######## mem_access_ctrl ########
### Selected gate families, mem_access_ctrl

(2 px per um)
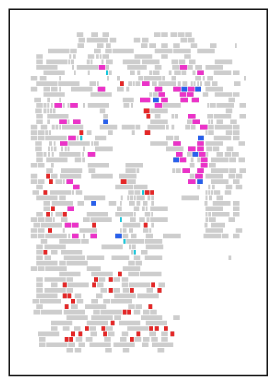
`config.mk`:
```
export PLATFORM = sky130hd
export DESIGN_NAME = mem_access_ctrl
export DESIGN_NICKNAME = d
export VERILOG_FILES = /design/src/rtl/mem_access_ctrl_pkg.sv /design/src/rtl/mem_access_ctrl_load_align.sv /design/src/rtl/mem_access_ctrl.sv
export SDC_FILE = /design/constraint.sdc
export NUM_CORES = 1
export LEC_CHECK = 0
export CAP_MARGIN = 30
export CORE_ASPECT_RATIO = 1.5
export CORE_MARGIN = 10
export CORE_UTILIZATION = 30
export DETAILED_ROUTE_END_ITERATION = 16
export PLACE_DENSITY = 0.63
export SETUP_SLACK_MARGIN = 0.4
export SLEW_MARGIN = 10
export SYNTH_ARGS = -nofsm -noshare
export SYNTH_HDL_FRONTEND = slang
export SYNTH_SLANG_ARGS = --single-unit
```
`constraint.sdc`:
```
create_clock -name clk -period 3.5 [get_ports clk]
set_input_delay 0.525 -clock clk [delete_from_list [all_inputs] [get_ports clk]]
set_output_delay 0.525 -clock clk [all_outputs]
set_load 0.01 [all_outputs]
```
`src/rtl/mem_access_ctrl_pkg.sv`:
```
// Shared definitions for the MEM-stage access controller: funct3 codes, FSM state encodings
// and the funct3 legality check used to bypass the memory port.
package mem_access_ctrl_pkg;

    typedef enum logic [1:0] {
        ST_IDLE   = 2'b00,
        ST_ACCESS = 2'b01,
        ST_RESP   = 2'b10
    } state_t;

    localparam logic [2:0] F3_LB  = 3'b000;
    localparam logic [2:0] F3_LH  = 3'b001;
    localparam logic [2:0] F3_LW  = 3'b010;
    localparam logic [2:0] F3_LBU = 3'b100;
    localparam logic [2:0] F3_LHU = 3'b101;
    localparam logic [2:0] F3_SB  = 3'b000;
    localparam logic [2:0] F3_SH  = 3'b001;
    localparam logic [2:0] F3_SW  = 3'b010;

    // Unsigned widths exist only for loads.
    function automatic logic f3_illegal(input logic we, input logic [2:0] funct3);
        return (funct3 == 3'b011) || (funct3 == 3'b110) || (funct3 == 3'b111) ||
               (we && funct3[2]);
    endfunction

endpackage

```
`src/rtl/mem_access_ctrl_load_align.sv`:
```
// Combinational load lane select: picks the byte/halfword addressed by the low address bits
// and sign- or zero-extends it to 32 bits.
module mem_access_ctrl_load_align
    import mem_access_ctrl_pkg::*;
(
    input  logic [31:0] word,
    input  logic [1:0]  offset,
    input  logic [2:0]  funct3,
    output logic [31:0] data
);

    logic [7:0]  byte_lane;
    logic [15:0] half_lane;

    always_comb begin
        case (offset)
            2'b00:   byte_lane = word[7:0];
            2'b01:   byte_lane = word[15:8];
            2'b10:   byte_lane = word[23:16];
            default: byte_lane = word[31:24];
        endcase
        half_lane = offset[1] ? word[31:16] : word[15:0];

        case (funct3)
            F3_LB:   data = {{24{byte_lane[7]}}, byte_lane};
            F3_LH:   data = {{16{half_lane[15]}}, half_lane};
            F3_LW:   data = word;
            F3_LBU:  data = {24'b0, byte_lane};
            F3_LHU:  data = {16'b0, half_lane};
            default: data = 32'b0;
        endcase
    end

endmodule

```
`src/rtl/mem_access_ctrl.sv`:
```
// MEM-stage data memory access controller: one outstanding load/store, variable-latency ack with
// timeout, load extension and store lane replication. Optional MEM_MISALIGN_TRAP_EN traps misaligned accesses.
module mem_access_ctrl
    import mem_access_ctrl_pkg::*;
#(
    parameter int MAX_WAIT = 15
) (
    input  logic        clk,
    input  logic        rst_n,
    input  logic        req_valid,
    output logic        req_ready,
    input  logic        req_we,
    input  logic [2:0]  req_funct3,
    input  logic [31:0] req_addr,
    input  logic [31:0] req_wdata,
    output logic        rsp_valid,
    output logic [31:0] rsp_rdata,
    output logic        rsp_err,
    output logic        mem_en,
    output logic [3:0]  mem_we,
    output logic [31:0] mem_addr,
    output logic [31:0] mem_wdata,
    input  logic [31:0] mem_rdata,
    input  logic        mem_ack
);

    localparam logic [7:0] LAST_WAIT = 8'(MAX_WAIT - 1);

    state_t      state, state_next;
    logic        we_q;
    logic [2:0]  funct3_q;
    logic [31:0] addr_q;
    logic [31:0] wdata_q;
    logic [7:0]  wait_cnt;
    logic        bypass;
    logic        timeout;
    logic [31:0] load_data;

    always_comb begin
        bypass = f3_illegal(req_we, req_funct3);
`ifdef MEM_MISALIGN_TRAP_EN
        if ((req_funct3[1:0] == 2'b01) && req_addr[0])
            bypass = 1'b1;
        if ((req_funct3[1:0] == 2'b10) && (req_addr[1:0] != 2'b00))
            bypass = 1'b1;
`endif
    end

    assign timeout = (wait_cnt == LAST_WAIT);

    always_comb begin
        state_next = state;
        case (state)
            ST_IDLE:   if (req_valid) state_next = bypass ? ST_RESP : ST_ACCESS;
            ST_ACCESS: if (mem_ack || timeout) state_next = ST_RESP;
            ST_RESP:   state_next = ST_IDLE;
            default:   state_next = ST_IDLE;
        endcase
    end

    always_ff @(posedge clk or negedge rst_n) begin
        if (!rst_n)
            state <= ST_IDLE;
        else
            state <= state_next;
    end

    always_ff @(posedge clk or negedge rst_n) begin
        if (!rst_n)
            wait_cnt <= 8'd0;
        else if (state != ST_ACCESS)
            wait_cnt <= 8'd0;
        else if (!mem_ack)
            wait_cnt <= wait_cnt + 8'd1;
    end

    // Request fields only matter while the FSM is busy, so they carry no reset.
    always_ff @(posedge clk) begin
        if ((state == ST_IDLE) && req_valid) begin
            we_q     <= req_we;
            funct3_q <= req_funct3;
            addr_q   <= req_addr;
            wdata_q  <= req_wdata;
        end
    end

    mem_access_ctrl_load_align u_load_align (
        .word   (mem_rdata),
        .offset (addr_q[1:0]),
        .funct3 (funct3_q),
        .data   (load_data)
    );

    // Response registers hold a value only during RESP; ack wins over a simultaneous timeout.
    always_ff @(posedge clk or negedge rst_n) begin
        if (!rst_n) begin
            rsp_rdata <= 32'b0;
            rsp_err   <= 1'b0;
        end else begin
            rsp_rdata <= 32'b0;
            rsp_err   <= 1'b0;
            case (state)
                ST_IDLE:   rsp_err <= req_valid && bypass;
                ST_ACCESS: begin
                    if (mem_ack)
                        rsp_rdata <= we_q ? 32'b0 : load_data;
                    else if (timeout)
                        rsp_err <= 1'b1;
                end
                default: ;
            endcase
        end
    end

    assign req_ready = (state == ST_IDLE);
    assign rsp_valid = (state == ST_RESP);
    assign mem_en    = (state == ST_ACCESS);

    always_comb begin
        mem_addr  = 32'b0;
        mem_we    = 4'b0000;
        mem_wdata = 32'b0;
        if (mem_en) begin
            mem_addr = {addr_q[31:2], 2'b00};
            if (we_q) begin
                case (funct3_q[1:0])
                    2'b00: begin
                        mem_we    = 4'b0001 << addr_q[1:0];
                        mem_wdata = {4{wdata_q[7:0]}};
                    end
                    2'b01: begin
                        mem_we    = addr_q[1] ? 4'b1100 : 4'b0011;
                        mem_wdata = {2{wdata_q[15:0]}};
                    end
                    default: begin
                        mem_we    = 4'b1111;
                        mem_wdata = wdata_q;
                    end
                endcase
            end
        end
    end

endmodule

```
==> impl_metrics.toml <==
# synthesis and place-and-route metrics
[placed_design]
gp_congestion = 0.838

[final_layout]
seq_share_pct = 40.1
clock_area_share_pct = 3.98
buf_share_pct = 27.5

[yosys]
ys_cells = 430
edf_count = 68
top_cell = "edfxtp_1"

[power]
p_int_uw = 2560
p_comb_uw = 949

[outcome]
outcome = "finished clean"

[setup_path]
cp_num_cells = 5
crit_chain = "nand2b_1 -> inv_2 -> buf_4 -> and2_1 -> clkdlybuf4s50_1"

[global_routing]
grt_start_max_net_pins = 44

[route]
routed_via_density = 4.79
dr_wl_met2_um = 8930
About 'Selected gate families' of mem_access_ctrl:
Key: red = AND and OR gates [cells 48, most used and2_1]; magenta = multiplexers [cells 46, most used mux2_2]; cyan = inverters [cells 6, most used inv_1, where center]; blue = AND-OR and OR-AND gates [cells 10, most used o22a_1]

[state kept, by name (all words and copies together) (netlist names)]
signal / flops
we_q: 1
rsp_rdata: 32
rsp_err: 1
funct3_q: 3
wdata_q: 32
wait_cnt: 8
state: 2
addr_q: 32
[cells by family after synthesis]
kind of cell / after synthesis / share of synthesized area, %
adder cells (fa/ha/maj): 2 / 0.475
other: 1 / 0.0711
multiplexers: 46 / 9.38
buffers and inverters: 39 / 4.72
AND-OR/OR-AND: 92 / 11.8
XOR/XNOR: 4 / 0.665
flip-flops: 111 / 59.2
AND/OR/NAND/NOR: 135 / 13.7

######## ssd_arbiter ########
### A small window of the routed layout, ssd_arbiter

Region (24, 61) to (54, 91) um. Cells in gray, sequential cells in the stronger gray; small squares are vias.
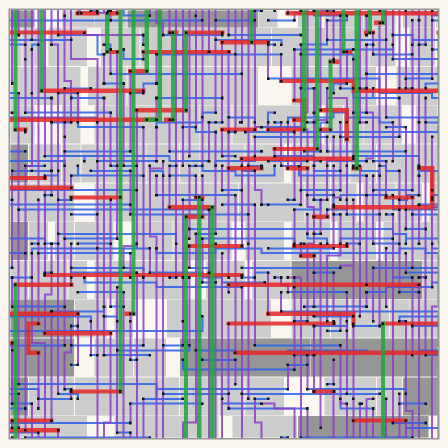
### Selected gate families, ssd_arbiter

(3 px per um)
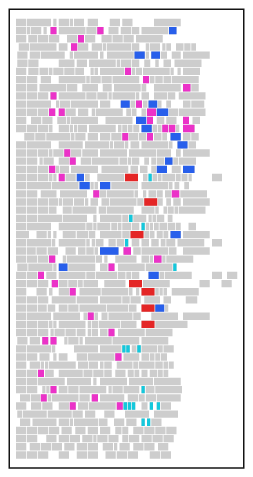
--- src/rtl/ssd_arbiter.sv ---
// ssd_arbiter: shares one 8-digit seven-segment display among four requesters.
// Round-robin grant among pending requests. A granted value stays on the display
// for at least HOLD_CYCLES cycles. The current owner may refresh its value at any
// time without restarting the hold. While lock is high the current owner keeps
// the display.
//
// Handshake: a requester raises req[i] with value_i and keeps both stable until
// ack[i] arrives. ack[i] is a one-cycle registered pulse. It is high in the cycle
// after the edge that latched value_i into number. If req[i] drops before the
// ack, the request is withdrawn and no ack is issued for it.
module ssd_arbiter #(
  parameter int HOLD_CYCLES = 50000000,
  parameter int CNT_WIDTH   = 26
) (
  input  logic        clock,
  input  logic        reset_n,
  input  logic [3:0]  req,
  input  logic [31:0] value0,
  input  logic [31:0] value1,
  input  logic [31:0] value2,
  input  logic [31:0] value3,
  input  logic        lock,
  output logic [3:0]  ack,
  output logic [31:0] number,
  output logic [1:0]  source,
  output logic        valid,
  output logic        hold_active
);

  typedef enum logic {IDLE = 1'b0, HOLD = 1'b1} state_t;

  // Hold reload value; out-of-range HOLD_CYCLES is a configuration error.
  localparam logic [CNT_WIDTH-1:0] LOAD = CNT_WIDTH'(HOLD_CYCLES - 1);

  state_t               state, state_nx;
  logic [CNT_WIDTH-1:0] cnt, cnt_nx;
  logic [1:0]           ptr, ptr_nx, win, src_nx;
  logic                 found, grant, refresh, valid_nx;
  logic [3:0]           ack_nx, rot;
  logic [31:0]          num_nx;
  logic [31:0]          vals [4];

  // Collect requester values so they can be indexed by owner or winner.
  always_comb begin
    vals[0] = value0;
    vals[1] = value1;
    vals[2] = value2;
    vals[3] = value3;
  end

  // Round-robin pick: rotate req so the pointer sits at bit 0.
  // Then take the lowest set bit.
  always_comb begin
    rot   = 4'({req, req} >> ptr);
    found = 1'b0;
    win   = ptr;
    for (int k = 3; k >= 0; k--) begin
      if (rot[k]) begin
        found = 1'b1;
        win   = ptr + 2'(k);
      end
    end
  end

  // Next-state logic: a new grant in IDLE has priority over an owner refresh.
  // The hold counter only runs in HOLD, and only while lock is low.
  always_comb begin
    state_nx = state;
    cnt_nx   = cnt;
    ptr_nx   = ptr;
    num_nx   = number;
    src_nx   = source;
    valid_nx = valid;
    ack_nx   = 4'b0000;
    grant    = (state == IDLE) && found && !lock;
    refresh  = !grant && valid && req[source];

    if (grant) begin
      num_nx      = vals[win];
      src_nx      = win;
      valid_nx    = 1'b1;
      ptr_nx      = win + 2'd1;
      cnt_nx      = LOAD;
      // A one-cycle hold leaves the arbiter free to grant again on the next edge.
      state_nx    = (LOAD != '0) ? HOLD : IDLE;
      ack_nx[win] = 1'b1;
    end else begin
      if (refresh) begin
        num_nx         = vals[source];
        ack_nx[source] = 1'b1;
      end
      if (state == HOLD && !lock) begin
        cnt_nx = (cnt != '0) ? cnt - CNT_WIDTH'(1) : '0;
        if (cnt <= CNT_WIDTH'(1)) state_nx = IDLE;
      end
    end
  end

  // State, counter, pointer and output registers.
  always_ff @(posedge clock or negedge reset_n) begin
    if (!reset_n) begin
      state  <= IDLE;
      cnt    <= '0;
      ptr    <= 2'd0;
      number <= 32'd0;
      source <= 2'd0;
      valid  <= 1'b0;
      ack    <= 4'b0000;
    end else begin
      state  <= state_nx;
      cnt    <= cnt_nx;
      ptr    <= ptr_nx;
      number <= num_nx;
      source <= src_nx;
      valid  <= valid_nx;
      ack    <= ack_nx;
    end
  end

  assign hold_active = (cnt != '0);

endmodule

--- config.mk ---
export PLATFORM = sky130hd
export DESIGN_NAME = ssd_arbiter
export DESIGN_NICKNAME = d
export VERILOG_FILES = /design/src/rtl/ssd_arbiter.sv
export SDC_FILE = /design/constraint.sdc
export NUM_CORES = 1
export LEC_CHECK = 0
export ABC_AREA = 0
export CAP_MARGIN = 20
export CORE_ASPECT_RATIO = 2
export CORE_MARGIN = 1.5
export CORE_UTILIZATION = 47
export DETAILED_ROUTE_END_ITERATION = 10
export GPL_ROUTABILITY_DRIVEN = 0
export PLACE_DENSITY = 0.92
export SYNTH_ARGS = -nofsm -noshare
export SYNTH_HDL_FRONTEND = slang
export SYNTH_SLANG_ARGS = --single-unit
--- constraint.sdc ---
create_clock -name clock -period 2.45 [get_ports clock]
set_clock_uncertainty 0.15 [all_clocks]
set_input_delay 0.49 -clock clock [delete_from_list [all_inputs] [get_ports clock]]
set_output_delay 0.49 -clock clock [all_outputs]
set_load 0.02 [all_outputs]
==> impl_metrics.toml <==
# synthesis and place-and-route metrics
[outcome]
outcome = "complete, but fails checks"
failed_checks = "negative setup slack"

[setup_path]
cp_top_family = "buffers and inverters"
critPathLaunchType = "input pin"
worst-path-buf-inv = 4

[clock_tree]
clk_path_buf_depth = 2
clock_latency_ps = 340

[final_layout]
final_cells = 872
comb-cell-share_pct = 42.2
area_growth_pct = 50.9
nClkBuffers = 12

[yosys]
synth.cellmix.simpleShare_pct = 18.1
synth-compound-area-share_pct = 17.8

[job]
warnings = 31

[timing]
setup_viol = 4
layout_setup_ws_ps = -46.8

[global_routing]
met1_usage_pct = 33.7

[placed_design]
dp_hpwl_um = 14600

[route]
drt_iter0_markers = 1030
vias = 6156
Notes on 'A small window of the routed layout' of ssd_arbiter above:
Key: blue = met1; green = met4; red = met3; purple = met2
Most frequent: buf_4 (16), nand2_1 (8), nor2_1 (7). 85 logic cells have their middle in the window. Netlist names of flops here include cnt (2). Sequential cells in the window: 4.

Notes on 'Selected gate families' of ssd_arbiter above:
Key: cyan = inverters [cells 16, most used inv_1]; red = adder and majority cells [cells 7, most used ha_1, where center]; blue = AND-OR and OR-AND gates [cells 21, most used a221o_1]; magenta = AND and OR gates [cells 43, most used and3_1]

power breakdown:
group          switching (uW)  internal, uW  leakage (uW)
clock network             483           831      0.000145
registers                 386          1530      0.000795
logic                    2490          2370       0.00226
cell usage after synthesis (6+ instances only):
master    number
nand2_1       78
dfrtp_1       68
mux2i_1       55
mux4_2        33
and3_1        30
a221oi_1      27
buf_2         23
nor2_1        23
clkbuf_1      16
inv_1         14
a21oi_1       13
nand3_1       13
a31oi_1       12
a221o_1        8
o21ai_1        8
o31ai_1        8
ha_1           7
o21ai_0        7
nor2b_1        6

######## amo_sequencer ########
$ cat config.mk
export PLATFORM = sky130hd
export DESIGN_NAME = amo_sequencer
export DESIGN_NICKNAME = d
export VERILOG_FILES = /design/src/rtl/amo_sequencer.sv
export SDC_FILE = /design/constraint.sdc
export NUM_CORES = 1
export LEC_CHECK = 0
export ABC_AREA = 1
export CORE_MARGIN = 3
export CORE_UTILIZATION = 40
export DETAILED_ROUTE_END_ITERATION = 7
export DONT_BUFFER_PORTS = 1
export GPL_TIMING_DRIVEN = 1
export SETUP_SLACK_MARGIN = 0.3
export SLEW_MARGIN = 0
export SYNTH_ARGS = -nofsm -noshare
export SYNTH_HDL_FRONTEND = slang
export SYNTH_SLANG_ARGS = --single-unit
export TNS_END_PERCENT = 20
$ cat constraint.sdc
create_clock -name clk -period 3.2 [get_ports clk]
set_clock_uncertainty 0.15 [all_clocks]
set_input_delay 0.32 -clock clk [delete_from_list [all_inputs] [get_ports clk]]
set_output_delay 0.32 -clock clk [all_outputs]
set_load 0.1 [all_outputs]
$ cat src/rtl/amo_sequencer.sv
// RV32A atomic sequencer: runs LR.W / SC.W / AMO*.W as a read-modify-write on the
// data-memory port while stalling the pipeline, and tracks the single LR/SC reservation.
module amo_sequencer #(
    parameter int XLEN     = 32,
    parameter int RESV_LSB = 2
) (
    input  logic            clk,
    input  logic            rst_n,
    input  logic            amo_valid,
    input  logic [4:0]      amo_funct5,
    input  logic [XLEN-1:0] amo_addr,
    input  logic [XLEN-1:0] amo_rs2,
    input  logic [4:0]      amo_rd_addr,
    output logic            mem_req,
    output logic            mem_we,
    output logic [XLEN-1:0] mem_addr,
    output logic [XLEN-1:0] mem_wdata,
    input  logic            mem_gnt,
    input  logic            mem_rvalid,
    input  logic [XLEN-1:0] mem_rdata,
    input  logic            snoop_valid,
    input  logic [XLEN-1:0] snoop_addr,
    output logic            amo_stall,
    output logic            wb_we,
    output logic [4:0]      wb_rd_addr,
    output logic [XLEN-1:0] wb_data,
    output logic            amo_illegal,
    output logic            amo_misaligned,
    output logic            resv_valid
);

    localparam logic [4:0] F_LR   = 5'b00010;
    localparam logic [4:0] F_SC   = 5'b00011;
    localparam logic [4:0] F_SWAP = 5'b00001;
    localparam logic [4:0] F_ADD  = 5'b00000;
    localparam logic [4:0] F_XOR  = 5'b00100;
    localparam logic [4:0] F_AND  = 5'b01100;
    localparam logic [4:0] F_OR   = 5'b01000;
    localparam logic [4:0] F_MIN  = 5'b10000;
    localparam logic [4:0] F_MAX  = 5'b10100;
    localparam logic [4:0] F_MINU = 5'b11000;
    localparam logic [4:0] F_MAXU = 5'b11100;

    localparam logic [XLEN-1:0] GRAN_MASK = {{(XLEN-RESV_LSB){1'b1}}, {RESV_LSB{1'b0}}};
    localparam logic [XLEN-1:0] WORD_MASK = {{(XLEN-2){1'b1}}, 2'b00};

    typedef enum logic [2:0] {IDLE, RD_REQ, RD_WAIT, WR_REQ, WR_WAIT, DONE} state_t;

    state_t          state_r;
    logic [4:0]      funct5_r;
    logic [XLEN-1:0] addr_r;
    logic [XLEN-1:0] rs2_r;
    logic [XLEN-1:0] old_r;
    logic [XLEN-1:0] resv_addr_r;
    logic            resv_valid_r;

    logic            resv_set_s;
    logic            sc_clear_s;
    logic [XLEN-1:0] resv_cmp_addr_s;
    logic            snoop_hit_s;
    logic            sc_hit_s;
    logic            busy_s;

    function automatic logic is_legal(input logic [4:0] f);
        case (f)
            F_LR, F_SC, F_SWAP, F_ADD, F_XOR, F_AND, F_OR,
            F_MIN, F_MAX, F_MINU, F_MAXU: is_legal = 1'b1;
            default:                      is_legal = 1'b0;
        endcase
    endfunction

    function automatic logic [XLEN-1:0] amo_alu(input logic [4:0] f,
                                                 input logic [XLEN-1:0] a,
                                                 input logic [XLEN-1:0] b);
        case (f)
            F_SWAP, F_SC: amo_alu = b;
            F_ADD:        amo_alu = a + b;
            F_XOR:        amo_alu = a ^ b;
            F_AND:        amo_alu = a & b;
            F_OR:         amo_alu = a | b;
            F_MIN:        amo_alu = ($signed(a) < $signed(b)) ? a : b;
            F_MAX:        amo_alu = ($signed(a) > $signed(b)) ? a : b;
            F_MINU:       amo_alu = (a < b) ? a : b;
            F_MAXU:       amo_alu = (a > b) ? a : b;
            default:      amo_alu = a;
        endcase
    endfunction

    // A snoop that coincides with an LR completing is compared against the address being reserved.
    assign resv_set_s      = (state_r == RD_WAIT) && mem_rvalid && (funct5_r == F_LR);
    assign sc_clear_s      = (state_r == IDLE) && amo_valid && (amo_funct5 == F_SC);
    assign resv_cmp_addr_s = resv_set_s ? addr_r : resv_addr_r;
    assign snoop_hit_s     = snoop_valid && (((snoop_addr ^ resv_cmp_addr_s) & GRAN_MASK) == {XLEN{1'b0}});
    assign sc_hit_s        = resv_valid_r && (((amo_addr ^ resv_addr_r) & GRAN_MASK) == {XLEN{1'b0}});
    assign busy_s          = (state_r == RD_REQ) || (state_r == RD_WAIT) ||
                             (state_r == WR_REQ) || (state_r == WR_WAIT);
    assign amo_stall       = rst_n && (((state_r == IDLE) && amo_valid) || busy_s);
    assign resv_valid      = resv_valid_r;

    // Reservation register: clear (snoop hit or SC issue) takes priority over an LR set.
    always_ff @(posedge clk or negedge rst_n) begin
        if (!rst_n) begin
            resv_valid_r <= 1'b0;
            resv_addr_r  <= {XLEN{1'b0}};
        end else if (snoop_hit_s || sc_clear_s) begin
            resv_valid_r <= 1'b0;
        end else if (resv_set_s) begin
            resv_valid_r <= 1'b1;
            resv_addr_r  <= addr_r;
        end
    end

    // Sequencer FSM with registered memory-port and writeback outputs.
    always_ff @(posedge clk or negedge rst_n) begin
        if (!rst_n) begin
            state_r        <= IDLE;
            funct5_r       <= 5'd0;
            addr_r         <= {XLEN{1'b0}};
            rs2_r          <= {XLEN{1'b0}};
            old_r          <= {XLEN{1'b0}};
            mem_req        <= 1'b0;
            mem_we         <= 1'b0;
            mem_addr       <= {XLEN{1'b0}};
            mem_wdata      <= {XLEN{1'b0}};
            wb_we          <= 1'b0;
            wb_rd_addr     <= 5'd0;
            wb_data        <= {XLEN{1'b0}};
            amo_illegal    <= 1'b0;
            amo_misaligned <= 1'b0;
        end else begin
            wb_we          <= 1'b0;
            amo_illegal    <= 1'b0;
            amo_misaligned <= 1'b0;
            case (state_r)
                IDLE: begin
                    if (amo_valid) begin
                        funct5_r   <= amo_funct5;
                        addr_r     <= amo_addr;
                        rs2_r      <= amo_rs2;
                        wb_rd_addr <= amo_rd_addr;
                        mem_addr   <= amo_addr & WORD_MASK;
                        if (amo_addr[1:0] != 2'b00) begin
                            amo_misaligned <= 1'b1;
                            state_r        <= DONE;
                        end else if (!is_legal(amo_funct5)) begin
                            amo_illegal <= 1'b1;
                            state_r     <= DONE;
                        end else if (amo_funct5 == F_SC) begin
                            if (sc_hit_s) begin
                                mem_req   <= 1'b1;
                                mem_we    <= 1'b1;
                                mem_wdata <= amo_rs2;
                                state_r   <= WR_REQ;
                            end else begin
                                wb_we   <= 1'b1;
                                wb_data <= {{(XLEN-1){1'b0}}, 1'b1};
                                state_r <= DONE;
                            end
                        end else begin
                            mem_req <= 1'b1;
                            mem_we  <= 1'b0;
                            state_r <= RD_REQ;
                        end
                    end
                end
                RD_REQ: begin
                    if (mem_gnt) begin
                        mem_req <= 1'b0;
                        state_r <= RD_WAIT;
                    end
                end
                RD_WAIT: begin
                    if (mem_rvalid) begin
                        old_r <= mem_rdata;
                        if (funct5_r == F_LR) begin
                            wb_we   <= 1'b1;
                            wb_data <= mem_rdata;
                            state_r <= DONE;
                        end else begin
                            mem_req   <= 1'b1;
                            mem_we    <= 1'b1;
                            mem_wdata <= amo_alu(funct5_r, mem_rdata, rs2_r);
                            state_r   <= WR_REQ;
                        end
                    end
                end
                WR_REQ: begin
                    if (mem_gnt) begin
                        mem_req <= 1'b0;
                        mem_we  <= 1'b0;
                        state_r <= WR_WAIT;
                    end
                end
                WR_WAIT: begin
                    if (mem_rvalid) begin
                        wb_we   <= 1'b1;
                        wb_data <= (funct5_r == F_SC) ? {XLEN{1'b0}} : old_r;
                        state_r <= DONE;
                    end
                end
                DONE:    state_r <= IDLE;
                default: state_r <= IDLE;
            endcase
        end
    end

endmodule

### Routed metal, one color a layer, amo_sequencer

(2 px per um) Only two layers are drawn.
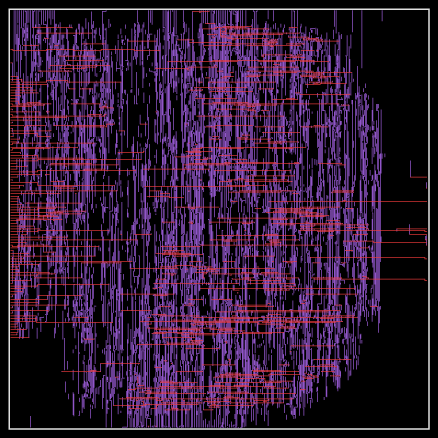
Key: red = met3 [wire length 7440 um]; purple = met2 [wire length 32.0 mm]

### A small window of the routed layout, amo_sequencer

Region (90, 90) to (120, 120) um. Cells in gray, sequential cells in the stronger gray; small squares are vias.
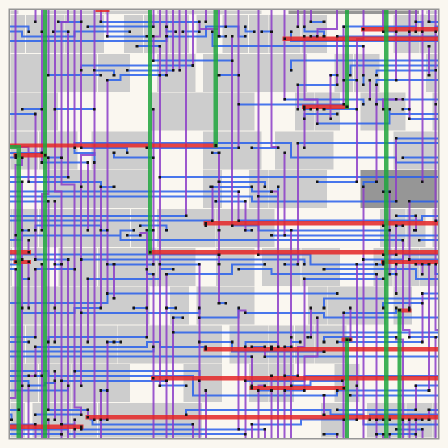
Key: purple = met2; blue = met1; red = met3; green = met4
80 logic cells have their middle in the window. Netlist names of flops here include mem_wdata (1). Sequential cells in the window: 1. Most frequent: buf_4 (11), inv_1 (9), nand2_1 (9).

==> impl_metrics.toml <==
# synthesis and place-and-route metrics
[outcome]
outcome = "complete, but fails checks"
failed_checks = "negative hold slack"

[yosys]
top_cell = "nand2_1"
ys_sh_mux_pct = 1.50
synth-compound-area-share_pct = 17.0
synth_cell_types = 53
yosysSeqAreaShare_pct = 31.4
ys.flops = 207
edf_count = 0
synthArstFlopShare_pct = 100
synth_top_cell_by_area = "dfrtp_1"
ys_area_mm2 = 0.0165
ys_cells = 2493
synth_cells = 2493

[route]
top_layer_used = "met4"
postRouteWirelength_um = 70300
drc_errors = 0
routed_via_density = 5.74

[final_layout]
comb-cell-share_pct = 49.8
buffers = 319
nClkBuffers = 34
nFillCells = 3911
inv_count = 258
most-common-layout-cells = "nand2_1 (638), nor2_1 (252), inv_1 (238)"
utilization_pct = 52.6
area_growth_pct = 28.1
seq_share_pct = 24.5

[timing]
hold_slack_ps = -665
hold_viol_final = 207
setup_viol = 0

[global_routing]
grt_pass1_wl_um = 105000
met2_usage_pct = 48.4

[power]
power_clock_uw = 2780
p_sw_share_pct = 58.9
power_frac_comb_pct = 56.7
p_leak_uw = 0.0101
p_per_area_mw_per_mm2 = 1210

[setup_path]
r2r_setup_slack_ps = 310

[clock_tree]
clockRootBuffer = "clkbuf_16"
clk_pin_slew_ps = 70
clk_path_buf_depth = 3

[die]
well_tap_count = 525
rows = 73

[job]
warnings = 98
drv_cap = 0
## sequential cells by signal, summed over array words and instances (netlist names), 3 cells and up
| register | cells |
|---|---|
| mem_wdata | 32 |
| old_r | 32 |
| rs2_r | 32 |
| wb_data | 32 |
| addr_r | 30 |
| resv_addr_r | 30 |
| funct5_r | 5 |
| wb_rd_addr | 5 |
| state_r | 3 |
## stage by stage
step	setup WS [ps]	power (uW)	TNS [ps]
after floorplan	474	16400	0
after global placement	5.45	20500	0
after detailed placement	-7.90	20700	-7.90
after CTS	274	24200	0
after global routing	165	27000	0
final	306	25500	0

######## im_loader ########
### Cell placement, im_loader

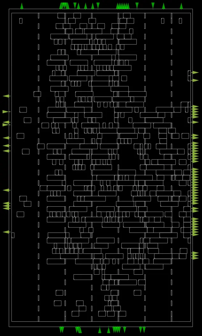
### Routed metal, one color a layer, im_loader

(3 px per um) Only two layers are drawn.
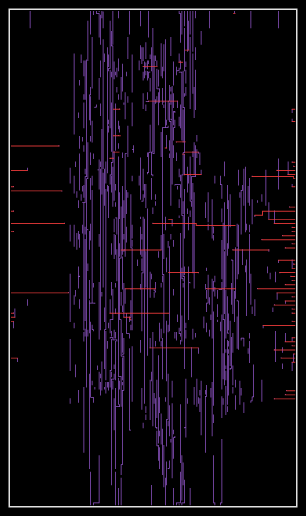
### Selected gate families, im_loader

(3 px per um)
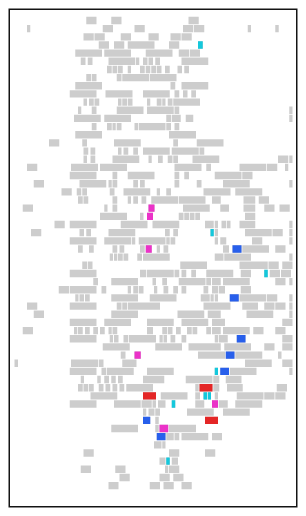
### src/rtl/im_loader.sv
// rtl/im_loader.sv - boot-time byte-stream to instruction-memory word writer
//
// Assembles a big-endian byte stream into 32-bit words and writes them to
// consecutive instruction-memory words starting at BASE_ADDR. The CPU is held
// until the word carrying the last byte has been committed.
//
// Ports:
//   clk, reset            clock, asynchronous active-high reset
//   in_valid/in_data/in_last/in_ready   byte stream handshake
//   im_we/im_addr/im_wdata              one-cycle memory write port
//   cpu_hold              holds the fetch PC at BASE_ADDR while 1
//   load_done             image fully committed
//   overflow              sticky, a word was dropped because memory was full
//   word_count            number of words actually written
module im_loader #(
  parameter logic [31:0] BASE_ADDR = 32'h00003000,
  parameter int          IM_SIZE   = 1024,
  parameter int          CW        = 11
) (
  input  logic          clk,
  input  logic          reset,
  input  logic          in_valid,
  input  logic [7:0]    in_data,
  input  logic          in_last,
  output logic          in_ready,
  output logic          im_we,
  output logic [31:0]   im_addr,
  output logic [31:0]   im_wdata,
  output logic          cpu_hold,
  output logic          load_done,
  output logic          overflow,
  output logic [CW-1:0] word_count
);

  typedef enum logic [1:0] {S_LOAD, S_WRITE, S_DONE} state_t;

  state_t        state;
  state_t        state_next;
  logic [1:0]    byte_cnt;
  logic [31:0]   acc;
  logic [CW-1:0] word_idx;
  logic          last_seen;

  logic          take;
  logic          word_end;
  logic          mem_full;
  logic [31:0]   acc_next;

  // Handshake decoded from state only, so no in_valid -> in_ready path.
  assign take     = in_valid && (state == S_LOAD);
  assign word_end = take && ((byte_cnt == 2'd3) || in_last);
  assign mem_full = (word_idx == CW'(IM_SIZE));

  // Byte k lands at [31-8k:24-8k]; acc is cleared after every word, so the
  // unfilled low bytes of a short final word read as zero.
  assign acc_next = acc | ({in_data, 24'h000000} >> {byte_cnt, 3'b000});

  assign word_count = word_idx;

  always_ff @(posedge clk or posedge reset) begin
    if (reset) begin
      state <= S_LOAD;
    end else begin
      state <= state_next;
    end
  end

  always_comb begin
    state_next = state;
    in_ready   = 1'b0;
    im_we      = 1'b0;
    cpu_hold   = 1'b1;
    load_done  = 1'b0;
    case (state)
      S_LOAD: begin
        in_ready = 1'b1;
        if (word_end) begin
          // A full memory skips the write; only the last byte ends the load.
          if (!mem_full) begin
            state_next = S_WRITE;
          end else if (in_last) begin
            state_next = S_DONE;
          end
        end
      end
      S_WRITE: begin
        im_we      = 1'b1;
        state_next = last_seen ? S_DONE : S_LOAD;
      end
      S_DONE: begin
        cpu_hold  = 1'b0;
        load_done = 1'b1;
      end
      default: begin
        state_next = S_LOAD;
      end
    endcase
  end

  always_ff @(posedge clk or posedge reset) begin
    if (reset) begin
      byte_cnt  <= 2'd0;
      acc       <= 32'h0;
      word_idx  <= '0;
      last_seen <= 1'b0;
      im_addr   <= BASE_ADDR;
      im_wdata  <= 32'h0;
      overflow  <= 1'b0;
    end else begin
      if (take) begin
        if (word_end) begin
          byte_cnt  <= 2'd0;
          acc       <= 32'h0;
          last_seen <= in_last;
          if (!mem_full) begin
            im_wdata <= acc_next;
            im_addr  <= BASE_ADDR + 32'({word_idx, 2'b00});
          end else begin
            overflow <= 1'b1;
          end
        end else begin
          byte_cnt <= byte_cnt + 2'd1;
          acc      <= acc_next;
        end
      end
      if (state == S_WRITE) begin
        word_idx <= word_idx + CW'(1);
      end
    end
  end

endmodule
### config.mk
export PLATFORM = sky130hd
export DESIGN_NAME = im_loader
export DESIGN_NICKNAME = d
export VERILOG_FILES = /design/src/rtl/im_loader.sv
export SDC_FILE = /design/constraint.sdc
export NUM_CORES = 1
export LEC_CHECK = 0
export CORE_ASPECT_RATIO = 1.75
export CORE_MARGIN = 1
export CORE_UTILIZATION = 26
export DETAILED_ROUTE_END_ITERATION = 6
export PLACE_DENSITY = 0.51
export SYNTH_ARGS = -nofsm -noshare
export SYNTH_HDL_FRONTEND = slang
export SYNTH_SLANG_ARGS = --single-unit
export TNS_END_PERCENT = 5
### constraint.sdc
create_clock -name clk -period 9.4 [get_ports clk]
set_input_delay 2.35 -clock clk [delete_from_list [all_inputs] [get_ports clk]]
set_output_delay 2.35 -clock clk [all_outputs]
set_load 0.01 [all_outputs]
==> impl_metrics.toml <==
# synthesis and place-and-route metrics
[global_routing]
grt_overflow = 0
grt_pass1_vias = 2846

[timing]
finalCritPeriodShare_pct = 54.6
slew_headroom_pct = 31.2

[clock_tree]
clockRootBuffer = "clkbuf_16"

[yosys]
ys_area_mm2 = 0.00396
ys_sh_mux_pct = 2.34
topCombFamilyByArea = "AND-OR/OR-AND gates"
synthesis.area_mm2 = 0.00396
synth_warnings = 0

[route]
drt_iter0_markers = 164
ant_nets = 0

[setup_path]
cpPeakStageDelay_ps = 780
r2r_end = "im_wdata[2]"
worstReg2RegStart = "word_count[6]"

[power]
p_seq_share_pct = 49.1
switching_power_uw = 173

[min_path]
hold_end = "im_addr[13]"

[final_layout]
register_area_mm2 = 0.00233

[die]
io_pins = 92

[outcome]
outcome = "finished clean"

[placed_design]
dp_cells = 607
## Picture notes: 'Cell placement' of im_loader
Final Util: 33.6%
Cell Count, Final, Fillers Out: 623
Seq area share: 46.4%
well tap count: 183

## Picture notes: 'Routed metal, one color a layer' of im_loader
Key: purple = met2 [wire length 4970 um]; red = met3 [wire length 411 um]

## Picture notes: 'Selected gate families' of im_loader
Key: cyan = inverters [cells 8, most used inv_1]; magenta = AND and OR gates [cells 6, most used and2_1]; blue = AND-OR and OR-AND gates [cells 7, most used a22o_1]; red = adder and majority cells [cells 3, most used ha_1]

-- worst register-to-register path, delay by kind of cell, from the launching register on --
| family | cells | cell delay, ps |
|---|---|---|
| simple gates | 3 | 2020 |
| flops | 1 | 440 |
| compound gates | 1 | 240 |
| buf+inv | 1 | 380 |
-- registers in the layout, summed over array words and instances, names as in the netlist --
signal,flops
overflow,1
byte_cnt,2
word_count,11
acc,32
im_addr,12
last_seen,1
im_wdata,32
state,2

######## key_debounce_toggle ########
### A small window of the routed layout, key_debounce_toggle

Region (40, 40) to (70, 70) um. Cells in gray, sequential cells in the stronger gray; small squares are vias.
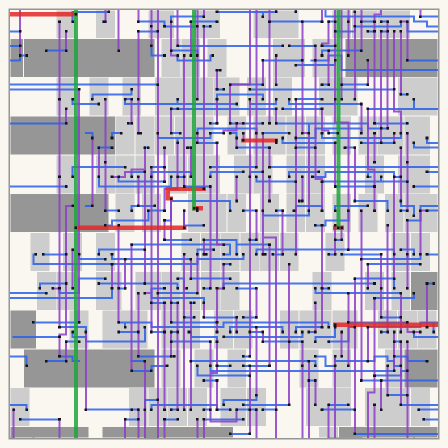
### Signal metal coverage by tile, key_debounce_toggle

(2 px per um) The die is cut into 22 by 22 equal tiles; dark purple is low, yellow is high, scaled to the fullest tile. Values are wire area over tile area, all layers added.
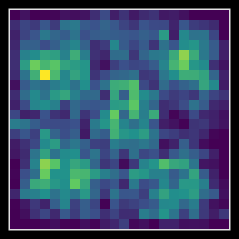
<file path="config.mk">
export PLATFORM = sky130hd
export DESIGN_NAME = key_debounce_toggle
export DESIGN_NICKNAME = d
export VERILOG_FILES = /design/src/rtl/key_if_pkg.sv /design/src/rtl/key_debounce_chan.sv /design/src/rtl/key_debounce_toggle.sv
export SDC_FILE = /design/constraint.sdc
export NUM_CORES = 1
export LEC_CHECK = 0
export ABC_AREA = 1
export CORE_UTILIZATION = 60
export CTS_BUF_LIST = sky130_fd_sc_hd__clkbuf_4
export CTS_CLUSTER_SIZE = 28
export DETAILED_ROUTE_END_ITERATION = 10
export GPL_ROUTABILITY_DRIVEN = 0
export PLACE_DENSITY = 0.77
export SLEW_MARGIN = 20
export SYNTH_ARGS = -nofsm -noshare
export SYNTH_HDL_FRONTEND = slang
export SYNTH_SLANG_ARGS = --single-unit
</file>
<file path="constraint.sdc">
create_clock -name CLK -period 3.25 [get_ports CLK]
set_clock_uncertainty 0.05 [all_clocks]
set_input_delay 0.325 -clock CLK [delete_from_list [all_inputs] [get_ports CLK]]
set_output_delay 0.325 -clock CLK [all_outputs]
set_load 0.005 [all_outputs]
</file>
<file path="src/rtl/key_if_pkg.sv">
// key_if_pkg: shared constants and helpers for the key debounce front end
package key_if_pkg;
  localparam int DEFAULT_DEBOUNCE_CYCLES = 1000000;
  localparam logic LVL_PRESSED = 1'b1;
  localparam logic LVL_RELEASED = 1'b0;
  function automatic int cnt_width(input int n);
    return $clog2(n + 1);
  endfunction
endpackage

</file>
<file path="src/rtl/key_debounce_chan.sv">
// key_debounce_chan: one key channel - synchroniser, debounce counter, level, strobes and toggle
module key_debounce_chan
  import key_if_pkg::*;
#(
  parameter int DEBOUNCE_CYCLES = DEFAULT_DEBOUNCE_CYCLES
) (
  input  logic CLK,
  input  logic RSTn,
  input  logic i_key,
  input  logic i_clear,
  output logic o_level,
  output logic o_press,
  output logic o_release,
  output logic o_toggle
);
  localparam int CW = cnt_width(DEBOUNCE_CYCLES);
  localparam logic [CW-1:0] LAST = CW'(DEBOUNCE_CYCLES - 1);
  logic r_sync1, r_sync2, r_level, r_press, r_release, r_toggle;
  logic [CW-1:0] r_cnt;
  logic w_same, w_accept, w_rise, w_fall;
  assign w_same = r_sync2 == r_level;
  // acceptance happens on the edge where the count would reach DEBOUNCE_CYCLES
  assign w_accept = !w_same && r_cnt == LAST;
  assign w_rise = w_accept && r_sync2 == LVL_PRESSED;
  assign w_fall = w_accept && r_sync2 == LVL_RELEASED;
  always_ff @(posedge CLK or negedge RSTn)
    if (!RSTn) begin
      r_sync1 <= LVL_RELEASED;
      r_sync2 <= LVL_RELEASED;
      r_cnt <= '0;
      r_level <= LVL_RELEASED;
      r_press <= 1'b0;
      r_release <= 1'b0;
      r_toggle <= 1'b0;
    end else begin
      r_sync1 <= i_key;
      r_sync2 <= r_sync1;
      r_cnt <= (w_same || w_accept) ? '0 : r_cnt + 1'b1;
      r_level <= w_accept ? r_sync2 : r_level;
      r_press <= w_rise;
      r_release <= w_fall;
      r_toggle <= i_clear ? 1'b0 : r_toggle ^ w_rise;
    end
  assign o_level = r_level;
  assign o_press = r_press;
  assign o_release = r_release;
  assign o_toggle = r_toggle;
endmodule

</file>
<file path="src/rtl/key_debounce_toggle.sv">
// key_debounce_toggle: NUM_KEYS independent debounced keys with press/release strobes and toggles
module key_debounce_toggle
  import key_if_pkg::*;
#(
  parameter int NUM_KEYS = 5,
  parameter int DEBOUNCE_CYCLES = DEFAULT_DEBOUNCE_CYCLES,
  parameter bit KEY_ACTIVE_LOW = 1'b0
) (
  input  logic                CLK,
  input  logic                RSTn,
  input  logic [NUM_KEYS-1:0] Key_Input,
  input  logic                Clear,
  output logic [NUM_KEYS-1:0] Key_Level,
  output logic [NUM_KEYS-1:0] Key_Press,
  output logic [NUM_KEYS-1:0] Key_Release,
  output logic [NUM_KEYS-1:0] Key_Toggle
);
  logic [NUM_KEYS-1:0] w_key;
  assign w_key = Key_Input ^ {NUM_KEYS{KEY_ACTIVE_LOW}};
  genvar i;
  generate
    for (i = 0; i < NUM_KEYS; i++) begin : g_chan
      key_debounce_chan #(.DEBOUNCE_CYCLES(DEBOUNCE_CYCLES)) u_chan (
        .CLK      (CLK),
        .RSTn     (RSTn),
        .i_key    (w_key[i]),
        .i_clear  (Clear),
        .o_level  (Key_Level[i]),
        .o_press  (Key_Press[i]),
        .o_release(Key_Release[i]),
        .o_toggle (Key_Toggle[i])
      );
    end
  endgenerate
endmodule

</file>
==> impl_metrics.toml <==
# synthesis and place-and-route metrics
[min_path]
whs_path_depth = 1
hold_path_class = "input pin to flip-flop"

[yosys]
synth_cells = 914
top_cell = "nand2_1"
edf_count = 0
synth_cell_types = 29
synth-compound-area-share_pct = 2.44

[timing]
finalCritPeriodShare_pct = 57.9
hold_slack_ps = 163

[final_layout]
layout_top_cell = "nand2_1"

[route]
drc_errors = 0
postRouteWirelength_um = 13300

[global_routing]
grt_use_total_pct = 24.6

[clock_tree]
cts_buffers = 17
clock_latency_ps = 540

[placed_design]
dp_cells = 1057
io_buffers = 27
placed_area_mm2 = 0.00718

[outcome]
outcome = "finished clean"

[job]
warnings = 26

[setup_path]
r2r_setup_slack_ps = 1370
Notes on 'A small window of the routed layout' of key_debounce_toggle above:
Key: green = met4; red = met3; purple = met2; blue = met1
Most frequent: nand2_1 (36), nor2_1 (33), inv_1 (16). 115 logic cells have their middle in the window. Netlist names of flops here include g_chan.u_chan.r_cnt (5). Sequential cells in the window: 5.

Notes on 'Signal metal coverage by tile' of key_debounce_toggle above:
The densest ninth of the die: center. The mean over all tiles is 0.17. 7.4% of the tiles are nearly empty. 16% of the tiles are over half the peak. The fullest tile reaches 0.59.

==> metal layers <==
metal | vias to the layer above | track usage, % | part of all wire [%]
met5 | - | 0 | 0
met1 | 2628 | 30.4 | 45
met4 | 0 | 8.19 | 1.2
li1 | 2846 | - | -
met2 | 88 | 41.8 | 50
met3 | 20 | 6.52 | 3.4
==> layout make-up <==
cell class | instances | area, um^2
Sequential cell | 130 | 3250
Clock buffer | 19 | 143
Inverter | 112 | 423
Tap cell | 140 | 175
Timing Repair Buffer | 30 | 305
Clock inverter | 13 | 238
Multi-Input combinational cell | 646 | 3040
Fill cell | 953 | 3460

######## factorial_calc ########
### A small window of the routed layout, factorial_calc

Region (46, 47) to (76, 77) um. Cells in gray, sequential cells in the stronger gray; small squares are vias.
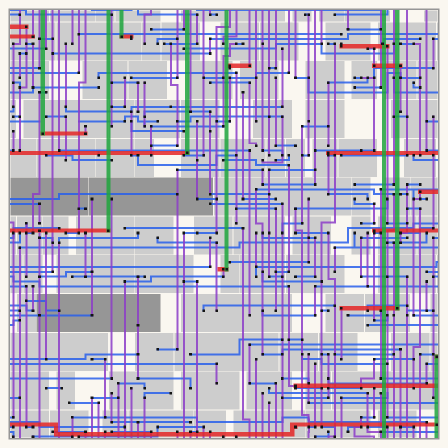
### Signal metal coverage by tile, factorial_calc

(2 px per um) The die is cut into 24 by 25 equal tiles; dark purple is low, yellow is high, scaled to the fullest tile. Values are wire area over tile area, all layers added.
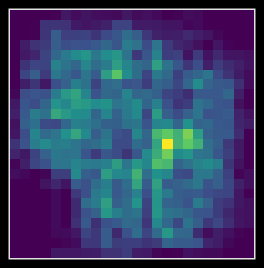
--- src/rtl/factorial_pkg.sv ---
// factorial_pkg: shared widths, FSM state type and limits for the factorial engine.
//   DEF_IN_W / DEF_OUT_W : default operand and result widths
//   MAX_EXACT_N          : largest N whose factorial fits in DEF_OUT_W bits
//   SAT_VALUE            : result reported on overflow when saturation is built in
package factorial_pkg;
    localparam int DEF_IN_W = 4;
    localparam int DEF_OUT_W = 32;
    localparam int MAX_EXACT_N = 12;
    localparam logic [31:0] SAT_VALUE = 32'hFFFF_FFFF;
    typedef enum logic {IDLE, CALC} state_t;
endpackage

--- src/rtl/fact_mul_32x4.sv ---
// fact_mul_32x4: combinational unsigned multiply of the accumulator by the countdown value.
//   a : A_W-bit multiplicand (accumulator)
//   b : B_W-bit multiplier (count)
//   p : full A_W+B_W-bit product; bits above A_W-1 signal overflow
module fact_mul_32x4
    import factorial_pkg::*;
#(
    parameter int A_W = DEF_OUT_W,
    parameter int B_W = DEF_IN_W
) (
    input  logic [A_W-1:0]     a,
    input  logic [B_W-1:0]     b,
    output logic [A_W+B_W-1:0] p
);
    assign p = (A_W+B_W)'(a) * (A_W+B_W)'(b);
endmodule

--- src/rtl/factorial_calc.sv ---
// factorial_calc: iterative N! engine, one multiply per clock, start/done handshake.
//   clk      : rising-edge clock
//   rst_n    : synchronous active-low reset
//   start    : request, accepted only when idle; number captured with it
//   number   : operand N
//   out      : result, held until the next completion
//   done     : one-cycle pulse when out/overflow are updated
//   busy     : high while computing
//   overflow : true N! does not fit in OUT_W bits
// Build option FACTORIAL_SAT_EN: report SAT_VALUE in out when overflow is set.
module factorial_calc
    import factorial_pkg::*;
#(
    parameter int IN_W = DEF_IN_W,
    parameter int OUT_W = DEF_OUT_W
) (
    input  logic             clk,
    input  logic             rst_n,
    input  logic             start,
    input  logic [IN_W-1:0]  number,
    output logic [OUT_W-1:0] out,
    output logic             done,
    output logic             busy,
    output logic             overflow
);
    state_t state, state_n;
    logic [OUT_W-1:0] acc, acc_n, out_n, fin;
    logic [IN_W-1:0] cnt, cnt_n;
    logic ovf_int, ovf_n, overflow_n, done_n;
    logic [OUT_W+IN_W-1:0] prod;

    fact_mul_32x4 #(.A_W(OUT_W), .B_W(IN_W)) u_mul (
        .a(acc),
        .b(cnt),
        .p(prod)
    );

`ifdef FACTORIAL_SAT_EN
    assign fin = ovf_int ? OUT_W'(SAT_VALUE) : acc;
`else
    assign fin = acc;
`endif

    assign busy = (state == CALC);

    always_ff @(posedge clk) begin
        if (!rst_n) begin
            state    <= IDLE;
            acc      <= OUT_W'(1);
            cnt      <= '0;
            ovf_int  <= 1'b0;
            out      <= '0;
            done     <= 1'b0;
            overflow <= 1'b0;
        end else begin
            state    <= state_n;
            acc      <= acc_n;
            cnt      <= cnt_n;
            ovf_int  <= ovf_n;
            out      <= out_n;
            done     <= done_n;
            overflow <= overflow_n;
        end
    end

    // Counting down from N to 2 means 0! and 1! finish on the first CALC cycle with acc=1.
    always_comb begin
        state_n    = state;
        acc_n      = acc;
        cnt_n      = cnt;
        ovf_n      = ovf_int;
        out_n      = out;
        overflow_n = overflow;
        done_n     = 1'b0;
        if (state == IDLE) begin
            if (start) begin
                state_n = CALC;
                acc_n   = OUT_W'(1);
                cnt_n   = number;
                ovf_n   = 1'b0;
            end
        end else if (cnt <= IN_W'(1)) begin
            state_n    = IDLE;
            out_n      = fin;
            overflow_n = ovf_int;
            done_n     = 1'b1;
        end else begin
            acc_n = prod[OUT_W-1:0];
            ovf_n = ovf_int | (prod[OUT_W+IN_W-1:OUT_W] != '0);
            cnt_n = cnt - IN_W'(1);
        end
    end
endmodule

--- config.mk ---
export PLATFORM = sky130hd
export DESIGN_NAME = factorial_calc
export DESIGN_NICKNAME = d
export VERILOG_FILES = /design/src/rtl/factorial_pkg.sv /design/src/rtl/fact_mul_32x4.sv /design/src/rtl/factorial_calc.sv
export SDC_FILE = /design/constraint.sdc
export NUM_CORES = 1
export LEC_CHECK = 0
export CAP_MARGIN = 10
export CORE_AREA = 2 2 120 122
export CTS_BUF_LIST = sky130_fd_sc_hd__clkbuf_8
export DETAILED_ROUTE_END_ITERATION = 8
export DIE_AREA = 0 0 122 124
export GPL_TIMING_DRIVEN = 1
export PLACE_DENSITY = 0.76
export SLEW_MARGIN = 20
export SYNTH_ARGS = -nofsm -noshare
export SYNTH_HDL_FRONTEND = slang
export SYNTH_SLANG_ARGS = --single-unit
--- constraint.sdc ---
create_clock -name clk -period 3.8 [get_ports clk]
set_clock_uncertainty 0.15 [all_clocks]
set_input_delay 0.95 -clock clk [delete_from_list [all_inputs] [get_ports clk]]
set_output_delay 0.95 -clock clk [all_outputs]
set_load 0.005 [all_outputs]
==> impl_metrics.toml <==
# synthesis and place-and-route metrics
[timing]
setup_viol = 16
layout_setup_ws_ps = -193
hold_viol_final = 0
tns_ps = -1640

[power]
power_frac_comb_pct = 17.8
top_power_group = "registers"
p_comb_uw = 323
finalPower_uw = 1820

[min_path]
hp-start = "out[14]"

[global_routing]
grt_use_met3_pct = 4.76

[final_layout]
final_cells = 1208
num_antenna_cells = 0
layout_top_cell = "buf_4"

[clock_tree]
cts_tree = "built"
clock_latency_ps = 390
hold_buffers = 0
clockRootBuffer = "clkbuf_8"

[yosys]
ys.flops = 72
topCombFamilyByArea = "adder cells"
synth_cell_types = 54
synth.cellmix.simpleShare_pct = 22.3

[job]
warnings = 30

[outcome]
failed_checks = "negative setup slack"
outcome = "complete, but fails checks"

[setup_path]
crit_chain = "buf_8 -> and2_4 -> fa_1 -> inv_1 -> fa_1 -> inv_2 -> ha_4 -> buf_4 -> a31o_4 -> a221oi_4 -> o31ai_4 -> a311oi_2 -> xnor2_1 -> a22oi_1 -> nor2_1"
crit_path_top_delay_cell = "fa_1"

[die]
die_h_um = 124

[route]
drt_iter0_markers = 478
Notes on 'A small window of the routed layout' of factorial_calc above:
Key: purple = met2; blue = met1; red = met3; green = met4
Sequential cells in the window: 3. 84 logic cells have their middle in the window. Netlist names of flops here include cnt (2), acc (1). Most frequent: buf_4 (22), buf_6 (6), nor2_1 (5).

Notes on 'Signal metal coverage by tile' of factorial_calc above:
The fullest tile reaches 0.91. 7.7% of the tiles are over half the peak. The mean over all tiles is 0.21. The densest ninth of the die: center.

cell type report:
cell class	instances	area, um^2	share of cell area, %
multi-input cells	625	5250	56.4
clock buffers	9	124	1.33
inverters	121	454	4.88
well taps	180	225	2.42
repair buffers	194	1710	18.3
clock inverters	7	96.3	1.04
flip-flops and latches	72	1450	15.6
registers in the layout, summed over array words and instances, names as in the netlist:
register  cells
done          1
overflow      1
out          32
cnt           4
acc          32
ovf_int       1
busy          1

######## fetch_stage_flat ########
### Selected gate families, fetch_stage_flat

(3 px per um)
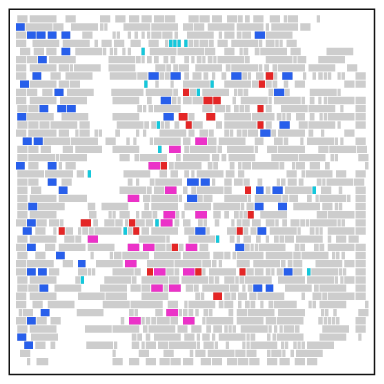
### Routed metal, one color a layer, fetch_stage_flat

(3 px per um) Only two layers are drawn.
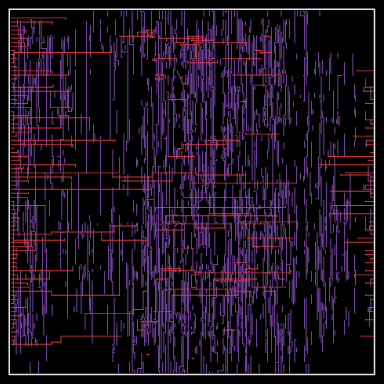
$ cat src/rtl/fetch_stage_if.sv
// rtl/fetch_stage_if.sv - instruction memory request/response bundle for the fetch stage
interface fetch_stage_if #(
    parameter int XLEN = 32
) ();
    logic            imem_req;
    logic [XLEN-1:0] imem_addr;
    logic            imem_ready;
    logic [31:0]     imem_rdata;

    modport master (
        output imem_req,
        output imem_addr,
        input  imem_ready,
        input  imem_rdata
    );

    modport slave (
        input  imem_req,
        input  imem_addr,
        output imem_ready,
        output imem_rdata
    );
endinterface

$ cat src/rtl/fetch_stage.sv
// rtl/fetch_stage.sv - RV32I instruction fetch + IF/ID register; FETCH_PERF_CNT_EN adds perf counters
module fetch_stage #(
    parameter int              XLEN      = 32,
    parameter logic [XLEN-1:0] RESET_PC  = '0,
    parameter logic [31:0]     NOP_INSTR = 32'h0000_0013
) (
    input  logic              clk,
    input  logic              rst_n,
    input  logic              stall_f,
    input  logic              stall_d,
    input  logic              flush_d,
    input  logic              brn_taken_e,
    input  logic [XLEN-1:0]   brn_target_e,
    fetch_stage_if.master     imem,
    output logic [31:0]       instr_d,
    output logic [XLEN-1:0]   pc_d,
    output logic [XLEN-1:0]   pc_plus4_d,
    output logic              valid_d
`ifdef FETCH_PERF_CNT_EN
    ,
    output logic [31:0]       perf_fetch_cnt,
    output logic [31:0]       perf_stall_cnt
`endif
);
    typedef enum logic [1:0] {
        BOOT  = 2'd0,
        FETCH = 2'd1,
        WAIT  = 2'd2
    } state_t;

    localparam logic [XLEN-1:0] PC_STEP = XLEN'(4);

    state_t          state_q;
    state_t          state_next;
    logic [XLEN-1:0] pc_f;
    logic [XLEN-1:0] pc_next;
    logic            redirect_pend;
    logic            pend_next;
    logic [XLEN-1:0] pend_tgt;
    logic [XLEN-1:0] pend_tgt_next;
    logic            accept;
    logic [XLEN-1:0] brn_tgt;
    logic            unused_tgt_lsb;

    // Instructions are word aligned; the low target bits are dropped.
    assign brn_tgt        = {brn_target_e[XLEN-1:2], 2'b00};
    assign unused_tgt_lsb = ^brn_target_e[1:0];
    assign imem.imem_addr = pc_f;

    // Next-state, next-PC and redirect bookkeeping.
    always_comb begin
        state_next    = state_q;
        pc_next       = pc_f;
        pend_next     = redirect_pend;
        pend_tgt_next = pend_tgt;
        // A word is consumed only when nothing redirects or holds the front end.
        accept = imem.imem_req && imem.imem_ready && !stall_f && !redirect_pend && !brn_taken_e;

        case (state_q)
            BOOT:    state_next = FETCH;
            FETCH:   if (!imem.imem_ready) state_next = WAIT;
            WAIT:    if (imem.imem_ready) state_next = FETCH;
            default: state_next = BOOT;
        endcase

        if (brn_taken_e && imem.imem_req && !imem.imem_ready) begin
            // Outstanding request: keep the address stable, remember the target.
            pend_next     = 1'b1;
            pend_tgt_next = brn_tgt;
        end else if (brn_taken_e) begin
            pc_next   = brn_tgt;
            pend_next = 1'b0;
        end else if (redirect_pend && imem.imem_ready) begin
            // Late word from the old path completes and is dropped.
            pc_next   = pend_tgt;
            pend_next = 1'b0;
        end else if (accept) begin
            pc_next = pc_f + PC_STEP;
        end
    end

    // Front-end state register: FSM state, PC, pending redirect, request strobe.
    always_ff @(posedge clk or negedge rst_n) begin
        if (!rst_n) begin
            state_q       <= BOOT;
            pc_f          <= RESET_PC;
            redirect_pend <= 1'b0;
            pend_tgt      <= '0;
            imem.imem_req <= 1'b0;
        end else begin
            state_q       <= state_next;
            pc_f          <= pc_next;
            redirect_pend <= pend_next;
            pend_tgt      <= pend_tgt_next;
            imem.imem_req <= (state_next != BOOT);
        end
    end

    // IF/ID register: flush/redirect > stall_d > accepted word > bubble.
    always_ff @(posedge clk or negedge rst_n) begin
        if (!rst_n) begin
            instr_d    <= NOP_INSTR;
            pc_d       <= '0;
            pc_plus4_d <= '0;
            valid_d    <= 1'b0;
        end else if (flush_d || brn_taken_e) begin
            instr_d <= NOP_INSTR;
            valid_d <= 1'b0;
        end else if (stall_d) begin
            instr_d <= instr_d;
            valid_d <= valid_d;
        end else if (accept) begin
            instr_d    <= imem.imem_rdata;
            pc_d       <= pc_f;
            pc_plus4_d <= pc_f + PC_STEP;
            valid_d    <= 1'b1;
        end else begin
            instr_d <= NOP_INSTR;
            valid_d <= 1'b0;
        end
    end

`ifdef FETCH_PERF_CNT_EN
    // Saturating counters of accepted words and wait/stall cycles.
    always_ff @(posedge clk or negedge rst_n) begin
        if (!rst_n) begin
            perf_fetch_cnt <= '0;
            perf_stall_cnt <= '0;
        end else begin
            if (accept && perf_fetch_cnt != 32'hFFFF_FFFF)
                perf_fetch_cnt <= perf_fetch_cnt + 32'd1;
            if ((state_q == WAIT || stall_f) && perf_stall_cnt != 32'hFFFF_FFFF)
                perf_stall_cnt <= perf_stall_cnt + 32'd1;
        end
    end
`endif
endmodule

$ cat src/flat_wrapper.sv
// flat-port wrapper written by rule: the top's interface ports become plain ports
module fetch_stage_flat 
#(
    parameter int              XLEN      = 32,
    parameter logic [XLEN-1:0] RESET_PC  = '0,
    parameter logic [31:0]     NOP_INSTR = 32'h0000_0013
)
  (clk, rst_n, stall_f, stall_d, flush_d, brn_taken_e, brn_target_e, instr_d, pc_d, pc_plus4_d, valid_d, imem_imem_req, imem_imem_addr, imem_imem_ready, imem_imem_rdata);
  fetch_stage_if #(.XLEN(XLEN)) imem_i ();
  input  logic clk;
  input  logic rst_n;
  input  logic stall_f;
  input  logic stall_d;
  input  logic flush_d;
  input  logic brn_taken_e;
  input  logic [XLEN-1:0] brn_target_e;
  output logic [31:0] instr_d;
  output logic [XLEN-1:0] pc_d;
  output logic [XLEN-1:0] pc_plus4_d;
  output logic valid_d;
  output wire logic [$bits(imem_i.imem_req)-1:0] imem_imem_req;
  output wire logic [$bits(imem_i.imem_addr)-1:0] imem_imem_addr;
  input wire logic [$bits(imem_i.imem_ready)-1:0] imem_imem_ready;
  input wire logic [$bits(imem_i.imem_rdata)-1:0] imem_imem_rdata;
  assign imem_imem_req = imem_i.imem_req;
  assign imem_imem_addr = imem_i.imem_addr;
  assign imem_i.imem_ready = imem_imem_ready;
  assign imem_i.imem_rdata = imem_imem_rdata;
  fetch_stage #(.XLEN(XLEN), .RESET_PC(RESET_PC), .NOP_INSTR(NOP_INSTR)) u_core (.clk(clk), .rst_n(rst_n), .stall_f(stall_f), .stall_d(stall_d), .flush_d(flush_d), .brn_taken_e(brn_taken_e), .brn_target_e(brn_target_e), .imem(imem_i), .instr_d(instr_d), .pc_d(pc_d), .pc_plus4_d(pc_plus4_d), .valid_d(valid_d));
endmodule
$ cat config.mk
export PLATFORM = sky130hd
export DESIGN_NAME = fetch_stage_flat
export DESIGN_NICKNAME = d
export VERILOG_FILES = /design/src/rtl/fetch_stage_if.sv /design/src/rtl/fetch_stage.sv /design/src/flat_wrapper.sv
export SDC_FILE = /design/constraint.sdc
export NUM_CORES = 1
export LEC_CHECK = 0
export CORE_MARGIN = 1.5
export CORE_UTILIZATION = 52
export CTS_BUF_LIST = sky130_fd_sc_hd__clkbuf_16
export DETAILED_ROUTE_END_ITERATION = 16
export PLACE_DENSITY = 0.87
export SKIP_LAST_GASP = 1
export SYNTH_ARGS = -nofsm -noshare
export SYNTH_HDL_FRONTEND = slang
export SYNTH_SLANG_ARGS = --single-unit
$ cat constraint.sdc
create_clock -name clk -period 3.3 [get_ports clk]
set_input_delay 0.495 -clock clk [delete_from_list [all_inputs] [get_ports clk]]
set_output_delay 0.495 -clock clk [all_outputs]
set_load 0.05 [all_outputs]
==> impl_metrics.toml <==
# synthesis and place-and-route metrics
[outcome]
outcome = "finished clean"

[final_layout]
register_area_mm2 = 0.00393
nClkBuffers = 17
top_register = "u_core.instr_d"
final_cells = 1096
fin_area_mm2 = 0.00982
most-common-layout-cells = "clkdlybuf4s50_1 (190), nand2_1 (158), dfrtp_1 (154)"
buf_share_pct = 21.1
buffers = 209

[route]
routed_via_density = 5.66
vias = 6208
ant_nets = 0
drt_iter0_markers = 480

[setup_path]
r2r_setup_slack_ps = 930
critPathKind = "flip-flop to flip-flop"
worstReg2RegStart = "u_core.imem.imem_addr[10]"
reg2regPathDepth = 6

[timing]
hold_slack_ps = 109
hold_viol_final = 0
finalClockSkew_ps = 6.41
fmax_mhz = 422

[die]
fp.coreArea_mm2 = 0.0138
fp-utilization_pct = 52.8
rows = 43

[placed_design]
dp_cells = 1067
placed_area_mm2 = 0.00926

[clock_tree]
post_cts.repair.setup_buffers = 0
cts_buffers = 17

[yosys]
edf_count = 0
yosysSeqAreaShare_pct = 54.1
synthArstFlopShare_pct = 100
synthesis.area_mm2 = 0.00727
synth_top_cell_by_area = "dfrtp_1"

[power]
pg_seq_uw = 3180
p_per_area_mw_per_mm2 = 945

[global_routing]
grt_pass1_vias = 6052
grt_start_max_net_pins = 91
About 'Selected gate families' of fetch_stage_flat:
Key: cyan = inverters [cells 17, most used inv_1]; magenta = multiplexers [cells 20, most used mux2_2]; blue = AND-OR and OR-AND gates [cells 56, most used a22o_1, where spread over the die]; red = AND and OR gates [cells 23, most used and2_1]

About 'Routed metal, one color a layer' of fetch_stage_flat:
Key: red = met3 [wire length 1630 um]; purple = met2 [wire length 9060 um]

[cell usage after synthesis, types with 12 or more instances]
master / count
dfrtp_1: 154
nand4_1: 12
nand3_1: 12
xor2_1: 19
a22o_1: 31
o21ai_0: 51
nor2_1: 21
clkbuf_1: 37
mux2_2: 19
inv_1: 17
nand2_1: 158
o21ai_1: 14
nor3_1: 15
a21oi_1: 50
[critical path, stage by stage (launching register included)]
cell      delay [ps]
dfrtp_1          560
nand4_4          200
nor4_4           590
buf_4            280
nand4_1          190
o21ai_0          200
o2bb2a_1         230

######## nw_trace_ctrl ########
==> config.mk <==
export PLATFORM = sky130hd
export DESIGN_NAME = nw_trace_ctrl
export DESIGN_NICKNAME = d
export VERILOG_FILES = /design/src/rtl/nw_trace_ctrl.sv
export SDC_FILE = /design/constraint.sdc
export NUM_CORES = 1
export LEC_CHECK = 0
export ABC_CLOCK_PERIOD_IN_PS = 2750
export CORE_MARGIN = 5
export CORE_UTILIZATION = 45
export CTS_BUF_LIST = sky130_fd_sc_hd__clkbuf_4 sky130_fd_sc_hd__clkbuf_8 sky130_fd_sc_hd__clkbuf_16
export CTS_CLUSTER_DIAMETER = 30
export DETAILED_ROUTE_END_ITERATION = 8
export PLACE_DENSITY = 0.8
export SYNTH_ARGS = -nofsm -noshare
export SYNTH_HDL_FRONTEND = slang
export SYNTH_SLANG_ARGS = --single-unit
==> constraint.sdc <==
create_clock -name clk -period 2.75 [get_ports clk]
set_input_delay 0.55 -clock clk [delete_from_list [all_inputs] [get_ports clk]]
set_output_delay 0.55 -clock clk [all_outputs]
set_load 0.01 [all_outputs]
==> src/rtl/nw_trace_ctrl.sv <==
// nw_trace_ctrl -- Needleman-Wunsch traceback controller.
//
// Purpose: accepts an alignment job (two strings), starts the scoring grid,
// waits for the final score, then walks the direction matrix from the
// bottom-right cell (LENGTH-1, LENGTH-1) back to (0, 0). Each visited
// coordinate is written to a path memory as {y, x} at consecutive addresses.
//
// Optional feature (compile-time macro NW_TRACE_TIMEOUT_EN): a watchdog on
// the RUN state. If the grid does not report valid within TIMEOUT_CYCLES
// cycles, the job is dropped and error pulses for one cycle. Without the
// macro the watchdog is absent, error is tied low, and RUN waits forever.
//
// Ports:
//   clk, reset          clock (rising edge), asynchronous active-low reset
//   job_valid/job_ready job handshake; ready only while idle
//   s1_in, s2_in        input strings, captured on job acceptance
//   grid_s1, grid_s2    registered strings driven to the grid
//   grid_start          one-cycle start pulse to the grid
//   grid_valid          grid bottom-right cell valid
//   grid_score          grid final score (signed)
//   dir_x, dir_y        direction-matrix read coordinate
//   dir_data            direction of (dir_x, dir_y), one cycle after request
//   wen, waddr, wdata   path memory write port, wdata = {y, x}
//   done                one-cycle completion pulse
//   error               one-cycle watchdog timeout pulse
//   path_len            number of coordinates written by the last job
//   score               score of the last completed job (signed)

module nw_trace_ctrl #(
  parameter int         LENGTH         = 10,
  parameter int         CWIDTH         = 2,
  parameter int         SWIDTH         = 16,
  parameter int         CORD_LENGTH    = 8,
  parameter int         ADDR_SIZE      = 9,
  parameter logic [1:0] TOP_DIR        = 2'b00,
  parameter logic [1:0] LEFT_DIR       = 2'b01,
  parameter logic [1:0] CORNER_DIR     = 2'b10,
  parameter int         TIMEOUT_CYCLES = 1024
) (
  input  logic                       clk,
  input  logic                       reset,
  input  logic                       job_valid,
  output logic                       job_ready,
  input  logic [LENGTH*CWIDTH-1:0]   s1_in,
  input  logic [LENGTH*CWIDTH-1:0]   s2_in,
  output logic [LENGTH*CWIDTH-1:0]   grid_s1,
  output logic [LENGTH*CWIDTH-1:0]   grid_s2,
  output logic                       grid_start,
  input  logic                       grid_valid,
  input  logic signed [SWIDTH-1:0]   grid_score,
  output logic [CORD_LENGTH-1:0]     dir_x,
  output logic [CORD_LENGTH-1:0]     dir_y,
  input  logic [1:0]                 dir_data,
  output logic                       wen,
  output logic [ADDR_SIZE-1:0]       waddr,
  output logic [2*CORD_LENGTH-1:0]   wdata,
  output logic                       done,
  output logic                       error,
  output logic [ADDR_SIZE-1:0]       path_len,
  output logic signed [SWIDTH-1:0]   score
);

  // The longest path (2*LENGTH-1 cells) must fit the write address space,
  // and the watchdog limit must be a positive cycle count.
  if ((2*LENGTH-1 > (1 << ADDR_SIZE)) || (TIMEOUT_CYCLES < 1)) begin : g_bad_params
    $error("nw_trace_ctrl: inconsistent parameters");
  end

  typedef enum logic [2:0] {
    ST_IDLE       = 3'd0,
    ST_LOAD       = 3'd1,
    ST_RUN        = 3'd2,
    ST_TRACE_REQ  = 3'd3,
    ST_TRACE_WAIT = 3'd4,
    ST_WRITE      = 3'd5,
    ST_DONE       = 3'd6
  } state_t;

  localparam logic [CORD_LENGTH-1:0] LAST_CORD = CORD_LENGTH'(LENGTH-1);

  state_t                     state_q, state_d;
  logic [LENGTH*CWIDTH-1:0]   s1_q, s2_q;
  logic [CORD_LENGTH-1:0]     x_q, y_q;
  logic [CORD_LENGTH-1:0]     x_step, y_step;
  logic [1:0]                 dir_q;
  logic [1:0]                 eff_dir;
  logic [ADDR_SIZE-1:0]       waddr_q;
  logic [ADDR_SIZE-1:0]       path_len_q;
  logic signed [SWIDTH-1:0]   run_score_q;
  logic signed [SWIDTH-1:0]   score_q;
  logic                       at_origin;
  logic                       timeout_hit;

  assign at_origin = (x_q == '0) && (y_q == '0);

`ifdef NW_TRACE_TIMEOUT_EN
  localparam int TW = $clog2(TIMEOUT_CYCLES + 1);
  logic [TW-1:0] tmo_cnt_q;
  logic          error_q;

  // The counter holds the number of RUN cycles already elapsed, so the
  // TIMEOUT_CYCLES-th RUN cycle without grid_valid is the one that bails out.
  assign timeout_hit = (tmo_cnt_q == TW'(TIMEOUT_CYCLES - 1));

  always_ff @(posedge clk or negedge reset) begin
    if (!reset) begin
      tmo_cnt_q <= '0;
      error_q   <= 1'b0;
    end else begin
      error_q <= 1'b0;
      if (state_q == ST_LOAD) begin
        tmo_cnt_q <= '0;
      end else if (state_q == ST_RUN) begin
        tmo_cnt_q <= tmo_cnt_q + 1'b1;
        if (!grid_valid && timeout_hit) error_q <= 1'b1;
      end
    end
  end

  assign error = error_q;
`else
  assign timeout_hit = 1'b0;
  assign error       = 1'b0;
`endif

  // State register
  always_ff @(posedge clk or negedge reset) begin
    if (!reset) state_q <= ST_IDLE;
    else        state_q <= state_d;
  end

  // Next-state logic
  always_comb begin
    state_d = state_q;
    case (state_q)
      ST_IDLE:       if (job_valid) state_d = ST_LOAD;
      ST_LOAD:       state_d = ST_RUN;
      ST_RUN: begin
        if (grid_valid)       state_d = ST_TRACE_REQ;
        else if (timeout_hit) state_d = ST_IDLE;
      end
      ST_TRACE_REQ:  state_d = ST_TRACE_WAIT;
      ST_TRACE_WAIT: state_d = ST_WRITE;
      ST_WRITE:      state_d = at_origin ? ST_DONE : ST_TRACE_REQ;
      ST_DONE:       state_d = ST_IDLE;
      default:       state_d = ST_IDLE;
    endcase
  end

  // Output decode
  always_comb begin
    job_ready  = (state_q == ST_IDLE);
    grid_start = (state_q == ST_LOAD);
    wen        = (state_q == ST_WRITE);
    done       = (state_q == ST_DONE);
  end

  // On the grid edges only one move is legal, so the stored direction is
  // overridden there; this also keeps the coordinates from wrapping below 0.
  always_comb begin
    eff_dir = dir_q;
    if (y_q == '0)      eff_dir = LEFT_DIR;
    else if (x_q == '0) eff_dir = TOP_DIR;

    x_step = x_q;
    y_step = y_q;
    case (eff_dir)
      TOP_DIR:  y_step = y_q - 1'b1;
      LEFT_DIR: x_step = x_q - 1'b1;
      default: begin
        x_step = x_q - 1'b1;
        y_step = y_q - 1'b1;
      end
    endcase
  end

  // Datapath registers
  always_ff @(posedge clk or negedge reset) begin
    if (!reset) begin
      s1_q        <= '0;
      s2_q        <= '0;
      x_q         <= '0;
      y_q         <= '0;
      dir_q       <= TOP_DIR;
      waddr_q     <= '0;
      path_len_q  <= '0;
      run_score_q <= '0;
      score_q     <= '0;
    end else begin
      case (state_q)
        ST_IDLE: begin
          if (job_valid) begin
            s1_q <= s1_in;
            s2_q <= s2_in;
          end
        end
        ST_RUN: begin
          if (grid_valid) begin
            // Held privately until DONE so the published score only
            // changes when a job actually completes.
            run_score_q <= grid_score;
            x_q         <= LAST_CORD;
            y_q         <= LAST_CORD;
            waddr_q     <= '0;
          end
        end
        ST_TRACE_WAIT: dir_q <= dir_data;
        ST_WRITE: begin
          waddr_q <= waddr_q + 1'b1;
          if (at_origin) begin
            path_len_q <= waddr_q + 1'b1;
            score_q    <= run_score_q;
          end else begin
            x_q <= x_step;
            y_q <= y_step;
          end
        end
        default: ;
      endcase
    end
  end

  assign grid_s1  = s1_q;
  assign grid_s2  = s2_q;
  assign dir_x    = x_q;
  assign dir_y    = y_q;
  assign waddr    = waddr_q;
  assign wdata    = {y_q, x_q};
  assign path_len = path_len_q;
  assign score    = score_q;

endmodule

==> impl_metrics.toml <==
# synthesis and place-and-route metrics
[global_routing]
grt_use_total_pct = 18.1
grt.busiest_layer = "met2"
grt_pass1_vias = 3765
met2_usage_pct = 29.7

[final_layout]
utilization_pct = 63.4
num_antenna_cells = 0

[setup_path]
worstPathArrival_ps = 2000
r2r_setup_slack_ps = 380
r2r_end = "path_len[7]"

[timing]
slew_headroom_pct = 62.6
finalCritPeriodShare_pct = 92.8
layout_setup_ws_ps = 197
fmax_mhz = 392

[yosys]
synthFlopType = "dfrtp_1"
ys_area_mm2 = 0.00498
synth-xor-area-share_pct = 1.23
avgSynthCellArea_um2 = 11.9
synthesis.area_mm2 = 0.00498
ys_cells = 417
synth_top_cell_by_area = "dfrtp_1"
synth-compound-area-share_pct = 8.82

[outcome]
outcome = "finished clean"

[clock_tree]
h-tree-depth = 3

[route]
wl_per_cell_um = 16.6
drt_iter0_markers = 170
postRouteWirelength_um = 11900

[die]
die-area_mm2 = 0.0133

[power]
p_per_area_mw_per_mm2 = 908
peakVddDrop_uv = 488
p_comb_uw = 2730

[placed_design]
dp_hpwl_um = 8730
post-place-ws_ps = 381
cell type report:
type                       instances  area, um^2  share of cell area, %
tap                              140         175                   2.55
clock inverter                     5        41.3                  0.601
clock buffer                      10         138                   2.00
sequential                       111        2780                   40.4
timing repair buffer             177        1770                   25.7
multi-input combinational        262        1940                   28.2
inverter                          10        37.5                  0.546
flip-flops by register name, indices dropped and copies added, names as in the netlist:
signal and flops:
dir_x 8, dir_y 8, path_len 9, waddr 9, dir_q 2, score 16
grid_s2 20, run_score_q 16, state_q 3, grid_s1 20
### Signal metal coverage by tile, nw_trace_ctrl

(2 px per um) The die is cut into 23 by 23 equal tiles; dark purple is low, yellow is high, scaled to the fullest tile. Values are wire area over tile area, all layers added.
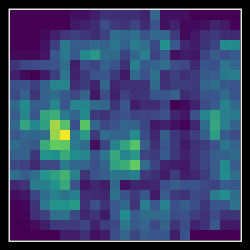
The fullest tile reaches 0.59. The mean over all tiles is 0.14. The emptiest ninth of the die: north-west. 6.6% of the tiles are over half the peak.

### Routed metal, one color a layer, nw_trace_ctrl

(3 px per um) Only two layers are drawn.
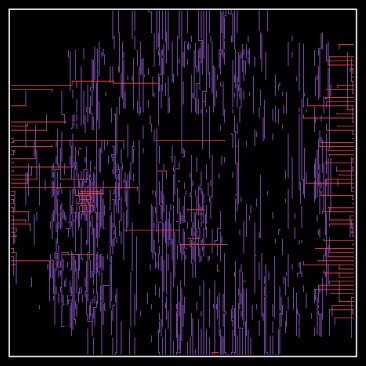
Key: purple = met2 [wire length 5750 um]; red = met3 [wire length 834 um]


######## patch_trigger_sequencer_flat ########
==> src/rtl/patch_trigger_sequencer_pkg.sv <==
// Shared state type and configuration-word layout helpers for patch_trigger_sequencer.
package patch_seq_pkg;

  typedef enum logic [1:0] {
    IDLE   = 2'd0,
    ARMED  = 2'd1,
    ACTIVE = 2'd2,
    DONE   = 2'd3
  } state_e;

  localparam int DEF_OBS_W  = 4;
  localparam int DEF_CTRL_W = 5;
  localparam int DEF_DUR_W  = 8;

  // Field order inside the serial word, LSB first: match_val, match_mask, ovr_en, ovr_val, duration.
  function automatic int cfg_width(input int obs_w, input int ctrl_w, input int dur_w);
    return 2 * obs_w + 2 * ctrl_w + dur_w;
  endfunction

  function automatic int off_match_mask(input int obs_w);
    return obs_w;
  endfunction

  function automatic int off_ovr_en(input int obs_w);
    return 2 * obs_w;
  endfunction

  function automatic int off_ovr_val(input int obs_w, input int ctrl_w);
    return 2 * obs_w + ctrl_w;
  endfunction

  function automatic int off_duration(input int obs_w, input int ctrl_w);
    return 2 * obs_w + 2 * ctrl_w;
  endfunction

  localparam int OFF_MATCH_VAL  = 0;
  localparam int OFF_MATCH_MASK = DEF_OBS_W;
  localparam int OFF_OVR_EN     = 2 * DEF_OBS_W;
  localparam int OFF_OVR_VAL    = 2 * DEF_OBS_W + DEF_CTRL_W;
  localparam int OFF_DURATION   = 2 * DEF_OBS_W + 2 * DEF_CTRL_W;
  localparam int DEF_CFG_W      = 2 * DEF_OBS_W + 2 * DEF_CTRL_W + DEF_DUR_W;

endpackage

==> src/rtl/patch_trigger_sequencer_if.sv <==
// Serial configuration handshake between the patch configuration chain and the sequencer.
interface patch_cfg_if;

  logic cfg_bit;
  logic cfg_valid;
  logic cfg_ready;
  logic cfg_done;

  modport master (
    output cfg_bit,
    output cfg_valid,
    input  cfg_ready,
    input  cfg_done
  );

  modport slave (
    input  cfg_bit,
    input  cfg_valid,
    output cfg_ready,
    output cfg_done
  );

endinterface

==> src/rtl/patch_trigger_sequencer_cfg_shifter.sv <==
// Serial shadow register for the patch configuration word: collects bits LSB first,
// holds the completed word until the sequencer applies it, then pulses cfg_done.
module patch_cfg_shifter #(
  parameter int CFG_W = 26
) (
  input  logic             clk,
  input  logic             rst,
  input  logic             cfg_bit,
  input  logic             cfg_valid,
  input  logic             apply,
  output logic             cfg_ready,
  output logic             cfg_pending,
  output logic             cfg_done,
  output logic [CFG_W-1:0] cfg_word
);

  localparam int               CNT_W    = $clog2(CFG_W);
  localparam logic [CNT_W-1:0] LAST_BIT = CNT_W'(CFG_W - 1);

  logic [CFG_W-1:0] shadow_q, shadow_d;
  logic [CNT_W-1:0] bit_cnt_q, bit_cnt_d;
  logic             pending_q, pending_d;
  logic             done_q, done_d;
  logic             accept;

  // New bits enter at the top so the first bit received ends up at bit 0.
  always_comb begin
    accept    = cfg_valid && !pending_q;
    shadow_d  = shadow_q;
    bit_cnt_d = bit_cnt_q;
    pending_d = pending_q;
    done_d    = 1'b0;
    if (accept) begin
      shadow_d = {cfg_bit, shadow_q[CFG_W-1:1]};
      if (bit_cnt_q == LAST_BIT) begin
        bit_cnt_d = '0;
        pending_d = 1'b1;
      end else begin
        bit_cnt_d = bit_cnt_q + 1'b1;
      end
    end
    if (apply && pending_q) begin
      pending_d = 1'b0;
      done_d    = 1'b1;
    end
  end

  always_ff @(posedge clk) begin
    if (rst) begin
      shadow_q  <= '0;
      bit_cnt_q <= '0;
      pending_q <= 1'b0;
      done_q    <= 1'b0;
    end else begin
      shadow_q  <= shadow_d;
      bit_cnt_q <= bit_cnt_d;
      pending_q <= pending_d;
      done_q    <= done_d;
    end
  end

  assign cfg_ready   = !pending_q;
  assign cfg_pending = pending_q;
  assign cfg_done    = done_q;
  assign cfg_word    = shadow_q;

endmodule

==> src/rtl/patch_trigger_sequencer.sv <==
// Observe/control patch point: masked pattern trigger overriding controlled signals for a duration.
// Optional macro PATCH_TRIGGER_SEQUENCER_AUTO_REARM_EN: DONE re-arms and an 8-bit hit_cnt port is added.
module patch_trigger_sequencer
  import patch_seq_pkg::*;
#(
  parameter int OBS_W  = 4,
  parameter int CTRL_W = 5,
  parameter int DUR_W  = 8
) (
  input  logic              clk,
  input  logic              rst,
  patch_cfg_if.slave        cfg,
  input  logic              arm,
  input  logic [OBS_W-1:0]  obs_in,
  input  logic [CTRL_W-1:0] sig_in,
  output logic [CTRL_W-1:0] sig_out,
  output logic              hit,
  output logic [1:0]        state_o
`ifdef PATCH_TRIGGER_SEQUENCER_AUTO_REARM_EN
  ,
  output logic [7:0]        hit_cnt
`endif
);

  localparam int CFG_W    = cfg_width(OBS_W, CTRL_W, DUR_W);
  localparam int MASK_LSB = off_match_mask(OBS_W);
  localparam int EN_LSB   = off_ovr_en(OBS_W);
  localparam int VAL_LSB  = off_ovr_val(OBS_W, CTRL_W);
  localparam int DUR_LSB  = off_duration(OBS_W, CTRL_W);

  state_e            state_q, state_d;
  logic [DUR_W-1:0]  dur_cnt_q, dur_cnt_d;
  logic [CTRL_W-1:0] ovr_act_q, ovr_act_d;
  logic              hit_q, hit_d;
  logic [CFG_W-1:0]  cfg_q, cfg_d;
  logic [CFG_W-1:0]  cfg_word;
  logic              cfg_pending;
  logic              apply;
  logic              match;

  logic [OBS_W-1:0]  match_val, match_mask;
  logic [CTRL_W-1:0] ovr_en, ovr_val;
  logic [DUR_W-1:0]  duration;

  assign match_val  = cfg_q[0 +: OBS_W];
  assign match_mask = cfg_q[MASK_LSB +: OBS_W];
  assign ovr_en     = cfg_q[EN_LSB +: CTRL_W];
  assign ovr_val    = cfg_q[VAL_LSB +: CTRL_W];
  assign duration   = cfg_q[DUR_LSB +: DUR_W];

  // An all-zero mask would match everything, so it is treated as "never trigger".
  assign match = (match_mask != '0) && (((obs_in ^ match_val) & match_mask) == '0);

  patch_cfg_shifter #(
    .CFG_W (CFG_W)
  ) u_cfg_shifter (
    .clk         (clk),
    .rst         (rst),
    .cfg_bit     (cfg.cfg_bit),
    .cfg_valid   (cfg.cfg_valid),
    .apply       (apply),
    .cfg_ready   (cfg.cfg_ready),
    .cfg_pending (cfg_pending),
    .cfg_done    (cfg.cfg_done),
    .cfg_word    (cfg_word)
  );

  always_ff @(posedge clk) begin
    if (rst) begin
      state_q   <= IDLE;
      dur_cnt_q <= '0;
      ovr_act_q <= '0;
      hit_q     <= 1'b0;
      cfg_q     <= '0;
    end else begin
      state_q   <= state_d;
      dur_cnt_q <= dur_cnt_d;
      ovr_act_q <= ovr_act_d;
      hit_q     <= hit_d;
      cfg_q     <= cfg_d;
    end
  end

  // A zero duration makes ACTIVE sticky; otherwise dur_cnt counts the remaining override cycles.
  always_comb begin
    state_d   = state_q;
    dur_cnt_d = dur_cnt_q;
    case (state_q)
      IDLE: begin
        if (arm && !cfg_pending) state_d = ARMED;
      end
      ARMED: begin
        if (!arm) begin
          state_d = IDLE;
        end else if (match) begin
          state_d   = ACTIVE;
          dur_cnt_d = duration;
        end
      end
      ACTIVE: begin
        if (!arm) begin
          state_d = IDLE;
        end else if (duration != '0) begin
          dur_cnt_d = dur_cnt_q - 1'b1;
          if (dur_cnt_q == DUR_W'(1)) state_d = DONE;
        end
      end
      DONE: begin
        if (!arm) state_d = IDLE;
`ifdef PATCH_TRIGGER_SEQUENCER_AUTO_REARM_EN
        else state_d = ARMED;
`endif
      end
      default: state_d = IDLE;
    endcase
  end

  // The active config may only change while no override can be in flight.
  always_comb begin
    apply     = cfg_pending && (state_q == IDLE || state_q == DONE);
    hit_d     = (state_q == ARMED) && arm && match;
    ovr_act_d = (state_d == ACTIVE) ? ovr_en : '0;
    cfg_d     = apply ? cfg_word : cfg_q;
    sig_out   = (sig_in & ~ovr_act_q) | (ovr_val & ovr_act_q);
  end

  assign hit     = hit_q;
  assign state_o = state_q;

`ifdef PATCH_TRIGGER_SEQUENCER_AUTO_REARM_EN
  logic [7:0] hit_cnt_q, hit_cnt_d;

  always_comb begin
    hit_cnt_d = hit_cnt_q;
    if (hit_d && hit_cnt_q != 8'hFF) hit_cnt_d = hit_cnt_q + 8'd1;
  end

  always_ff @(posedge clk) begin
    if (rst) hit_cnt_q <= '0;
    else     hit_cnt_q <= hit_cnt_d;
  end

  assign hit_cnt = hit_cnt_q;
`endif

endmodule

==> src/flat_wrapper.sv <==
// flat-port wrapper written by rule: the top's interface ports become plain ports
module patch_trigger_sequencer_flat import patch_seq_pkg::*;
#(
  parameter int OBS_W  = 4,
  parameter int CTRL_W = 5,
  parameter int DUR_W  = 8
)
  (clk, rst, arm, obs_in, sig_in, sig_out, hit, state_o, cfg_cfg_bit, cfg_cfg_valid, cfg_cfg_ready, cfg_cfg_done);
  patch_cfg_if cfg_i ();
  input  logic clk;
  input  logic rst;
  input  logic arm;
  input  logic [OBS_W-1:0] obs_in;
  input  logic [CTRL_W-1:0] sig_in;
  output logic [CTRL_W-1:0] sig_out;
  output logic hit;
  output logic [1:0] state_o;
  input wire logic [$bits(cfg_i.cfg_bit)-1:0] cfg_cfg_bit;
  input wire logic [$bits(cfg_i.cfg_valid)-1:0] cfg_cfg_valid;
  output wire logic [$bits(cfg_i.cfg_ready)-1:0] cfg_cfg_ready;
  output wire logic [$bits(cfg_i.cfg_done)-1:0] cfg_cfg_done;
  assign cfg_i.cfg_bit = cfg_cfg_bit;
  assign cfg_i.cfg_valid = cfg_cfg_valid;
  assign cfg_cfg_ready = cfg_i.cfg_ready;
  assign cfg_cfg_done = cfg_i.cfg_done;
  patch_trigger_sequencer #(.OBS_W(OBS_W), .CTRL_W(CTRL_W), .DUR_W(DUR_W)) u_core (.clk(clk), .rst(rst), .cfg(cfg_i), .arm(arm), .obs_in(obs_in), .sig_in(sig_in), .sig_out(sig_out), .hit(hit), .state_o(state_o));
endmodule
==> config.mk <==
export PLATFORM = sky130hd
export DESIGN_NAME = patch_trigger_sequencer_flat
export DESIGN_NICKNAME = d
export VERILOG_FILES = /design/src/rtl/patch_trigger_sequencer_pkg.sv /design/src/rtl/patch_trigger_sequencer_if.sv /design/src/rtl/patch_trigger_sequencer_cfg_shifter.sv /design/src/rtl/patch_trigger_sequencer.sv /design/src/flat_wrapper.sv
export SDC_FILE = /design/constraint.sdc
export NUM_CORES = 1
export LEC_CHECK = 0
export CORE_UTILIZATION = 45
export DETAILED_ROUTE_END_ITERATION = 10
export GPL_ROUTABILITY_DRIVEN = 1
export REMOVE_ABC_BUFFERS = 1
export SLEW_MARGIN = 10
export SYNTH_ARGS = -nofsm -noshare
export SYNTH_HDL_FRONTEND = slang
export SYNTH_SLANG_ARGS = --single-unit
==> constraint.sdc <==
create_clock -name clk -period 2.8 [get_ports clk]
set_input_delay 0.42 -clock clk [delete_from_list [all_inputs] [get_ports clk]]
set_output_delay 0.42 -clock clk [all_outputs]
set_load 0.005 [all_outputs]
### Signal metal coverage by tile, patch_trigger_sequencer_flat

(3 px per um) The die is cut into 17 by 17 equal tiles; dark purple is low, yellow is high, scaled to the fullest tile. Values are wire area over tile area, all layers added.
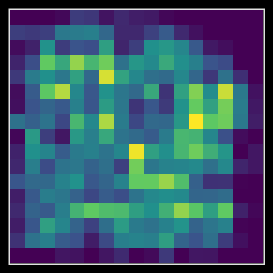
The fullest tile reaches 0.42. 14% of the tiles are nearly empty. The mean over all tiles is 0.14. The emptiest ninth of the die: north-east.

==> impl_metrics.toml <==
# synthesis and place-and-route metrics
[yosys]
synth_cells = 335
synthesis.area_mm2 = 0.00306
synth_top_cell_by_area = "dfxtp_1"

[global_routing]
grt.busiest_layer = "met2"
grt_pass1_vias = 2225
met2_usage_pct = 30.8
met1_usage_pct = 25.1
grt_use_total_pct = 19.5

[route]
top_layer_used = "met4"
dr_wl_met2_um = 2930

[timing]
maxSlewViolCount = 0
tightest_slew_ps = 696
slew_headroom_pct = 53.2
min_period_ps = 2030

[final_layout]
largestClassByArea = "registers"
num_antenna_cells = 0
nClkBuffers = 11

[power]
p_comb_uw = 236
power_frac_comb_pct = 10.9
power_clock_uw = 843
top_power_group = "registers"

[outcome]
outcome = "finished clean"

[setup_path]
r2r_setup_slack_ps = 770
cpPeakStageDelay_ps = 430
critPathRequiredTime_ps = 3050

[placed_design]
post-place-ws_ps = 569
dp_hpwl_um = 4370

[die]
die_h_um = 84.5
## final timing paths
check	from	depth (start not counted)	endpoint
hold / removal	u_core.cfg_q[11]	2	u_core.ovr_act_q[3]
hold reg to reg	u_core.cfg_q[11]	2	u_core.ovr_act_q[3]
setup reg to reg	u_core.state_o[0]	8	u_core.state_o[0]
setup / recovery	u_core.state_o[0]	8	u_core.state_o[0]
## per-stage QoR
step                utilization (%)  total power [uW]
finish                         55.8              2170
global route                   55.8              2280
CTS                            55.8              2200
floorplan                         -              1260
global placement               52.7              1350
detailed placement             52.7              1350

######## cw8_decoder ########
### Signal metal coverage by tile, cw8_decoder

(4 px per um) The die is cut into 16 by 13 equal tiles; dark purple is low, yellow is high, scaled to the fullest tile. Values are wire area over tile area, all layers added.
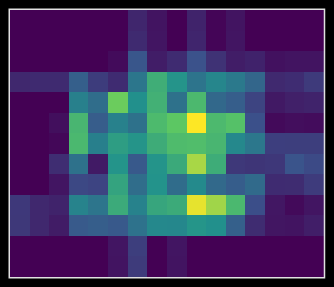
### Selected gate families, cw8_decoder

(4 px per um)
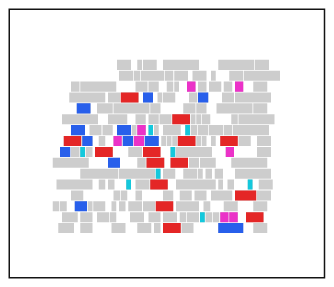
### src/rtl/cw8_decoder.sv
// Receive-side decoder for the figure-8 segment chase: recovers the chase step
// from a one-hot segment bus, tracks lock to the forward sequence, counts errors.
module cw8_decoder #(
  parameter int LOCK_LEN = 2,
  parameter int ERR_W    = 8
) (
  input  logic             i_clk,
  input  logic             i_rst_n,
  input  logic [6:0]       i_segment,
  input  logic             i_sample,
  output logic [2:0]       o_count,
  output logic             o_locked,
  output logic             o_error,
  output logic [ERR_W-1:0] o_err_cnt,
  output logic [1:0]       o_state
);

  typedef enum logic [1:0] {
    HUNT   = 2'b00,
    TRACK  = 2'b01,
    LOCKED = 2'b10
  } state_e;

  localparam logic [6:0] SEG_A = 7'b0000001;
  localparam logic [6:0] SEG_B = 7'b0000010;
  localparam logic [6:0] SEG_C = 7'b0000100;
  localparam logic [6:0] SEG_D = 7'b0001000;
  localparam logic [6:0] SEG_E = 7'b0010000;
  localparam logic [6:0] SEG_F = 7'b0100000;
  localparam logic [6:0] SEG_G = 7'b1000000;

  localparam logic [2:0] LOCK_RUN = 3'(LOCK_LEN);

  typedef struct packed {
    logic       uniq;
    logic [2:0] step;
  } decode_t;

  // g is deliberately not unique: it is steps 2 and 6, so only history resolves it.
  function automatic decode_t decode(input logic [6:0] seg);
    decode_t d;
    d = '0;
    case (seg)
      SEG_A:   d = '{uniq: 1'b1, step: 3'd0};
      SEG_B:   d = '{uniq: 1'b1, step: 3'd1};
      SEG_E:   d = '{uniq: 1'b1, step: 3'd3};
      SEG_D:   d = '{uniq: 1'b1, step: 3'd4};
      SEG_C:   d = '{uniq: 1'b1, step: 3'd5};
      SEG_F:   d = '{uniq: 1'b1, step: 3'd7};
      default: d = '0;
    endcase
    return d;
  endfunction

  function automatic logic [6:0] pattern_of(input logic [2:0] step);
    logic [6:0] p;
    case (step)
      3'd0:    p = SEG_A;
      3'd1:    p = SEG_B;
      3'd2:    p = SEG_G;
      3'd3:    p = SEG_E;
      3'd4:    p = SEG_D;
      3'd5:    p = SEG_C;
      3'd6:    p = SEG_G;
      default: p = SEG_F;
    endcase
    return p;
  endfunction

  state_e           state_q, state_d;
  logic [2:0]       count_q, count_d;
  logic [2:0]       run_q,   run_d;
  logic             locked_q, locked_d;
  logic             error_q, error_d;
  logic [ERR_W-1:0] err_cnt_q, err_cnt_d;

  decode_t    dec;
  logic [2:0] count_inc;
  logic [2:0] run_inc;
  logic       match;

  assign dec       = decode(i_segment);
  assign count_inc = count_q + 3'd1;
  assign run_inc   = run_q + 3'd1;
  // The expected pattern always advances, so a repeated pattern is a mismatch.
  assign match     = (i_segment == pattern_of(count_inc));

  // NOTE: every always_comb target gets a default first so no path infers a latch.
  always_comb begin
    state_d   = state_q;
    count_d   = count_q;
    run_d     = run_q;
    error_d   = 1'b0;
    err_cnt_d = err_cnt_q;

    if (i_sample) begin
      case (state_q)
        HUNT: begin
          if (dec.uniq) begin
            count_d = dec.step;
            run_d   = 3'd0;
            state_d = TRACK;
          end
        end

        TRACK: begin
          if (match) begin
            count_d = count_inc;
            run_d   = run_inc;
            if (run_inc == LOCK_RUN) state_d = LOCKED;
          end else if (dec.uniq) begin
            count_d = dec.step;
            run_d   = 3'd0;
          end else begin
            state_d = HUNT;
          end
        end

        LOCKED: begin
          if (match) begin
            count_d = count_inc;
          end else begin
            error_d = 1'b1;
            if (err_cnt_q != '1) err_cnt_d = err_cnt_q + 1'b1;
            if (dec.uniq) begin
              count_d = dec.step;
              run_d   = 3'd0;
              state_d = TRACK;
            end else begin
              state_d = HUNT;
            end
          end
        end

        default: state_d = HUNT;
      endcase
    end
  end

  assign locked_d = (state_d == LOCKED);

  // NOTE: async assert clears the in-flight error pulse too; release is synchronised upstream.
  always_ff @(posedge i_clk or negedge i_rst_n) begin
    if (!i_rst_n) begin
      state_q   <= HUNT;
      count_q   <= 3'd0;
      run_q     <= 3'd0;
      locked_q  <= 1'b0;
      error_q   <= 1'b0;
      err_cnt_q <= '0;
    end else begin
      // NOTE: non-blocking assignments keep every register sampling pre-edge values.
      state_q   <= state_d;
      count_q   <= count_d;
      run_q     <= run_d;
      locked_q  <= locked_d;
      error_q   <= error_d;
      err_cnt_q <= err_cnt_d;
    end
  end

  assign o_count   = count_q;
  assign o_locked  = locked_q;
  assign o_error   = error_q;
  assign o_err_cnt = err_cnt_q;
  assign o_state   = state_q;

endmodule
### config.mk
export PLATFORM = sky130hd
export DESIGN_NAME = cw8_decoder
export DESIGN_NICKNAME = d
export VERILOG_FILES = /design/src/rtl/cw8_decoder.sv
export SDC_FILE = /design/constraint.sdc
export NUM_CORES = 1
export LEC_CHECK = 0
export CAP_MARGIN = 20
export CORE_ASPECT_RATIO = 0.8
export CORE_MARGIN = 10
export CORE_UTILIZATION = 52
export CTS_CLUSTER_SIZE = 25
export DETAILED_ROUTE_END_ITERATION = 16
export GPL_ROUTABILITY_DRIVEN = 0
export GPL_TIMING_DRIVEN = 0
export PLACE_DENSITY_LB_ADDON = 0.2
export SLEW_MARGIN = 20
export SYNTH_ARGS = -nofsm -noshare
export SYNTH_HDL_FRONTEND = slang
export SYNTH_SLANG_ARGS = --single-unit
### constraint.sdc
create_clock -name i_clk -period 2.66 [get_ports i_clk]
set_input_delay 0.532 -clock i_clk [delete_from_list [all_inputs] [get_ports i_clk]]
set_output_delay 0.532 -clock i_clk [all_outputs]
set_load 0.02 [all_outputs]
==> impl_metrics.toml <==
# synthesis and place-and-route metrics
[setup_path]
crit_fanout = 7
worstPathArrival_ps = 2750
critPathLaunchType = "flip-flop"
worstReg2RegStart = "o_count[0]"

[power]
p_sw_share_pct = 43.5
power_frac_comb_pct = 59.0
finalPower_uw = 1500
peakVddDrop_uv = 367

[timing]
tns_ps = 0
hold_viol_final = 0
tightest_slew_ps = 805

[final_layout]
final_cells = 211
drive_above_1_share_pct = 14.9
largest_register_ffs = 8
nFillCells = 210

[global_routing]
grt_overflow = 0
met2_usage_pct = 20.2

[route]
drt_iter0_markers = 110
wl_met1_um = 1650

[placed_design]
dp_hpwl_um = 2560
io_buffers = 20

[outcome]
outcome = "finished clean"

[clock_tree]
clock_latency_ps = 290

[min_path]
hold_end = "run_q[1]"
whs_path_depth = 1

[yosys]
synthesis.area_mm2 = 0.00142
## Picture notes: 'Signal metal coverage by tile' of cw8_decoder
The densest ninth of the die: center. 15% of the tiles are over half the peak. The mean over all tiles is 0.096. The fullest tile reaches 0.46.

## Picture notes: 'Selected gate families' of cw8_decoder
Key: blue = AND-OR and OR-AND gates [cells 12, most used a21o_1]; magenta = AND and OR gates [cells 8, most used and3_1]; cyan = inverters [cells 8, most used inv_1, where center]; red = adder and majority cells [cells 14, most used ha_1, where center]

==> kinds of logic (layout without fill, tap and decap cells) <==
family / Yosys count / in the layout / synth area share, %
DFF: 18 / 18 / 31.7
muxes: 5 / 5 / 3.70
and+or+nand+nor: 49 / 49 / 18.6
buffers and inverters: 12 / 40 / 4.40
adders and majority gates: 14 / 14 / 12.3
AOI/OAI and AO/OA: 32 / 32 / 18.3
xor gates and xnor gates: 17 / 17 / 11.0

######## alu_accumulator ########
--- config.mk ---
export PLATFORM = sky130hd
export DESIGN_NAME = alu_accumulator
export DESIGN_NICKNAME = d
export VERILOG_FILES = /design/src/rtl/alu_accumulator.sv
export SDC_FILE = /design/constraint.sdc
export NUM_CORES = 1
export LEC_CHECK = 0
export CELL_PAD_IN_SITES_DETAIL_PLACEMENT = 1
export CELL_PAD_IN_SITES_GLOBAL_PLACEMENT = 1
export CORE_UTILIZATION = 35
export DETAILED_ROUTE_END_ITERATION = 10
export HOLD_SLACK_MARGIN = 0.12
export PLACE_DENSITY = 0.84
export SETUP_SLACK_MARGIN = 0.1
export SLEW_MARGIN = 10
export SYNTH_ARGS = -nofsm -noshare
export SYNTH_HDL_FRONTEND = slang
export SYNTH_SLANG_ARGS = --single-unit
--- constraint.sdc ---
create_clock -name clk -period 2.2 [get_ports clk]
set_input_delay 0.55 -clock clk [delete_from_list [all_inputs] [get_ports clk]]
set_output_delay 0.55 -clock clk [all_outputs]
set_load 0.02 [all_outputs]
--- src/rtl/alu_accumulator.sv ---
// Purpose: sequential front-end and 64-bit result register for the combinational opcode ALU.
// Latency: ALU op response SETTLE_CYCLES+1 cycles after the command handshake; local/illegal op 1 cycle.
// Backpressure: one command in flight; cmd_ready low in WAIT/DONE, response held until rsp_ready.
//
// Ports:
//   clk, rst                    rising-edge clock, synchronous active-high reset
//   cmd_valid/cmd_ready         command handshake; cmd_opcode (4b), cmd_operand (32b)
//   rsp_valid/rsp_ready         response handshake; rsp_data (64b accumulator), rsp_err (2b)
//   err_sticky                  OR of ALU errors since the last rst/CLEAR
//   busy                        high whenever the FSM is not IDLE
//   alu_a/alu_b/alu_opcode      drive the external ALU
//   alu_c/alu_err               result and error returned by the ALU
//
// Build option: define ACC_ERR_LOCK_EN to suppress ALU issue while err_sticky is non-zero.

module alu_accumulator #(
    parameter int unsigned SETTLE_CYCLES = 2,       // legal range 1..15
    parameter logic [63:0] ACC_RESET     = 64'h0
) (
    input  logic        clk,
    input  logic        rst,

    input  logic        cmd_valid,
    output logic        cmd_ready,
    input  logic [3:0]  cmd_opcode,
    input  logic [31:0] cmd_operand,

    output logic        rsp_valid,
    input  logic        rsp_ready,
    output logic [63:0] rsp_data,
    output logic [1:0]  rsp_err,

    output logic [1:0]  err_sticky,
    output logic        busy,

    output logic [31:0] alu_a,
    output logic [31:0] alu_b,
    output logic [3:0]  alu_opcode,
    input  logic [63:0] alu_c,
    input  logic [1:0]  alu_err
);

    // ------------------------------------------------------------------
    // Opcodes and types
    // ------------------------------------------------------------------
    localparam logic [3:0] OP_NOP   = 4'b0000;
    localparam logic [3:0] OP_CLEAR = 4'b0001;
    localparam logic [3:0] OP_LOAD  = 4'b0010;
    localparam logic [3:0] OP_ADD   = 4'b0100;
    localparam logic [3:0] OP_SUB   = 4'b0101;
    localparam logic [3:0] OP_DIV   = 4'b0111;
    localparam logic [3:0] OP_MOD   = 4'b1000;

    localparam logic [1:0] ERR_NONE    = 2'b00;
    localparam logic [1:0] ERR_ILLEGAL = 2'b11;

    // The settle counter counts down to zero; the zero cycle is the capture cycle.
    localparam logic [3:0] CNT_INIT = 4'(SETTLE_CYCLES - 1);

    typedef enum logic [1:0] {
        IDLE = 2'd0,
        WAIT = 2'd1,
        DONE = 2'd2
    } state_t;

    typedef enum logic [2:0] {
        CLS_ALU     = 3'd0,
        CLS_NOP     = 3'd1,
        CLS_CLEAR   = 3'd2,
        CLS_LOAD    = 3'd3,
        CLS_ILLEGAL = 3'd4
    } op_class_t;

    typedef struct packed {
        logic [3:0]  opcode;
        logic [31:0] operand;
    } cmd_t;

    typedef struct packed {
        logic [63:0] data;
        logic [1:0]  err;
    } rsp_t;

    function automatic op_class_t decode_op(input logic [3:0] op);
        op_class_t cls;
        case (op)
            OP_ADD, OP_SUB, OP_DIV, OP_MOD: cls = CLS_ALU;
            OP_NOP:                         cls = CLS_NOP;
            OP_CLEAR:                       cls = CLS_CLEAR;
            OP_LOAD:                        cls = CLS_LOAD;
            default:                        cls = CLS_ILLEGAL;
        endcase
        return cls;
    endfunction

    // ------------------------------------------------------------------
    // State
    // ------------------------------------------------------------------
    state_t      state;
    state_t      state_nxt;
    logic [63:0] acc;
    logic [3:0]  cnt;
    rsp_t        rsp_q;

    cmd_t        cmd_in;
    op_class_t   cmd_cls;
    logic        cmd_fire;
    logic        alu_lock;
    logic        alu_issue;
    logic        capture;
    logic [63:0] acc_after_alu;

    assign cmd_in    = '{opcode: cmd_opcode, operand: cmd_operand};
    assign cmd_cls   = decode_op(cmd_in.opcode);
    assign cmd_fire  = cmd_valid && cmd_ready;

`ifdef ACC_ERR_LOCK_EN
    // Any recorded error freezes ALU issue until CLEAR or rst.
    assign alu_lock  = (err_sticky != ERR_NONE);
`else
    assign alu_lock  = 1'b0;
`endif

    // A locked ALU op is answered like a local op: straight to DONE.
    assign alu_issue = (cmd_cls == CLS_ALU) && !alu_lock;

    // Capture in the last WAIT cycle; an erroring result leaves acc untouched.
    assign capture       = (state == WAIT) && (cnt == 4'd0);
    assign acc_after_alu = (alu_err == ERR_NONE) ? alu_c : acc;

    assign rsp_data = rsp_q.data;
    assign rsp_err  = rsp_q.err;

    // ------------------------------------------------------------------
    // FSM: state register
    // ------------------------------------------------------------------
    always_ff @(posedge clk) begin
        if (rst) begin
            state <= IDLE;
        end else begin
            state <= state_nxt;
        end
    end

    // ------------------------------------------------------------------
    // FSM: next state and handshake outputs
    // ------------------------------------------------------------------
    always_comb begin
        state_nxt = state;
        cmd_ready = 1'b0;
        rsp_valid = 1'b0;
        busy      = 1'b1;
        case (state)
            IDLE: begin
                cmd_ready = 1'b1;
                busy      = 1'b0;
                if (cmd_valid) begin
                    state_nxt = alu_issue ? WAIT : DONE;
                end
            end
            WAIT: begin
                if (cnt == 4'd0) begin
                    state_nxt = DONE;
                end
            end
            DONE: begin
                rsp_valid = 1'b1;
                if (rsp_ready) begin
                    state_nxt = IDLE;
                end
            end
            default: begin
                state_nxt = IDLE;
            end
        endcase
    end

    // ------------------------------------------------------------------
    // Datapath: accumulator, error flags, ALU drive, response register.
    // The response register is only written on the way into DONE, so it
    // stays stable for as long as the consumer stalls.
    // ------------------------------------------------------------------
    always_ff @(posedge clk) begin
        if (rst) begin
            acc        <= ACC_RESET;
            err_sticky <= ERR_NONE;
            cnt        <= 4'd0;
            rsp_q      <= '0;
            alu_a      <= 32'd0;
            alu_b      <= 32'd0;
            alu_opcode <= 4'd0;
        end else begin
            case (state)
                IDLE: begin
                    if (cmd_fire) begin
                        case (cmd_cls)
                            CLS_ALU: begin
                                if (alu_issue) begin
                                    // Only the low word of acc feeds back to the ALU.
                                    alu_a      <= acc[31:0];
                                    alu_b      <= cmd_in.operand;
                                    alu_opcode <= cmd_in.opcode;
                                    cnt        <= CNT_INIT;
                                end else begin
                                    rsp_q <= '{data: acc, err: err_sticky};
                                end
                            end
                            CLS_NOP: begin
                                rsp_q <= '{data: acc, err: ERR_NONE};
                            end
                            CLS_CLEAR: begin
                                acc        <= ACC_RESET;
                                err_sticky <= ERR_NONE;
                                rsp_q      <= '{data: ACC_RESET, err: ERR_NONE};
                            end
                            CLS_LOAD: begin
                                acc   <= {32'd0, cmd_in.operand};
                                rsp_q <= '{data: {32'd0, cmd_in.operand}, err: ERR_NONE};
                            end
                            default: begin
                                rsp_q <= '{data: acc, err: ERR_ILLEGAL};
                            end
                        endcase
                    end
                end
                WAIT: begin
                    if (capture) begin
                        acc        <= acc_after_alu;
                        err_sticky <= err_sticky | alu_err;
                        rsp_q      <= '{data: acc_after_alu, err: alu_err};
                        // alu_a/alu_b keep their values; only the opcode returns to NOP.
                        alu_opcode <= OP_NOP;
                    end else begin
                        cnt <= cnt - 4'd1;
                    end
                end
                default: begin
                    // DONE: hold everything until the response is taken.
                end
            endcase
        end
    end

endmodule
==> impl_metrics.toml <==
# synthesis and place-and-route metrics
[setup_path]
endpoint = "alu_b[26]"
r2r_setup_slack_ps = 300
crit_fanout = 2
r2r_end = "rsp_data[26]"

[route]
vias = 8854

[clock_tree]
clockRootBuffer = "clkbuf_16"
cts_buffers = 24
clk_pin_slew_ps = 60
cts_tree = "built"
hold_buffers = 0
clock-sinks = 206
post_cts.repair.setup_buffers = 0

[timing]
hold_viol_final = 0
tns_ps = 0
setup_viol = 0

[global_routing]
grt_pass1_wl_um = 49700
grt_start_max_net_pins = 57
grt_pass1_vias = 9384

[power]
peakVddDrop_uv = 513
p_seq_share_pct = 40.9
clkPwrFrac_pct = 41.2
pg_seq_uw = 3990
p_sw_share_pct = 27.3
p_int_uw = 7090
p_comb_uw = 1750

[final_layout]
num_antenna_cells = 1
fin_area_mm2 = 0.0128
buffers = 302
comb-cell-share_pct = 33.2
nMultiInputCombCells = 808
drive_above_1_share_pct = 9.69
comb_area_mm2 = 0.00425
register_area_mm2 = 0.00412

[yosys]
synthFlopType = "dfxtp_1"
avgSynthCellArea_um2 = 7.94
synth_cells = 1112
synthArstFlopShare_pct = 0
top_cell = "nand2_1"
yosysSeqAreaShare_pct = 46.7

[outcome]
outcome = "finished clean"

[die]
die_h_um = 161
fp.dieW_um = 161
rows = 57
die-area_mm2 = 0.0259
io_pins = 245
cell families after synthesis:
kind of cell,share of synthesized area (%)
buf+inv,5.66
simple gates,22.8
mux,3.63
compound gates,20.7
fa+ha+maj,0.284
flops,46.7
xor+xnor,0.199
metrics by stage:
stage | setup slack (ps) | instances | hold slack, ps | util [%]
2_1_floorplan | 324 | 1112 | 450 | -
3_3_place_gp | -293 | 1642 | 441 | 48.6
3_5_place_dp | -408 | 1642 | 449 | 48.6
4_1_cts | 103 | 1683 | 436 | 51.8
5_1_grt | 102 | 1687 | 445 | 52.2
6_report | 115 | 1687 | 447 | 52.2
### A small window of the routed layout, alu_accumulator

Region (65, 65) to (95, 95) um. Cells in gray, sequential cells in the stronger gray; small squares are vias.
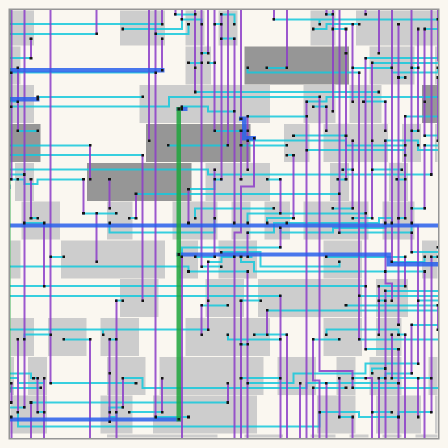
Key: blue = met3; purple = met2; green = met4; cyan = met1
Netlist names of flops here include cnt (3). Most frequent: buf_4 (9), nand2_1 (7), buf_12 (4). Sequential cells in the window: 3. 53 logic cells have their middle in the window.


######## tmds_channel_decoder ########
==> src/rtl/tmds_channel_decoder_pkg.sv <==
// tmds_channel_decoder_pkg: shared constants and types for the TMDS channel decoder.
//   CTRL_00..CTRL_11 : the four control tokens, named by their c1c0 value.
//   state_t          : alignment FSM states.
//   OFFSET_W         : width of the bit-offset register (offsets 0..9).
package tmds_channel_decoder_pkg;

    localparam int OFFSET_W = 4;

    localparam logic [9:0] CTRL_00 = 10'b1101010100;
    localparam logic [9:0] CTRL_01 = 10'b0010101011;
    localparam logic [9:0] CTRL_10 = 10'b0101010100;
    localparam logic [9:0] CTRL_11 = 10'b1010101011;

    typedef enum logic {
        ST_SEARCH = 1'b0,
        ST_LOCKED = 1'b1
    } state_t;

endpackage

==> src/rtl/tmds_symbol_decode.sv <==
// tmds_symbol_decode: combinational decode of one aligned 10-bit TMDS symbol.
//   i_sym     : aligned symbol, i_sym[0] earliest bit on the wire
//   o_is_ctrl : symbol is one of the four control tokens
//   o_c0/o_c1 : control bits carried by the token (0 for data symbols)
//   o_d       : decoded 8-bit data (meaningful only when o_is_ctrl is 0)
module tmds_symbol_decode
    import tmds_channel_decoder_pkg::*;
(
    input  logic [9:0] i_sym,
    output logic       o_is_ctrl,
    output logic       o_c0,
    output logic       o_c1,
    output logic [7:0] o_d
);

    logic [7:0] w_t;

    // bit 9 flags DC-balance inversion, bit 8 selects XOR (1) or XNOR (0) chaining
    assign w_t = i_sym[9] ? ~i_sym[7:0] : i_sym[7:0];
    assign o_d = {w_t[7:1] ^ w_t[6:0] ^ {7{~i_sym[8]}}, w_t[0]};

    assign o_c0      = (i_sym == CTRL_01) || (i_sym == CTRL_11);
    assign o_c1      = (i_sym == CTRL_10) || (i_sym == CTRL_11);
    assign o_is_ctrl = (i_sym == CTRL_00) || o_c0 || o_c1;

endmodule

==> src/rtl/tmds_channel_decoder.sv <==
// tmds_channel_decoder: aligns and decodes one TMDS channel from raw deserialized words.
//   i_pixelclk : pixel clock, all logic on the rising edge
//   i_rst_n    : synchronous active-low reset
//   i_din      : raw 10-bit word, i_din[0] earliest bit
//   o_dout     : decoded pixel data (0 for tokens and while unlocked)
//   o_de       : 1 for data symbols, 0 for control tokens
//   o_c0/o_c1  : control-token bits
//   o_locked   : symbol alignment achieved
//   o_offset   : current bit offset 0..9
//   o_err_cnt  : loss-of-lock count when TMDS_DEC_ERR_CNT_EN is defined, else 0
// Optional feature macro: TMDS_DEC_ERR_CNT_EN
module tmds_channel_decoder
    import tmds_channel_decoder_pkg::*;
#(
    parameter int SEARCH_TIMEOUT = 4096,
    parameter int LOCK_CNT       = 8
) (
    input  logic                i_pixelclk,
    input  logic                i_rst_n,
    input  logic [9:0]          i_din,
    output logic [7:0]          o_dout,
    output logic                o_de,
    output logic                o_c0,
    output logic                o_c1,
    output logic                o_locked,
    output logic [OFFSET_W-1:0] o_offset,
    output logic [15:0]         o_err_cnt
);

    localparam int IDLE_W = $clog2(SEARCH_TIMEOUT + 1);
    localparam int RUN_W  = $clog2(LOCK_CNT + 1);

    logic [9:0]          r_din_prev;
    logic [9:0]          r_sym;
    logic [OFFSET_W-1:0] r_offset;
    state_t              r_state;
    logic [IDLE_W-1:0]   r_idle_cnt;
    logic [RUN_W-1:0]    r_run_cnt;
    logic [7:0]          r_dout;
    logic                r_de;
    logic                r_c0;
    logic                r_c1;

    logic [18:0]         w_win;
    logic [9:0]          w_sym;
    logic                w_is_ctrl;
    logic                w_c0;
    logic                w_c1;
    logic [7:0]          w_d;
    logic                w_timeout;
    logic                w_lock_hit;
    logic                w_next_locked;

    // the top bit of the new word never lands in a symbol at offsets 0..9
    assign w_win = {i_din[8:0], r_din_prev};

    always_comb begin
        w_sym = w_win[9:0];
        for (int k = 1; k < 10; k++)
            if (r_offset == OFFSET_W'(k)) w_sym = w_win[k +: 10];
    end

    tmds_symbol_decode u_decode (
        .i_sym     (r_sym),
        .o_is_ctrl (w_is_ctrl),
        .o_c0      (w_c0),
        .o_c1      (w_c1),
        .o_d       (w_d)
    );

    // a token on the would-be timeout cycle suppresses the timeout
    assign w_timeout     = !w_is_ctrl && (r_idle_cnt == IDLE_W'(SEARCH_TIMEOUT - 1));
    assign w_lock_hit    = (r_state == ST_SEARCH) && w_is_ctrl && (r_run_cnt == RUN_W'(LOCK_CNT - 1));
    assign w_next_locked = (r_state == ST_LOCKED) ? !w_timeout : w_lock_hit;

    always_ff @(posedge i_pixelclk) begin
        if (!i_rst_n) begin
            r_din_prev <= '0;
            r_sym      <= '0;
            r_offset   <= '0;
            r_state    <= ST_SEARCH;
            r_idle_cnt <= '0;
            r_run_cnt  <= '0;
            r_dout     <= '0;
            r_de       <= 1'b0;
            r_c0       <= 1'b0;
            r_c1       <= 1'b0;
        end else begin
            r_din_prev <= i_din;
            r_sym      <= w_sym;
            r_idle_cnt <= (w_is_ctrl || w_timeout) ? '0 : r_idle_cnt + 1'b1;
            r_run_cnt  <= (r_state == ST_SEARCH && w_is_ctrl && !w_lock_hit) ? r_run_cnt + 1'b1 : '0;
            if (r_state == ST_SEARCH && w_timeout)
                r_offset <= (r_offset == OFFSET_W'(9)) ? '0 : r_offset + 1'b1;
            r_state    <= w_next_locked ? ST_LOCKED : ST_SEARCH;
            // outputs follow the next state so the locking token is itself emitted
            r_de       <= w_next_locked && !w_is_ctrl;
            r_c0       <= w_next_locked && w_is_ctrl && w_c0;
            r_c1       <= w_next_locked && w_is_ctrl && w_c1;
            r_dout     <= (w_next_locked && !w_is_ctrl) ? w_d : '0;
        end
    end

    assign o_dout   = r_dout;
    assign o_de     = r_de;
    assign o_c0     = r_c0;
    assign o_c1     = r_c1;
    assign o_locked = (r_state == ST_LOCKED);
    assign o_offset = r_offset;

`ifdef TMDS_DEC_ERR_CNT_EN
    logic [15:0] r_err_cnt;

    always_ff @(posedge i_pixelclk) begin
        if (!i_rst_n)
            r_err_cnt <= '0;
        else if (r_state == ST_LOCKED && w_timeout && r_err_cnt != 16'hFFFF)
            r_err_cnt <= r_err_cnt + 1'b1;
    end

    assign o_err_cnt = r_err_cnt;
`else
    assign o_err_cnt = '0;
`endif

endmodule
==> config.mk <==
export PLATFORM = sky130hd
export DESIGN_NAME = tmds_channel_decoder
export DESIGN_NICKNAME = d
export VERILOG_FILES = /design/src/rtl/tmds_channel_decoder_pkg.sv /design/src/rtl/tmds_symbol_decode.sv /design/src/rtl/tmds_channel_decoder.sv
export SDC_FILE = /design/constraint.sdc
export NUM_CORES = 1
export LEC_CHECK = 0
export ABC_AREA = 1
export CORE_MARGIN = 4
export CORE_UTILIZATION = 50
export CTS_BUF_LIST = sky130_fd_sc_hd__clkbuf_16
export CTS_CLUSTER_DIAMETER = 60
export DETAILED_ROUTE_END_ITERATION = 8
export PLACE_DENSITY = 0.77
export SYNTH_ARGS = -nofsm -noshare
export SYNTH_HDL_FRONTEND = slang
export SYNTH_SLANG_ARGS = --single-unit
==> constraint.sdc <==
create_clock -name i_pixelclk -period 1.5 [get_ports i_pixelclk]
set_input_delay 0.15 -clock i_pixelclk [delete_from_list [all_inputs] [get_ports i_pixelclk]]
set_output_delay 0.15 -clock i_pixelclk [all_outputs]
set_load 0.01 [all_outputs]
### Selected gate families, tmds_channel_decoder

(4 px per um)
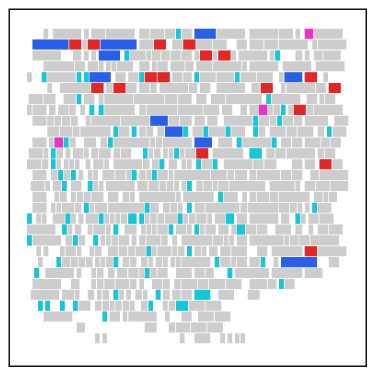
Key: blue = adder and majority cells [cells 10, most used ha_1]; magenta = AND and OR gates [cells 3, most used or2_2]; red = XOR/XNOR gates [cells 17, most used xnor2_1]; cyan = inverters [cells 83, most used inv_1]

### Cell placement, tmds_channel_decoder

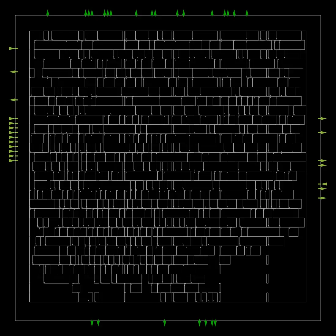
# fillers: 416
num rows: 29
well tap count: 77
flip-flops: 53
Seq area share: 22.1%

### A small window of the routed layout, tmds_channel_decoder

Region (29, 29) to (59, 59) um. Cells in gray, sequential cells in the stronger gray; small squares are vias.
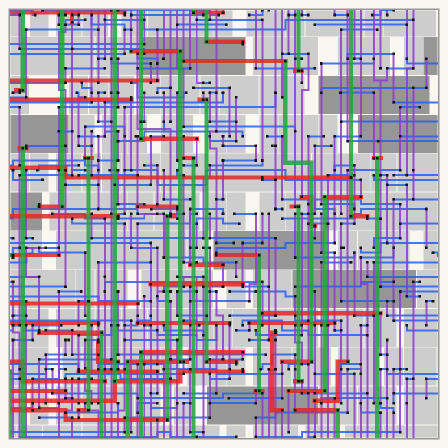
Key: blue = met1; purple = met2; red = met3; green = met4
115 logic cells have their middle in the window. Netlist names of flops here include o_offset (2), r_sym (2). Most frequent: nand2_1 (25), buf_4 (17), inv_1 (16). Sequential cells in the window: 7.

==> impl_metrics.toml <==
# synthesis and place-and-route metrics
[power]
power_frac_comb_pct = 12.3
p_comb_uw = 370
p_per_area_mw_per_mm2 = 612

[setup_path]
crit_path_top_delay_cell = "dfxtp_2"
critPathLaunchType = "flip-flop"
endpoint_kind = "flip-flop"
cp_top_family = "simple AND/OR/NAND/NOR gates"
crit_fanout = 5
worst-path-buf-inv = 3
worstPathArrival_ps = 1940
critPathKind = "flip-flop to flip-flop"

[yosys]
synth_top_cell_by_area = "dfxtp_1"
top_cell = "nand2_1"
area_leaders = "dfxtp_1 (32%), nand2_1 (14%), inv_1 (8.0%)"

[clock_tree]
post_cts.repair.setup_buffers = 26
hold_buffers = 0

[outcome]
outcome = "complete, but fails checks"
failed_checks = "negative setup slack"

[timing]
fmax_mhz = 575
layout_setup_ws_ps = -238
setup_viol = 38

[final_layout]
comb_area_mm2 = 0.00208
nClkBuffers = 5
largestRegisters = "r_idle_cnt: 13 flops, r_din_prev: 10 flops, r_sym: 10 flops"

[route]
dr_wl_met2_um = 5540
stage by stage:
stage | util, % | instances | hold WS (ps) | cell area (um^2) | total power (uW)
global route | 77.5 | 698 | 424 | 4920 | 3120
global placement | 63.8 | 651 | 430 | 4050 | 1790
finish | 77.5 | 698 | 395 | 4920 | 3010
floorplan | - | 507 | 243 | 3360 | 1700
CTS | 72.7 | 684 | 394 | 4610 | 2980
detailed placement | 63.8 | 651 | 460 | 4050 | 1790
cell families after synthesis:
family	share of synthesized area, %
other cells	0.115
fa+ha+maj	3.83
buf+inv	16.1
compound gates	13.9
simple gates	29.1
xor+xnor	4.55
flops	32.4

######## uart_echo_tester ########
===== config.mk =====
export PLATFORM = sky130hd
export DESIGN_NAME = uart_echo_tester
export DESIGN_NICKNAME = d
export VERILOG_FILES = /design/src/rtl/uart_echo_tester.sv
export SDC_FILE = /design/constraint.sdc
export NUM_CORES = 1
export LEC_CHECK = 0
export ABC_AREA = 0
export CAP_MARGIN = 20
export CORE_UTILIZATION = 52
export CTS_BUF_LIST = sky130_fd_sc_hd__clkbuf_4 sky130_fd_sc_hd__clkbuf_8 sky130_fd_sc_hd__clkbuf_16
export CTS_CLUSTER_DIAMETER = 60
export DETAILED_ROUTE_END_ITERATION = 8
export PLACE_DENSITY = 0.75
export RECOVER_POWER = 25
export SLEW_MARGIN = 20
export SYNTH_ARGS = -nofsm -noshare
export SYNTH_HDL_FRONTEND = slang
export SYNTH_SLANG_ARGS = --single-unit
export TNS_END_PERCENT = 20

===== constraint.sdc =====
create_clock -name clk -period 2.45 [get_ports clk]
set_input_delay 0.49 -clock clk [delete_from_list [all_inputs] [get_ports clk]]
set_output_delay 0.49 -clock clk [all_outputs]
set_load 0.01 [all_outputs]

===== src/rtl/uart_echo_tester.sv =====
// Board self-test initiator: streams a byte pattern into a uart_tx and checks each echo
// from a uart_rx against (sent ^ XOR_MASK). Define LFSR_PATTERN_EN for an LFSR pattern.
module uart_echo_tester #(
    parameter int unsigned CLKFREQ     = 12000000,
    parameter int unsigned TIMEOUT_CYC = CLKFREQ / 100,
    parameter logic [7:0]  XOR_MASK    = 8'h20,
    parameter int unsigned NUM_BYTES   = 256
) (
    input  logic        clk,
    input  logic        rst_n,
    input  logic        start,
    output logic        tx_send,
    output logic [7:0]  tx_data,
    input  logic        tx_busy,
    input  logic        rx_ready,
    input  logic [7:0]  rx_data,
    output logic        running,
    output logic        done,
    output logic [15:0] pass_cnt,
    output logic [15:0] err_cnt,
    output logic [15:0] last_err
);

`ifdef LFSR_PATTERN_EN
    localparam logic [7:0] PatSeed = 8'h01;
`else
    localparam logic [7:0] PatSeed = 8'h00;
`endif

    localparam logic [23:0] TmoLast    = 24'(TIMEOUT_CYC - 1);
    localparam logic [15:0] IdxLast    = 16'(NUM_BYTES - 1);
    localparam bit          RunForever = (NUM_BYTES == 0);

    typedef enum logic [2:0] {
        StIdle,
        StSend,
        StWaitTx,
        StWaitRx,
        StCheck,
        StNext,
        StDone
    } state_e;

    state_e      state_q, state_d;
    logic [7:0]  pat_q, pat_d;
    logic [15:0] idx_q, idx_d;
    logic [23:0] tmo_q, tmo_d;
    logic        pend_q, pend_d;
    logic [7:0]  rx_byte_q, rx_byte_d;
    logic        rx_prev_q;
    logic [15:0] pass_q, pass_d;
    logic [15:0] err_q, err_d;
    logic [15:0] last_q, last_d;
    logic        rx_evt;
    logic [7:0]  exp_byte;

    function automatic logic [15:0] sat_inc(input logic [15:0] v);
        return (v == 16'hFFFF) ? v : v + 16'd1;
    endfunction

    function automatic logic [7:0] next_pat(input logic [7:0] p);
`ifdef LFSR_PATTERN_EN
        // Fibonacci form of x^8+x^6+x^5+x^4+1, shifting toward the MSB.
        return {p[6:0], p[7] ^ p[5] ^ p[4] ^ p[3]};
`else
        return p + 8'd1;
`endif
    endfunction

    assign rx_evt   = rx_ready & ~rx_prev_q;
    assign exp_byte = pat_q ^ XOR_MASK;

    always_comb begin
        state_d   = state_q;
        pat_d     = pat_q;
        idx_d     = idx_q;
        tmo_d     = '0;
        pend_d    = pend_q;
        rx_byte_d = rx_byte_q;
        pass_d    = pass_q;
        err_d     = err_q;
        last_d    = last_q;
        tx_send   = 1'b0;

        unique case (state_q)
            StIdle: begin
                if (start) begin
                    state_d = StSend;
                    pat_d   = PatSeed;
                    idx_d   = '0;
                    pend_d  = 1'b0;
                    pass_d  = '0;
                    err_d   = '0;
                    last_d  = '0;
                end
                if (rx_evt) begin
                    err_d  = sat_inc(err_d);
                    last_d = {8'h00, rx_data};
                end
            end
            StSend: begin
                tx_send = 1'b1;
                if (tx_busy) begin
                    state_d = StWaitTx;
                end
                if (rx_evt) begin
                    err_d  = sat_inc(err_q);
                    last_d = {8'h00, rx_data};
                end
            end
            StWaitTx: begin
                // Fast echoes can arrive before uart_tx reports idle; hold them for WAIT_RX.
                if (rx_evt) begin
                    pend_d    = 1'b1;
                    rx_byte_d = rx_data;
                end
                if (!tx_busy) begin
                    state_d = StWaitRx;
                end
            end
            StWaitRx: begin
                if (pend_q || rx_evt) begin
                    state_d = StCheck;
                    pend_d  = 1'b0;
                    if (!pend_q) begin
                        rx_byte_d = rx_data;
                    end
                end else if (tmo_q == TmoLast) begin
                    state_d = StNext;
                    err_d   = sat_inc(err_q);
                    last_d  = {exp_byte, 8'h00};
                end else begin
                    tmo_d = tmo_q + 24'd1;
                end
            end
            StCheck: begin
                state_d = StNext;
                if (rx_byte_q == exp_byte) begin
                    pass_d = sat_inc(pass_q);
                end else begin
                    err_d  = sat_inc(err_q);
                    last_d = {exp_byte, rx_byte_q};
                end
            end
            StNext: begin
                pat_d = next_pat(pat_q);
                idx_d = idx_q + 16'd1;
                if (!RunForever && (idx_q == IdxLast)) begin
                    state_d = StDone;
                end else begin
                    state_d = StSend;
                end
            end
            StDone: begin
                if (rx_evt) begin
                    err_d  = sat_inc(err_q);
                    last_d = {8'h00, rx_data};
                end
                if (!start) begin
                    state_d = StIdle;
                end
            end
            default: begin
                state_d = StIdle;
            end
        endcase
    end

    always_ff @(posedge clk or negedge rst_n) begin
        if (!rst_n) begin
            state_q   <= StIdle;
            pat_q     <= PatSeed;
            idx_q     <= '0;
            tmo_q     <= '0;
            pend_q    <= 1'b0;
            rx_byte_q <= '0;
            rx_prev_q <= 1'b0;
            pass_q    <= '0;
            err_q     <= '0;
            last_q    <= '0;
        end else begin
            state_q   <= state_d;
            pat_q     <= pat_d;
            idx_q     <= idx_d;
            tmo_q     <= tmo_d;
            pend_q    <= pend_d;
            rx_byte_q <= rx_byte_d;
            rx_prev_q <= rx_ready;
            pass_q    <= pass_d;
            err_q     <= err_d;
            last_q    <= last_d;
        end
    end

    assign tx_data  = pat_q;
    assign running  = (state_q != StIdle) && (state_q != StDone);
    assign done     = (state_q == StDone);
    assign pass_cnt = pass_q;
    assign err_cnt  = err_q;
    assign last_err = last_q;

endmodule


==> impl_metrics.toml <==
# synthesis and place-and-route metrics
[outcome]
outcome = "finished clean"

[yosys]
yosysSeqAreaShare_pct = 44.5
synthFlopType = "dfrtp_1"
common_cells = "dfrtp_1 (109), nand2_1 (66), nor2_1 (55)"
synth_cells = 661
avgSynthCellArea_um2 = 9.27
synthArstFlopShare_pct = 100
synthesis.area_mm2 = 0.00613
synth-xor-area-share_pct = 4.43
synth_top_cell_by_area = "dfrtp_1"
fp_nets = 680

[clock_tree]
h-tree-depth = 3
clock-sinks = 109

[final_layout]
final_cells = 922
num_antenna_cells = 0
flops = 109
nClkBuffers = 12
utilization_pct = 67.2
largest_register_ffs = 24
comb_area_mm2 = 0.00323
buffers = 134

[setup_path]
crit_path_top_delay_cell = "clkdlybuf4s50_1"
worstPathArrival_ps = 2630
critPathKind = "input pin to flip-flop"
critPathRequiredTime_ps = 2690
endpoint_kind = "flip-flop"

[global_routing]
grt_pass1_wl_um = 26400
grt_pass1_vias = 5337

[die]
fp.dieW_um = 111
rows = 39
io_pins = 72

[power]
p_int_uw = 4370

[min_path]
whs_path_depth = 1

[timing]
fmax_mhz = 418
tns_ps = 0
layout_setup_ws_ps = 58.4
finalCritPeriodShare_pct = 97.6
rsz0062_at_grt = "true"

[route]
drc_errors = 0
wl_per_cell_um = 17.1
-- layout by cell type (no fill, tap or decap), drive strengths merged, types with 3 or more instances in the layout --
master,instances
nor4,5
nor3,10
nor3b,5
o31ai,19
nand2b,6
o41ai,6
a21oi,39
dfrtp,109
a31oi,5
nor2b,5
or2,5
ha,6
xnor2,10
mux2i,12
nand4,22
a211oi,4
clkbuf,14
or4,3
and4,7
buf,62
xor2,21
nand2,66
inv,18
nor2,55
and2,12
and3,14
or3,23
o21ai,48
nand3,44
clkdlybuf4s50,68
mux2,19
o211ai,4
a22o,8
### Routed metal, one color a layer, uart_echo_tester

(3 px per um) Only two layers are drawn.
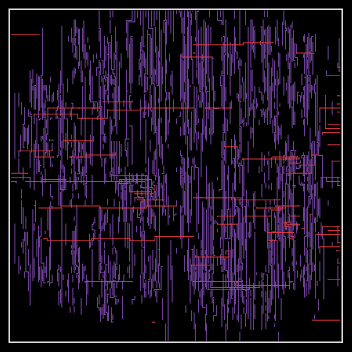
Key: purple = met2 [wire length 7980 um]; red = met3 [wire length 740 um]

### Selected gate families, uart_echo_tester

(3 px per um)
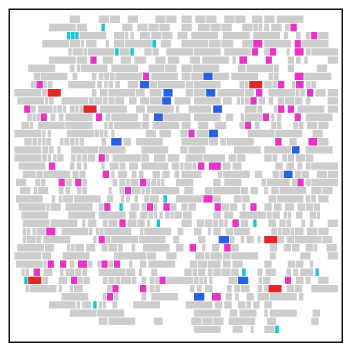
Key: magenta = AND and OR gates [cells 64, most used or3_1, where spread over the die]; blue = AND-OR and OR-AND gates [cells 14, most used a22o_1]; cyan = inverters [cells 16, most used inv_1]; red = adder and majority cells [cells 6, most used ha_1]


######## vga_fb_arbiter ########
### Selected gate families, vga_fb_arbiter

(3 px per um)
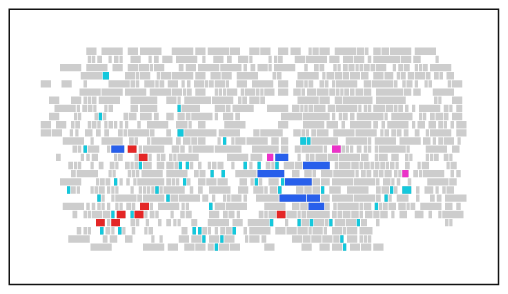
## config.mk

```make
export PLATFORM = sky130hd
export DESIGN_NAME = vga_fb_arbiter
export DESIGN_NICKNAME = d
export VERILOG_FILES = /design/src/rtl/vga_fb_arbiter.sv
export SDC_FILE = /design/constraint.sdc
export NUM_CORES = 1
export LEC_CHECK = 0
export ABC_AREA = 1
export CORE_ASPECT_RATIO = 0.5
export CORE_MARGIN = 10
export CORE_UTILIZATION = 45
export CTS_CLUSTER_SIZE = 30
export DETAILED_ROUTE_END_ITERATION = 10
export PLACE_DENSITY = 0.76
export SYNTH_ARGS = -nofsm -noshare
export SYNTH_HDL_FRONTEND = slang
export SYNTH_SLANG_ARGS = --single-unit
```

## constraint.sdc

```tcl
create_clock -name clk -period 2 [get_ports clk]
set_input_delay 0.3 -clock clk [delete_from_list [all_inputs] [get_ports clk]]
set_output_delay 0.3 -clock clk [all_outputs]
set_load 0.01 [all_outputs]
```

## src/rtl/vga_fb_arbiter.sv

```systemverilog
// rtl/vga_fb_arbiter.sv - single-port framebuffer arbiter: scan-out prefetch FIFO plus host writes
module vga_fb_arbiter #(
  parameter int H_ACTIVE = 640,
  parameter int V_ACTIVE = 480,
  parameter int H_TOTAL  = 800,
  parameter int V_TOTAL  = 525,
  parameter int WORD_W   = 16,
  parameter int ADDR_W   = 15
) (
  input  logic              clk,
  input  logic              rst_n,
  input  logic              clk_en,
  input  logic [9:0]        hpos,
  input  logic [9:0]        vpos,
  input  logic              active,
  input  logic              host_valid,
  output logic              host_ready,
  input  logic [ADDR_W-1:0] host_addr,
  input  logic [WORD_W-1:0] host_wdata,
  output logic              mem_en,
  output logic              mem_we,
  output logic [ADDR_W-1:0] mem_addr,
  output logic [WORD_W-1:0] mem_wdata,
  input  logic [WORD_W-1:0] mem_rdata,
  output logic              pixel,
  output logic              underrun
);

  localparam int SEL_W = $clog2(WORD_W);
  localparam int TOTAL = H_ACTIVE * V_ACTIVE / WORD_W;
  localparam logic [ADDR_W:0] TOTAL_A = (ADDR_W + 1)'(TOTAL);

  generate
    if (WORD_W != (1 << SEL_W) || (H_ACTIVE % WORD_W) != 0 || H_TOTAL <= H_ACTIVE ||
        V_TOTAL <= V_ACTIVE || TOTAL > (1 << ADDR_W)) begin : g_bad_cfg
      $error("vga_fb_arbiter: inconsistent geometry parameters");
    end
  endgenerate

  typedef enum logic {IDLE, RUN} state_t;

  state_t            state;
  logic [WORD_W-1:0] fifo_head;
  logic [WORD_W-1:0] fifo_tail;
  logic [1:0]        fifo_count;
  logic [ADDR_W:0]   fetch_addr;
  logic              rd_issue;
  logic              rd_valid;

  logic              trigger;
  logic              dreq;
  logic              host_go;
  logic              run_beat;
  logic              pop;
  logic              starve;
  logic [2:0]        occupancy;
  logic [SEL_W-1:0]  bit_sel;

  // Reads in flight count against FIFO space so a returning word always has a slot.
  assign occupancy  = {1'b0, fifo_count} + {2'b0, rd_issue} + {2'b0, rd_valid};
  assign trigger    = clk_en && (vpos == 10'(V_TOTAL - 1)) && (hpos == 10'(H_ACTIVE));
  assign dreq       = (state == RUN) && (occupancy < 3'd2) && (fetch_addr < TOTAL_A);
  assign host_ready = rst_n && !dreq;
  assign host_go    = host_valid && host_ready;

  assign run_beat = clk_en && active && (state == RUN);
  assign pop      = run_beat && (&hpos[SEL_W-1:0]) && (fifo_count != 2'd0);
  assign starve   = run_beat && (fifo_count == 2'd0);

  // WORD_W is a power of two, so WORD_W-1-x is just the bitwise inverse of x.
  assign bit_sel = ~hpos[SEL_W-1:0];
  assign pixel   = ((state == RUN) && active && (fifo_count != 2'd0)) ? fifo_head[bit_sel] : 1'b0;

  always_ff @(posedge clk) begin
    if (!rst_n) begin
      state      <= IDLE;
      fifo_head  <= '0;
      fifo_tail  <= '0;
      fifo_count <= 2'd0;
      fetch_addr <= '0;
      rd_issue   <= 1'b0;
      rd_valid   <= 1'b0;
      underrun   <= 1'b0;
      mem_en     <= 1'b0;
      mem_we     <= 1'b0;
      mem_addr   <= '0;
      mem_wdata  <= '0;
    end else begin
      if (dreq) begin
        mem_en   <= 1'b1;
        mem_we   <= 1'b0;
        mem_addr <= fetch_addr[ADDR_W-1:0];
      end else if (host_go) begin
        mem_en    <= 1'b1;
        mem_we    <= 1'b1;
        mem_addr  <= host_addr;
        mem_wdata <= host_wdata;
      end else begin
        mem_en <= 1'b0;
        mem_we <= 1'b0;
      end

      // A frame trigger drops any read already on its way back.
      rd_issue <= dreq && !trigger;
      rd_valid <= rd_issue && !trigger;

      if (starve) begin
        underrun <= 1'b1;
      end

      if (trigger) begin
        state      <= RUN;
        fifo_count <= 2'd0;
        fetch_addr <= '0;
      end else begin
        if (starve) begin
          state <= IDLE;
        end
        if (dreq) begin
          fetch_addr <= fetch_addr + 1'b1;
        end
        case ({rd_valid, pop})
          2'b10: begin
            if (fifo_count == 2'd0) begin
              fifo_head <= mem_rdata;
            end else begin
              fifo_tail <= mem_rdata;
            end
            fifo_count <= fifo_count + 2'd1;
          end
          2'b01: begin
            fifo_head  <= fifo_tail;
            fifo_count <= fifo_count - 2'd1;
          end
          2'b11: begin
            if (fifo_count == 2'd1) begin
              fifo_head <= mem_rdata;
            end else begin
              fifo_head <= fifo_tail;
              fifo_tail <= mem_rdata;
            end
          end
          default: begin
          end
        endcase
      end
    end
  end

endmodule

```

==> impl_metrics.toml <==
# synthesis and place-and-route metrics
[outcome]
failed_checks = "negative setup slack"
outcome = "complete, but fails checks"

[global_routing]
grt_start_max_net_pins = 71
grt_pass1_wl_um = 21200
grt_pass1_vias = 4345
grt_use_met3_pct = 3.69

[route]
top_layer_used = "met4"
wl_met1_um = 5800
wl_per_cell_um = 14.5

[power]
p_seq_share_pct = 44.6
finalPower_uw = 4030

[die]
fp.coreArea_mm2 = 0.00967

[job]
drv_cap = 0

[setup_path]
cpPeakStageDelay_ps = 340
endpoint = "fifo_head[1]"
worst-path-buf-inv = 5
crit_path_top_delay_cell = "dfxtp_2"
worstReg2RegStart = "fifo_count[0]"

[clock_tree]
clockRootBuffer = "clkbuf_16"
clk_pin_slew_ps = 70

[final_layout]
buf_share_pct = 24.6
largestClassByArea = "multi-input combinational cells"

[timing]
slew_headroom_pct = 79.3
layout_setup_ws_ps = -76.6
setup_viol = 19

[placed_design]
placed_area_mm2 = 0.00597
gp_congestion = 0.874
io_buffers = 107

[min_path]
hp-start = "fetch_addr[15]"

[yosys]
ys.flops = 87
synth_top_cell_by_area = "dfxtp_1"
Notes on 'Selected gate families' of vga_fb_arbiter above:
Key: magenta = AND and OR gates [cells 3, most used or2_2]; cyan = inverters [cells 48, most used inv_1]; blue = adder and majority cells [cells 8, most used ha_4, where center]; red = XOR/XNOR gates [cells 8, most used xor2_1, where south-west]

metrics by stage:
| stage | cells | setup WS, ps |
|---|---|---|
| floorplan | 672 | -15.9 |
| global placement | 913 | -449 |
| detailed placement | 913 | -508 |
| CTS | 939 | -4.81 |
| global route | 942 | -159 |
| finish | 942 | -76.6 |
power by group through the flow:
stage | Sequential (uW) | Clock (uW) | Combinational (uW)
floorplan | 1860 | 0 | 170
global placement | 1830 | 0 | 484
detailed placement | 1840 | 0 | 490
CTS | 1800 | 1760 | 492
global route | 1800 | 1840 | 547
finish | 1800 | 1730 | 503

######## mac_cfg_seq_flat ########
### A small window of the routed layout, mac_cfg_seq_flat

Region (57, 38) to (87, 68) um. Cells in gray, sequential cells in the stronger gray; small squares are vias.
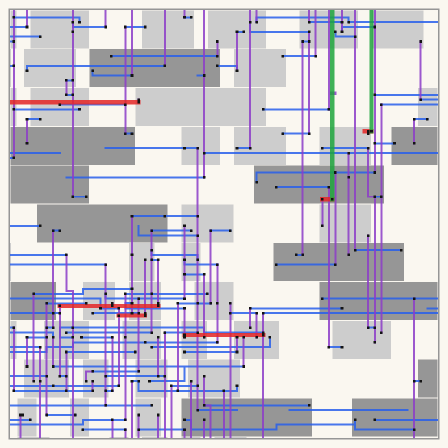
### Selected gate families, mac_cfg_seq_flat

(2 px per um)
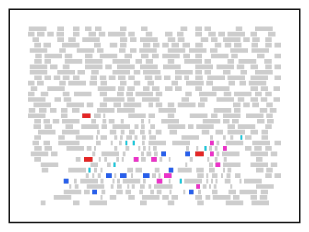
### Cell placement, mac_cfg_seq_flat

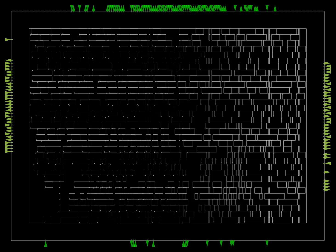
### src/rtl/mac_cfg_seq_if.sv
// mac_cfg_seq_if -- AXI4-Lite write channel bundle (AW, W, B) for mac_cfg_seq.
// Rev 1.0
`default_nettype none

interface mac_cfg_seq_if;
  logic [31:0] S_AXI_awaddr;
  logic        S_AXI_awvalid;
  logic        S_AXI_awready;
  logic [31:0] S_AXI_wdata;
  logic        S_AXI_wvalid;
  logic        S_AXI_wready;
  logic [1:0]  S_AXI_bresp;
  logic        S_AXI_bvalid;
  logic        S_AXI_bready;

  modport master (
    output S_AXI_awaddr, S_AXI_awvalid, S_AXI_wdata, S_AXI_wvalid, S_AXI_bready,
    input  S_AXI_awready, S_AXI_wready, S_AXI_bresp, S_AXI_bvalid
  );

  modport slave (
    input  S_AXI_awaddr, S_AXI_awvalid, S_AXI_wdata, S_AXI_wvalid, S_AXI_bready,
    output S_AXI_awready, S_AXI_wready, S_AXI_bresp, S_AXI_bvalid
  );
endinterface

`default_nettype wire

### src/rtl/mac_cfg_seq.sv
// mac_cfg_seq -- walks a configuration table and issues one AXI4-Lite write per entry.
// Rev 1.0
`default_nettype none

module mac_cfg_seq #(
  parameter int N_ENTRIES = 16,
  parameter int TIMEOUT   = 255
) (
  input  logic                Clk_reg,
  input  logic                ResetB,
  input  logic                Start,
  output logic [7:0]          Tbl_addr,
  input  logic [63:0]         Tbl_data,
  mac_cfg_seq_if.master       axi,
  output logic                Busy,
  output logic                CPU_init_end,
  output logic                Err,
  output logic [7:0]          Err_idx
);

  localparam int                CNT_W    = (TIMEOUT < 2) ? 1 : $clog2(TIMEOUT + 1);
  localparam logic [7:0]        LAST_IDX = 8'(N_ENTRIES - 1);
  localparam logic [CNT_W-1:0]  CNT_LAST = CNT_W'(TIMEOUT - 1);

  typedef enum logic [2:0] {
    IDLE  = 3'd0,
    FETCH = 3'd1,
    LOAD  = 3'd2,
    WRITE = 3'd3,
    RESP  = 3'd4,
    DONE  = 3'd5,
    ERR   = 3'd6
  } state_t;

  state_t           state_q, state_d;
  logic [7:0]       addr_q, addr_d;
  logic [7:0]       err_idx_q, err_idx_d;
  logic [31:0]      awaddr_q, awaddr_d;
  logic [31:0]      wdata_q, wdata_d;
  logic             awvalid_q, awvalid_d;
  logic             wvalid_q, wvalid_d;
  logic             aw_done_q, aw_done_d;
  logic             w_done_q, w_done_d;
  logic             init_end_q, init_end_d;
  logic             err_q, err_d;
  logic [CNT_W-1:0] cnt_q, cnt_d;
  logic             timeout_hit;

  // The counter value seen in the Nth WRITE/RESP cycle is N-1.
  assign timeout_hit = ((state_q == WRITE) || (state_q == RESP)) && (cnt_q == CNT_LAST);

  always_ff @(posedge Clk_reg or negedge ResetB) begin
    if (!ResetB) begin
      state_q    <= IDLE;
      addr_q     <= '0;
      err_idx_q  <= '0;
      awaddr_q   <= '0;
      wdata_q    <= '0;
      awvalid_q  <= 1'b0;
      wvalid_q   <= 1'b0;
      aw_done_q  <= 1'b0;
      w_done_q   <= 1'b0;
      init_end_q <= 1'b0;
      err_q      <= 1'b0;
      cnt_q      <= '0;
    end else begin
      state_q    <= state_d;
      addr_q     <= addr_d;
      err_idx_q  <= err_idx_d;
      awaddr_q   <= awaddr_d;
      wdata_q    <= wdata_d;
      awvalid_q  <= awvalid_d;
      wvalid_q   <= wvalid_d;
      aw_done_q  <= aw_done_d;
      w_done_q   <= w_done_d;
      init_end_q <= init_end_d;
      err_q      <= err_d;
      cnt_q      <= cnt_d;
    end
  end

  always_comb begin
    state_d    = state_q;
    addr_d     = addr_q;
    err_idx_d  = err_idx_q;
    awaddr_d   = awaddr_q;
    wdata_d    = wdata_q;
    awvalid_d  = awvalid_q;
    wvalid_d   = wvalid_q;
    aw_done_d  = aw_done_q;
    w_done_d   = w_done_q;
    init_end_d = init_end_q;
    err_d      = err_q;
    cnt_d      = cnt_q;

    case (state_q)
      IDLE, DONE, ERR: begin
        if (Start) begin
          state_d    = FETCH;
          addr_d     = '0;
          init_end_d = 1'b0;
          err_d      = 1'b0;
        end
      end
      FETCH: begin
        cnt_d   = '0;
        state_d = LOAD;
      end
      LOAD: begin
        awaddr_d  = Tbl_data[63:32];
        wdata_d   = Tbl_data[31:0];
        awvalid_d = 1'b1;
        wvalid_d  = 1'b1;
        aw_done_d = 1'b0;
        w_done_d  = 1'b0;
        state_d   = WRITE;
      end
      WRITE: begin
        cnt_d = cnt_q + 1'b1;
        if (awvalid_q && axi.S_AXI_awready) begin
          awvalid_d = 1'b0;
          aw_done_d = 1'b1;
        end
        if (wvalid_q && axi.S_AXI_wready) begin
          wvalid_d = 1'b0;
          w_done_d = 1'b1;
        end
        if (aw_done_q && w_done_q) begin
          state_d = RESP;
        end
        if (timeout_hit) begin
          awvalid_d = 1'b0;
          wvalid_d  = 1'b0;
          err_d     = 1'b1;
          err_idx_d = addr_q;
          state_d   = ERR;
        end
      end
      RESP: begin
        cnt_d = cnt_q + 1'b1;
        if (axi.S_AXI_bvalid) begin
          if (axi.S_AXI_bresp != 2'b00) begin
            err_d     = 1'b1;
            err_idx_d = addr_q;
            state_d   = ERR;
          end else if (addr_q == LAST_IDX) begin
            init_end_d = 1'b1;
            state_d    = DONE;
          end else begin
            addr_d  = addr_q + 8'd1;
            state_d = FETCH;
          end
        end else if (timeout_hit) begin
          err_d     = 1'b1;
          err_idx_d = addr_q;
          state_d   = ERR;
        end
      end
      default: state_d = IDLE;
    endcase
  end

  assign Tbl_addr          = addr_q;
  assign Err_idx           = err_idx_q;
  assign CPU_init_end      = init_end_q;
  assign Err               = err_q;
  assign Busy              = (state_q == FETCH) || (state_q == LOAD) ||
                             (state_q == WRITE) || (state_q == RESP);
  assign axi.S_AXI_awaddr  = awaddr_q;
  assign axi.S_AXI_awvalid = awvalid_q;
  assign axi.S_AXI_wdata   = wdata_q;
  assign axi.S_AXI_wvalid  = wvalid_q;
  assign axi.S_AXI_bready  = (state_q == RESP);

endmodule

`default_nettype wire

### src/flat_wrapper.sv
// flat-port wrapper written by rule: the top's interface ports become plain ports
module mac_cfg_seq_flat 
#(
  parameter int N_ENTRIES = 16,
  parameter int TIMEOUT   = 255
)
  (Clk_reg, ResetB, Start, Tbl_addr, Tbl_data, Busy, CPU_init_end, Err, Err_idx, axi_S_AXI_awaddr, axi_S_AXI_awvalid, axi_S_AXI_wdata, axi_S_AXI_wvalid, axi_S_AXI_bready, axi_S_AXI_awready, axi_S_AXI_wready, axi_S_AXI_bresp, axi_S_AXI_bvalid);
  mac_cfg_seq_if axi_i ();
  input  logic Clk_reg;
  input  logic ResetB;
  input  logic Start;
  output logic [7:0] Tbl_addr;
  input  logic [63:0] Tbl_data;
  output logic Busy;
  output logic CPU_init_end;
  output logic Err;
  output logic [7:0] Err_idx;
  output wire logic [$bits(axi_i.S_AXI_awaddr)-1:0] axi_S_AXI_awaddr;
  output wire logic [$bits(axi_i.S_AXI_awvalid)-1:0] axi_S_AXI_awvalid;
  output wire logic [$bits(axi_i.S_AXI_wdata)-1:0] axi_S_AXI_wdata;
  output wire logic [$bits(axi_i.S_AXI_wvalid)-1:0] axi_S_AXI_wvalid;
  output wire logic [$bits(axi_i.S_AXI_bready)-1:0] axi_S_AXI_bready;
  input wire logic [$bits(axi_i.S_AXI_awready)-1:0] axi_S_AXI_awready;
  input wire logic [$bits(axi_i.S_AXI_wready)-1:0] axi_S_AXI_wready;
  input wire logic [$bits(axi_i.S_AXI_bresp)-1:0] axi_S_AXI_bresp;
  input wire logic [$bits(axi_i.S_AXI_bvalid)-1:0] axi_S_AXI_bvalid;
  assign axi_S_AXI_awaddr = axi_i.S_AXI_awaddr;
  assign axi_S_AXI_awvalid = axi_i.S_AXI_awvalid;
  assign axi_S_AXI_wdata = axi_i.S_AXI_wdata;
  assign axi_S_AXI_wvalid = axi_i.S_AXI_wvalid;
  assign axi_S_AXI_bready = axi_i.S_AXI_bready;
  assign axi_i.S_AXI_awready = axi_S_AXI_awready;
  assign axi_i.S_AXI_wready = axi_S_AXI_wready;
  assign axi_i.S_AXI_bresp = axi_S_AXI_bresp;
  assign axi_i.S_AXI_bvalid = axi_S_AXI_bvalid;
  mac_cfg_seq #(.N_ENTRIES(N_ENTRIES), .TIMEOUT(TIMEOUT)) u_core (.Clk_reg(Clk_reg), .ResetB(ResetB), .Start(Start), .Tbl_addr(Tbl_addr), .Tbl_data(Tbl_data), .axi(axi_i), .Busy(Busy), .CPU_init_end(CPU_init_end), .Err(Err), .Err_idx(Err_idx));
endmodule
### config.mk
export PLATFORM = sky130hd
export DESIGN_NAME = mac_cfg_seq_flat
export DESIGN_NICKNAME = d
export VERILOG_FILES = /design/src/rtl/mac_cfg_seq_if.sv /design/src/rtl/mac_cfg_seq.sv /design/src/flat_wrapper.sv
export SDC_FILE = /design/constraint.sdc
export NUM_CORES = 1
export LEC_CHECK = 0
export CELL_PAD_IN_SITES_DETAIL_PLACEMENT = 1
export CELL_PAD_IN_SITES_GLOBAL_PLACEMENT = 1
export CORE_ASPECT_RATIO = 0.7
export CORE_MARGIN = 8
export CORE_UTILIZATION = 37
export CTS_BUF_LIST = sky130_fd_sc_hd__clkbuf_16
export CTS_CLUSTER_DIAMETER = 150
export DETAILED_ROUTE_END_ITERATION = 8
export PLACE_DENSITY_LB_ADDON = 0.1
export SLEW_MARGIN = 20
export SYNTH_ARGS = -nofsm -noshare
export SYNTH_HDL_FRONTEND = slang
export SYNTH_SLANG_ARGS = --single-unit
### constraint.sdc
create_clock -name Clk_reg -period 5.8 [get_ports Clk_reg]
set_clock_uncertainty 0.2 [all_clocks]
set_input_delay 1.74 -clock Clk_reg [delete_from_list [all_inputs] [get_ports Clk_reg]]
set_output_delay 1.74 -clock Clk_reg [all_outputs]
set_load 0.03 [all_outputs]
==> impl_metrics.toml <==
# synthesis and place-and-route metrics
[clock_tree]
clk_pin_slew_ps = 70
cts_tree = "built"
clock-sinks = 97

[global_routing]
antenna_found_initial = 0
grt_use_met3_pct = 7.03

[placed_design]
io_buffers = 157

[timing]
finalCritPeriodShare_pct = 81.3
slew_headroom_pct = 38.0
tightest_slew_ps = 930

[route]
drt_iter0_markers = 114
routed_via_density = 5.03
wl_met1_um = 5230

[setup_path]
crit_start = "u_core.state_q[2]"
cp_top_family = "flip-flops"
critPathLaunchType = "flip-flop"
reg2regPathDepth = 5

[yosys]
common_cells = "dfrtp_1 (97), mux2_2 (64), nor2_1 (21)"
ys_cells = 340

[die]
die-area_mm2 = 0.0153

[final_layout]
most-common-layout-cells = "clkdlybuf4s50_1 (156), dfrtp_1 (97), mux2_2 (64)"

[outcome]
outcome = "finished clean"

[power]
p_sw_share_pct = 40.9
clkPwrFrac_pct = 16.9
## Picture notes: 'A small window of the routed layout' of mac_cfg_seq_flat
Key: green = met4; purple = met2; blue = met1; red = met3
40 logic cells have their middle in the window. Netlist names of flops here include u_core.axi.S_AXI_wdata (5), u_core.cnt_q (3). Sequential cells in the window: 9. Most frequent: dfrtp_1 (9), clkdlybuf4s50_1 (7), mux2_2 (5).

## Picture notes: 'Selected gate families' of mac_cfg_seq_flat
Key: magenta = AND and OR gates [cells 9, most used or3_1]; red = adder and majority cells [cells 3, most used ha_1]; blue = AND-OR and OR-AND gates [cells 9, most used a21o_1, where south]; cyan = inverters [cells 7, most used inv_1]

## Picture notes: 'Cell placement' of mac_cfg_seq_flat
Seq area share: 38.5%
# fillers: 1225
Core Region: 0.0115 mm^2
Cell Count, Final, Fillers Out: 654

[area by class of cell]
cell class	count	area [um^2]	area share (%)
clock buffer	9	225	3.57
inverter	7	26.3	0.416
tap	157	196	3.11
sequential	97	2430	38.5
clock inverter	6	92.6	1.47
multi-input combinational	219	1760	27.9
timing repair buffer	159	1580	25.1
[power groups by stage]
stage	combinational [uW]	clock [uW]	sequential, uW
final	1960	641	1190
after global routing	2070	686	1240
after CTS	1990	661	1190
after detailed placement	1980	0	1200
after global placement	1940	0	1180
after floorplan	728	0	1640

######## ddr3_multichan_burst_writer ########
$ cat config.mk
export PLATFORM = sky130hd
export DESIGN_NAME = ddr3_multichan_burst_writer
export DESIGN_NICKNAME = d
export VERILOG_FILES = /design/src/rtl/ddr3_multichan_burst_writer.sv
export SDC_FILE = /design/constraint.sdc
export NUM_CORES = 1
export LEC_CHECK = 0
export ABC_CLOCK_PERIOD_IN_PS = 14800
export CAP_MARGIN = 20
export CORE_AREA = 5 5 343 345
export CTS_CLUSTER_SIZE = 8
export DETAILED_ROUTE_END_ITERATION = 8
export DIE_AREA = 0 0 348 350
export HOLD_SLACK_MARGIN = 0.06
export PLACE_DENSITY = 0.39
export SLEW_MARGIN = 0
export SYNTH_ARGS = -nofsm -noshare
export SYNTH_HDL_FRONTEND = slang
export SYNTH_SLANG_ARGS = --single-unit
export TNS_END_PERCENT = 30
$ cat constraint.sdc
create_clock -name ddr3_clk -period 14.8 [get_ports ddr3_clk]
set_input_delay 2.22 -clock ddr3_clk [delete_from_list [all_inputs] [get_ports ddr3_clk]]
set_output_delay 2.22 -clock ddr3_clk [all_outputs]
set_load 0.02 [all_outputs]
$ cat src/rtl/ddr3_multichan_burst_writer.sv
// ddr3_multichan_burst_writer
// Round-robin DDR3 write master. Drains NUM_CH show-ahead pixel FIFOs into
// per-channel frame buffers using fixed-length Avalon-MM write bursts.
// Each channel can ping-pong between two frame buffers (DOUBLE_BUF=1).
//
// Ports:
//   ddr3_clk, ddr3_clk_reset        clock, synchronous active-high reset
//   ch_enable[NUM_CH]               per-channel enable (sampled while arbitrating)
//   ch_base_addr[NUM_CH*27]         buffer-0 base per channel, word units
//   ch_fifo_data/level/read         show-ahead FIFO head, fill level, pop strobe
//   ddr3_write_address/data/write   Avalon-MM write command
//   ddr3_waitrequest, ddr3_burstcount
//   ch_frame_done[NUM_CH]           pulse after a channel's last burst of a frame
//   ch_buf_sel[NUM_CH]              buffer currently written per channel
//   busy                            high while a burst is in progress
//
// state    | meaning
// ST_ARB   | pick next eligible channel, latch burst address
// ST_BURST | stream BURST_LEN beats from the granted FIFO
module ddr3_multichan_burst_writer #(
  parameter int NUM_CH      = 2,
  parameter int BURST_LEN   = 8,
  parameter int FRAME_WORDS = 21600,
  parameter int LEVEL_W     = 8,
  parameter int DOUBLE_BUF  = 1
) (
  input  logic                    ddr3_clk,
  input  logic                    ddr3_clk_reset,
  input  logic [NUM_CH-1:0]       ch_enable,
  input  logic [NUM_CH*27-1:0]    ch_base_addr,
  input  logic [NUM_CH*256-1:0]   ch_fifo_data,
  input  logic [NUM_CH*LEVEL_W-1:0] ch_fifo_level,
  output logic [NUM_CH-1:0]       ch_fifo_read,
  output logic [26:0]             ddr3_write_address,
  output logic [255:0]            ddr3_write_data,
  output logic                    ddr3_write,
  input  logic                    ddr3_waitrequest,
  output logic [7:0]              ddr3_burstcount,
  output logic [NUM_CH-1:0]       ch_frame_done,
  output logic [NUM_CH-1:0]       ch_buf_sel,
  output logic                    busy
);

  localparam int CH_W   = (NUM_CH > 1) ? $clog2(NUM_CH) : 1;
  localparam int BEAT_W = (BURST_LEN > 1) ? $clog2(BURST_LEN) : 1;
  localparam int CNT_W  = $clog2(FRAME_WORDS + 1);

  typedef enum logic {ST_ARB, ST_BURST} state_t;
  state_t state, state_nxt;

  logic [26:0]       base_arr [NUM_CH];
  logic [255:0]      data_arr [NUM_CH];
  logic [NUM_CH-1:0] eligible;
  logic [CNT_W-1:0]  word_cnt [NUM_CH];
  logic [NUM_CH-1:0] buf_sel;
  logic [CH_W-1:0]   ptr;
  logic [CH_W-1:0]   g;
  logic [CH_W-1:0]   pick;
  logic              found;
  logic [BEAT_W-1:0] beat_cnt;
  logic [26:0]       grant_addr;
  logic              accept;
  logic              last_beat;
  logic              wrap;
  int                idx;

  always_comb begin
    for (int i = 0; i < NUM_CH; i++) begin
      base_arr[i] = ch_base_addr[i*27 +: 27];
      data_arr[i] = ch_fifo_data[i*256 +: 256];
      eligible[i] = ch_enable[i] &&
                    (32'(ch_fifo_level[i*LEVEL_W +: LEVEL_W]) >= 32'(BURST_LEN));
    end
  end

  // First eligible channel searching upward from the round-robin pointer.
  always_comb begin
    found = 1'b0;
    pick  = '0;
    idx   = 0;
    for (int k = 0; k < NUM_CH; k++) begin
      idx = int'(ptr) + k;
      if (idx >= NUM_CH) idx = idx - NUM_CH;
      if (!found && eligible[idx]) begin
        found = 1'b1;
        pick  = CH_W'(idx);
      end
    end
  end

  // Address arithmetic wraps modulo 2^27 by truncation.
  assign grant_addr = base_arr[pick]
                    + (buf_sel[pick] ? 27'(FRAME_WORDS) : 27'd0)
                    + 27'(word_cnt[pick]);

  // Reset gates the handshake so nothing is popped or written in the reset cycle.
  assign accept    = (state == ST_BURST) && !ddr3_waitrequest && !ddr3_clk_reset;
  assign last_beat = (beat_cnt == BEAT_W'(BURST_LEN - 1));
  assign wrap      = ((32'(word_cnt[g]) + 32'(BURST_LEN)) == 32'(FRAME_WORDS));

  always_ff @(posedge ddr3_clk) begin
    if (ddr3_clk_reset) state <= ST_ARB;
    else                state <= state_nxt;
  end

  always_comb begin
    state_nxt = state;
    case (state)
      ST_ARB:   if (found) state_nxt = ST_BURST;
      ST_BURST: if (accept && last_beat) state_nxt = ST_ARB;
      default:  state_nxt = ST_ARB;
    endcase
  end

  always_comb begin
    ddr3_write   = (state == ST_BURST) && !ddr3_clk_reset;
    busy         = (state == ST_BURST);
    ch_fifo_read = '0;
    if (accept) ch_fifo_read[g] = 1'b1;
  end

  always_ff @(posedge ddr3_clk) begin
    if (ddr3_clk_reset) begin
      g                  <= '0;
      ptr                <= '0;
      beat_cnt           <= '0;
      ddr3_write_address <= '0;
      buf_sel            <= '0;
      ch_frame_done      <= '0;
      for (int i = 0; i < NUM_CH; i++) word_cnt[i] <= '0;
    end else begin
      ch_frame_done <= '0;
      if (state == ST_ARB && found) begin
        g                  <= pick;
        ddr3_write_address <= grant_addr;
        beat_cnt           <= '0;
      end
      if (accept) begin
        if (last_beat) begin
          beat_cnt <= '0;
          ptr      <= (g == CH_W'(NUM_CH - 1)) ? '0 : g + 1'b1;
          if (wrap) begin
            word_cnt[g]      <= '0;
            ch_frame_done[g] <= 1'b1;
            if (DOUBLE_BUF != 0) buf_sel[g] <= ~buf_sel[g];
          end else begin
            word_cnt[g] <= word_cnt[g] + CNT_W'(BURST_LEN);
          end
        end else begin
          beat_cnt <= beat_cnt + 1'b1;
        end
      end
    end
  end

  assign ddr3_write_data = data_arr[g];
  assign ddr3_burstcount = 8'(BURST_LEN);
  assign ch_buf_sel      = buf_sel;

endmodule

### Signal metal coverage by tile, ddr3_multichan_burst_writer

The die is cut into 35 by 35 equal tiles; dark purple is low, yellow is high, scaled to the fullest tile. Values are wire area over tile area, all layers added.
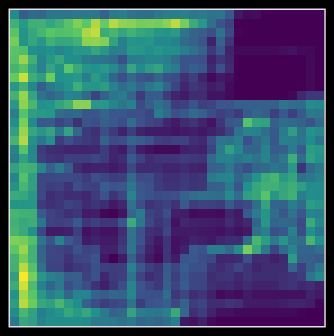
The mean over all tiles is 0.16. The fullest tile reaches 0.53. The emptiest ninth of the die: north-east. 19% of the tiles are over half the peak.

### Routed metal, one color a layer, ddr3_multichan_burst_writer

(1 px per um) Only two layers are drawn.
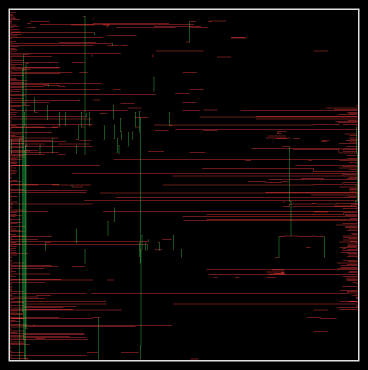
Key: green = met4 [wire length 2570 um]; red = met3 [wire length 13500 um]

==> impl_metrics.toml <==
# synthesis and place-and-route metrics
[global_routing]
grt_overflow = 0
grt_pass1_vias = 11100

[yosys]
ys_sh_mux_pct = 44.0
synth.cellmix.simpleShare_pct = 12.3
area_leaders = "mux2_2 (41%), edfxtp_1 (11%), dfxtp_1 (9.5%)"
synthFlopType = "dfxtp_1"
topCombFamilyByArea = "multiplexers"
synthArstFlopShare_pct = 0
ys.flops = 68
synth_top_cell_by_area = "mux2_2"

[setup_path]
worstReg2RegStart = "ptr"
worstPathArrival_ps = 7800
critPathRequiredTime_ps = 15020
cp_top_family = "AND-OR/OR-AND gates"
worst-path-buf-inv = 3

[clock_tree]
h-tree-depth = 3
cts_buffers = 9

[timing]
finalCritPeriodShare_pct = 51.3
hold_slack_ps = 463

[outcome]
outcome = "finished clean"

[route]
ant_nets = 0
routed_via_density = 3.31
drt_iter0_markers = 527

[final_layout]
top_register = "word_cnt"
area_growth_pct = 135
nets = 2288

[job]
drv_cap = 0
warnings = 32

[die]
fp.dieW_um = 348
-- area by class of cell --
type	count	share of cell area (%)
repair buffers	881	46.8
clock inverters	5	0.399
multi-input cells	703	32.2
well taps	1512	10.1
diodes	22	0.293
inverters	4	0.0799
flip-flops and latches	68	8.86
clock buffers	11	1.29
-- through the flow --
step / util (%) / cell area (um^2)
4_1_cts: 16.5 / 18700
3_3_place_gp: 16.2 / 18400
3_5_place_dp: 16.2 / 18400
2_1_floorplan: - / 8030
5_1_grt: 16.5 / 18700
6_report: 16.5 / 18800

######## ap_ctrl_sequencer ########
File: config.mk
export PLATFORM = sky130hd
export DESIGN_NAME = ap_ctrl_sequencer
export DESIGN_NICKNAME = d
export VERILOG_FILES = /design/src/rtl/ap_seq_pkg.sv /design/src/rtl/ap_seq_sat_counter.sv /design/src/rtl/ap_ctrl_sequencer.sv
export SDC_FILE = /design/constraint.sdc
export NUM_CORES = 1
export LEC_CHECK = 0
export ABC_AREA = 1
export ABC_CLOCK_PERIOD_IN_PS = 6000
export CAP_MARGIN = 20
export CORE_MARGIN = 1
export CORE_UTILIZATION = 56
export DETAILED_ROUTE_END_ITERATION = 8
export PLACE_DENSITY = 0.81
export RECOVER_POWER = 25
export SLEW_MARGIN = 20
export SYNTH_ARGS = -nofsm -noshare
export SYNTH_HDL_FRONTEND = slang
export SYNTH_SLANG_ARGS = --single-unit
File: constraint.sdc
create_clock -name clock -period 6 [get_ports clock]
set_input_delay 1.8 -clock clock [delete_from_list [all_inputs] [get_ports clock]]
set_output_delay 1.8 -clock clock [all_outputs]
set_load 0.01 [all_outputs]
File: src/rtl/ap_seq_pkg.sv
// ap_seq_pkg: shared state type and default counter width for the ap_ctrl_hs sequencer
package ap_seq_pkg;
    localparam int CNT_W_DEFAULT = 32;
    typedef enum logic [2:0] {S_IDLE, S_START, S_WAIT_DONE, S_FINISH, S_TIMEOUT} state_t;
endpackage

File: src/rtl/ap_seq_sat_counter.sv
// ap_seq_sat_counter: up-counter with synchronous load that sticks at all-ones
module ap_seq_sat_counter #(
    parameter int W = 32
) (
    input  logic         clock,
    input  logic         reset,
    input  logic         load,
    input  logic [W-1:0] load_val,
    input  logic         inc,
    output logic [W-1:0] count
);
    always_ff @(posedge clock or posedge reset)
        if (reset) count <= '0;
        else if (load) count <= load_val;
        else if (inc && !(&count)) count <= count + 1'b1;
endmodule

File: src/rtl/ap_ctrl_sequencer.sv
// ap_ctrl_sequencer: issues NUM_TRANS ap_ctrl_hs transactions with watchdog and latency statistics
module ap_ctrl_sequencer
    import ap_seq_pkg::*;
#(
    parameter int NUM_TRANS      = 1,
    parameter int TIMEOUT_CYCLES = 100000,
    parameter int CNT_W          = CNT_W_DEFAULT
) (
    input  logic             clock,
    input  logic             reset,
    input  logic             enable,
    output logic             ap_start,
    input  logic             ap_ready,
    input  logic             ap_done,
    output logic             finish,
    output logic             timeout,
    output logic             protocol_err,
    output logic             busy,
    output logic [CNT_W-1:0] trans_count,
    output logic [CNT_W-1:0] last_latency,
    output logic [CNT_W-1:0] max_latency
);
    state_t           state, nxt;
    logic [CNT_W-1:0] lat, tc_next;
    logic             active, complete, last, lat_hit, lat_load;

    assign active   = state == S_START || state == S_WAIT_DONE;
    assign complete = (state == S_START && ap_ready && ap_done) || (state == S_WAIT_DONE && ap_done);
    assign tc_next  = &trans_count ? trans_count : trans_count + 1'b1;
    assign last     = tc_next == CNT_W'(NUM_TRANS);
    assign lat_hit  = lat == CNT_W'(TIMEOUT_CYCLES);
    // reload on every entry to START, including back-to-back restarts from START itself
    assign lat_load = nxt == S_START && (state != S_START || complete);

    always_comb begin
        nxt = state;
        case (state)
            S_IDLE:               nxt = !enable ? S_IDLE : NUM_TRANS > 0 ? S_START : S_FINISH;
            S_START, S_WAIT_DONE: nxt = complete ? (last ? S_FINISH : S_START) :
                                        lat_hit ? S_TIMEOUT :
                                        (state == S_START && ap_ready) ? S_WAIT_DONE : state;
            default:              nxt = state;
        endcase
    end

    assign ap_start = state == S_START;
    assign busy     = active;
    assign finish   = state == S_FINISH || state == S_TIMEOUT;
    assign timeout  = state == S_TIMEOUT;

    ap_seq_sat_counter #(.W(CNT_W)) u_lat (
        .clock(clock), .reset(reset), .load(lat_load), .load_val(CNT_W'(1)),
        .inc(active), .count(lat)
    );

    ap_seq_sat_counter #(.W(CNT_W)) u_trans (
        .clock(clock), .reset(reset), .load(1'b0), .load_val('0),
        .inc(complete), .count(trans_count)
    );

    always_ff @(posedge clock or posedge reset)
        if (reset) begin
            state        <= S_IDLE;
            protocol_err <= 1'b0;
            last_latency <= '0;
            max_latency  <= '0;
        end else begin
            state <= nxt;
            if (ap_done && !active) protocol_err <= 1'b1;
            if (complete) begin
                last_latency <= lat;
                if (lat > max_latency) max_latency <= lat;
            end
        end
endmodule

### Signal metal coverage by tile, ap_ctrl_sequencer

(2 px per um) The die is cut into 24 by 24 equal tiles; dark purple is low, yellow is high, scaled to the fullest tile. Values are wire area over tile area, all layers added.
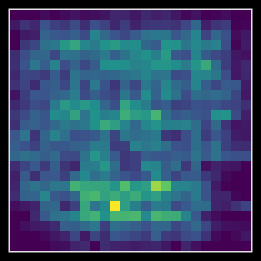
7.3% of the tiles are nearly empty. 9.5% of the tiles are over half the peak. The fullest tile reaches 0.81. The mean over all tiles is 0.22.

### Selected gate families, ap_ctrl_sequencer

(3 px per um)
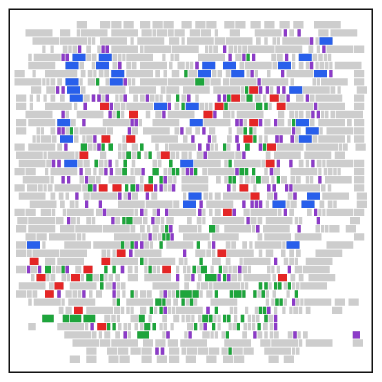
Key: green = NOR gates [cells 124, most used nor2_1]; purple = inverters [cells 173, most used inv_1]; red = XOR/XNOR gates [cells 35, most used xor2_1]; blue = adder and majority cells [cells 35, most used ha_1]

### Routed metal, one color a layer, ap_ctrl_sequencer

(3 px per um) Only two layers are drawn.
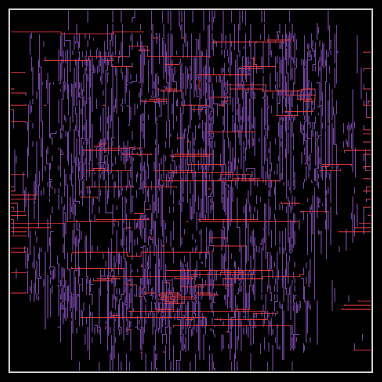
Key: red = met3 [wire length 1360 um]; purple = met2 [wire length 9010 um]

==> impl_metrics.toml <==
# synthesis and place-and-route metrics
[outcome]
outcome = "complete, but fails checks"
failed_checks = "max-capacitance violations, max-slew violations"

[yosys]
ys_cells = 1066
edf_count = 0
synth-xor-area-share_pct = 3.90
topCombFamilyByArea = "simple AND/OR/NAND/NOR gates"

[setup_path]
endpoint_kind = "output port"
worstReg2RegStart = "state[1]"
reg2regPathDepth = 11

[route]
wl_per_cell_um = 14.6
vias = 7208
ant_nets = 0

[clock_tree]
h-tree-depth = 4
hold_buffers = 0
cts_buffers = 17
clk_path_buf_depth = 2
cts_tree = "built"

[power]
p_int_uw = 1980
p_comb_uw = 1080

[final_layout]
clock_area_share_pct = 6.23
comb-cell-share_pct = 39.2
inv_count = 173

[job]
warnings = 29
drv_cap = 1

[die]
fp.dieW_um = 121

[timing]
hold_slack_ps = 475
setup_viol = 0
finalClockSkew_ps = 4.60
layout_setup_ws_ps = 1950
hold_viol_final = 0
maxSlewViolCount = 109
finalCritPeriodShare_pct = 67.5

[global_routing]
grt_use_total_pct = 28.8

[min_path]
hold_path_class = "flip-flop to flip-flop"
how the worst min path moves through the flow:
| stage | startpoint | to | cells past startpoint |
|---|---|---|---|
| global placement | protocol_err | protocol_err | 1 |
| global route | protocol_err | protocol_err | 1 |
| CTS | protocol_err | protocol_err | 1 |
| finish | protocol_err | protocol_err | 1 |
| detailed placement | protocol_err | protocol_err | 1 |
| floorplan | protocol_err | protocol_err | 1 |
flip-flops by register name, indices dropped and copies added, names as in the netlist:
signal	count
protocol_err	1
u_lat.count	32
last_latency	32
u_trans.count	32
state	3
max_latency	32

######## display_scan_ctrl ########
**config.mk**
```make
export PLATFORM = sky130hd
export DESIGN_NAME = display_scan_ctrl
export DESIGN_NICKNAME = d
export VERILOG_FILES = /design/src/rtl/display_scan_ctrl.sv
export SDC_FILE = /design/constraint.sdc
export NUM_CORES = 1
export LEC_CHECK = 0
export CAP_MARGIN = 20
export CORE_UTILIZATION = 50
export CTS_CLUSTER_DIAMETER = 80
export DETAILED_ROUTE_END_ITERATION = 10
export GPL_TIMING_DRIVEN = 0
export PLACE_DENSITY = 0.76
export SYNTH_ARGS = -nofsm -noshare
export SYNTH_HDL_FRONTEND = slang
export SYNTH_SLANG_ARGS = --single-unit
```
**constraint.sdc**
```tcl
create_clock -name clk -period 2.8 [get_ports clk]
set_input_delay 0.28 -clock clk [delete_from_list [all_inputs] [get_ports clk]]
set_output_delay 0.28 -clock clk [all_outputs]
set_load 0.005 [all_outputs]
```
**src/rtl/display_scan_ctrl.sv**
```systemverilog
`default_nettype none
// ============================================================================
// Module   : display_scan_ctrl
// Purpose  : Sequencing controller for a 3-digit multiplexed 7-segment
//            display. A binary value accepted through a load handshake is
//            converted to BCD by shift-add-3 (one bit per cycle), then the
//            three digits are time-multiplexed with a programmable on-time,
//            an optional all-off dead-time and leading-zero blanking.
// Ports    : clk          system clock
//            rst          asynchronous reset, active low
//            value_in     binary value, sampled when a load is accepted
//            load         load request, level sampled
//            lz_en        leading-zero blanking enable (live)
//            load_ack     one-cycle pulse, load accepted
//            busy         conversion in progress
//            done         one-cycle pulse, new BCD value committed
//            ovf          last accepted value exceeded 999 (saturated)
//            nibble       BCD digit for the nibble encoder
//            digit_blank  current slot is blanked or dead
//            sel_seg      anode select, active low, bit3 always 1
// Revision : 1.0 - initial release
// ============================================================================
module display_scan_ctrl #(
   parameter int SCAN_DIV = 12500,
   parameter int DEAD_CYC = 250
) (
   input  logic       clk,
   input  logic       rst,
   input  logic [9:0] value_in,
   input  logic       load,
   input  logic       lz_en,
   output logic       load_ack,
   output logic       busy,
   output logic       done,
   output logic       ovf,
   output logic [3:0] nibble,
   output logic       digit_blank,
   output logic [3:0] sel_seg
);

   // The slot counter only has to reach the larger of the two periods minus one.
   localparam int CNT_MAX = (SCAN_DIV > DEAD_CYC) ? SCAN_DIV : DEAD_CYC;
   localparam int CNT_W   = (CNT_MAX > 1) ? $clog2(CNT_MAX) : 1;

   localparam logic [CNT_W-1:0] C_ACTIVE_LAST = CNT_W'(SCAN_DIV - 1);
   localparam logic [CNT_W-1:0] C_DEAD_LAST   = CNT_W'((DEAD_CYC > 0) ? DEAD_CYC - 1 : 0);
   localparam logic [3:0]       C_ITER_LAST   = 4'd9;
   localparam logic [9:0]       C_BCD_MAX     = 10'd999;
   localparam logic [3:0]       C_ANODE_OFF   = 4'b1111;

   typedef enum logic [1:0] {
      START  = 2'd0,
      ACTIVE = 2'd1,
      DEAD   = 2'd2
   } scan_state_t;

   // ------------------------------------------------------------------------
   // Binary to BCD conversion
   // ------------------------------------------------------------------------
   logic [9:0]  r_bin;
   logic [11:0] r_work;
   logic [3:0]  r_iter;
   logic [11:0] r_disp;

   logic        w_accept;
   logic        w_commit;
   logic [9:0]  w_sat;
   logic [11:0] w_work_adj;
   logic [11:0] w_work_step;
   logic [11:0] w_disp_nxt;

   function automatic logic [3:0] dabble_adj(input logic [3:0] d);
      if (d >= 4'd5) begin
         return d + 4'd3;
      end
      return d;
   endfunction

   assign w_accept    = load && !busy;
   assign w_sat       = (value_in > C_BCD_MAX) ? C_BCD_MAX : value_in;
   assign w_work_adj  = {dabble_adj(r_work[11:8]), dabble_adj(r_work[7:4]), dabble_adj(r_work[3:0])};
   assign w_work_step = (w_work_adj << 1) | {11'd0, r_bin[9]};
   // The tenth iteration commits its own result straight into the display
   // register, so the partially shifted work value is never visible.
   assign w_commit    = busy && (r_iter == C_ITER_LAST);
   assign w_disp_nxt  = w_commit ? w_work_step : r_disp;

   always_ff @(posedge clk or negedge rst) begin
      if (!rst) begin
         load_ack <= 1'b0;
         busy     <= 1'b0;
         done     <= 1'b0;
         ovf      <= 1'b0;
         r_bin    <= '0;
         r_work   <= '0;
         r_iter   <= '0;
         r_disp   <= '0;
      end else begin
         load_ack <= w_accept;
         done     <= w_commit;
         r_disp   <= w_disp_nxt;
         if (w_accept) begin
            busy   <= 1'b1;
            ovf    <= (value_in > C_BCD_MAX);
            r_bin  <= w_sat;
            r_work <= '0;
            r_iter <= '0;
         end else if (busy) begin
            r_work <= w_work_step;
            r_bin  <= r_bin << 1;
            r_iter <= r_iter + 4'd1;
            if (w_commit) begin
               busy <= 1'b0;
            end
         end
      end
   end

   // ------------------------------------------------------------------------
   // Scan sequencer
   // ------------------------------------------------------------------------
   scan_state_t      r_state;
   scan_state_t      w_state_nxt;
   logic [1:0]       r_idx;
   logic [1:0]       w_idx_nxt;
   logic [1:0]       w_idx_inc;
   logic [CNT_W-1:0] r_cnt;
   logic [CNT_W-1:0] w_cnt_nxt;

   assign w_idx_inc = (r_idx == 2'd2) ? 2'd0 : r_idx + 2'd1;

   always_comb begin
      w_state_nxt = r_state;
      w_idx_nxt   = r_idx;
      w_cnt_nxt   = r_cnt + CNT_W'(1);
      case (r_state)
         START: begin
            w_state_nxt = ACTIVE;
            w_idx_nxt   = 2'd0;
            w_cnt_nxt   = '0;
         end
         ACTIVE: begin
            if (r_cnt == C_ACTIVE_LAST) begin
               w_cnt_nxt = '0;
               if (DEAD_CYC == 0) begin
                  w_idx_nxt = w_idx_inc;
               end else begin
                  w_state_nxt = DEAD;
               end
            end
         end
         DEAD: begin
            if (r_cnt == C_DEAD_LAST) begin
               w_cnt_nxt   = '0;
               w_state_nxt = ACTIVE;
               w_idx_nxt   = w_idx_inc;
            end
         end
         default: begin
            w_state_nxt = START;
            w_idx_nxt   = 2'd0;
            w_cnt_nxt   = '0;
         end
      endcase
   end

   // Outputs are built from the next-cycle slot and the next-cycle display
   // value, so a slot that opens on the commit edge already shows the new BCD.
   logic [3:0] w_digit;
   logic [3:0] w_anode;
   logic       w_hund_zero;
   logic       w_tens_zero;
   logic       w_blank_lz;

   always_comb begin
      w_digit = w_disp_nxt[3:0];
      w_anode = C_ANODE_OFF;
      case (w_idx_nxt)
         2'd0: begin
            w_digit = w_disp_nxt[3:0];
            w_anode = 4'b1110;
         end
         2'd1: begin
            w_digit = w_disp_nxt[7:4];
            w_anode = 4'b1101;
         end
         2'd2: begin
            w_digit = w_disp_nxt[11:8];
            w_anode = 4'b1011;
         end
         default: begin
            w_digit = w_disp_nxt[3:0];
            w_anode = C_ANODE_OFF;
         end
      endcase
   end

   assign w_hund_zero = (w_disp_nxt[11:8] == 4'd0);
   assign w_tens_zero = (w_disp_nxt[7:4] == 4'd0);
   // Units are never blanked; tens only when hundreds are blank too.
   assign w_blank_lz  = lz_en && (((w_idx_nxt == 2'd2) && w_hund_zero) ||
                                  ((w_idx_nxt == 2'd1) && w_hund_zero && w_tens_zero));

   always_ff @(posedge clk or negedge rst) begin
      if (!rst) begin
         r_state     <= START;
         r_idx       <= 2'd0;
         r_cnt       <= '0;
         nibble      <= 4'd0;
         digit_blank <= 1'b1;
         sel_seg     <= C_ANODE_OFF;
      end else begin
         r_state <= w_state_nxt;
         r_idx   <= w_idx_nxt;
         r_cnt   <= w_cnt_nxt;
         nibble  <= w_digit;
         if (w_state_nxt == ACTIVE) begin
            digit_blank <= w_blank_lz;
            sel_seg     <= w_blank_lz ? C_ANODE_OFF : w_anode;
         end else begin
            digit_blank <= 1'b1;
            sel_seg     <= C_ANODE_OFF;
         end
      end
   end

endmodule
`default_nettype wire

```
==> impl_metrics.toml <==
# synthesis and place-and-route metrics
[yosys]
yosysTopAreaCellShare_pct = 47.1
synth_cell_types = 58
avgSynthCellArea_um2 = 10.2
synthArstFlopShare_pct = 100

[clock_tree]
clockRootBuffer = "clkbuf_8"
clk_path_buf_depth = 2
cts_tree = "built"
clock-sinks = 68
clk_pin_slew_ps = 70
clock_latency_ps = 350

[global_routing]
grt_overflow = 0
antenna_found_initial = 0
grt_pass1_wl_um = 11800

[setup_path]
critPathLaunchType = "flip-flop"
crit_path_top_delay_cell = "or4_4"
endpoint_kind = "flip-flop"
cp_num_cells = 9
critPathMostFrequentCell = "or4_4"
worst-path-buf-inv = 0
worstPathArrival_ps = 3340
crit_chain = "or4_4 -> or3_4 -> or4_4 -> a21boi_2 -> o21a_1 -> ha_2 -> o211ai_1 -> o41a_1 -> o2111ai_2"
cpPeakStageDelay_ps = 540

[placed_design]
io_buffers = 25

[route]
wl_per_cell_um = 14.3
ant_nets = 0
drc_errors = 4

[timing]
fmax_mhz = 325
layout_setup_ws_ps = -278
setup_viol = 8
slew_headroom_pct = 44.5

[final_layout]
comb_area_mm2 = 0.00162
buf_share_pct = 8.69
clock_area_share_pct = 5.01
layout_top_cell = "dfrtp_1"
fin_area_mm2 = 0.00404

[power]
peakVddDrop_uv = 433
p_int_uw = 2260
p_leak_uw = 0.00182
clkPwrFrac_pct = 23.9

[job]
warnings = 41

[die]
io_pins = 27

[outcome]
outcome = "complete, but fails checks"
failed_checks = "design-rule violations, negative setup slack"
[worst register-to-register path: stages (launching register included)]
cell       delay [ps]
dfrtp_1           390
or4_4             540
or3_4             350
or4_4             490
a21boi_2          160
o21a_1            160
ha_2              190
o211ai_1           80
o41a_1            410
o2111ai_2         230
[cells by family (layout without fill, tap and decap cells)]
kind of cell	count (synthesis)	in the layout	synth area share [%]
xor gates and xnor gates	16	16	4.12
buffers and inverters	28	76	3.39
muxes	10	10	3.05
DFF	68	68	50.2
and+or+nand+nor	107	107	15.3
other	1	1	0.110
adders and majority gates	19	19	6.99
AOI/OAI and AO/OA	85	85	16.8
### Cell placement, display_scan_ctrl

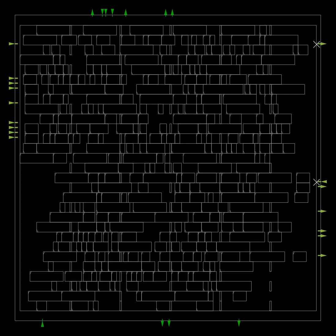
num rows: 29
Final Util: 62.6%
Cell Count, Final, Fillers Out: 459
flip-flops: 68
well tap count: 77

### Selected gate families, display_scan_ctrl

(4 px per um)
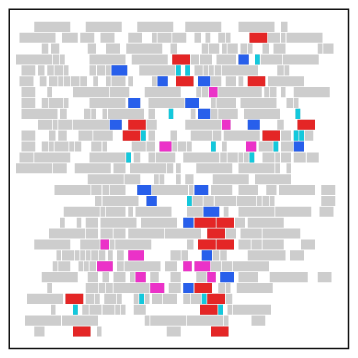
Key: cyan = inverters [cells 17, most used inv_1]; blue = AND-OR and OR-AND gates [cells 18, most used o21a_1]; red = adder and majority cells [cells 19, most used ha_1]; magenta = AND and OR gates [cells 12, most used and2_1]


######## unified_mem_arbiter ########
File: src/rtl/unified_mem_arbiter.sv
// Single-port memory arbiter for fetch/data; grant same cycle, read data MEM_LATENCY cycles later, losers stall.
// Define ARB_STARVE_GUARD_EN to promote fetch after STARVE_LIMIT denied arbitration cycles.
module unified_mem_arbiter #(
    parameter int ADDR_W       = 32,
    parameter int DATA_W       = 32,
    parameter int MEM_LATENCY  = 1,
    parameter int STARVE_LIMIT = 4
) (
    input  logic              clk,
    input  logic              reset,
    input  logic              if_req,
    input  logic [ADDR_W-1:0] if_addr,
    output logic              if_gnt,
    output logic              if_rvalid,
    output logic [DATA_W-1:0] if_rdata,
    input  logic              d_req,
    input  logic              d_we,
    input  logic [ADDR_W-1:0] d_addr,
    input  logic [DATA_W-1:0] d_wdata,
    output logic              d_gnt,
    output logic              d_rvalid,
    output logic [DATA_W-1:0] d_rdata,
    output logic              mem_en,
    output logic              mem_we,
    output logic [ADDR_W-1:0] mem_addr,
    output logic [DATA_W-1:0] mem_wdata,
    input  logic [DATA_W-1:0] mem_rdata
);

    typedef enum logic [1:0] {IDLE, RD_IF, RD_D} state_t;

    localparam logic [2:0] LAT_INIT = 3'(MEM_LATENCY - 1);

    state_t     state_q, state_d;
    logic [2:0] lat_q, lat_d;
    logic       arb_cycle;
    logic       if_prio;
    logic       if_win, d_win;

    // Arbitration is open when idle or when the outstanding read returns this cycle.
    assign arb_cycle = (state_q == IDLE) || (lat_q == 3'd0);
    assign if_win    = if_req && (!d_req || if_prio);
    assign d_win     = d_req && !if_win;

`ifdef ARB_STARVE_GUARD_EN
    localparam logic [3:0] LIMIT = 4'(STARVE_LIMIT);

    logic [3:0] starve_q;

    assign if_prio = (starve_q == LIMIT);

    always_ff @(posedge clk) begin
        if (reset) begin
            starve_q <= 4'd0;
        end else if (!if_req || if_gnt) begin
            starve_q <= 4'd0;
        end else if (arb_cycle && starve_q != LIMIT) begin
            starve_q <= starve_q + 4'd1;
        end
    end
`else
    logic unused_starve_limit;

    assign if_prio             = 1'b0;
    assign unused_starve_limit = (STARVE_LIMIT > 0);
`endif

    always_ff @(posedge clk) begin
        if (reset) begin
            state_q <= IDLE;
            lat_q   <= 3'd0;
        end else begin
            state_q <= state_d;
            lat_q   <= lat_d;
        end
    end

    always_comb begin
        state_d = state_q;
        lat_d   = lat_q;
        if (state_q != IDLE && lat_q != 3'd0) begin
            lat_d = lat_q - 3'd1;
        end else if (if_gnt) begin
            state_d = RD_IF;
            lat_d   = LAT_INIT;
        end else if (d_gnt && !d_we) begin
            state_d = RD_D;
            lat_d   = LAT_INIT;
        end else begin
            state_d = IDLE;
            lat_d   = 3'd0;
        end
    end

    // Every output is gated by reset so nothing leaks while reset is held.
    always_comb begin
        if_gnt    = !reset && arb_cycle && if_win;
        d_gnt     = !reset && arb_cycle && d_win;
        if_rvalid = !reset && (state_q == RD_IF) && (lat_q == 3'd0);
        d_rvalid  = !reset && (state_q == RD_D) && (lat_q == 3'd0);
        if_rdata  = if_rvalid ? mem_rdata : '0;
        d_rdata   = d_rvalid ? mem_rdata : '0;
        mem_en    = if_gnt || d_gnt;
        mem_we    = d_gnt && d_we;
        mem_addr  = '0;
        mem_wdata = '0;
        if (if_gnt) begin
            mem_addr = if_addr;
        end else if (d_gnt) begin
            mem_addr  = d_addr;
            mem_wdata = d_wdata;
        end
    end

endmodule

File: config.mk
export PLATFORM = sky130hd
export DESIGN_NAME = unified_mem_arbiter
export DESIGN_NICKNAME = d
export VERILOG_FILES = /design/src/rtl/unified_mem_arbiter.sv
export SDC_FILE = /design/constraint.sdc
export NUM_CORES = 1
export LEC_CHECK = 0
export CORE_AREA = 4 4 100 102
export CTS_BUF_LIST = sky130_fd_sc_hd__clkbuf_8
export CTS_CLUSTER_SIZE = 12
export DETAILED_ROUTE_END_ITERATION = 12
export DIE_AREA = 0 0 104 106
export PLACE_DENSITY_LB_ADDON = 0.12
export SLEW_MARGIN = 25
export SYNTH_ARGS = -nofsm -noshare
export SYNTH_HDL_FRONTEND = slang
export SYNTH_SLANG_ARGS = --single-unit
File: constraint.sdc
create_clock -name clk -period 3.1 [get_ports clk]
set_clock_uncertainty 0.2 [all_clocks]
set_input_delay 0.775 -clock clk [delete_from_list [all_inputs] [get_ports clk]]
set_output_delay 0.775 -clock clk [all_outputs]
set_load 0.02 [all_outputs]
### Selected gate families, unified_mem_arbiter

(4 px per um)
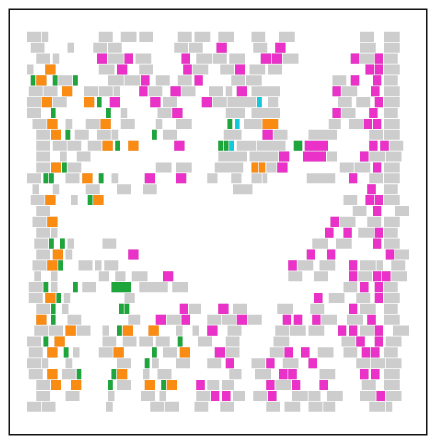
Key: green = NOR gates [cells 39, most used nor2_1]; orange = inverting AOI/OAI gates [cells 35, most used a22oi_1]; cyan = inverters [cells 3, most used inv_1]; magenta = AND and OR gates [cells 104, most used and2_1]

### Signal metal coverage by tile, unified_mem_arbiter

(2 px per um) The die is cut into 21 by 21 equal tiles; dark purple is low, yellow is high, scaled to the fullest tile. Values are wire area over tile area, all layers added.
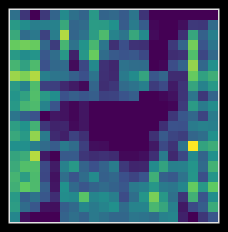
The emptiest ninth of the die: center. The mean over all tiles is 0.13. 14% of the tiles are nearly empty. The fullest tile reaches 0.42.

## cells by family (layout without fill, tap and decap cells)
family          after synthesis  in the layout  synth area share, %
compound gates               36             36                 18.8
fa+ha+maj                     2              2                 1.73
buf+inv                      26            286                 12.8
flops                         5              5                 6.91
simple gates                145            145                 59.8
## cell type report
cell class / count / area [um^2] / area share [%]
inverters: 3 / 11.3 / 0.269
well taps: 111 / 139 / 3.32
multi-input cells: 183 / 1170 / 27.9
clock inverters: 1 / 5.00 / 0.120
clock buffers: 3 / 41.3 / 0.986
flip-flops and latches: 5 / 100 / 2.39
repair buffers: 279 / 2720 / 65.0
==> impl_metrics.toml <==
# synthesis and place-and-route metrics
[clock_tree]
clock-sinks = 5
clock_latency_ps = 220
ctsResizeCount = 364

[yosys]
common_cells = "and2_1 (66), nor2_1 (37), a22oi_1 (32)"

[power]
peakVddDrop_uv = 60.1
p_per_area_mw_per_mm2 = 150
power_clock_uw = 120

[setup_path]
critPathLaunchType = "input pin"
reg2regPathDepth = 5
cp_num_cells = 6
worstReg2RegStart = "lat_q[0]"

[timing]
hold_slack_ps = 207
rsz0062_at_grt = "false"
slew_headroom_pct = 79.6
layout_setup_ws_ps = 115

[route]
drt_iter0_markers = 43
wl_met1_um = 3040
route.met3.wl_um = 930

[global_routing]
grt_pass1_wl_um = 13000

[die]
rows = 35

[min_path]
whs_path_depth = 1
hold_path_class = "flip-flop to flip-flop"

[job]
warnings = 26

[placed_design]
dp_cells = 581

[outcome]
outcome = "finished clean"

[final_layout]
most-common-layout-cells = "clkdlybuf4s50_1 (130), clkdlybuf4s15_2 (71), and2_1 (66)"

######## mmio_port_uart ########
### Signal metal coverage by tile, mmio_port_uart

(2 px per um) The die is cut into 30 by 30 equal tiles; dark purple is low, yellow is high, scaled to the fullest tile. Values are wire area over tile area, all layers added.
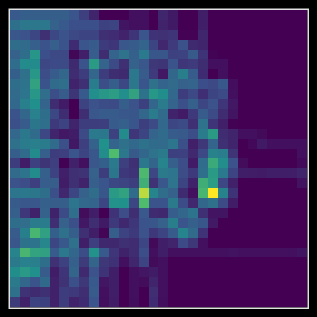
### A small window of the routed layout, mmio_port_uart

Region (59, 59) to (89, 89) um. Cells in gray, sequential cells in the stronger gray; small squares are vias.
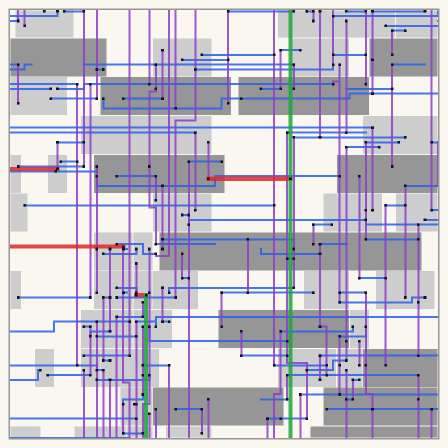
### Selected gate families, mmio_port_uart

(2 px per um)
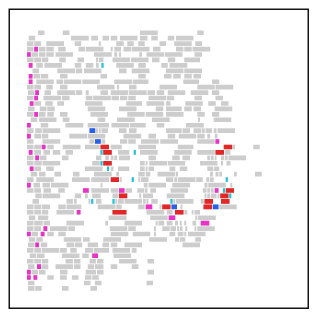
`config.mk`:
```
export PLATFORM = sky130hd
export DESIGN_NAME = mmio_port_uart
export DESIGN_NICKNAME = d
export VERILOG_FILES = /design/src/rtl/mmio_port_uart.sv
export SDC_FILE = /design/constraint.sdc
export NUM_CORES = 1
export LEC_CHECK = 0
export CAP_MARGIN = 25
export CORE_MARGIN = 8
export CORE_UTILIZATION = 30
export DETAILED_ROUTE_END_ITERATION = 16
export SLEW_MARGIN = 15
export SYNTH_ARGS = -nofsm -noshare
export SYNTH_HDL_FRONTEND = slang
export SYNTH_SLANG_ARGS = --single-unit
```
`constraint.sdc`:
```
create_clock -name clk -period 6.84 [get_ports clk]
set_input_delay 0.684 -clock clk [delete_from_list [all_inputs] [get_ports clk]]
set_output_delay 0.684 -clock clk [all_outputs]
set_load 0.02 [all_outputs]
```
`src/rtl/mmio_port_uart.sv`:
```
// Memory-mapped slave for the MEM stage: output/input ports plus a small
// TX FIFO that feeds an 8N1 UART serializer.
//
// state   | meaning
// --------+---------------------------------------------------------------
// S_IDLE  | line high, waiting for a byte in the FIFO
// S_START | start bit (line low) for one bit period
// S_DATA  | eight data bits, LSB first, one bit period each
// S_STOP  | stop bit (line high) for one bit period
module mmio_port_uart #(
  parameter logic [31:0] BASE_ADDR    = 32'h1001_1000,
  parameter int          CLKS_PER_BIT = 434,
  parameter int          FIFO_DEPTH   = 4
) (
  input  logic        clk,
  input  logic        reset,
  input  logic [31:0] Address,
  input  logic [31:0] WriteData,
  input  logic        MemWrite,
  input  logic        MemRead,
  output logic [31:0] ReadData,
  output logic        Hit,
  input  logic [7:0]  PortIn,
  output logic [31:0] PortOut,
  output logic        TxD
);

  localparam int BAUD_W = (CLKS_PER_BIT > 1) ? $clog2(CLKS_PER_BIT) : 1;
  localparam int PTR_W  = (FIFO_DEPTH > 1) ? $clog2(FIFO_DEPTH) : 1;
  localparam int CNT_W  = PTR_W + 1;

  localparam logic [BAUD_W-1:0] BAUD_LAST = BAUD_W'(CLKS_PER_BIT - 1);
  localparam logic [CNT_W-1:0]  CNT_FULL  = CNT_W'(FIFO_DEPTH);

  localparam logic [1:0] S_IDLE  = 2'd0;
  localparam logic [1:0] S_START = 2'd1;
  localparam logic [1:0] S_DATA  = 2'd2;
  localparam logic [1:0] S_STOP  = 2'd3;

  localparam logic [1:0] REG_PORT_OUT = 2'd0;
  localparam logic [1:0] REG_PORT_IN  = 2'd1;
  localparam logic [1:0] REG_TX_DATA  = 2'd2;
  localparam logic [1:0] REG_STATUS   = 2'd3;

  logic              hit;
  logic              wr_en;
  logic              rd_en;
  logic [1:0]        reg_sel;
  logic              unused_addr;

  logic [31:0]       port_out_q, port_out_d;
  logic [7:0]        sync1_q;
  logic [7:0]        sync2_q;

  logic [7:0]        fifo_q [FIFO_DEPTH];
  logic [PTR_W-1:0]  wr_ptr_q, wr_ptr_d;
  logic [PTR_W-1:0]  rd_ptr_q, rd_ptr_d;
  logic [CNT_W-1:0]  count_q, count_d;
  logic              overflow_q, overflow_d;
  logic              fifo_full;
  logic              fifo_empty;
  logic              push_req;
  logic              push;
  logic              pop;

  logic [1:0]        state_q, state_d;
  logic [BAUD_W-1:0] baud_q, baud_d;
  logic [2:0]        bit_q, bit_d;
  logic [7:0]        shift_q, shift_d;
  logic              baud_done;

  logic [31:0]       status;
  logic [31:0]       read_data;
  logic              txd;

  // Address decode ignores the strobes so the top level can mux on Hit alone.
  assign hit         = (Address[31:4] == BASE_ADDR[31:4]);
  assign reg_sel     = Address[3:2];
  assign wr_en       = MemWrite & hit;
  assign rd_en       = MemRead & hit;
  assign unused_addr = ^Address[1:0];

  assign fifo_full  = (count_q == CNT_FULL);
  assign fifo_empty = (count_q == '0);
  assign push_req   = wr_en && (reg_sel == REG_TX_DATA);
  assign push       = push_req && !fifo_full;
  assign pop        = (state_q == S_IDLE) && !fifo_empty;
  assign baud_done  = (baud_q == BAUD_LAST);

  always_comb begin
    port_out_d = port_out_q;
    if (wr_en && (reg_sel == REG_PORT_OUT)) begin
      port_out_d = WriteData;
    end
  end

  // Full is judged on the pre-edge count, so a same-cycle pop never rescues a write.
  always_comb begin
    wr_ptr_d   = wr_ptr_q;
    rd_ptr_d   = rd_ptr_q;
    count_d    = count_q;
    overflow_d = overflow_q;
    if (push) begin
      wr_ptr_d = wr_ptr_q + PTR_W'(1);
    end
    if (pop) begin
      rd_ptr_d = rd_ptr_q + PTR_W'(1);
    end
    if (push && !pop) begin
      count_d = count_q + CNT_W'(1);
    end else if (pop && !push) begin
      count_d = count_q - CNT_W'(1);
    end
    if (push_req && fifo_full) begin
      overflow_d = 1'b1;
    end else if (wr_en && (reg_sel == REG_STATUS) && WriteData[3]) begin
      overflow_d = 1'b0;
    end
  end

  always_comb begin
    state_d = state_q;
    baud_d  = baud_q;
    bit_d   = bit_q;
    shift_d = shift_q;
    case (state_q)
      S_IDLE: begin
        if (pop) begin
          shift_d = fifo_q[rd_ptr_q];
          baud_d  = '0;
          bit_d   = '0;
          state_d = S_START;
        end
      end
      S_START: begin
        if (baud_done) begin
          baud_d  = '0;
          state_d = S_DATA;
        end else begin
          baud_d = baud_q + BAUD_W'(1);
        end
      end
      S_DATA: begin
        if (baud_done) begin
          baud_d  = '0;
          shift_d = {1'b0, shift_q[7:1]};
          if (bit_q == 3'd7) begin
            state_d = S_STOP;
          end else begin
            bit_d = bit_q + 3'd1;
          end
        end else begin
          baud_d = baud_q + BAUD_W'(1);
        end
      end
      S_STOP: begin
        if (baud_done) begin
          baud_d  = '0;
          state_d = S_IDLE;
        end else begin
          baud_d = baud_q + BAUD_W'(1);
        end
      end
      default: begin
        state_d = S_IDLE;
      end
    endcase
  end

  // Decoded straight from state so reset forces the line high without a clock.
  always_comb begin
    case (state_q)
      S_START: txd = 1'b0;
      S_DATA:  txd = shift_q[0];
      default: txd = 1'b1;
    endcase
  end

  always_comb begin
    status               = '0;
    status[0]            = fifo_full;
    status[1]            = fifo_empty;
    status[2]            = (state_q != S_IDLE);
    status[3]            = overflow_q;
    status[4 +: CNT_W]   = count_q;
  end

  always_comb begin
    read_data = '0;
    if (rd_en) begin
      case (reg_sel)
        REG_PORT_OUT: read_data = port_out_q;
        REG_PORT_IN:  read_data = {24'b0, sync2_q};
        REG_TX_DATA:  read_data = '0;
        REG_STATUS:   read_data = status;
        default:      read_data = '0;
      endcase
    end
  end

  always_ff @(posedge clk or negedge reset) begin
    if (!reset) begin
      port_out_q <= '0;
      sync1_q    <= '0;
      sync2_q    <= '0;
    end else begin
      port_out_q <= port_out_d;
      sync1_q    <= PortIn;
      sync2_q    <= sync1_q;
    end
  end

  always_ff @(posedge clk or negedge reset) begin
    if (!reset) begin
      for (int i = 0; i < FIFO_DEPTH; i++) begin
        fifo_q[i] <= '0;
      end
      wr_ptr_q   <= '0;
      rd_ptr_q   <= '0;
      count_q    <= '0;
      overflow_q <= 1'b0;
    end else begin
      if (push) begin
        fifo_q[wr_ptr_q] <= WriteData[7:0];
      end
      wr_ptr_q   <= wr_ptr_d;
      rd_ptr_q   <= rd_ptr_d;
      count_q    <= count_d;
      overflow_q <= overflow_d;
    end
  end

  always_ff @(posedge clk or negedge reset) begin
    if (!reset) begin
      state_q <= S_IDLE;
      baud_q  <= '0;
      bit_q   <= '0;
      shift_q <= '0;
    end else begin
      state_q <= state_d;
      baud_q  <= baud_d;
      bit_q   <= bit_d;
      shift_q <= shift_d;
    end
  end

  assign ReadData = read_data;
  assign Hit      = hit;
  assign PortOut  = port_out_q;
  assign TxD      = txd;

endmodule
```
==> impl_metrics.toml <==
# synthesis and place-and-route metrics
[final_layout]
register_area_mm2 = 0.00275
nets = 631
nClkBuffers = 9
utilization_pct = 41.8
area_growth_pct = 36.3
drive_above_1_share_pct = 17.3
nFillCells = 1595

[setup_path]
r2r_setup_slack_ps = 4100
crit_path_top_delay_cell = "clkdlybuf4s50_1"
crit_fanout = 24
worstPathArrival_ps = 3730

[yosys]
synthesis.area_mm2 = 0.00529
synthArstFlopShare_pct = 100
synth_cells = 402
yosysSeqAreaShare_pct = 52.1
synthFlopType = "dfrtp_1"
common_cells = "dfrtp_1 (110), mux2_2 (49), mux2_1 (30)"
avgSynthCellArea_um2 = 13.1
ys_cells = 402

[route]
ant_nets = 0
drc_errors = 0
route.met3.wl_um = 1550
first_pass_iters = 4

[die]
die-area_mm2 = 0.0221
fp.coreArea_mm2 = 0.0172
fp-utilization_pct = 30.7

[clock_tree]
clockRootBuffer = "clkbuf_16"
clk_path_buf_depth = 2
cts_tree = "built"

[min_path]
hold_path_class = "input pin to async pin"

[global_routing]
grt_pass1_vias = 4186
antenna_found_initial = 0
grt_use_met3_pct = 6.92
met1_usage_pct = 15.1

[placed_design]
gp_congestion = 0.770

[power]
finalPower_uw = 1260
p_leak_uw = 0.00324

[outcome]
outcome = "finished clean"
Notes on 'Signal metal coverage by tile' of mmio_port_uart above:
The densest ninth of the die: center. 30% of the tiles are nearly empty. The emptiest ninth of the die: south-east.

Notes on 'A small window of the routed layout' of mmio_port_uart above:
Key: blue = met1; red = met3; green = met4; purple = met2
Most frequent: dfrtp_1 (12), mux2_2 (10), nor2_1 (3). 40 logic cells have their middle in the window. Netlist names of flops here include fifo_q (8), rd_ptr_q (2). Sequential cells in the window: 12.

Notes on 'Selected gate families' of mmio_port_uart above:
Key: red = adder and majority cells [cells 15, most used ha_1]; cyan = inverters [cells 12, most used inv_1]; blue = AND-OR and OR-AND gates [cells 4, most used a211o_1]; magenta = AND and OR gates [cells 33, most used and2_1]

## kinds of logic (layout without fill, tap and decap cells)
family                     Yosys count  in the layout  share of synthesized area, %
xor gates and xnor gates            13             13                          2.15
muxes                               95             95                          21.8
DFF                                110            110                          52.1
buffers and inverters               26            168                          2.15
and+or+nand+nor                    113            113                          14.6
adders and majority gates           15             15                          3.69
AOI/OAI and AO/OA                   30             30                          3.60
## report_power, final
part	leakage, uW	total, uW	internal, uW	switching, uW
Clock	0.000144	531	286	245
Sequential	0.00146	656	655	1.56
Combinational	0.00163	73.4	41.9	31.5

######## input_debouncer ########
**config.mk**
```make
export PLATFORM = sky130hd
export DESIGN_NAME = input_debouncer
export DESIGN_NICKNAME = d
export VERILOG_FILES = /design/src/rtl/input_debouncer_pkg.sv /design/src/rtl/debounce_channel.sv /design/src/rtl/input_debouncer.sv
export SDC_FILE = /design/constraint.sdc
export NUM_CORES = 1
export LEC_CHECK = 0
export ABC_AREA = 0
export ABC_CLOCK_PERIOD_IN_PS = 3700
export CORE_ASPECT_RATIO = 1.1
export CORE_MARGIN = 5
export CORE_UTILIZATION = 40
export DETAILED_ROUTE_END_ITERATION = 10
export PLACE_DENSITY = 0.72
export SLEW_MARGIN = 5
export SYNTH_ARGS = -nofsm -noshare
export SYNTH_HDL_FRONTEND = slang
export SYNTH_SLANG_ARGS = --single-unit
```
**constraint.sdc**
```tcl
create_clock -name clk -period 3.7 [get_ports clk]
set_clock_uncertainty 0.15 [all_clocks]
set_input_delay 0.74 -clock clk [delete_from_list [all_inputs] [get_ports clk]]
set_output_delay 0.74 -clock clk [all_outputs]
set_load 0.03 [all_outputs]
```
**src/rtl/input_debouncer_pkg.sv**
```systemverilog
// Shared helpers for the input debouncer: constant-width arithmetic used at elaboration.
package input_debouncer_pkg;

    localparam int SYNC_STAGES_MIN = 2;
    localparam int SYNC_STAGES_MAX = 4;

    // Ceiling log2; returns the bit count needed to hold values 0..value-1.
    function automatic int clog2(input int value);
        int result;
        result = 0;
        for (int i = 0; i < 31; i++) begin
            if ((1 << i) < value) begin
                result = i + 1;
            end
        end
        return result;
    endfunction

endpackage

```
**src/rtl/debounce_channel.sv**
```systemverilog
// One debounced input: synchroniser, three-sample majority vote, stability counter,
// registered edge pulses and a sticky event flag.
module debounce_channel #(
    parameter int   SYNC_STAGES   = 2,
    parameter int   STABLE_CYCLES = 16,
    parameter int   CNT_W         = 5,
    parameter logic INIT_LVL      = 1'b0
) (
    input  logic clk,
    input  logic rst,
    input  logic in_raw,
    input  logic en,
    input  logic evt_clr,
    output logic out,
    output logic rise,
    output logic fall,
    output logic evt
);

    localparam logic [CNT_W-1:0] CNT_LAST = CNT_W'(STABLE_CYCLES - 1);
    localparam logic [CNT_W-1:0] CNT_ONE  = CNT_W'(1);

    (* ASYNC_REG = "TRUE" *) logic [SYNC_STAGES-1:0] sync_q;
    logic [SYNC_STAGES-1:0] sync_d;
    logic                   d1_q, d1_d;
    logic                   d2_q, d2_d;
    logic [CNT_W-1:0]       cnt_q, cnt_d;
    logic                   out_q, out_d;
    logic                   rise_q, rise_d;
    logic                   fall_q, fall_d;
    logic                   evt_q, evt_d;
    logic                   sample;
    logic                   vote;

    assign sample = sync_q[SYNC_STAGES-1];
    assign vote   = (sample & d1_q) | (sample & d2_q) | (d1_q & d2_q);

    always_comb begin
        sync_d = {sync_q[SYNC_STAGES-2:0], in_raw};
        d1_d   = sample;
        d2_d   = d1_q;
        cnt_d  = '0;
        out_d  = out_q;
        rise_d = 1'b0;
        fall_d = 1'b0;
        if (en && (vote != out_q)) begin
            if (cnt_q == CNT_LAST) begin
                out_d  = vote;
                rise_d = vote;
                fall_d = ~vote;
            end else begin
                cnt_d = cnt_q + CNT_ONE;
            end
        end
        // The visible pulse sets the flag, so a clear landing on the pulse cycle loses.
        evt_d = rise_q | fall_q | (evt_q & ~evt_clr);
    end

    always_ff @(posedge clk or posedge rst) begin
        if (rst) begin
            sync_q <= {SYNC_STAGES{INIT_LVL}};
            d1_q   <= INIT_LVL;
            d2_q   <= INIT_LVL;
            cnt_q  <= '0;
            out_q  <= INIT_LVL;
            rise_q <= 1'b0;
            fall_q <= 1'b0;
            evt_q  <= 1'b0;
        end else begin
            sync_q <= sync_d;
            d1_q   <= d1_d;
            d2_q   <= d2_d;
            cnt_q  <= cnt_d;
            out_q  <= out_d;
            rise_q <= rise_d;
            fall_q <= fall_d;
            evt_q  <= evt_d;
        end
    end

    assign out  = out_q;
    assign rise = rise_q;
    assign fall = fall_q;
    assign evt  = evt_q;

endmodule

```
**src/rtl/input_debouncer.sv**
```systemverilog
// Multi-channel debouncer for asynchronous buttons/straps; channels are independent.
module input_debouncer
    import input_debouncer_pkg::*;
#(
    parameter int            CH            = 4,
    parameter int            SYNC_STAGES   = 2,
    parameter int            STABLE_CYCLES = 16,
    parameter logic [CH-1:0] INIT          = {CH{1'b0}}
) (
    input  logic          clk,
    input  logic          rst,
    input  logic [CH-1:0] in,
    input  logic [CH-1:0] ch_en,
    input  logic [CH-1:0] evt_clr,
    output logic [CH-1:0] out,
    output logic [CH-1:0] rise,
    output logic [CH-1:0] fall,
    output logic [CH-1:0] evt
);

    localparam int CNT_W = clog2(STABLE_CYCLES + 1);

    generate
        for (genvar gi = 0; gi < CH; gi++) begin : g_ch
            debounce_channel #(
                .SYNC_STAGES  (SYNC_STAGES),
                .STABLE_CYCLES(STABLE_CYCLES),
                .CNT_W        (CNT_W),
                .INIT_LVL     (INIT[gi])
            ) u_ch (
                .clk    (clk),
                .rst    (rst),
                .in_raw (in[gi]),
                .en     (ch_en[gi]),
                .evt_clr(evt_clr[gi]),
                .out    (out[gi]),
                .rise   (rise[gi]),
                .fall   (fall[gi]),
                .evt    (evt[gi])
            );
        end
    endgenerate

endmodule

```
### Routed metal, one color a layer, input_debouncer

(4 px per um) Only two layers are drawn.
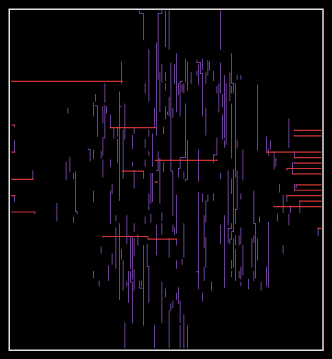
Key: purple = met2 [wire length 1250 um]; red = met3 [wire length 187 um]

==> impl_metrics.toml <==
# synthesis and place-and-route metrics
[outcome]
outcome = "finished clean"

[timing]
maxSlewViolCount = 0
hold_viol_final = 0
tns_ps = 0
hold_slack_ps = 201

[power]
pg_seq_uw = 589
switching_power_uw = 200
finalPower_uw = 957
p_per_area_mw_per_mm2 = 404
p_leak_uw = 0.00106

[yosys]
synth-xor-area-share_pct = 5.10
avgSynthCellArea_um2 = 12.2
ys_area_mm2 = 0.00204
yosysTopAreaCellShare_pct = 63.9
yosysSeqAreaShare_pct = 63.9

[die]
die_h_um = 84.8
rows = 27

[final_layout]
final_cells = 246
largest_register_ffs = 20
largestRegisters = "g_ch.u_ch.cnt_q: 20 flops, g_ch.u_ch.sync_q: 8 flops"
nFillCells = 444

[clock_tree]
clk_pin_slew_ps = 80
ctsResizeCount = 0

[setup_path]
crit_path_top_delay_cell = "clkdlybuf4s50_1"
cp_top_family = "buffers and inverters"

[global_routing]
grt_start_max_net_pins = 53

[route]
top_layer_used = "met4"
-- worst reg2reg max path: stages (launching register included) --
cell     delay (ps)
dfrtp_1         430
ha_1            270
and2b_1         190
and3_4          180
nand2_2          90
mux2_4          300
-- cell type report --
cell class / instances / share of cell area [%]
Sequential cell: 52 / 54.9
Multi-Input combinational cell: 89 / 24.4
Timing Repair Buffer: 29 / 12.2
Clock buffer: 8 / 3.80
Tap cell: 58 / 3.06
Inverter: 10 / 1.58

######## demux_pair_capture ########
[config.mk]
export PLATFORM = sky130hd
export DESIGN_NAME = demux_pair_capture
export DESIGN_NICKNAME = d
export VERILOG_FILES = /design/src/rtl/demux_pair_capture.sv
export SDC_FILE = /design/constraint.sdc
export NUM_CORES = 1
export LEC_CHECK = 0
export ABC_AREA = 1
export CAP_MARGIN = 30
export CORE_AREA = 2 2 64 48
export DETAILED_ROUTE_END_ITERATION = 8
export DIE_AREA = 0 0 66 50
export PLACE_DENSITY = 0.81
export RECOVER_POWER = 25
export SETUP_SLACK_MARGIN = 0.4
export SLEW_MARGIN = 5
export SYNTH_ARGS = -nofsm -noshare
export SYNTH_HDL_FRONTEND = slang
export SYNTH_SLANG_ARGS = --single-unit
export TNS_END_PERCENT = 10
[constraint.sdc]
create_clock -name clk -period 2.2 [get_ports clk]
set_input_delay 0.22 -clock clk [delete_from_list [all_inputs] [get_ports clk]]
set_output_delay 0.22 -clock clk [all_outputs]
set_load 0.02 [all_outputs]
[src/rtl/demux_pair_capture.sv]
// demux_pair_capture: steers a select-tagged, time-multiplexed bus into X/Y
// holding registers and presents each completed X/Y pair under valid/ack.
module demux_pair_capture #(
  parameter int W     = 8,
  parameter int CNT_W = 8
) (
  input  logic             clk,
  input  logic             rst,
  input  logic [W-1:0]     din,
  input  logic             sel,
  input  logic             din_valid,
  input  logic             pair_ack,
  input  logic             ovr_clr,
  output logic [W-1:0]     x_q,
  output logic [W-1:0]     y_q,
  output logic             pair_valid,
  output logic             overrun,
  output logic [CNT_W-1:0] pair_count,
  output logic [1:0]       state_q
);

  typedef enum logic [1:0] {
    IDLE  = 2'd0,
    GOT_X = 2'd1,
    GOT_Y = 2'd2,
    PAIR  = 2'd3
  } state_t;

  state_t           r_state;
  state_t           w_next;
  logic [W-1:0]     r_x;
  logic [W-1:0]     r_y;
  logic             r_pair_valid;
  logic             r_overrun;
  logic [CNT_W-1:0] r_count;
  logic             w_cap_x;
  logic             w_cap_y;
  logic             w_ovr_set;
  logic             w_cnt_inc;

  // State register
  always_ff @(posedge clk or posedge rst) begin
    if (rst) r_state <= IDLE;
    else     r_state <= w_next;
  end

  // Next state, capture enables, overrun events and pair-count increment
  always_comb begin
    w_next    = r_state;
    w_cap_x   = 1'b0;
    w_cap_y   = 1'b0;
    w_ovr_set = 1'b0;
    w_cnt_inc = 1'b0;
    unique case (r_state)
      IDLE: begin
        if (din_valid) begin
          if (sel) begin w_cap_y = 1'b1; w_next = GOT_Y; end
          else     begin w_cap_x = 1'b1; w_next = GOT_X; end
        end
      end
      GOT_X: begin
        if (din_valid) begin
          if (sel) begin w_cap_y = 1'b1; w_next = PAIR; end
          else     begin w_cap_x = 1'b1; w_ovr_set = 1'b1; end
        end
      end
      GOT_Y: begin
        if (din_valid) begin
          if (!sel) begin w_cap_x = 1'b1; w_next = PAIR; end
          else      begin w_cap_y = 1'b1; w_ovr_set = 1'b1; end
        end
      end
      PAIR: begin
        if (pair_ack) begin
          // An ack frees the pair; a same-cycle word starts the next pair as from IDLE.
          w_cnt_inc = 1'b1;
          if (din_valid) begin
            if (sel) begin w_cap_y = 1'b1; w_next = GOT_Y; end
            else     begin w_cap_x = 1'b1; w_next = GOT_X; end
          end else begin
            w_next = IDLE;
          end
        end else if (din_valid) begin
          w_ovr_set = 1'b1;
        end
      end
      default: w_next = IDLE;
    endcase
  end

  // Holding registers, registered pair_valid, sticky overrun and pair counter
  always_ff @(posedge clk or posedge rst) begin
    if (rst) begin
      r_x          <= '0;
      r_y          <= '0;
      r_pair_valid <= 1'b0;
      r_overrun    <= 1'b0;
      r_count      <= '0;
    end else begin
      if (w_cap_x) r_x <= din;
      if (w_cap_y) r_y <= din;
      r_pair_valid <= (w_next == PAIR);
      if (w_ovr_set)    r_overrun <= 1'b1;
      else if (ovr_clr) r_overrun <= 1'b0;
      if (w_cnt_inc) r_count <= r_count + 1'b1;
    end
  end

  assign x_q        = r_x;
  assign y_q        = r_y;
  assign pair_valid = r_pair_valid;
  assign overrun    = r_overrun;
  assign pair_count = r_count;
  assign state_q    = r_state;

endmodule

==> impl_metrics.toml <==
# synthesis and place-and-route metrics
[final_layout]
fin_area_mm2 = 0.00172
most-common-layout-cells = "clkdlybuf4s50_1 (41), nand2_1 (39), dfrtp_1 (28)"
register_area_um2 = 701
comb_area_um2 = 414
utilization_pct = 64.2

[timing]
maxSlewViolCount = 0
slew_headroom_pct = 5.19
tns_ps = 0

[yosys]
yosysTopAreaCellShare_pct = 56.9
edf_count = 0
ys_sh_adder_pct = 1.02
synth_cells = 135
ys.flops = 28
yosysSeqAreaShare_pct = 56.9
area_leaders = "dfrtp_1 (57%), nand2_1 (12%), inv_1 (7.6%)"

[die]
fp.coreArea_mm2 = 0.00268
io_pins = 42

[setup_path]
r2r_end = "y_q[7]"
cp_top_family = "buffers and inverters"
endpoint = "state_q[0]"
crit_path_top_delay_cell = "clkdlybuf4s50_1"
crit_fanout = 6
crit_start = "state_q[0]"
cpPeakStageDelay_ps = 680

[power]
p_leak_uw = 0.000843

[global_routing]
grt_start_max_net_pins = 29

[outcome]
outcome = "finished clean"

[route]
vias = 1007

[job]
warnings = 26
==> power breakdown <==
group          switching [uW]  internal [uW]
Sequential                113            628
Combinational             319            286
Clock                     151            160
Total                     583           1070
==> metal layers <==
layer  up-vias  global-route usage, %  share of wire, %
li1        499                      -                 -
met1       476                   23.3                43
met2        29                   31.1                51
met3         3                   6.39               5.6
met4         0                   5.44              0.53
met5         -                      0                 0
==> final cells by class <==
cell class,instances,area share (%)
flip-flops and latches,28,40.7
multi-input cells,80,24.0
repair buffers,42,24.0
inverters,25,5.45
clock buffers,4,3.20
well taps,36,2.61
### Selected gate families, demux_pair_capture

(6 px per um)
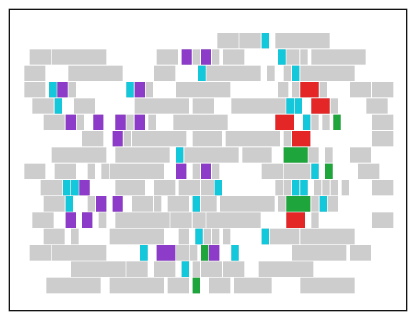
Key: green = NOR gates [cells 6, most used nor2_1]; purple = inverting AOI/OAI gates [cells 18, most used o21ai_0]; cyan = inverters [cells 25, most used inv_1]; red = XOR/XNOR gates [cells 5, most used xor2_1]

### A small window of the routed layout, demux_pair_capture

Region (18, 10) to (48, 40) um. Cells in gray, sequential cells in the stronger gray; small squares are vias.
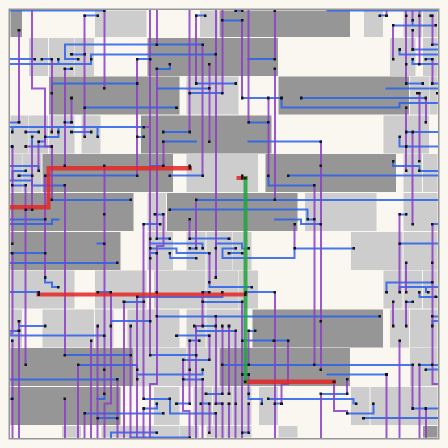
Key: red = met3; green = met4; purple = met2; blue = met1
Netlist names of flops here include y_q (7), x_q (3), pair_count (2). 67 logic cells have their middle in the window. Sequential cells in the window: 14. Most frequent: nand2_1 (16), dfrtp_1 (14), inv_1 (10).


######## mux_nt1_scan ########
### Cell placement, mux_nt1_scan

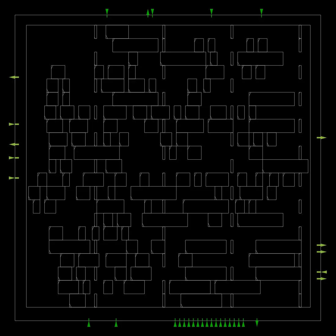
### A small window of the routed layout, mux_nt1_scan

Region (16, 16) to (46, 46) um. Cells in gray, sequential cells in the stronger gray; small squares are vias.
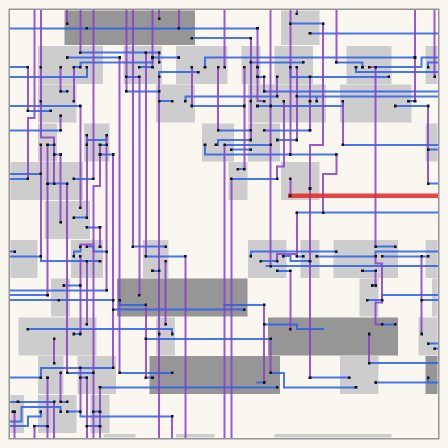
### Selected gate families, mux_nt1_scan

(6 px per um)
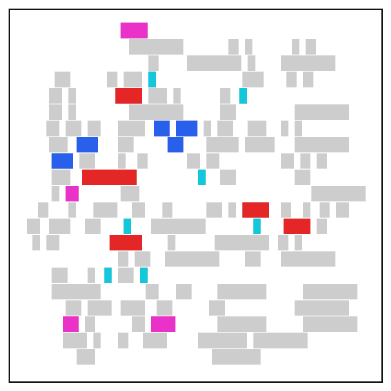
File: config.mk
export PLATFORM = sky130hd
export DESIGN_NAME = mux_nt1_scan
export DESIGN_NICKNAME = d
export VERILOG_FILES = /design/src/rtl/mux_nt1_scan_pkg.sv /design/src/rtl/rr_next_ch.sv /design/src/rtl/mux_nt1_scan.sv
export SDC_FILE = /design/constraint.sdc
export NUM_CORES = 1
export LEC_CHECK = 0
export CAP_MARGIN = 20
export CELL_PAD_IN_SITES_DETAIL_PLACEMENT = 1
export CELL_PAD_IN_SITES_GLOBAL_PLACEMENT = 2
export CORE_MARGIN = 2
export CORE_UTILIZATION = 33
export DETAILED_ROUTE_END_ITERATION = 12
export DONT_BUFFER_PORTS = 1
export GPL_TIMING_DRIVEN = 1
export PLACE_DENSITY_LB_ADDON = 0.1
export SYNTH_ARGS = -nofsm -noshare
export SYNTH_HDL_FRONTEND = slang
export SYNTH_SLANG_ARGS = --single-unit
File: constraint.sdc
create_clock -name clk -period 2.5 [get_ports clk]
set_input_delay 0.75 -clock clk [delete_from_list [all_inputs] [get_ports clk]]
set_output_delay 0.75 -clock clk [all_outputs]
set_load 0.005 [all_outputs]
File: src/rtl/mux_nt1_scan_pkg.sv
// Shared constants and helpers for the scanning N-to-1 multiplexer.
package mux_nt1_scan_pkg;

  localparam logic MODE_MANUAL = 1'b0;
  localparam logic MODE_AUTO   = 1'b1;

  // Ceiling log2 for elaboration-time width calculations.
  function automatic int clog2(input int value);
    int r;
    r = 0;
    while ((1 << r) < value) r++;
    return r;
  endfunction

endpackage

File: src/rtl/rr_next_ch.sv
// Combinational round-robin search: next enabled channel strictly after cur,
// wrapping modulo CH. With a single enabled channel the answer is cur itself.
module rr_next_ch
  import mux_nt1_scan_pkg::*;
#(
  parameter int CH = 4,
  parameter int SW = 2
) (
  input  logic [SW-1:0] cur,
  input  logic [CH-1:0] mask,
  output logic [SW-1:0] nxt,
  output logic          wrapped,
  output logic          none
);

  logic [2*CH-1:0] dbl;
  logic [CH-1:0]   rot;
  int              k;
  int              sum;
  logic            found;

  always_comb begin
    dbl   = {mask, mask};
    // rot[i] is the enable of channel (cur+1+i) mod CH
    rot   = CH'(dbl >> (32'(cur) + 32'd1));
    k     = 0;
    found = 1'b0;
    for (int i = 0; i < CH; i++) begin
      if (!found && rot[i]) begin
        k     = i;
        found = 1'b1;
      end
    end
    sum = int'(cur) + 1 + k;
    if (sum >= CH) sum = sum - CH;
    nxt     = found ? SW'(sum) : cur;
    none    = ~found;
    wrapped = found && (nxt <= cur);
  end

endmodule

File: src/rtl/mux_nt1_scan.sv
// Registered CH-channel W-bit multiplexer with manual select and an auto
// round-robin scan that dwells DWELL cycles on each enabled channel.
module mux_nt1_scan
  import mux_nt1_scan_pkg::*;
#(
  parameter int CH    = 4,
  parameter int W     = 4,
  parameter int DWELL = 50,
  localparam int SW   = clog2(CH),
  localparam int DW   = (DWELL > 1) ? clog2(DWELL) : 1
) (
  input  logic            clk,
  input  logic            rst_n,
  input  logic            mode,
  input  logic [SW-1:0]   s,
  input  logic [CH-1:0]   en_mask,
  input  logic            hold,
  input  logic [CH*W-1:0] din,
  output logic [W-1:0]    o,
  output logic [SW-1:0]   ch,
  output logic            o_vld,
  output logic            wrap
);

  logic [SW-1:0] ch_q, ch_d;
  logic [DW-1:0] dwell_q, dwell_d;
  logic          mode_q;
  logic [W-1:0]  o_q, o_d;
  logic          o_vld_q, o_vld_d;
  logic          wrap_q, wrap_d;

  logic [SW-1:0] nxt;
  logic          wrapped;
  logic          none;

  rr_next_ch #(.CH(CH), .SW(SW)) u_rr (
    .cur     (ch_q),
    .mask    (en_mask),
    .nxt     (nxt),
    .wrapped (wrapped),
    .none    (none)
  );

  always_comb begin
    ch_d    = ch_q;
    dwell_d = dwell_q;
    wrap_d  = 1'b0;
    o_d     = din[int'(ch_q)*W +: W];
    o_vld_d = (mode == MODE_AUTO) ? en_mask[ch_q] : 1'b1;

    if (hold) begin
      // frozen: ch and dwell keep their values, no wrap
    end else if (mode == MODE_MANUAL) begin
      dwell_d = '0;
      if (32'(s) < 32'(CH)) ch_d = s;
    end else if (mode_q == MODE_MANUAL) begin
      // first auto cycle: restart dwell, only leave ch if it is disabled
      dwell_d = '0;
      if (!en_mask[ch_q] && !none) begin
        ch_d   = nxt;
        wrap_d = wrapped;
      end
    end else if (none) begin
      dwell_d = '0;
    end else if (!en_mask[ch_q] || (dwell_q == DW'(DWELL - 1))) begin
      ch_d    = nxt;
      dwell_d = '0;
      wrap_d  = wrapped;
    end else begin
      dwell_d = dwell_q + 1'b1;
    end
  end

  always_ff @(posedge clk or negedge rst_n) begin
    if (!rst_n) begin
      ch_q    <= '0;
      dwell_q <= '0;
      mode_q  <= MODE_MANUAL;
      o_q     <= '0;
      o_vld_q <= 1'b0;
      wrap_q  <= 1'b0;
    end else begin
      ch_q    <= ch_d;
      dwell_q <= dwell_d;
      mode_q  <= mode;
      o_q     <= o_d;
      o_vld_q <= o_vld_d;
      wrap_q  <= wrap_d;
    end
  end

  assign o     = o_q;
  assign ch    = ch_q;
  assign o_vld = o_vld_q;
  assign wrap  = wrap_q;

endmodule
==> impl_metrics.toml <==
# synthesis and place-and-route metrics
[setup_path]
worstPathArrival_ps = 2550
cp_top_family = "AND-OR/OR-AND gates"

[route]
dr_wl_met2_um = 1520
ant_nets = 0

[timing]
min_period_ps = 2370
finalCritPeriodShare_pct = 95.0
tns_ps = 0
slew_headroom_pct = 73.2

[global_routing]
grt_pass1_wl_um = 4710
grt_use_met3_pct = 2.48

[job]
warnings = 28

[yosys]
synth-xor-area-share_pct = 0
synth_cell_types = 40

[placed_design]
placed_area_mm2 = 0.00121
dp_cells = 168

[outcome]
outcome = "finished clean"

[die]
die_h_um = 61.9
Notes on 'Cell placement' of mux_nt1_scan above:
flip-flops: 15
num rows: 21
Seq area share: 29.0%
Core Region: 0.00328 mm^2
# fillers: 391

Notes on 'A small window of the routed layout' of mux_nt1_scan above:
Key: purple = met2; red = met3; blue = met1
Netlist names of flops here include ch (2). Sequential cells in the window: 4. 40 logic cells have their middle in the window. Most frequent: nand2_1 (4), dfrtp_1 (4).

Notes on 'Selected gate families' of mux_nt1_scan above:
Key: blue = AND-OR and OR-AND gates [cells 5, most used o21a_1]; red = adder and majority cells [cells 5, most used ha_1]; magenta = AND and OR gates [cells 4]; cyan = inverters [cells 7, most used inv_1]

==> synth_stat cells, drive strengths merged, types with 2 or more instances <==
master  number  area share [%]
nand3        2            0.91
o211ai       2             1.4
nor4         2             1.1
nand4b       2             1.6
nand2b       4             2.9
clkbuf       3             1.0
nor2         8             2.7
o21ai       11             5.0
nor3         2            0.91
o21a         2             1.4
inv          7             2.4
mux2i        2             1.8
nor2b        6             3.4
ha           5             5.7
o31ai        3             2.0
buf          3             1.2
dfrtp       15              34
nand2       13             4.4
a21oi        6             2.7
mux4         5              10

######## parity_check_rx ########
$ cat src/rtl/parity_check_rx.sv
// Serial receiver/checker for parity-protected words.
// Frame on the line: start bit (0), DATA_W data bits LSB first, one parity bit.
// Only cycles with sin_valid=1 advance the deserialiser. A received word is held on a
// valid/ready output port. Define PARITY_ERR_CNT_EN to add the saturating err_cnt port.
module parity_check_rx #(
  parameter int unsigned DATA_W     = 4,
  parameter bit          PARITY_ODD = 1'b0
) (
  input  logic              clk,
  input  logic              rst_n,
  input  logic              sin,
  input  logic              sin_valid,
  output logic [DATA_W-1:0] out_data,
  output logic              out_valid,
  input  logic              out_ready,
  output logic              par_err,
  output logic              overrun
`ifdef PARITY_ERR_CNT_EN
  ,
  output logic [7:0]        err_cnt
`endif
);

  localparam int unsigned IdxW = $clog2(DATA_W);
  localparam logic [IdxW-1:0] IdxLast = IdxW'(DATA_W - 1);

  typedef enum logic [1:0] {StIdle, StData, StParity, StHold} state_e;

  state_e            state_q, state_d;
  logic [IdxW-1:0]   idx_q, idx_d;
  logic              acc_q, acc_d;
  logic [DATA_W-1:0] shreg_q, shreg_d;
  logic [DATA_W-1:0] data_q, data_d;
  logic              valid_q, valid_d;
  logic              perr_q, perr_d;
  logic              ovr_q, ovr_d;
  logic              start_bit;
  logic              err_now;

  assign start_bit = sin_valid && !sin;
  assign err_now   = acc_q ^ sin;

`ifdef PARITY_ERR_CNT_EN
  logic [7:0] cnt_q, cnt_d;

  // Saturating parity error counter.
  always_comb begin
    cnt_d = cnt_q;
    if (state_q == StParity && sin_valid && err_now && cnt_q != 8'hFF) begin
      cnt_d = cnt_q + 8'd1;
    end
  end

  // Counter register with synchronous reset.
  always_ff @(posedge clk) begin
    if (!rst_n) begin
      cnt_q <= 8'd0;
    end else begin
      cnt_q <= cnt_d;
    end
  end

  assign err_cnt = cnt_q;
`endif

  // Next-state and output-register logic for the receive FSM.
  always_comb begin
    state_d = state_q;
    idx_d   = idx_q;
    acc_d   = acc_q;
    shreg_d = shreg_q;
    data_d  = data_q;
    valid_d = valid_q;
    perr_d  = perr_q;
    ovr_d   = ovr_q;
    unique case (state_q)
      StIdle: begin
        if (start_bit) begin
          state_d = StData;
          idx_d   = '0;
          acc_d   = PARITY_ODD;
        end
      end
      StData: begin
        if (sin_valid) begin
          shreg_d[idx_q] = sin;
          acc_d          = acc_q ^ sin;
          idx_d          = idx_q + 1'b1;
          if (idx_q == IdxLast) begin
            state_d = StParity;
          end
        end
      end
      StParity: begin
        if (sin_valid) begin
          data_d  = shreg_q;
          perr_d  = err_now;
          valid_d = 1'b1;
          state_d = StHold;
        end
      end
      StHold: begin
        // The handshake is independent of sin_valid; a start bit in the same cycle
        // begins the next frame without a bubble.
        if (out_ready) begin
          valid_d = 1'b0;
          if (start_bit) begin
            state_d = StData;
            idx_d   = '0;
            acc_d   = PARITY_ODD;
          end else begin
            state_d = StIdle;
          end
        end else if (start_bit) begin
          ovr_d = 1'b1;
        end
      end
      default: state_d = StIdle;
    endcase
  end

  // State and output registers with synchronous active-low reset.
  always_ff @(posedge clk) begin
    if (!rst_n) begin
      state_q <= StIdle;
      idx_q   <= '0;
      acc_q   <= 1'b0;
      shreg_q <= '0;
      data_q  <= '0;
      valid_q <= 1'b0;
      perr_q  <= 1'b0;
      ovr_q   <= 1'b0;
    end else begin
      state_q <= state_d;
      idx_q   <= idx_d;
      acc_q   <= acc_d;
      shreg_q <= shreg_d;
      data_q  <= data_d;
      valid_q <= valid_d;
      perr_q  <= perr_d;
      ovr_q   <= ovr_d;
    end
  end

  assign out_data  = data_q;
  assign out_valid = valid_q;
  assign par_err   = perr_q;
  assign overrun   = ovr_q;

endmodule

$ cat config.mk
export PLATFORM = sky130hd
export DESIGN_NAME = parity_check_rx
export DESIGN_NICKNAME = d
export VERILOG_FILES = /design/src/rtl/parity_check_rx.sv
export SDC_FILE = /design/constraint.sdc
export NUM_CORES = 1
export LEC_CHECK = 0
export CAP_MARGIN = 20
export CORE_MARGIN = 3
export CORE_UTILIZATION = 53
export DETAILED_ROUTE_END_ITERATION = 10
export GPL_TIMING_DRIVEN = 0
export HOLD_SLACK_MARGIN = 0.02
export PLACE_DENSITY_LB_ADDON = 0.15
export SKIP_LAST_GASP = 1
export SLEW_MARGIN = 10
export SYNTH_ARGS = -nofsm -noshare
export SYNTH_HDL_FRONTEND = slang
export SYNTH_SLANG_ARGS = --single-unit
$ cat constraint.sdc
create_clock -name clk -period 2 [get_ports clk]
set_input_delay 0.6 -clock clk [delete_from_list [all_inputs] [get_ports clk]]
set_output_delay 0.6 -clock clk [all_outputs]
set_load 0.02 [all_outputs]
### Routed metal, one color a layer, parity_check_rx

(8 px per um) Only two layers are drawn.
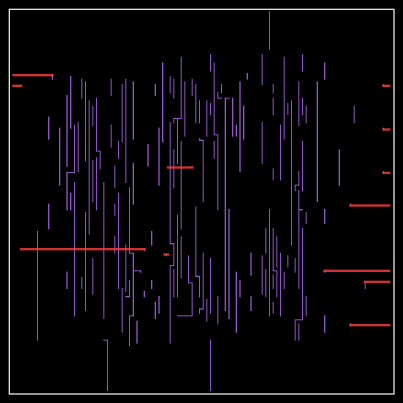
Key: purple = met2 [wire length 752 um]; red = met3 [wire length 47.1 um]

==> impl_metrics.toml <==
# synthesis and place-and-route metrics
[outcome]
outcome = "finished clean"

[die]
fp.dieW_um = 47.9
io_pins = 12
fp.coreArea_mm2 = 0.00158

[timing]
hold_slack_ps = 459

[yosys]
top_cell = "dfxtp_1"
avgSynthCellArea_um2 = 9.13
ys_area_um2 = 931
edf_count = 0
synth-compound-area-share_pct = 13.6
common_cells = "dfxtp_1 (16), ha_1 (12), nand2_1 (12)"
area_leaders = "dfxtp_1 (34%), ha_1 (16%), mux2i_1 (6.5%)"
synth_warnings = 0
synth_cells = 102
topCombFamilyByArea = "simple AND/OR/NAND/NOR gates"

[power]
power_clock_uw = 218
p_sw_share_pct = 35.5
peakVddDrop_uv = 728

[global_routing]
grt_use_total_pct = 17.5

[clock_tree]
cts_buffers = 3
clock_latency_ps = 290

[setup_path]
cpPeakStageDelay_ps = 610
worstReg2RegStart = "state_q[0]"
reg2regPathDepth = 5
critPathKind = "flip-flop to output port"
cp_num_cells = 1
crit_chain = "clkdlybuf4s50_1"
critPathLaunchType = "flip-flop"
crit_fanout = 3

[final_layout]
area_growth_pct = 16.8
register_area_um2 = 320
nets = 134
utilization_pct = 69.0

[min_path]
hold_path_class = "flip-flop to flip-flop"
hp-start = "out_data[3]"

[route]
postRouteWirelength_um = 1670
route.met3.wl_um = 47
drc_errors = 0
top_layer_used = "met4"

[job]
warnings = 36

[placed_design]
dp_hpwl_um = 1280
==> layout by cell type, fill, tap and decap left out, types with 2 or more instances in the layout <==
| master | instances |
|---|---|
| clkbuf_4 | 3 |
| nand2_1 | 12 |
| nor2_1 | 6 |
| nor2b_1 | 5 |
| mux2i_1 | 6 |
| inv_1 | 5 |
| o31ai_1 | 3 |
| nand3_1 | 5 |
| a21oi_1 | 9 |
| ha_1 | 12 |
| clkbuf_1 | 2 |
| nand2b_1 | 4 |
| dfxtp_1 | 16 |
| clkdlybuf4s50_1 | 10 |

######## spi_flash_streamer ########
### Selected gate families, spi_flash_streamer

(1.5 px per um)
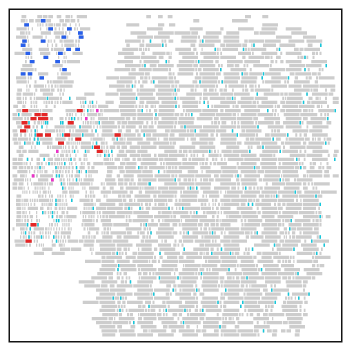
<file path="src/rtl/spi_flash_pkg.sv">
// Shared constants and state encoding for the SPI flash streamer.
//   CMD_READ / CMD_FAST_READ : flash read opcodes (0x03 / 0x0B)
//   DUMMY_CYCLES             : SCK cycles between address and data for fast read
//   ADDR_BITS                : flash byte address width
//   state_e                  : transfer sequencer states
package spi_flash_pkg;

    localparam logic [7:0] CMD_READ      = 8'h03;
    localparam logic [7:0] CMD_FAST_READ = 8'h0B;
    localparam int         DUMMY_CYCLES  = 8;
    localparam int         ADDR_BITS     = 24;

    typedef enum logic [2:0] {
        IDLE,
        CMD,
        ADDR,
        DUMMY,
        DATA,
        PAUSE,
        FINISH
    } state_e;

endpackage

</file>
<file path="src/rtl/spi_stream_fifo.sv">
// First-word-fall-through synchronous FIFO with occupancy output.
//   clk, reset      : clock, synchronous active-high reset
//   i_flush         : empty the FIFO on the next edge (wins over push/pop)
//   i_push, i_din   : write a word; ignored when full
//   i_pop           : drop the head word; ignored when empty
//   o_dout          : head word, valid while o_empty = 0
//   o_empty, o_full : occupancy flags
//   o_level         : number of stored words (0..DEPTH)
module spi_stream_fifo #(
    parameter int DATA_W = 32,
    parameter int DEPTH  = 16
) (
    input  logic                     clk,
    input  logic                     reset,
    input  logic                     i_flush,
    input  logic                     i_push,
    input  logic [DATA_W-1:0]        i_din,
    input  logic                     i_pop,
    output logic [DATA_W-1:0]        o_dout,
    output logic                     o_empty,
    output logic                     o_full,
    output logic [$clog2(DEPTH):0]   o_level
);
    localparam int AW = $clog2(DEPTH);
    localparam int LW = AW + 1;

    logic [DATA_W-1:0] mem_q [DEPTH];
    logic [AW-1:0]     wr_q;
    logic [AW-1:0]     rd_q;
    logic [LW-1:0]     level_q;
    logic              do_push;
    logic              do_pop;

    assign o_empty = (level_q == '0);
    assign o_full  = (level_q == LW'(DEPTH));
    assign do_push = i_push && !o_full;
    assign do_pop  = i_pop && !o_empty;
    assign o_dout  = mem_q[rd_q];
    assign o_level = level_q;

    always_ff @(posedge clk) begin
        if (do_push) begin
            mem_q[wr_q] <= i_din;
        end
    end

    // Pointers are exactly AW bits wide, so they wrap modulo DEPTH for free.
    always_ff @(posedge clk) begin
        if (reset || i_flush) begin
            wr_q    <= '0;
            rd_q    <= '0;
            level_q <= '0;
        end else begin
            wr_q    <= wr_q + AW'(do_push);
            rd_q    <= rd_q + AW'(do_pop);
            level_q <= level_q + LW'(do_push) - LW'(do_pop);
        end
    end

endmodule

</file>
<file path="src/rtl/spi_flash_streamer.sv">
// Streams a region of SPI NOR flash (mode 0, read 0x03 or fast read 0x0B)
// into a FWFT FIFO. Start address and word count are given at start time;
// SCK is stretched low at word boundaries while the FIFO is full.
//   clk, reset                : clock, synchronous active-high reset
//   i_start, i_addr, i_len    : start pulse, byte address, word count
//   i_abort                   : stop transfer, release CS, flush FIFO
//   o_busy, o_done            : transfer in progress / completion pulse
//   i_fifo_rd, o_fifo_*       : FIFO read side (dout, empty, low, level)
//   SPI_CSS/CLK/MOSI/MISO     : flash bus
module spi_flash_streamer
    import spi_flash_pkg::*;
#(
    parameter int DATA_W     = 32,
    parameter int FIFO_DEPTH = 16,
    parameter int LEN_W      = 16,
    parameter int CLK_DIV    = 1,
    parameter int FAST_READ  = 0,
    parameter int LOW_WATER  = 4
) (
    input  logic                          clk,
    input  logic                          reset,
    input  logic                          i_start,
    input  logic [23:0]                   i_addr,
    input  logic [LEN_W-1:0]              i_len,
    input  logic                          i_abort,
    output logic                          o_busy,
    output logic                          o_done,
    input  logic                          i_fifo_rd,
    output logic [DATA_W-1:0]             o_fifo_dout,
    output logic                          o_fifo_empty,
    output logic                          o_fifo_low,
    output logic [$clog2(FIFO_DEPTH):0]   o_fifo_level,
    output logic                          SPI_CSS,
    output logic                          SPI_CLK,
    output logic                          SPI_MOSI,
    input  logic                          SPI_MISO
);
    localparam int         DIV_W  = 8;
    localparam logic [7:0] OPCODE = (FAST_READ != 0) ? CMD_FAST_READ : CMD_READ;

    state_e               state_q, state_d;
    logic [DIV_W-1:0]     div_q, div_d;
    logic [5:0]           bit_q, bit_d;
    logic [31:0]          tx_q, tx_d;
    logic [6:0]           shift_q, shift_d;
    logic [DATA_W-1:0]    word_q, word_d;
    logic [LEN_W-1:0]     len_q, len_d;
    logic                 sck_q, sck_d;
    logic                 css_q, css_d;
    logic                 busy_q, busy_d;
    logic                 done_q, done_d;
    logic                 push_q, push_d;
    logic                 tick;
    logic                 fifo_full;
    logic [7:0]           rx_byte;

    // One tick per SCK half-period.
    assign tick    = (div_q == DIV_W'(CLK_DIV - 1));
    assign rx_byte = {shift_q, SPI_MISO};

    always_comb begin
        state_d = state_q;
        div_d   = div_q;
        bit_d   = bit_q;
        tx_d    = tx_q;
        shift_d = shift_q;
        word_d  = word_q;
        len_d   = len_q;
        sck_d   = sck_q;
        css_d   = css_q;
        busy_d  = busy_q;
        done_d  = 1'b0;
        push_d  = 1'b0;

        unique case (state_q)
            IDLE: begin
                if (i_start) begin
                    if (i_len == '0) begin
                        done_d = 1'b1;
                    end else begin
                        state_d = CMD;
                        css_d   = 1'b0;
                        busy_d  = 1'b1;
                        div_d   = '0;
                        bit_d   = '0;
                        len_d   = i_len;
                        // MSB of the shifter drives MOSI, so bit 7 of the
                        // opcode is on the wire as CS falls.
                        tx_d    = {OPCODE, i_addr};
                    end
                end
            end
            PAUSE: begin
                if (!fifo_full) begin
                    state_d = DATA;
                end
            end
            FINISH: begin
                if (tick) begin
                    state_d = IDLE;
                    css_d   = 1'b1;
                    busy_d  = 1'b0;
                    done_d  = 1'b1;
                    div_d   = '0;
                end else begin
                    div_d = div_q + DIV_W'(1);
                end
            end
            default: begin
                // Hold SCK low before the first rising edge of a word while
                // the FIFO cannot take it; the divider phase is preserved.
                if (state_q == DATA && !sck_q && bit_q == '0 && fifo_full) begin
                    state_d = PAUSE;
                end else if (!tick) begin
                    div_d = div_q + DIV_W'(1);
                end else begin
                    div_d = '0;
                    sck_d = ~sck_q;
                    if (!sck_q) begin
                        // Rising edge: sample MISO in the same cycle.
                        if (state_q == DATA) begin
                            shift_d = rx_byte[6:0];
                            // Completed bytes enter at the top and move down,
                            // leaving the first byte in bits [7:0].
                            if (bit_q[2:0] == 3'd7) begin
                                word_d = (DATA_W'(rx_byte) << (DATA_W - 8)) | (word_q >> 8);
                            end
                            if (bit_q == 6'(DATA_W - 1)) begin
                                push_d = 1'b1;
                                len_d  = len_q - LEN_W'(1);
                            end
                        end
                    end else begin
                        // Falling edge: next MOSI bit, advance bit counter.
                        tx_d  = {tx_q[30:0], 1'b0};
                        bit_d = bit_q + 6'd1;
                        if (state_q == CMD && bit_q == 6'd7) begin
                            state_d = ADDR;
                            bit_d   = '0;
                        end else if (state_q == ADDR && bit_q == 6'(ADDR_BITS - 1)) begin
                            state_d = (FAST_READ != 0) ? DUMMY : DATA;
                            bit_d   = '0;
                        end else if (state_q == DUMMY && bit_q == 6'(DUMMY_CYCLES - 1)) begin
                            state_d = DATA;
                            bit_d   = '0;
                        end else if (state_q == DATA && bit_q == 6'(DATA_W - 1)) begin
                            bit_d = '0;
                            if (len_q == '0) begin
                                state_d = FINISH;
                            end
                        end
                    end
                end
            end
        endcase

        if (i_abort) begin
            state_d = IDLE;
            css_d   = 1'b1;
            sck_d   = 1'b0;
            busy_d  = 1'b0;
            done_d  = 1'b0;
            push_d  = 1'b0;
            tx_d    = '0;
            div_d   = '0;
            bit_d   = '0;
        end
    end

    always_ff @(posedge clk) begin
        if (reset) begin
            state_q <= IDLE;
            div_q   <= '0;
            bit_q   <= '0;
            tx_q    <= '0;
            shift_q <= '0;
            word_q  <= '0;
            len_q   <= '0;
            sck_q   <= 1'b0;
            css_q   <= 1'b1;
            busy_q  <= 1'b0;
            done_q  <= 1'b0;
            push_q  <= 1'b0;
        end else begin
            state_q <= state_d;
            div_q   <= div_d;
            bit_q   <= bit_d;
            tx_q    <= tx_d;
            shift_q <= shift_d;
            word_q  <= word_d;
            len_q   <= len_d;
            sck_q   <= sck_d;
            css_q   <= css_d;
            busy_q  <= busy_d;
            done_q  <= done_d;
            push_q  <= push_d;
        end
    end

    spi_stream_fifo #(
        .DATA_W (DATA_W),
        .DEPTH  (FIFO_DEPTH)
    ) u_fifo (
        .clk     (clk),
        .reset   (reset),
        .i_flush (i_abort),
        .i_push  (push_q),
        .i_din   (word_q),
        .i_pop   (i_fifo_rd),
        .o_dout  (o_fifo_dout),
        .o_empty (o_fifo_empty),
        .o_full  (fifo_full),
        .o_level (o_fifo_level)
    );

    assign o_fifo_low = (int'(o_fifo_level) < LOW_WATER);
    assign o_busy     = busy_q;
    assign o_done     = done_q;
    assign SPI_CSS    = css_q;
    assign SPI_CLK    = sck_q;
    assign SPI_MOSI   = tx_q[31];

endmodule

</file>
<file path="config.mk">
export PLATFORM = sky130hd
export DESIGN_NAME = spi_flash_streamer
export DESIGN_NICKNAME = d
export VERILOG_FILES = /design/src/rtl/spi_flash_pkg.sv /design/src/rtl/spi_stream_fifo.sv /design/src/rtl/spi_flash_streamer.sv
export SDC_FILE = /design/constraint.sdc
export NUM_CORES = 1
export LEC_CHECK = 0
export ABC_AREA = 1
export CAP_MARGIN = 15
export CORE_UTILIZATION = 55
export DETAILED_ROUTE_END_ITERATION = 8
export PLACE_DENSITY = 0.76
export SKIP_LAST_GASP = 1
export SLEW_MARGIN = 0
export SYNTH_ARGS = -nofsm -noshare
export SYNTH_HDL_FRONTEND = slang
export SYNTH_SLANG_ARGS = --single-unit
</file>
<file path="constraint.sdc">
create_clock -name clk -period 3 [get_ports clk]
set_input_delay 0.45 -clock clk [delete_from_list [all_inputs] [get_ports clk]]
set_output_delay 0.45 -clock clk [all_outputs]
set_load 0.005 [all_outputs]
</file>
==> impl_metrics.toml <==
# synthesis and place-and-route metrics
[outcome]
outcome = "complete, but fails checks"
failed_checks = "design-rule violations, negative setup slack"

[min_path]
hp-start = "reset"

[setup_path]
crit_start = "u_fifo.rd_q[1]"
worstReg2RegStart = "state_q[2]"
r2r_setup_slack_ps = 370
endpoint = "o_fifo_dout[2]"
critPathLaunchType = "flip-flop"
reg2regPathDepth = 9

[timing]
rsz0062_at_grt = "true"
setup_viol = 1
finalClockSkew_ps = 23.1
layout_setup_ws_ps = -51.4
min_period_ps = 3050
slew_headroom_pct = 51.4

[yosys]
fp_nets = 2281
yosysSeqAreaShare_pct = 67.7
synth_cell_types = 40
ys_area_mm2 = 0.0263
ys_sh_adder_pct = 0.980

[power]
power_frac_comb_pct = 17.4

[route]
route.met3.wl_um = 5920
drc_errors = 3
dr_wl_met2_um = 30800

[global_routing]
met2_usage_pct = 43.6

[final_layout]
utilization_pct = 65.7
seq_share_pct = 58.0
buf_share_pct = 6.60
## Picture notes: 'Selected gate families' of spi_flash_streamer
Key: magenta = AND and OR gates [cells 5, most used and3_1, where west]; blue = AND-OR and OR-AND gates [cells 21, most used o211a_1, where north-west]; red = adder and majority cells [cells 20, most used ha_1]; cyan = inverters [cells 197, most used inv_1, where spread over the die]

-- timing repair --
item | 4_1_cts | 5_1_grt
pin swaps | 0 | 13
hold buffers | 0 | 0
setup buffers | 6 | 3
endpoints found under the setup margin | 32 | 27
hold endpoints to repair | 0 | 0
gates resized | 10 | 27
gates cloned | 2 | 5
-- worst max-delay path, stage by stage (launching register included) --
cell             delay [ps]
dfxtp_4                 390
inv_4                   250
buf_12                  280
o21ai_0                 160
o211ai_1                250
nand2_1                 160
clkdlybuf4s50_1         480

######## vedic_mult_pipe ########
### Cell placement, vedic_mult_pipe

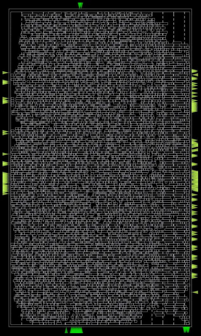
### Routed metal, one color a layer, vedic_mult_pipe

(1 px per um) Only two layers are drawn.
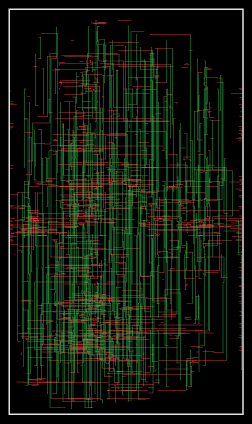
**config.mk**
```make
export PLATFORM = sky130hd
export DESIGN_NAME = vedic_mult_pipe
export DESIGN_NICKNAME = d
export VERILOG_FILES = /design/src/rtl/vedic_mult_pipe.sv
export SDC_FILE = /design/constraint.sdc
export NUM_CORES = 2
export LEC_CHECK = 0
export CORE_ASPECT_RATIO = 1.75
export CORE_MARGIN = 2
export CORE_UTILIZATION = 60
export DETAILED_ROUTE_END_ITERATION = 10
export GPL_TIMING_DRIVEN = 0
export PLACE_DENSITY_LB_ADDON = 0.2
export SYNTH_ARGS = -nofsm -noshare
export SYNTH_HDL_FRONTEND = slang
export SYNTH_SLANG_ARGS = --single-unit
```
**constraint.sdc**
```tcl
create_clock -name clk -period 16.9 [get_ports clk]
set_input_delay 4.225 -clock clk [delete_from_list [all_inputs] [get_ports clk]]
set_output_delay 4.225 -clock clk [all_outputs]
set_load 0.01 [all_outputs]
```
**src/rtl/vedic_mult_pipe.sv**
```systemverilog
// rtl/vedic_mult_pipe.sv - pipelined signed/unsigned Vedic multiplier with valid/ready handshake

// Unsigned Urdhva-Tiryagbhyam multiplier. Recursively splits into four
// half-width partial products down to 2x2 leaves.
module vedic_umul #(
    parameter int N = 4
) (
    input  logic [N-1:0]   i_a,
    input  logic [N-1:0]   i_b,
    output logic [2*N-1:0] o_p
);

    if (N == 2) begin : g_leaf
        logic w_t;
        logic w_u;
        logic w_hh;
        logic w_c1;
        assign w_t  = i_a[1] & i_b[0];
        assign w_u  = i_a[0] & i_b[1];
        assign w_hh = i_a[1] & i_b[1];
        assign w_c1 = w_t & w_u;
        // Vertical bit 0, crosswise sum at bit 1, vertical high pair plus carry.
        assign o_p  = {w_hh & w_c1, w_hh ^ w_c1, w_t ^ w_u, i_a[0] & i_b[0]};
    end else begin : g_tree
        localparam int H = N / 2;
        logic [N-1:0] w_ll;
        logic [N-1:0] w_lh;
        logic [N-1:0] w_hl;
        logic [N-1:0] w_hh;

        vedic_umul #(.N(H)) u_ll (.i_a(i_a[H-1:0]), .i_b(i_b[H-1:0]), .o_p(w_ll));
        vedic_umul #(.N(H)) u_lh (.i_a(i_a[H-1:0]), .i_b(i_b[N-1:H]), .o_p(w_lh));
        vedic_umul #(.N(H)) u_hl (.i_a(i_a[N-1:H]), .i_b(i_b[H-1:0]), .o_p(w_hl));
        vedic_umul #(.N(H)) u_hh (.i_a(i_a[N-1:H]), .i_b(i_b[N-1:H]), .o_p(w_hh));

        // High and low vertical products concatenate; crosswise terms land at offset H.
        assign o_p = {w_hh, w_ll}
                   + {{H{1'b0}}, w_lh, {H{1'b0}}}
                   + {{H{1'b0}}, w_hl, {H{1'b0}}};
    end

endmodule

module vedic_mult_pipe #(
    parameter int W      = 32,
    parameter int STAGES = 3
) (
    input  logic           clk,
    input  logic           rst,
    input  logic [W-1:0]   A,
    input  logic [W-1:0]   B,
    input  logic           is_signed,
    input  logic           in_valid,
    output logic           in_ready,
    output logic [2*W-1:0] Prod,
    output logic           overflow,
    output logic           out_valid,
    input  logic           out_ready
);

    logic [W-1:0]   w_mag_a;
    logic [W-1:0]   w_mag_b;
    logic           w_neg;
    logic [2*W-1:0] w_uprod;
    logic [2*W-1:0] w_prod;
    logic           w_ovf;
    logic           w_advance;

    logic [STAGES-1:0] r_vld;
    logic [STAGES-1:0] r_ovf;
    logic [2*W-1:0]    r_prod [STAGES];

    // Magnitudes: -(-2^(W-1)) wraps back to 2^(W-1), which is the correct
    // unsigned magnitude, so the extreme negative operand needs no special case.
    assign w_mag_a = (is_signed && A[W-1]) ? -A : A;
    assign w_mag_b = (is_signed && B[W-1]) ? -B : B;
    assign w_neg   = is_signed & (A[W-1] ^ B[W-1]);

    vedic_umul #(.N(W)) u_core (.i_a(w_mag_a), .i_b(w_mag_b), .o_p(w_uprod));

    assign w_prod = w_neg ? -w_uprod : w_uprod;

    // Signed result fits in W bits only when the top W+1 bits are a pure sign extension.
    assign w_ovf = is_signed ? !((&w_prod[2*W-1:W-1]) || !(|w_prod[2*W-1:W-1]))
                             : (|w_prod[2*W-1:W]);

    // The whole pipe moves together; it may advance whenever the output slot frees.
    assign w_advance = !out_valid || out_ready;
    assign in_ready  = w_advance;

    // Stage registers: valid bits always shift on advance, data only follows a valid upstream.
    always_ff @(posedge clk) begin
        if (rst) begin
            r_vld <= '0;
            r_ovf <= '0;
            for (int s = 0; s < STAGES; s++) begin
                r_prod[s] <= '0;
            end
        end else if (w_advance) begin
            r_vld[0] <= in_valid;
            if (in_valid) begin
                r_prod[0] <= w_prod;
                r_ovf[0]  <= w_ovf;
            end
            for (int s = 1; s < STAGES; s++) begin
                r_vld[s] <= r_vld[s-1];
                if (r_vld[s-1]) begin
                    r_prod[s] <= r_prod[s-1];
                    r_ovf[s]  <= r_ovf[s-1];
                end
            end
        end
    end

    assign out_valid = r_vld[STAGES-1];
    assign Prod      = r_prod[STAGES-1];
    assign overflow  = r_ovf[STAGES-1];

endmodule

```
==> impl_metrics.toml <==
# synthesis and place-and-route metrics
[outcome]
outcome = "complete, but fails checks"
failed_checks = "max-capacitance violations, max-slew violations, negative setup slack"

[timing]
rsz0062_at_grt = "true"
maxSlewViolCount = 11
hold_viol_final = 0
setup_viol = 3
layout_setup_ws_ps = -372
finalClockSkew_ps = 17.1

[setup_path]
endpoint_kind = "flip-flop"
critPathKind = "input pin to flip-flop"
critPathLaunchType = "input pin"

[yosys]
synth_top_cell_by_area = "ha_1"
ys_cells = 6631
synth_cells = 6631
synth-compound-area-share_pct = 10.6
synthesis.area_mm2 = 0.0548
synthFlopType = "edfxtp_1"

[die]
fp-utilization_pct = 60.6

[placed_design]
io_buffers = 129

[job]
drv_cap = 1

[final_layout]
area_growth_pct = 18.7

[route]
vias = 48500
first_pass_iters = 5

[global_routing]
met2_usage_pct = 68.9
Notes on 'Cell placement' of vedic_mult_pipe above:
Core Region: 0.0904 mm^2
# fillers: 6938
num rows: 146
flip-flops: 198
Seq area share: 9.06%

Notes on 'Routed metal, one color a layer' of vedic_mult_pipe above:
Key: green = met4 [wire length 25.8 mm]; red = met3 [wire length 13400 um]

-- worst min-delay path, cell delays in order (launching register included) --
cell	delay, ps
dfxtp_1	310
nand2_1	60
a21oi_1	70
-- worst paths after layout --
path	from	to	slack [ps]	cells after the start
min reg2reg	r_ovf[2]	r_ovf[2]	490	2
max	A[5]	r_ovf[0]	-370	63
min	r_ovf[2]	r_ovf[2]	490	2
max reg2reg	r_vld[2]	r_prod[0][59]	14420	5
-- repair_timing --
item,in CTS,in global routing
hold buffers,0,0
resized,764,281
gates cloned,0,1
pin swaps,251,225
setup buffers,200,92
setup endpoints to repair,41,21

######## result_packer_flat ########
### Cell placement, result_packer_flat

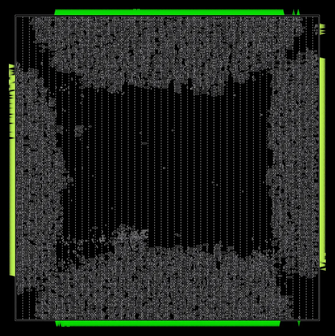
--- src/rtl/result_packer_pkg.sv ---
// result_packer_pkg: shared defaults, bank-state enum and count-width helper.
package result_packer_pkg;
   localparam int RES_WIDTH_DEF = 16;
   typedef enum logic [1:0] {EMPTY, FILLING, FULL} bank_state_e;
   function automatic int cnt_w(input int n);
      return $clog2(n + 1);
   endfunction
endpackage

--- src/rtl/result_packer_if.sv ---
// result_packer_if: ALU result stream in, packed batch handshake out.
interface result_packer_if
   import result_packer_pkg::*;
#(
   parameter int NUM = 100,
   parameter int RES_WIDTH = RES_WIDTH_DEF
);
   logic done_i;
   logic [RES_WIDTH-1:0] res_i;
   logic flush_i;
   logic batch_valid_o;
   logic batch_ready_i;
   logic [NUM*RES_WIDTH-1:0] batch_data_o;
   logic [cnt_w(NUM)-1:0] batch_cnt_o;
   logic [15:0] drop_cnt_o;
   modport master (
      output done_i, res_i, flush_i, batch_ready_i,
      input batch_valid_o, batch_data_o, batch_cnt_o, drop_cnt_o
   );
   modport slave (
      input done_i, res_i, flush_i, batch_ready_i,
      output batch_valid_o, batch_data_o, batch_cnt_o, drop_cnt_o
   );
endinterface

--- src/rtl/result_bank.sv ---
// result_bank: NUM x RES_WIDTH storage with one write port and a packed read port.
module result_bank #(
   parameter int NUM = 100,
   parameter int RES_WIDTH = 16,
   parameter int AW = $clog2(NUM)
) (
   input logic clk_i,
   input logic we,
   input logic [AW-1:0] waddr,
   input logic [RES_WIDTH-1:0] wdata,
   output logic [NUM*RES_WIDTH-1:0] rdata
);
   logic [RES_WIDTH-1:0] mem [NUM];
   always_ff @(posedge clk_i)
      if (we) mem[waddr] <= wdata;
   for (genvar i = 0; i < NUM; i++) begin : g_rd
      assign rdata[i*RES_WIDTH +: RES_WIDTH] = mem[i];
   end
endmodule

--- src/rtl/result_packer.sv ---
// result_packer: ping-pong batcher of ALU results for a batch consumer.
// Define RESULT_PACKER_DROP_CNT_EN to build the saturating drop counter.
module result_packer
   import result_packer_pkg::*;
#(
   parameter int NUM = 100,
   parameter int RES_WIDTH = RES_WIDTH_DEF
) (
   input logic clk_i,
   input logic reset_i,
   result_packer_if.slave bus
);
   localparam int CW = cnt_w(NUM);
   localparam int AW = $clog2(NUM);
   bank_state_e st_q [2], st_d [2];
   logic [CW-1:0] cnt_q [2], cnt_d [2];
   logic [CW-1:0] idx_q, idx_d, idx_inc;
   logic wr_q, wr_d, rd_q, rd_d, valid_q, valid_d;
   logic wfull, wr_en, close, hs;
   logic [NUM*RES_WIDTH-1:0] data [2];
   // A FULL write bank means both banks are FULL, so the result is dropped.
   always_comb begin
      wfull = st_q[wr_q] == FULL;
      wr_en = bus.done_i && !wfull;
      idx_inc = idx_q + CW'(wr_en);
      close = (wr_en && idx_inc == CW'(NUM)) || (bus.flush_i && idx_inc != '0);
      hs = valid_q && bus.batch_ready_i;
      st_d = st_q;
      cnt_d = cnt_q;
      wr_d = close ? !wr_q : wr_q;
      idx_d = close ? '0 : idx_inc;
      if (close) begin
         st_d[wr_q] = FULL;
         cnt_d[wr_q] = idx_inc;
      end else if (wr_en) st_d[wr_q] = FILLING;
      if (hs) st_d[rd_q] = EMPTY;
      rd_d = hs ? !rd_q : rd_q;
      valid_d = st_d[rd_d] == FULL;
   end
   always_ff @(posedge clk_i or negedge reset_i)
      if (!reset_i) begin
         st_q <= '{EMPTY, EMPTY};
         cnt_q <= '{'0, '0};
         idx_q <= '0;
         wr_q <= 1'b0;
         rd_q <= 1'b0;
         valid_q <= 1'b0;
      end else begin
         st_q <= st_d;
         cnt_q <= cnt_d;
         idx_q <= idx_d;
         wr_q <= wr_d;
         rd_q <= rd_d;
         valid_q <= valid_d;
      end
   for (genvar b = 0; b < 2; b++) begin : g_bank
      result_bank #(.NUM(NUM), .RES_WIDTH(RES_WIDTH), .AW(AW)) u_bank (
         .clk_i(clk_i),
         .we(wr_en && wr_q == 1'(b)),
         .waddr(idx_q[AW-1:0]),
         .wdata(bus.res_i),
         .rdata(data[b])
      );
   end
   assign bus.batch_valid_o = valid_q;
   assign bus.batch_data_o = data[rd_q];
   assign bus.batch_cnt_o = cnt_q[rd_q];
`ifdef RESULT_PACKER_DROP_CNT_EN
   logic [15:0] drop_q;
   always_ff @(posedge clk_i or negedge reset_i)
      if (!reset_i) drop_q <= '0;
      else if (bus.done_i && wfull && drop_q != 16'hFFFF) drop_q <= drop_q + 16'd1;
   assign bus.drop_cnt_o = drop_q;
`else
   assign bus.drop_cnt_o = '0;
`endif
endmodule

--- src/flat_wrapper.sv ---
// flat-port wrapper written by rule: the top's interface ports become plain ports
module result_packer_flat import result_packer_pkg::*;
#(
   parameter int NUM = 100,
   parameter int RES_WIDTH = RES_WIDTH_DEF
)
  (clk_i, reset_i, bus_done_i, bus_res_i, bus_flush_i, bus_batch_ready_i, bus_batch_valid_o, bus_batch_data_o, bus_batch_cnt_o, bus_drop_cnt_o);
  result_packer_if #(.NUM(NUM), .RES_WIDTH(RES_WIDTH)) bus_i ();
  input logic clk_i;
  input logic reset_i;
  input wire logic [$bits(bus_i.done_i)-1:0] bus_done_i;
  input wire logic [$bits(bus_i.res_i)-1:0] bus_res_i;
  input wire logic [$bits(bus_i.flush_i)-1:0] bus_flush_i;
  input wire logic [$bits(bus_i.batch_ready_i)-1:0] bus_batch_ready_i;
  output wire logic [$bits(bus_i.batch_valid_o)-1:0] bus_batch_valid_o;
  output wire logic [$bits(bus_i.batch_data_o)-1:0] bus_batch_data_o;
  output wire logic [$bits(bus_i.batch_cnt_o)-1:0] bus_batch_cnt_o;
  output wire logic [$bits(bus_i.drop_cnt_o)-1:0] bus_drop_cnt_o;
  assign bus_i.done_i = bus_done_i;
  assign bus_i.res_i = bus_res_i;
  assign bus_i.flush_i = bus_flush_i;
  assign bus_i.batch_ready_i = bus_batch_ready_i;
  assign bus_batch_valid_o = bus_i.batch_valid_o;
  assign bus_batch_data_o = bus_i.batch_data_o;
  assign bus_batch_cnt_o = bus_i.batch_cnt_o;
  assign bus_drop_cnt_o = bus_i.drop_cnt_o;
  result_packer #(.NUM(NUM), .RES_WIDTH(RES_WIDTH)) u_core (.clk_i(clk_i), .reset_i(reset_i), .bus(bus_i));
endmodule
--- config.mk ---
export PLATFORM = sky130hd
export DESIGN_NAME = result_packer_flat
export DESIGN_NICKNAME = d
export VERILOG_FILES = /design/src/rtl/result_packer_pkg.sv /design/src/rtl/result_packer_if.sv /design/src/rtl/result_bank.sv /design/src/rtl/result_packer.sv /design/src/flat_wrapper.sv
export SDC_FILE = /design/constraint.sdc
export NUM_CORES = 2
export LEC_CHECK = 0
export CAP_MARGIN = 0
export CORE_AREA = 2 2 636 638
export CTS_BUF_LIST = sky130_fd_sc_hd__clkbuf_4
export DETAILED_ROUTE_END_ITERATION = 10
export DIE_AREA = 0 0 638 640
export GPL_TIMING_DRIVEN = 0
export RECOVER_POWER = 100
export SYNTH_ARGS = -nofsm -noshare
export SYNTH_HDL_FRONTEND = slang
export SYNTH_SLANG_ARGS = --single-unit
--- constraint.sdc ---
create_clock -name clk_i -period 5.9 [get_ports clk_i]
set_input_delay 1.475 -clock clk_i [delete_from_list [all_inputs] [get_ports clk_i]]
set_output_delay 1.475 -clock clk_i [all_outputs]
set_load 0.05 [all_outputs]
==> impl_metrics.toml <==
# synthesis and place-and-route metrics
[outcome]
outcome = "complete, but fails checks"
failed_checks = "max-capacitance violations, max-slew violations"

[final_layout]
final_cells = 13900
inv_count = 4
comb_area_mm2 = 0.0198
comb-cell-share_pct = 13.2

[job]
warnings = 29
drv_cap = 122

[die]
rows = 233
fp-utilization_pct = 29.3
die_h_um = 640

[setup_path]
endpoint = "u_core.g_bank[0].u_bank.mem[32][5]"
worst-path-buf-inv = 2

[route]
vias = 63600
wl_met1_um = 147000
dr_wl_met2_um = 208000

[timing]
fmax_mhz = 170
min_period_ps = 5890
hold_viol_final = 0
maxSlewViolCount = 4190

[global_routing]
met2_usage_pct = 33.7
grt_overflow = 0

[yosys]
synth_cell_types = 45

[clock_tree]
post_cts.repair.setup_buffers = 0
clock_latency_ps = 1590

[placed_design]
placed_area_mm2 = 0.143
Notes on 'Cell placement' of result_packer_flat above:
# fillers: 37400
Core Region: 0.401 mm^2
Seq area share: 64.5%
Final Util: 37.4%
well tap count: 5287

## worst register-to-register path, delay by kind of cell, from the launching register on
kind	cells	cell delay, ps
and+or+nand+nor	4	1430
buffers and inverters	4	3440
DFF	1	320
## power by group
| group | leakage (uW) | internal, uW | total, uW | switching, uW |
|---|---|---|---|---|
| sequential | 0.0291 | 25400 | 25500 | 50.7 |
| clock | 0.00588 | 9030 | 18300 | 9290 |
| combinational | 0.0158 | 7330 | 25800 | 18400 |


==> layout pictures side by side <==
Routed metal, one color a layer.
(a)
(1.5 px per um) Only two layers are drawn.
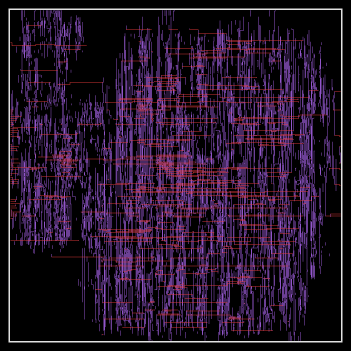
(b)
(3 px per um) Only two layers are drawn.
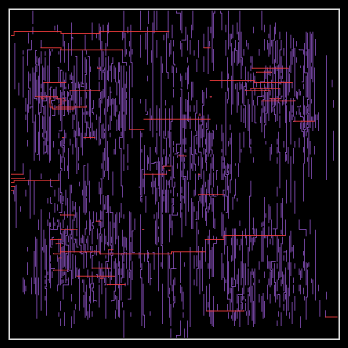
(c)
(6 px per um) Only two layers are drawn.
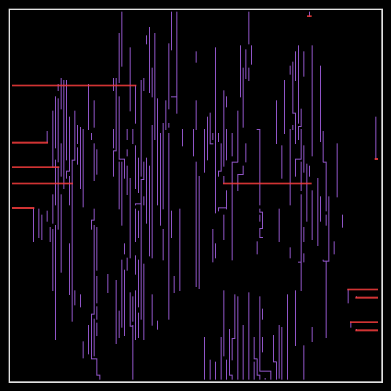
(d)
(3 px per um) Only two layers are drawn.
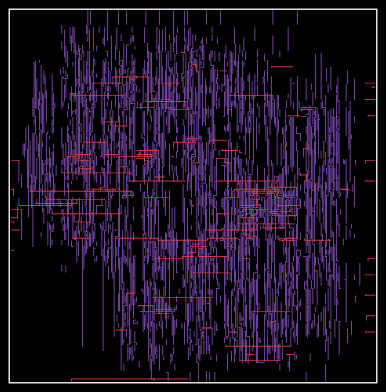
(e)
(4 px per um) Only two layers are drawn.
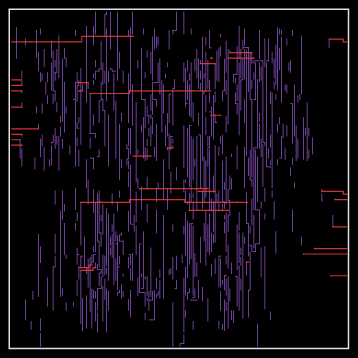
(f)
(2 px per um) Only two layers are drawn.
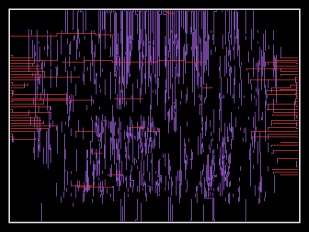
| picture | from |
|---|---|
| (b) | key_debounce_toggle |
| (c) | mux_nt1_scan |
| (e) | display_scan_ctrl |
| (a) | spi_flash_streamer |
| (d) | factorial_calc |
| (f) | mac_cfg_seq_flat |


==> layout pictures side by side <==
Cell placement.
panel A
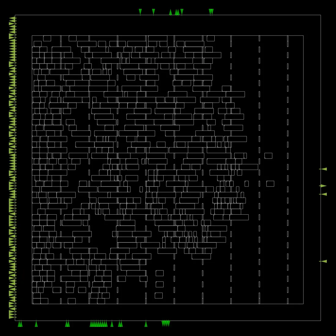
panel B
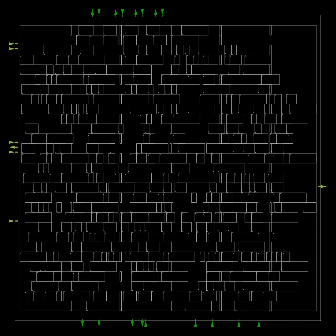
panel C
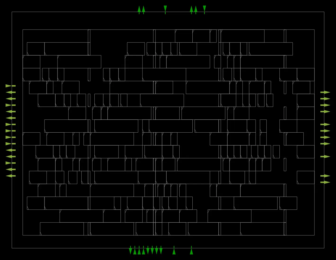
panel D
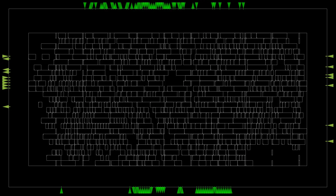
panel E
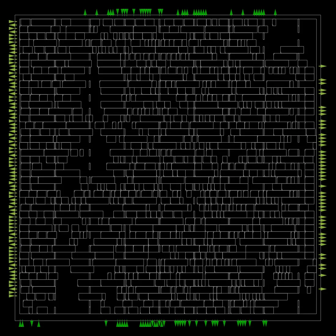
panel F
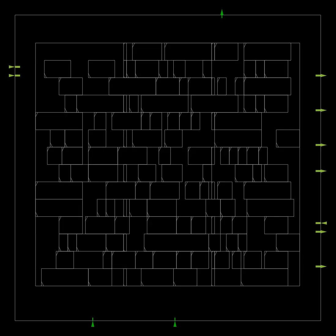
The one with the fewest sequential cells is panel F.
The one with the fewest cells is panel F.
fetch_stage_flat: panel E
patch_trigger_sequencer_flat: panel B
mmio_port_uart: panel A
parity_check_rx: panel F
vga_fb_arbiter: panel D
demux_pair_capture: panel C

No activity file was given, so power comes from the tool's default toggle rates.
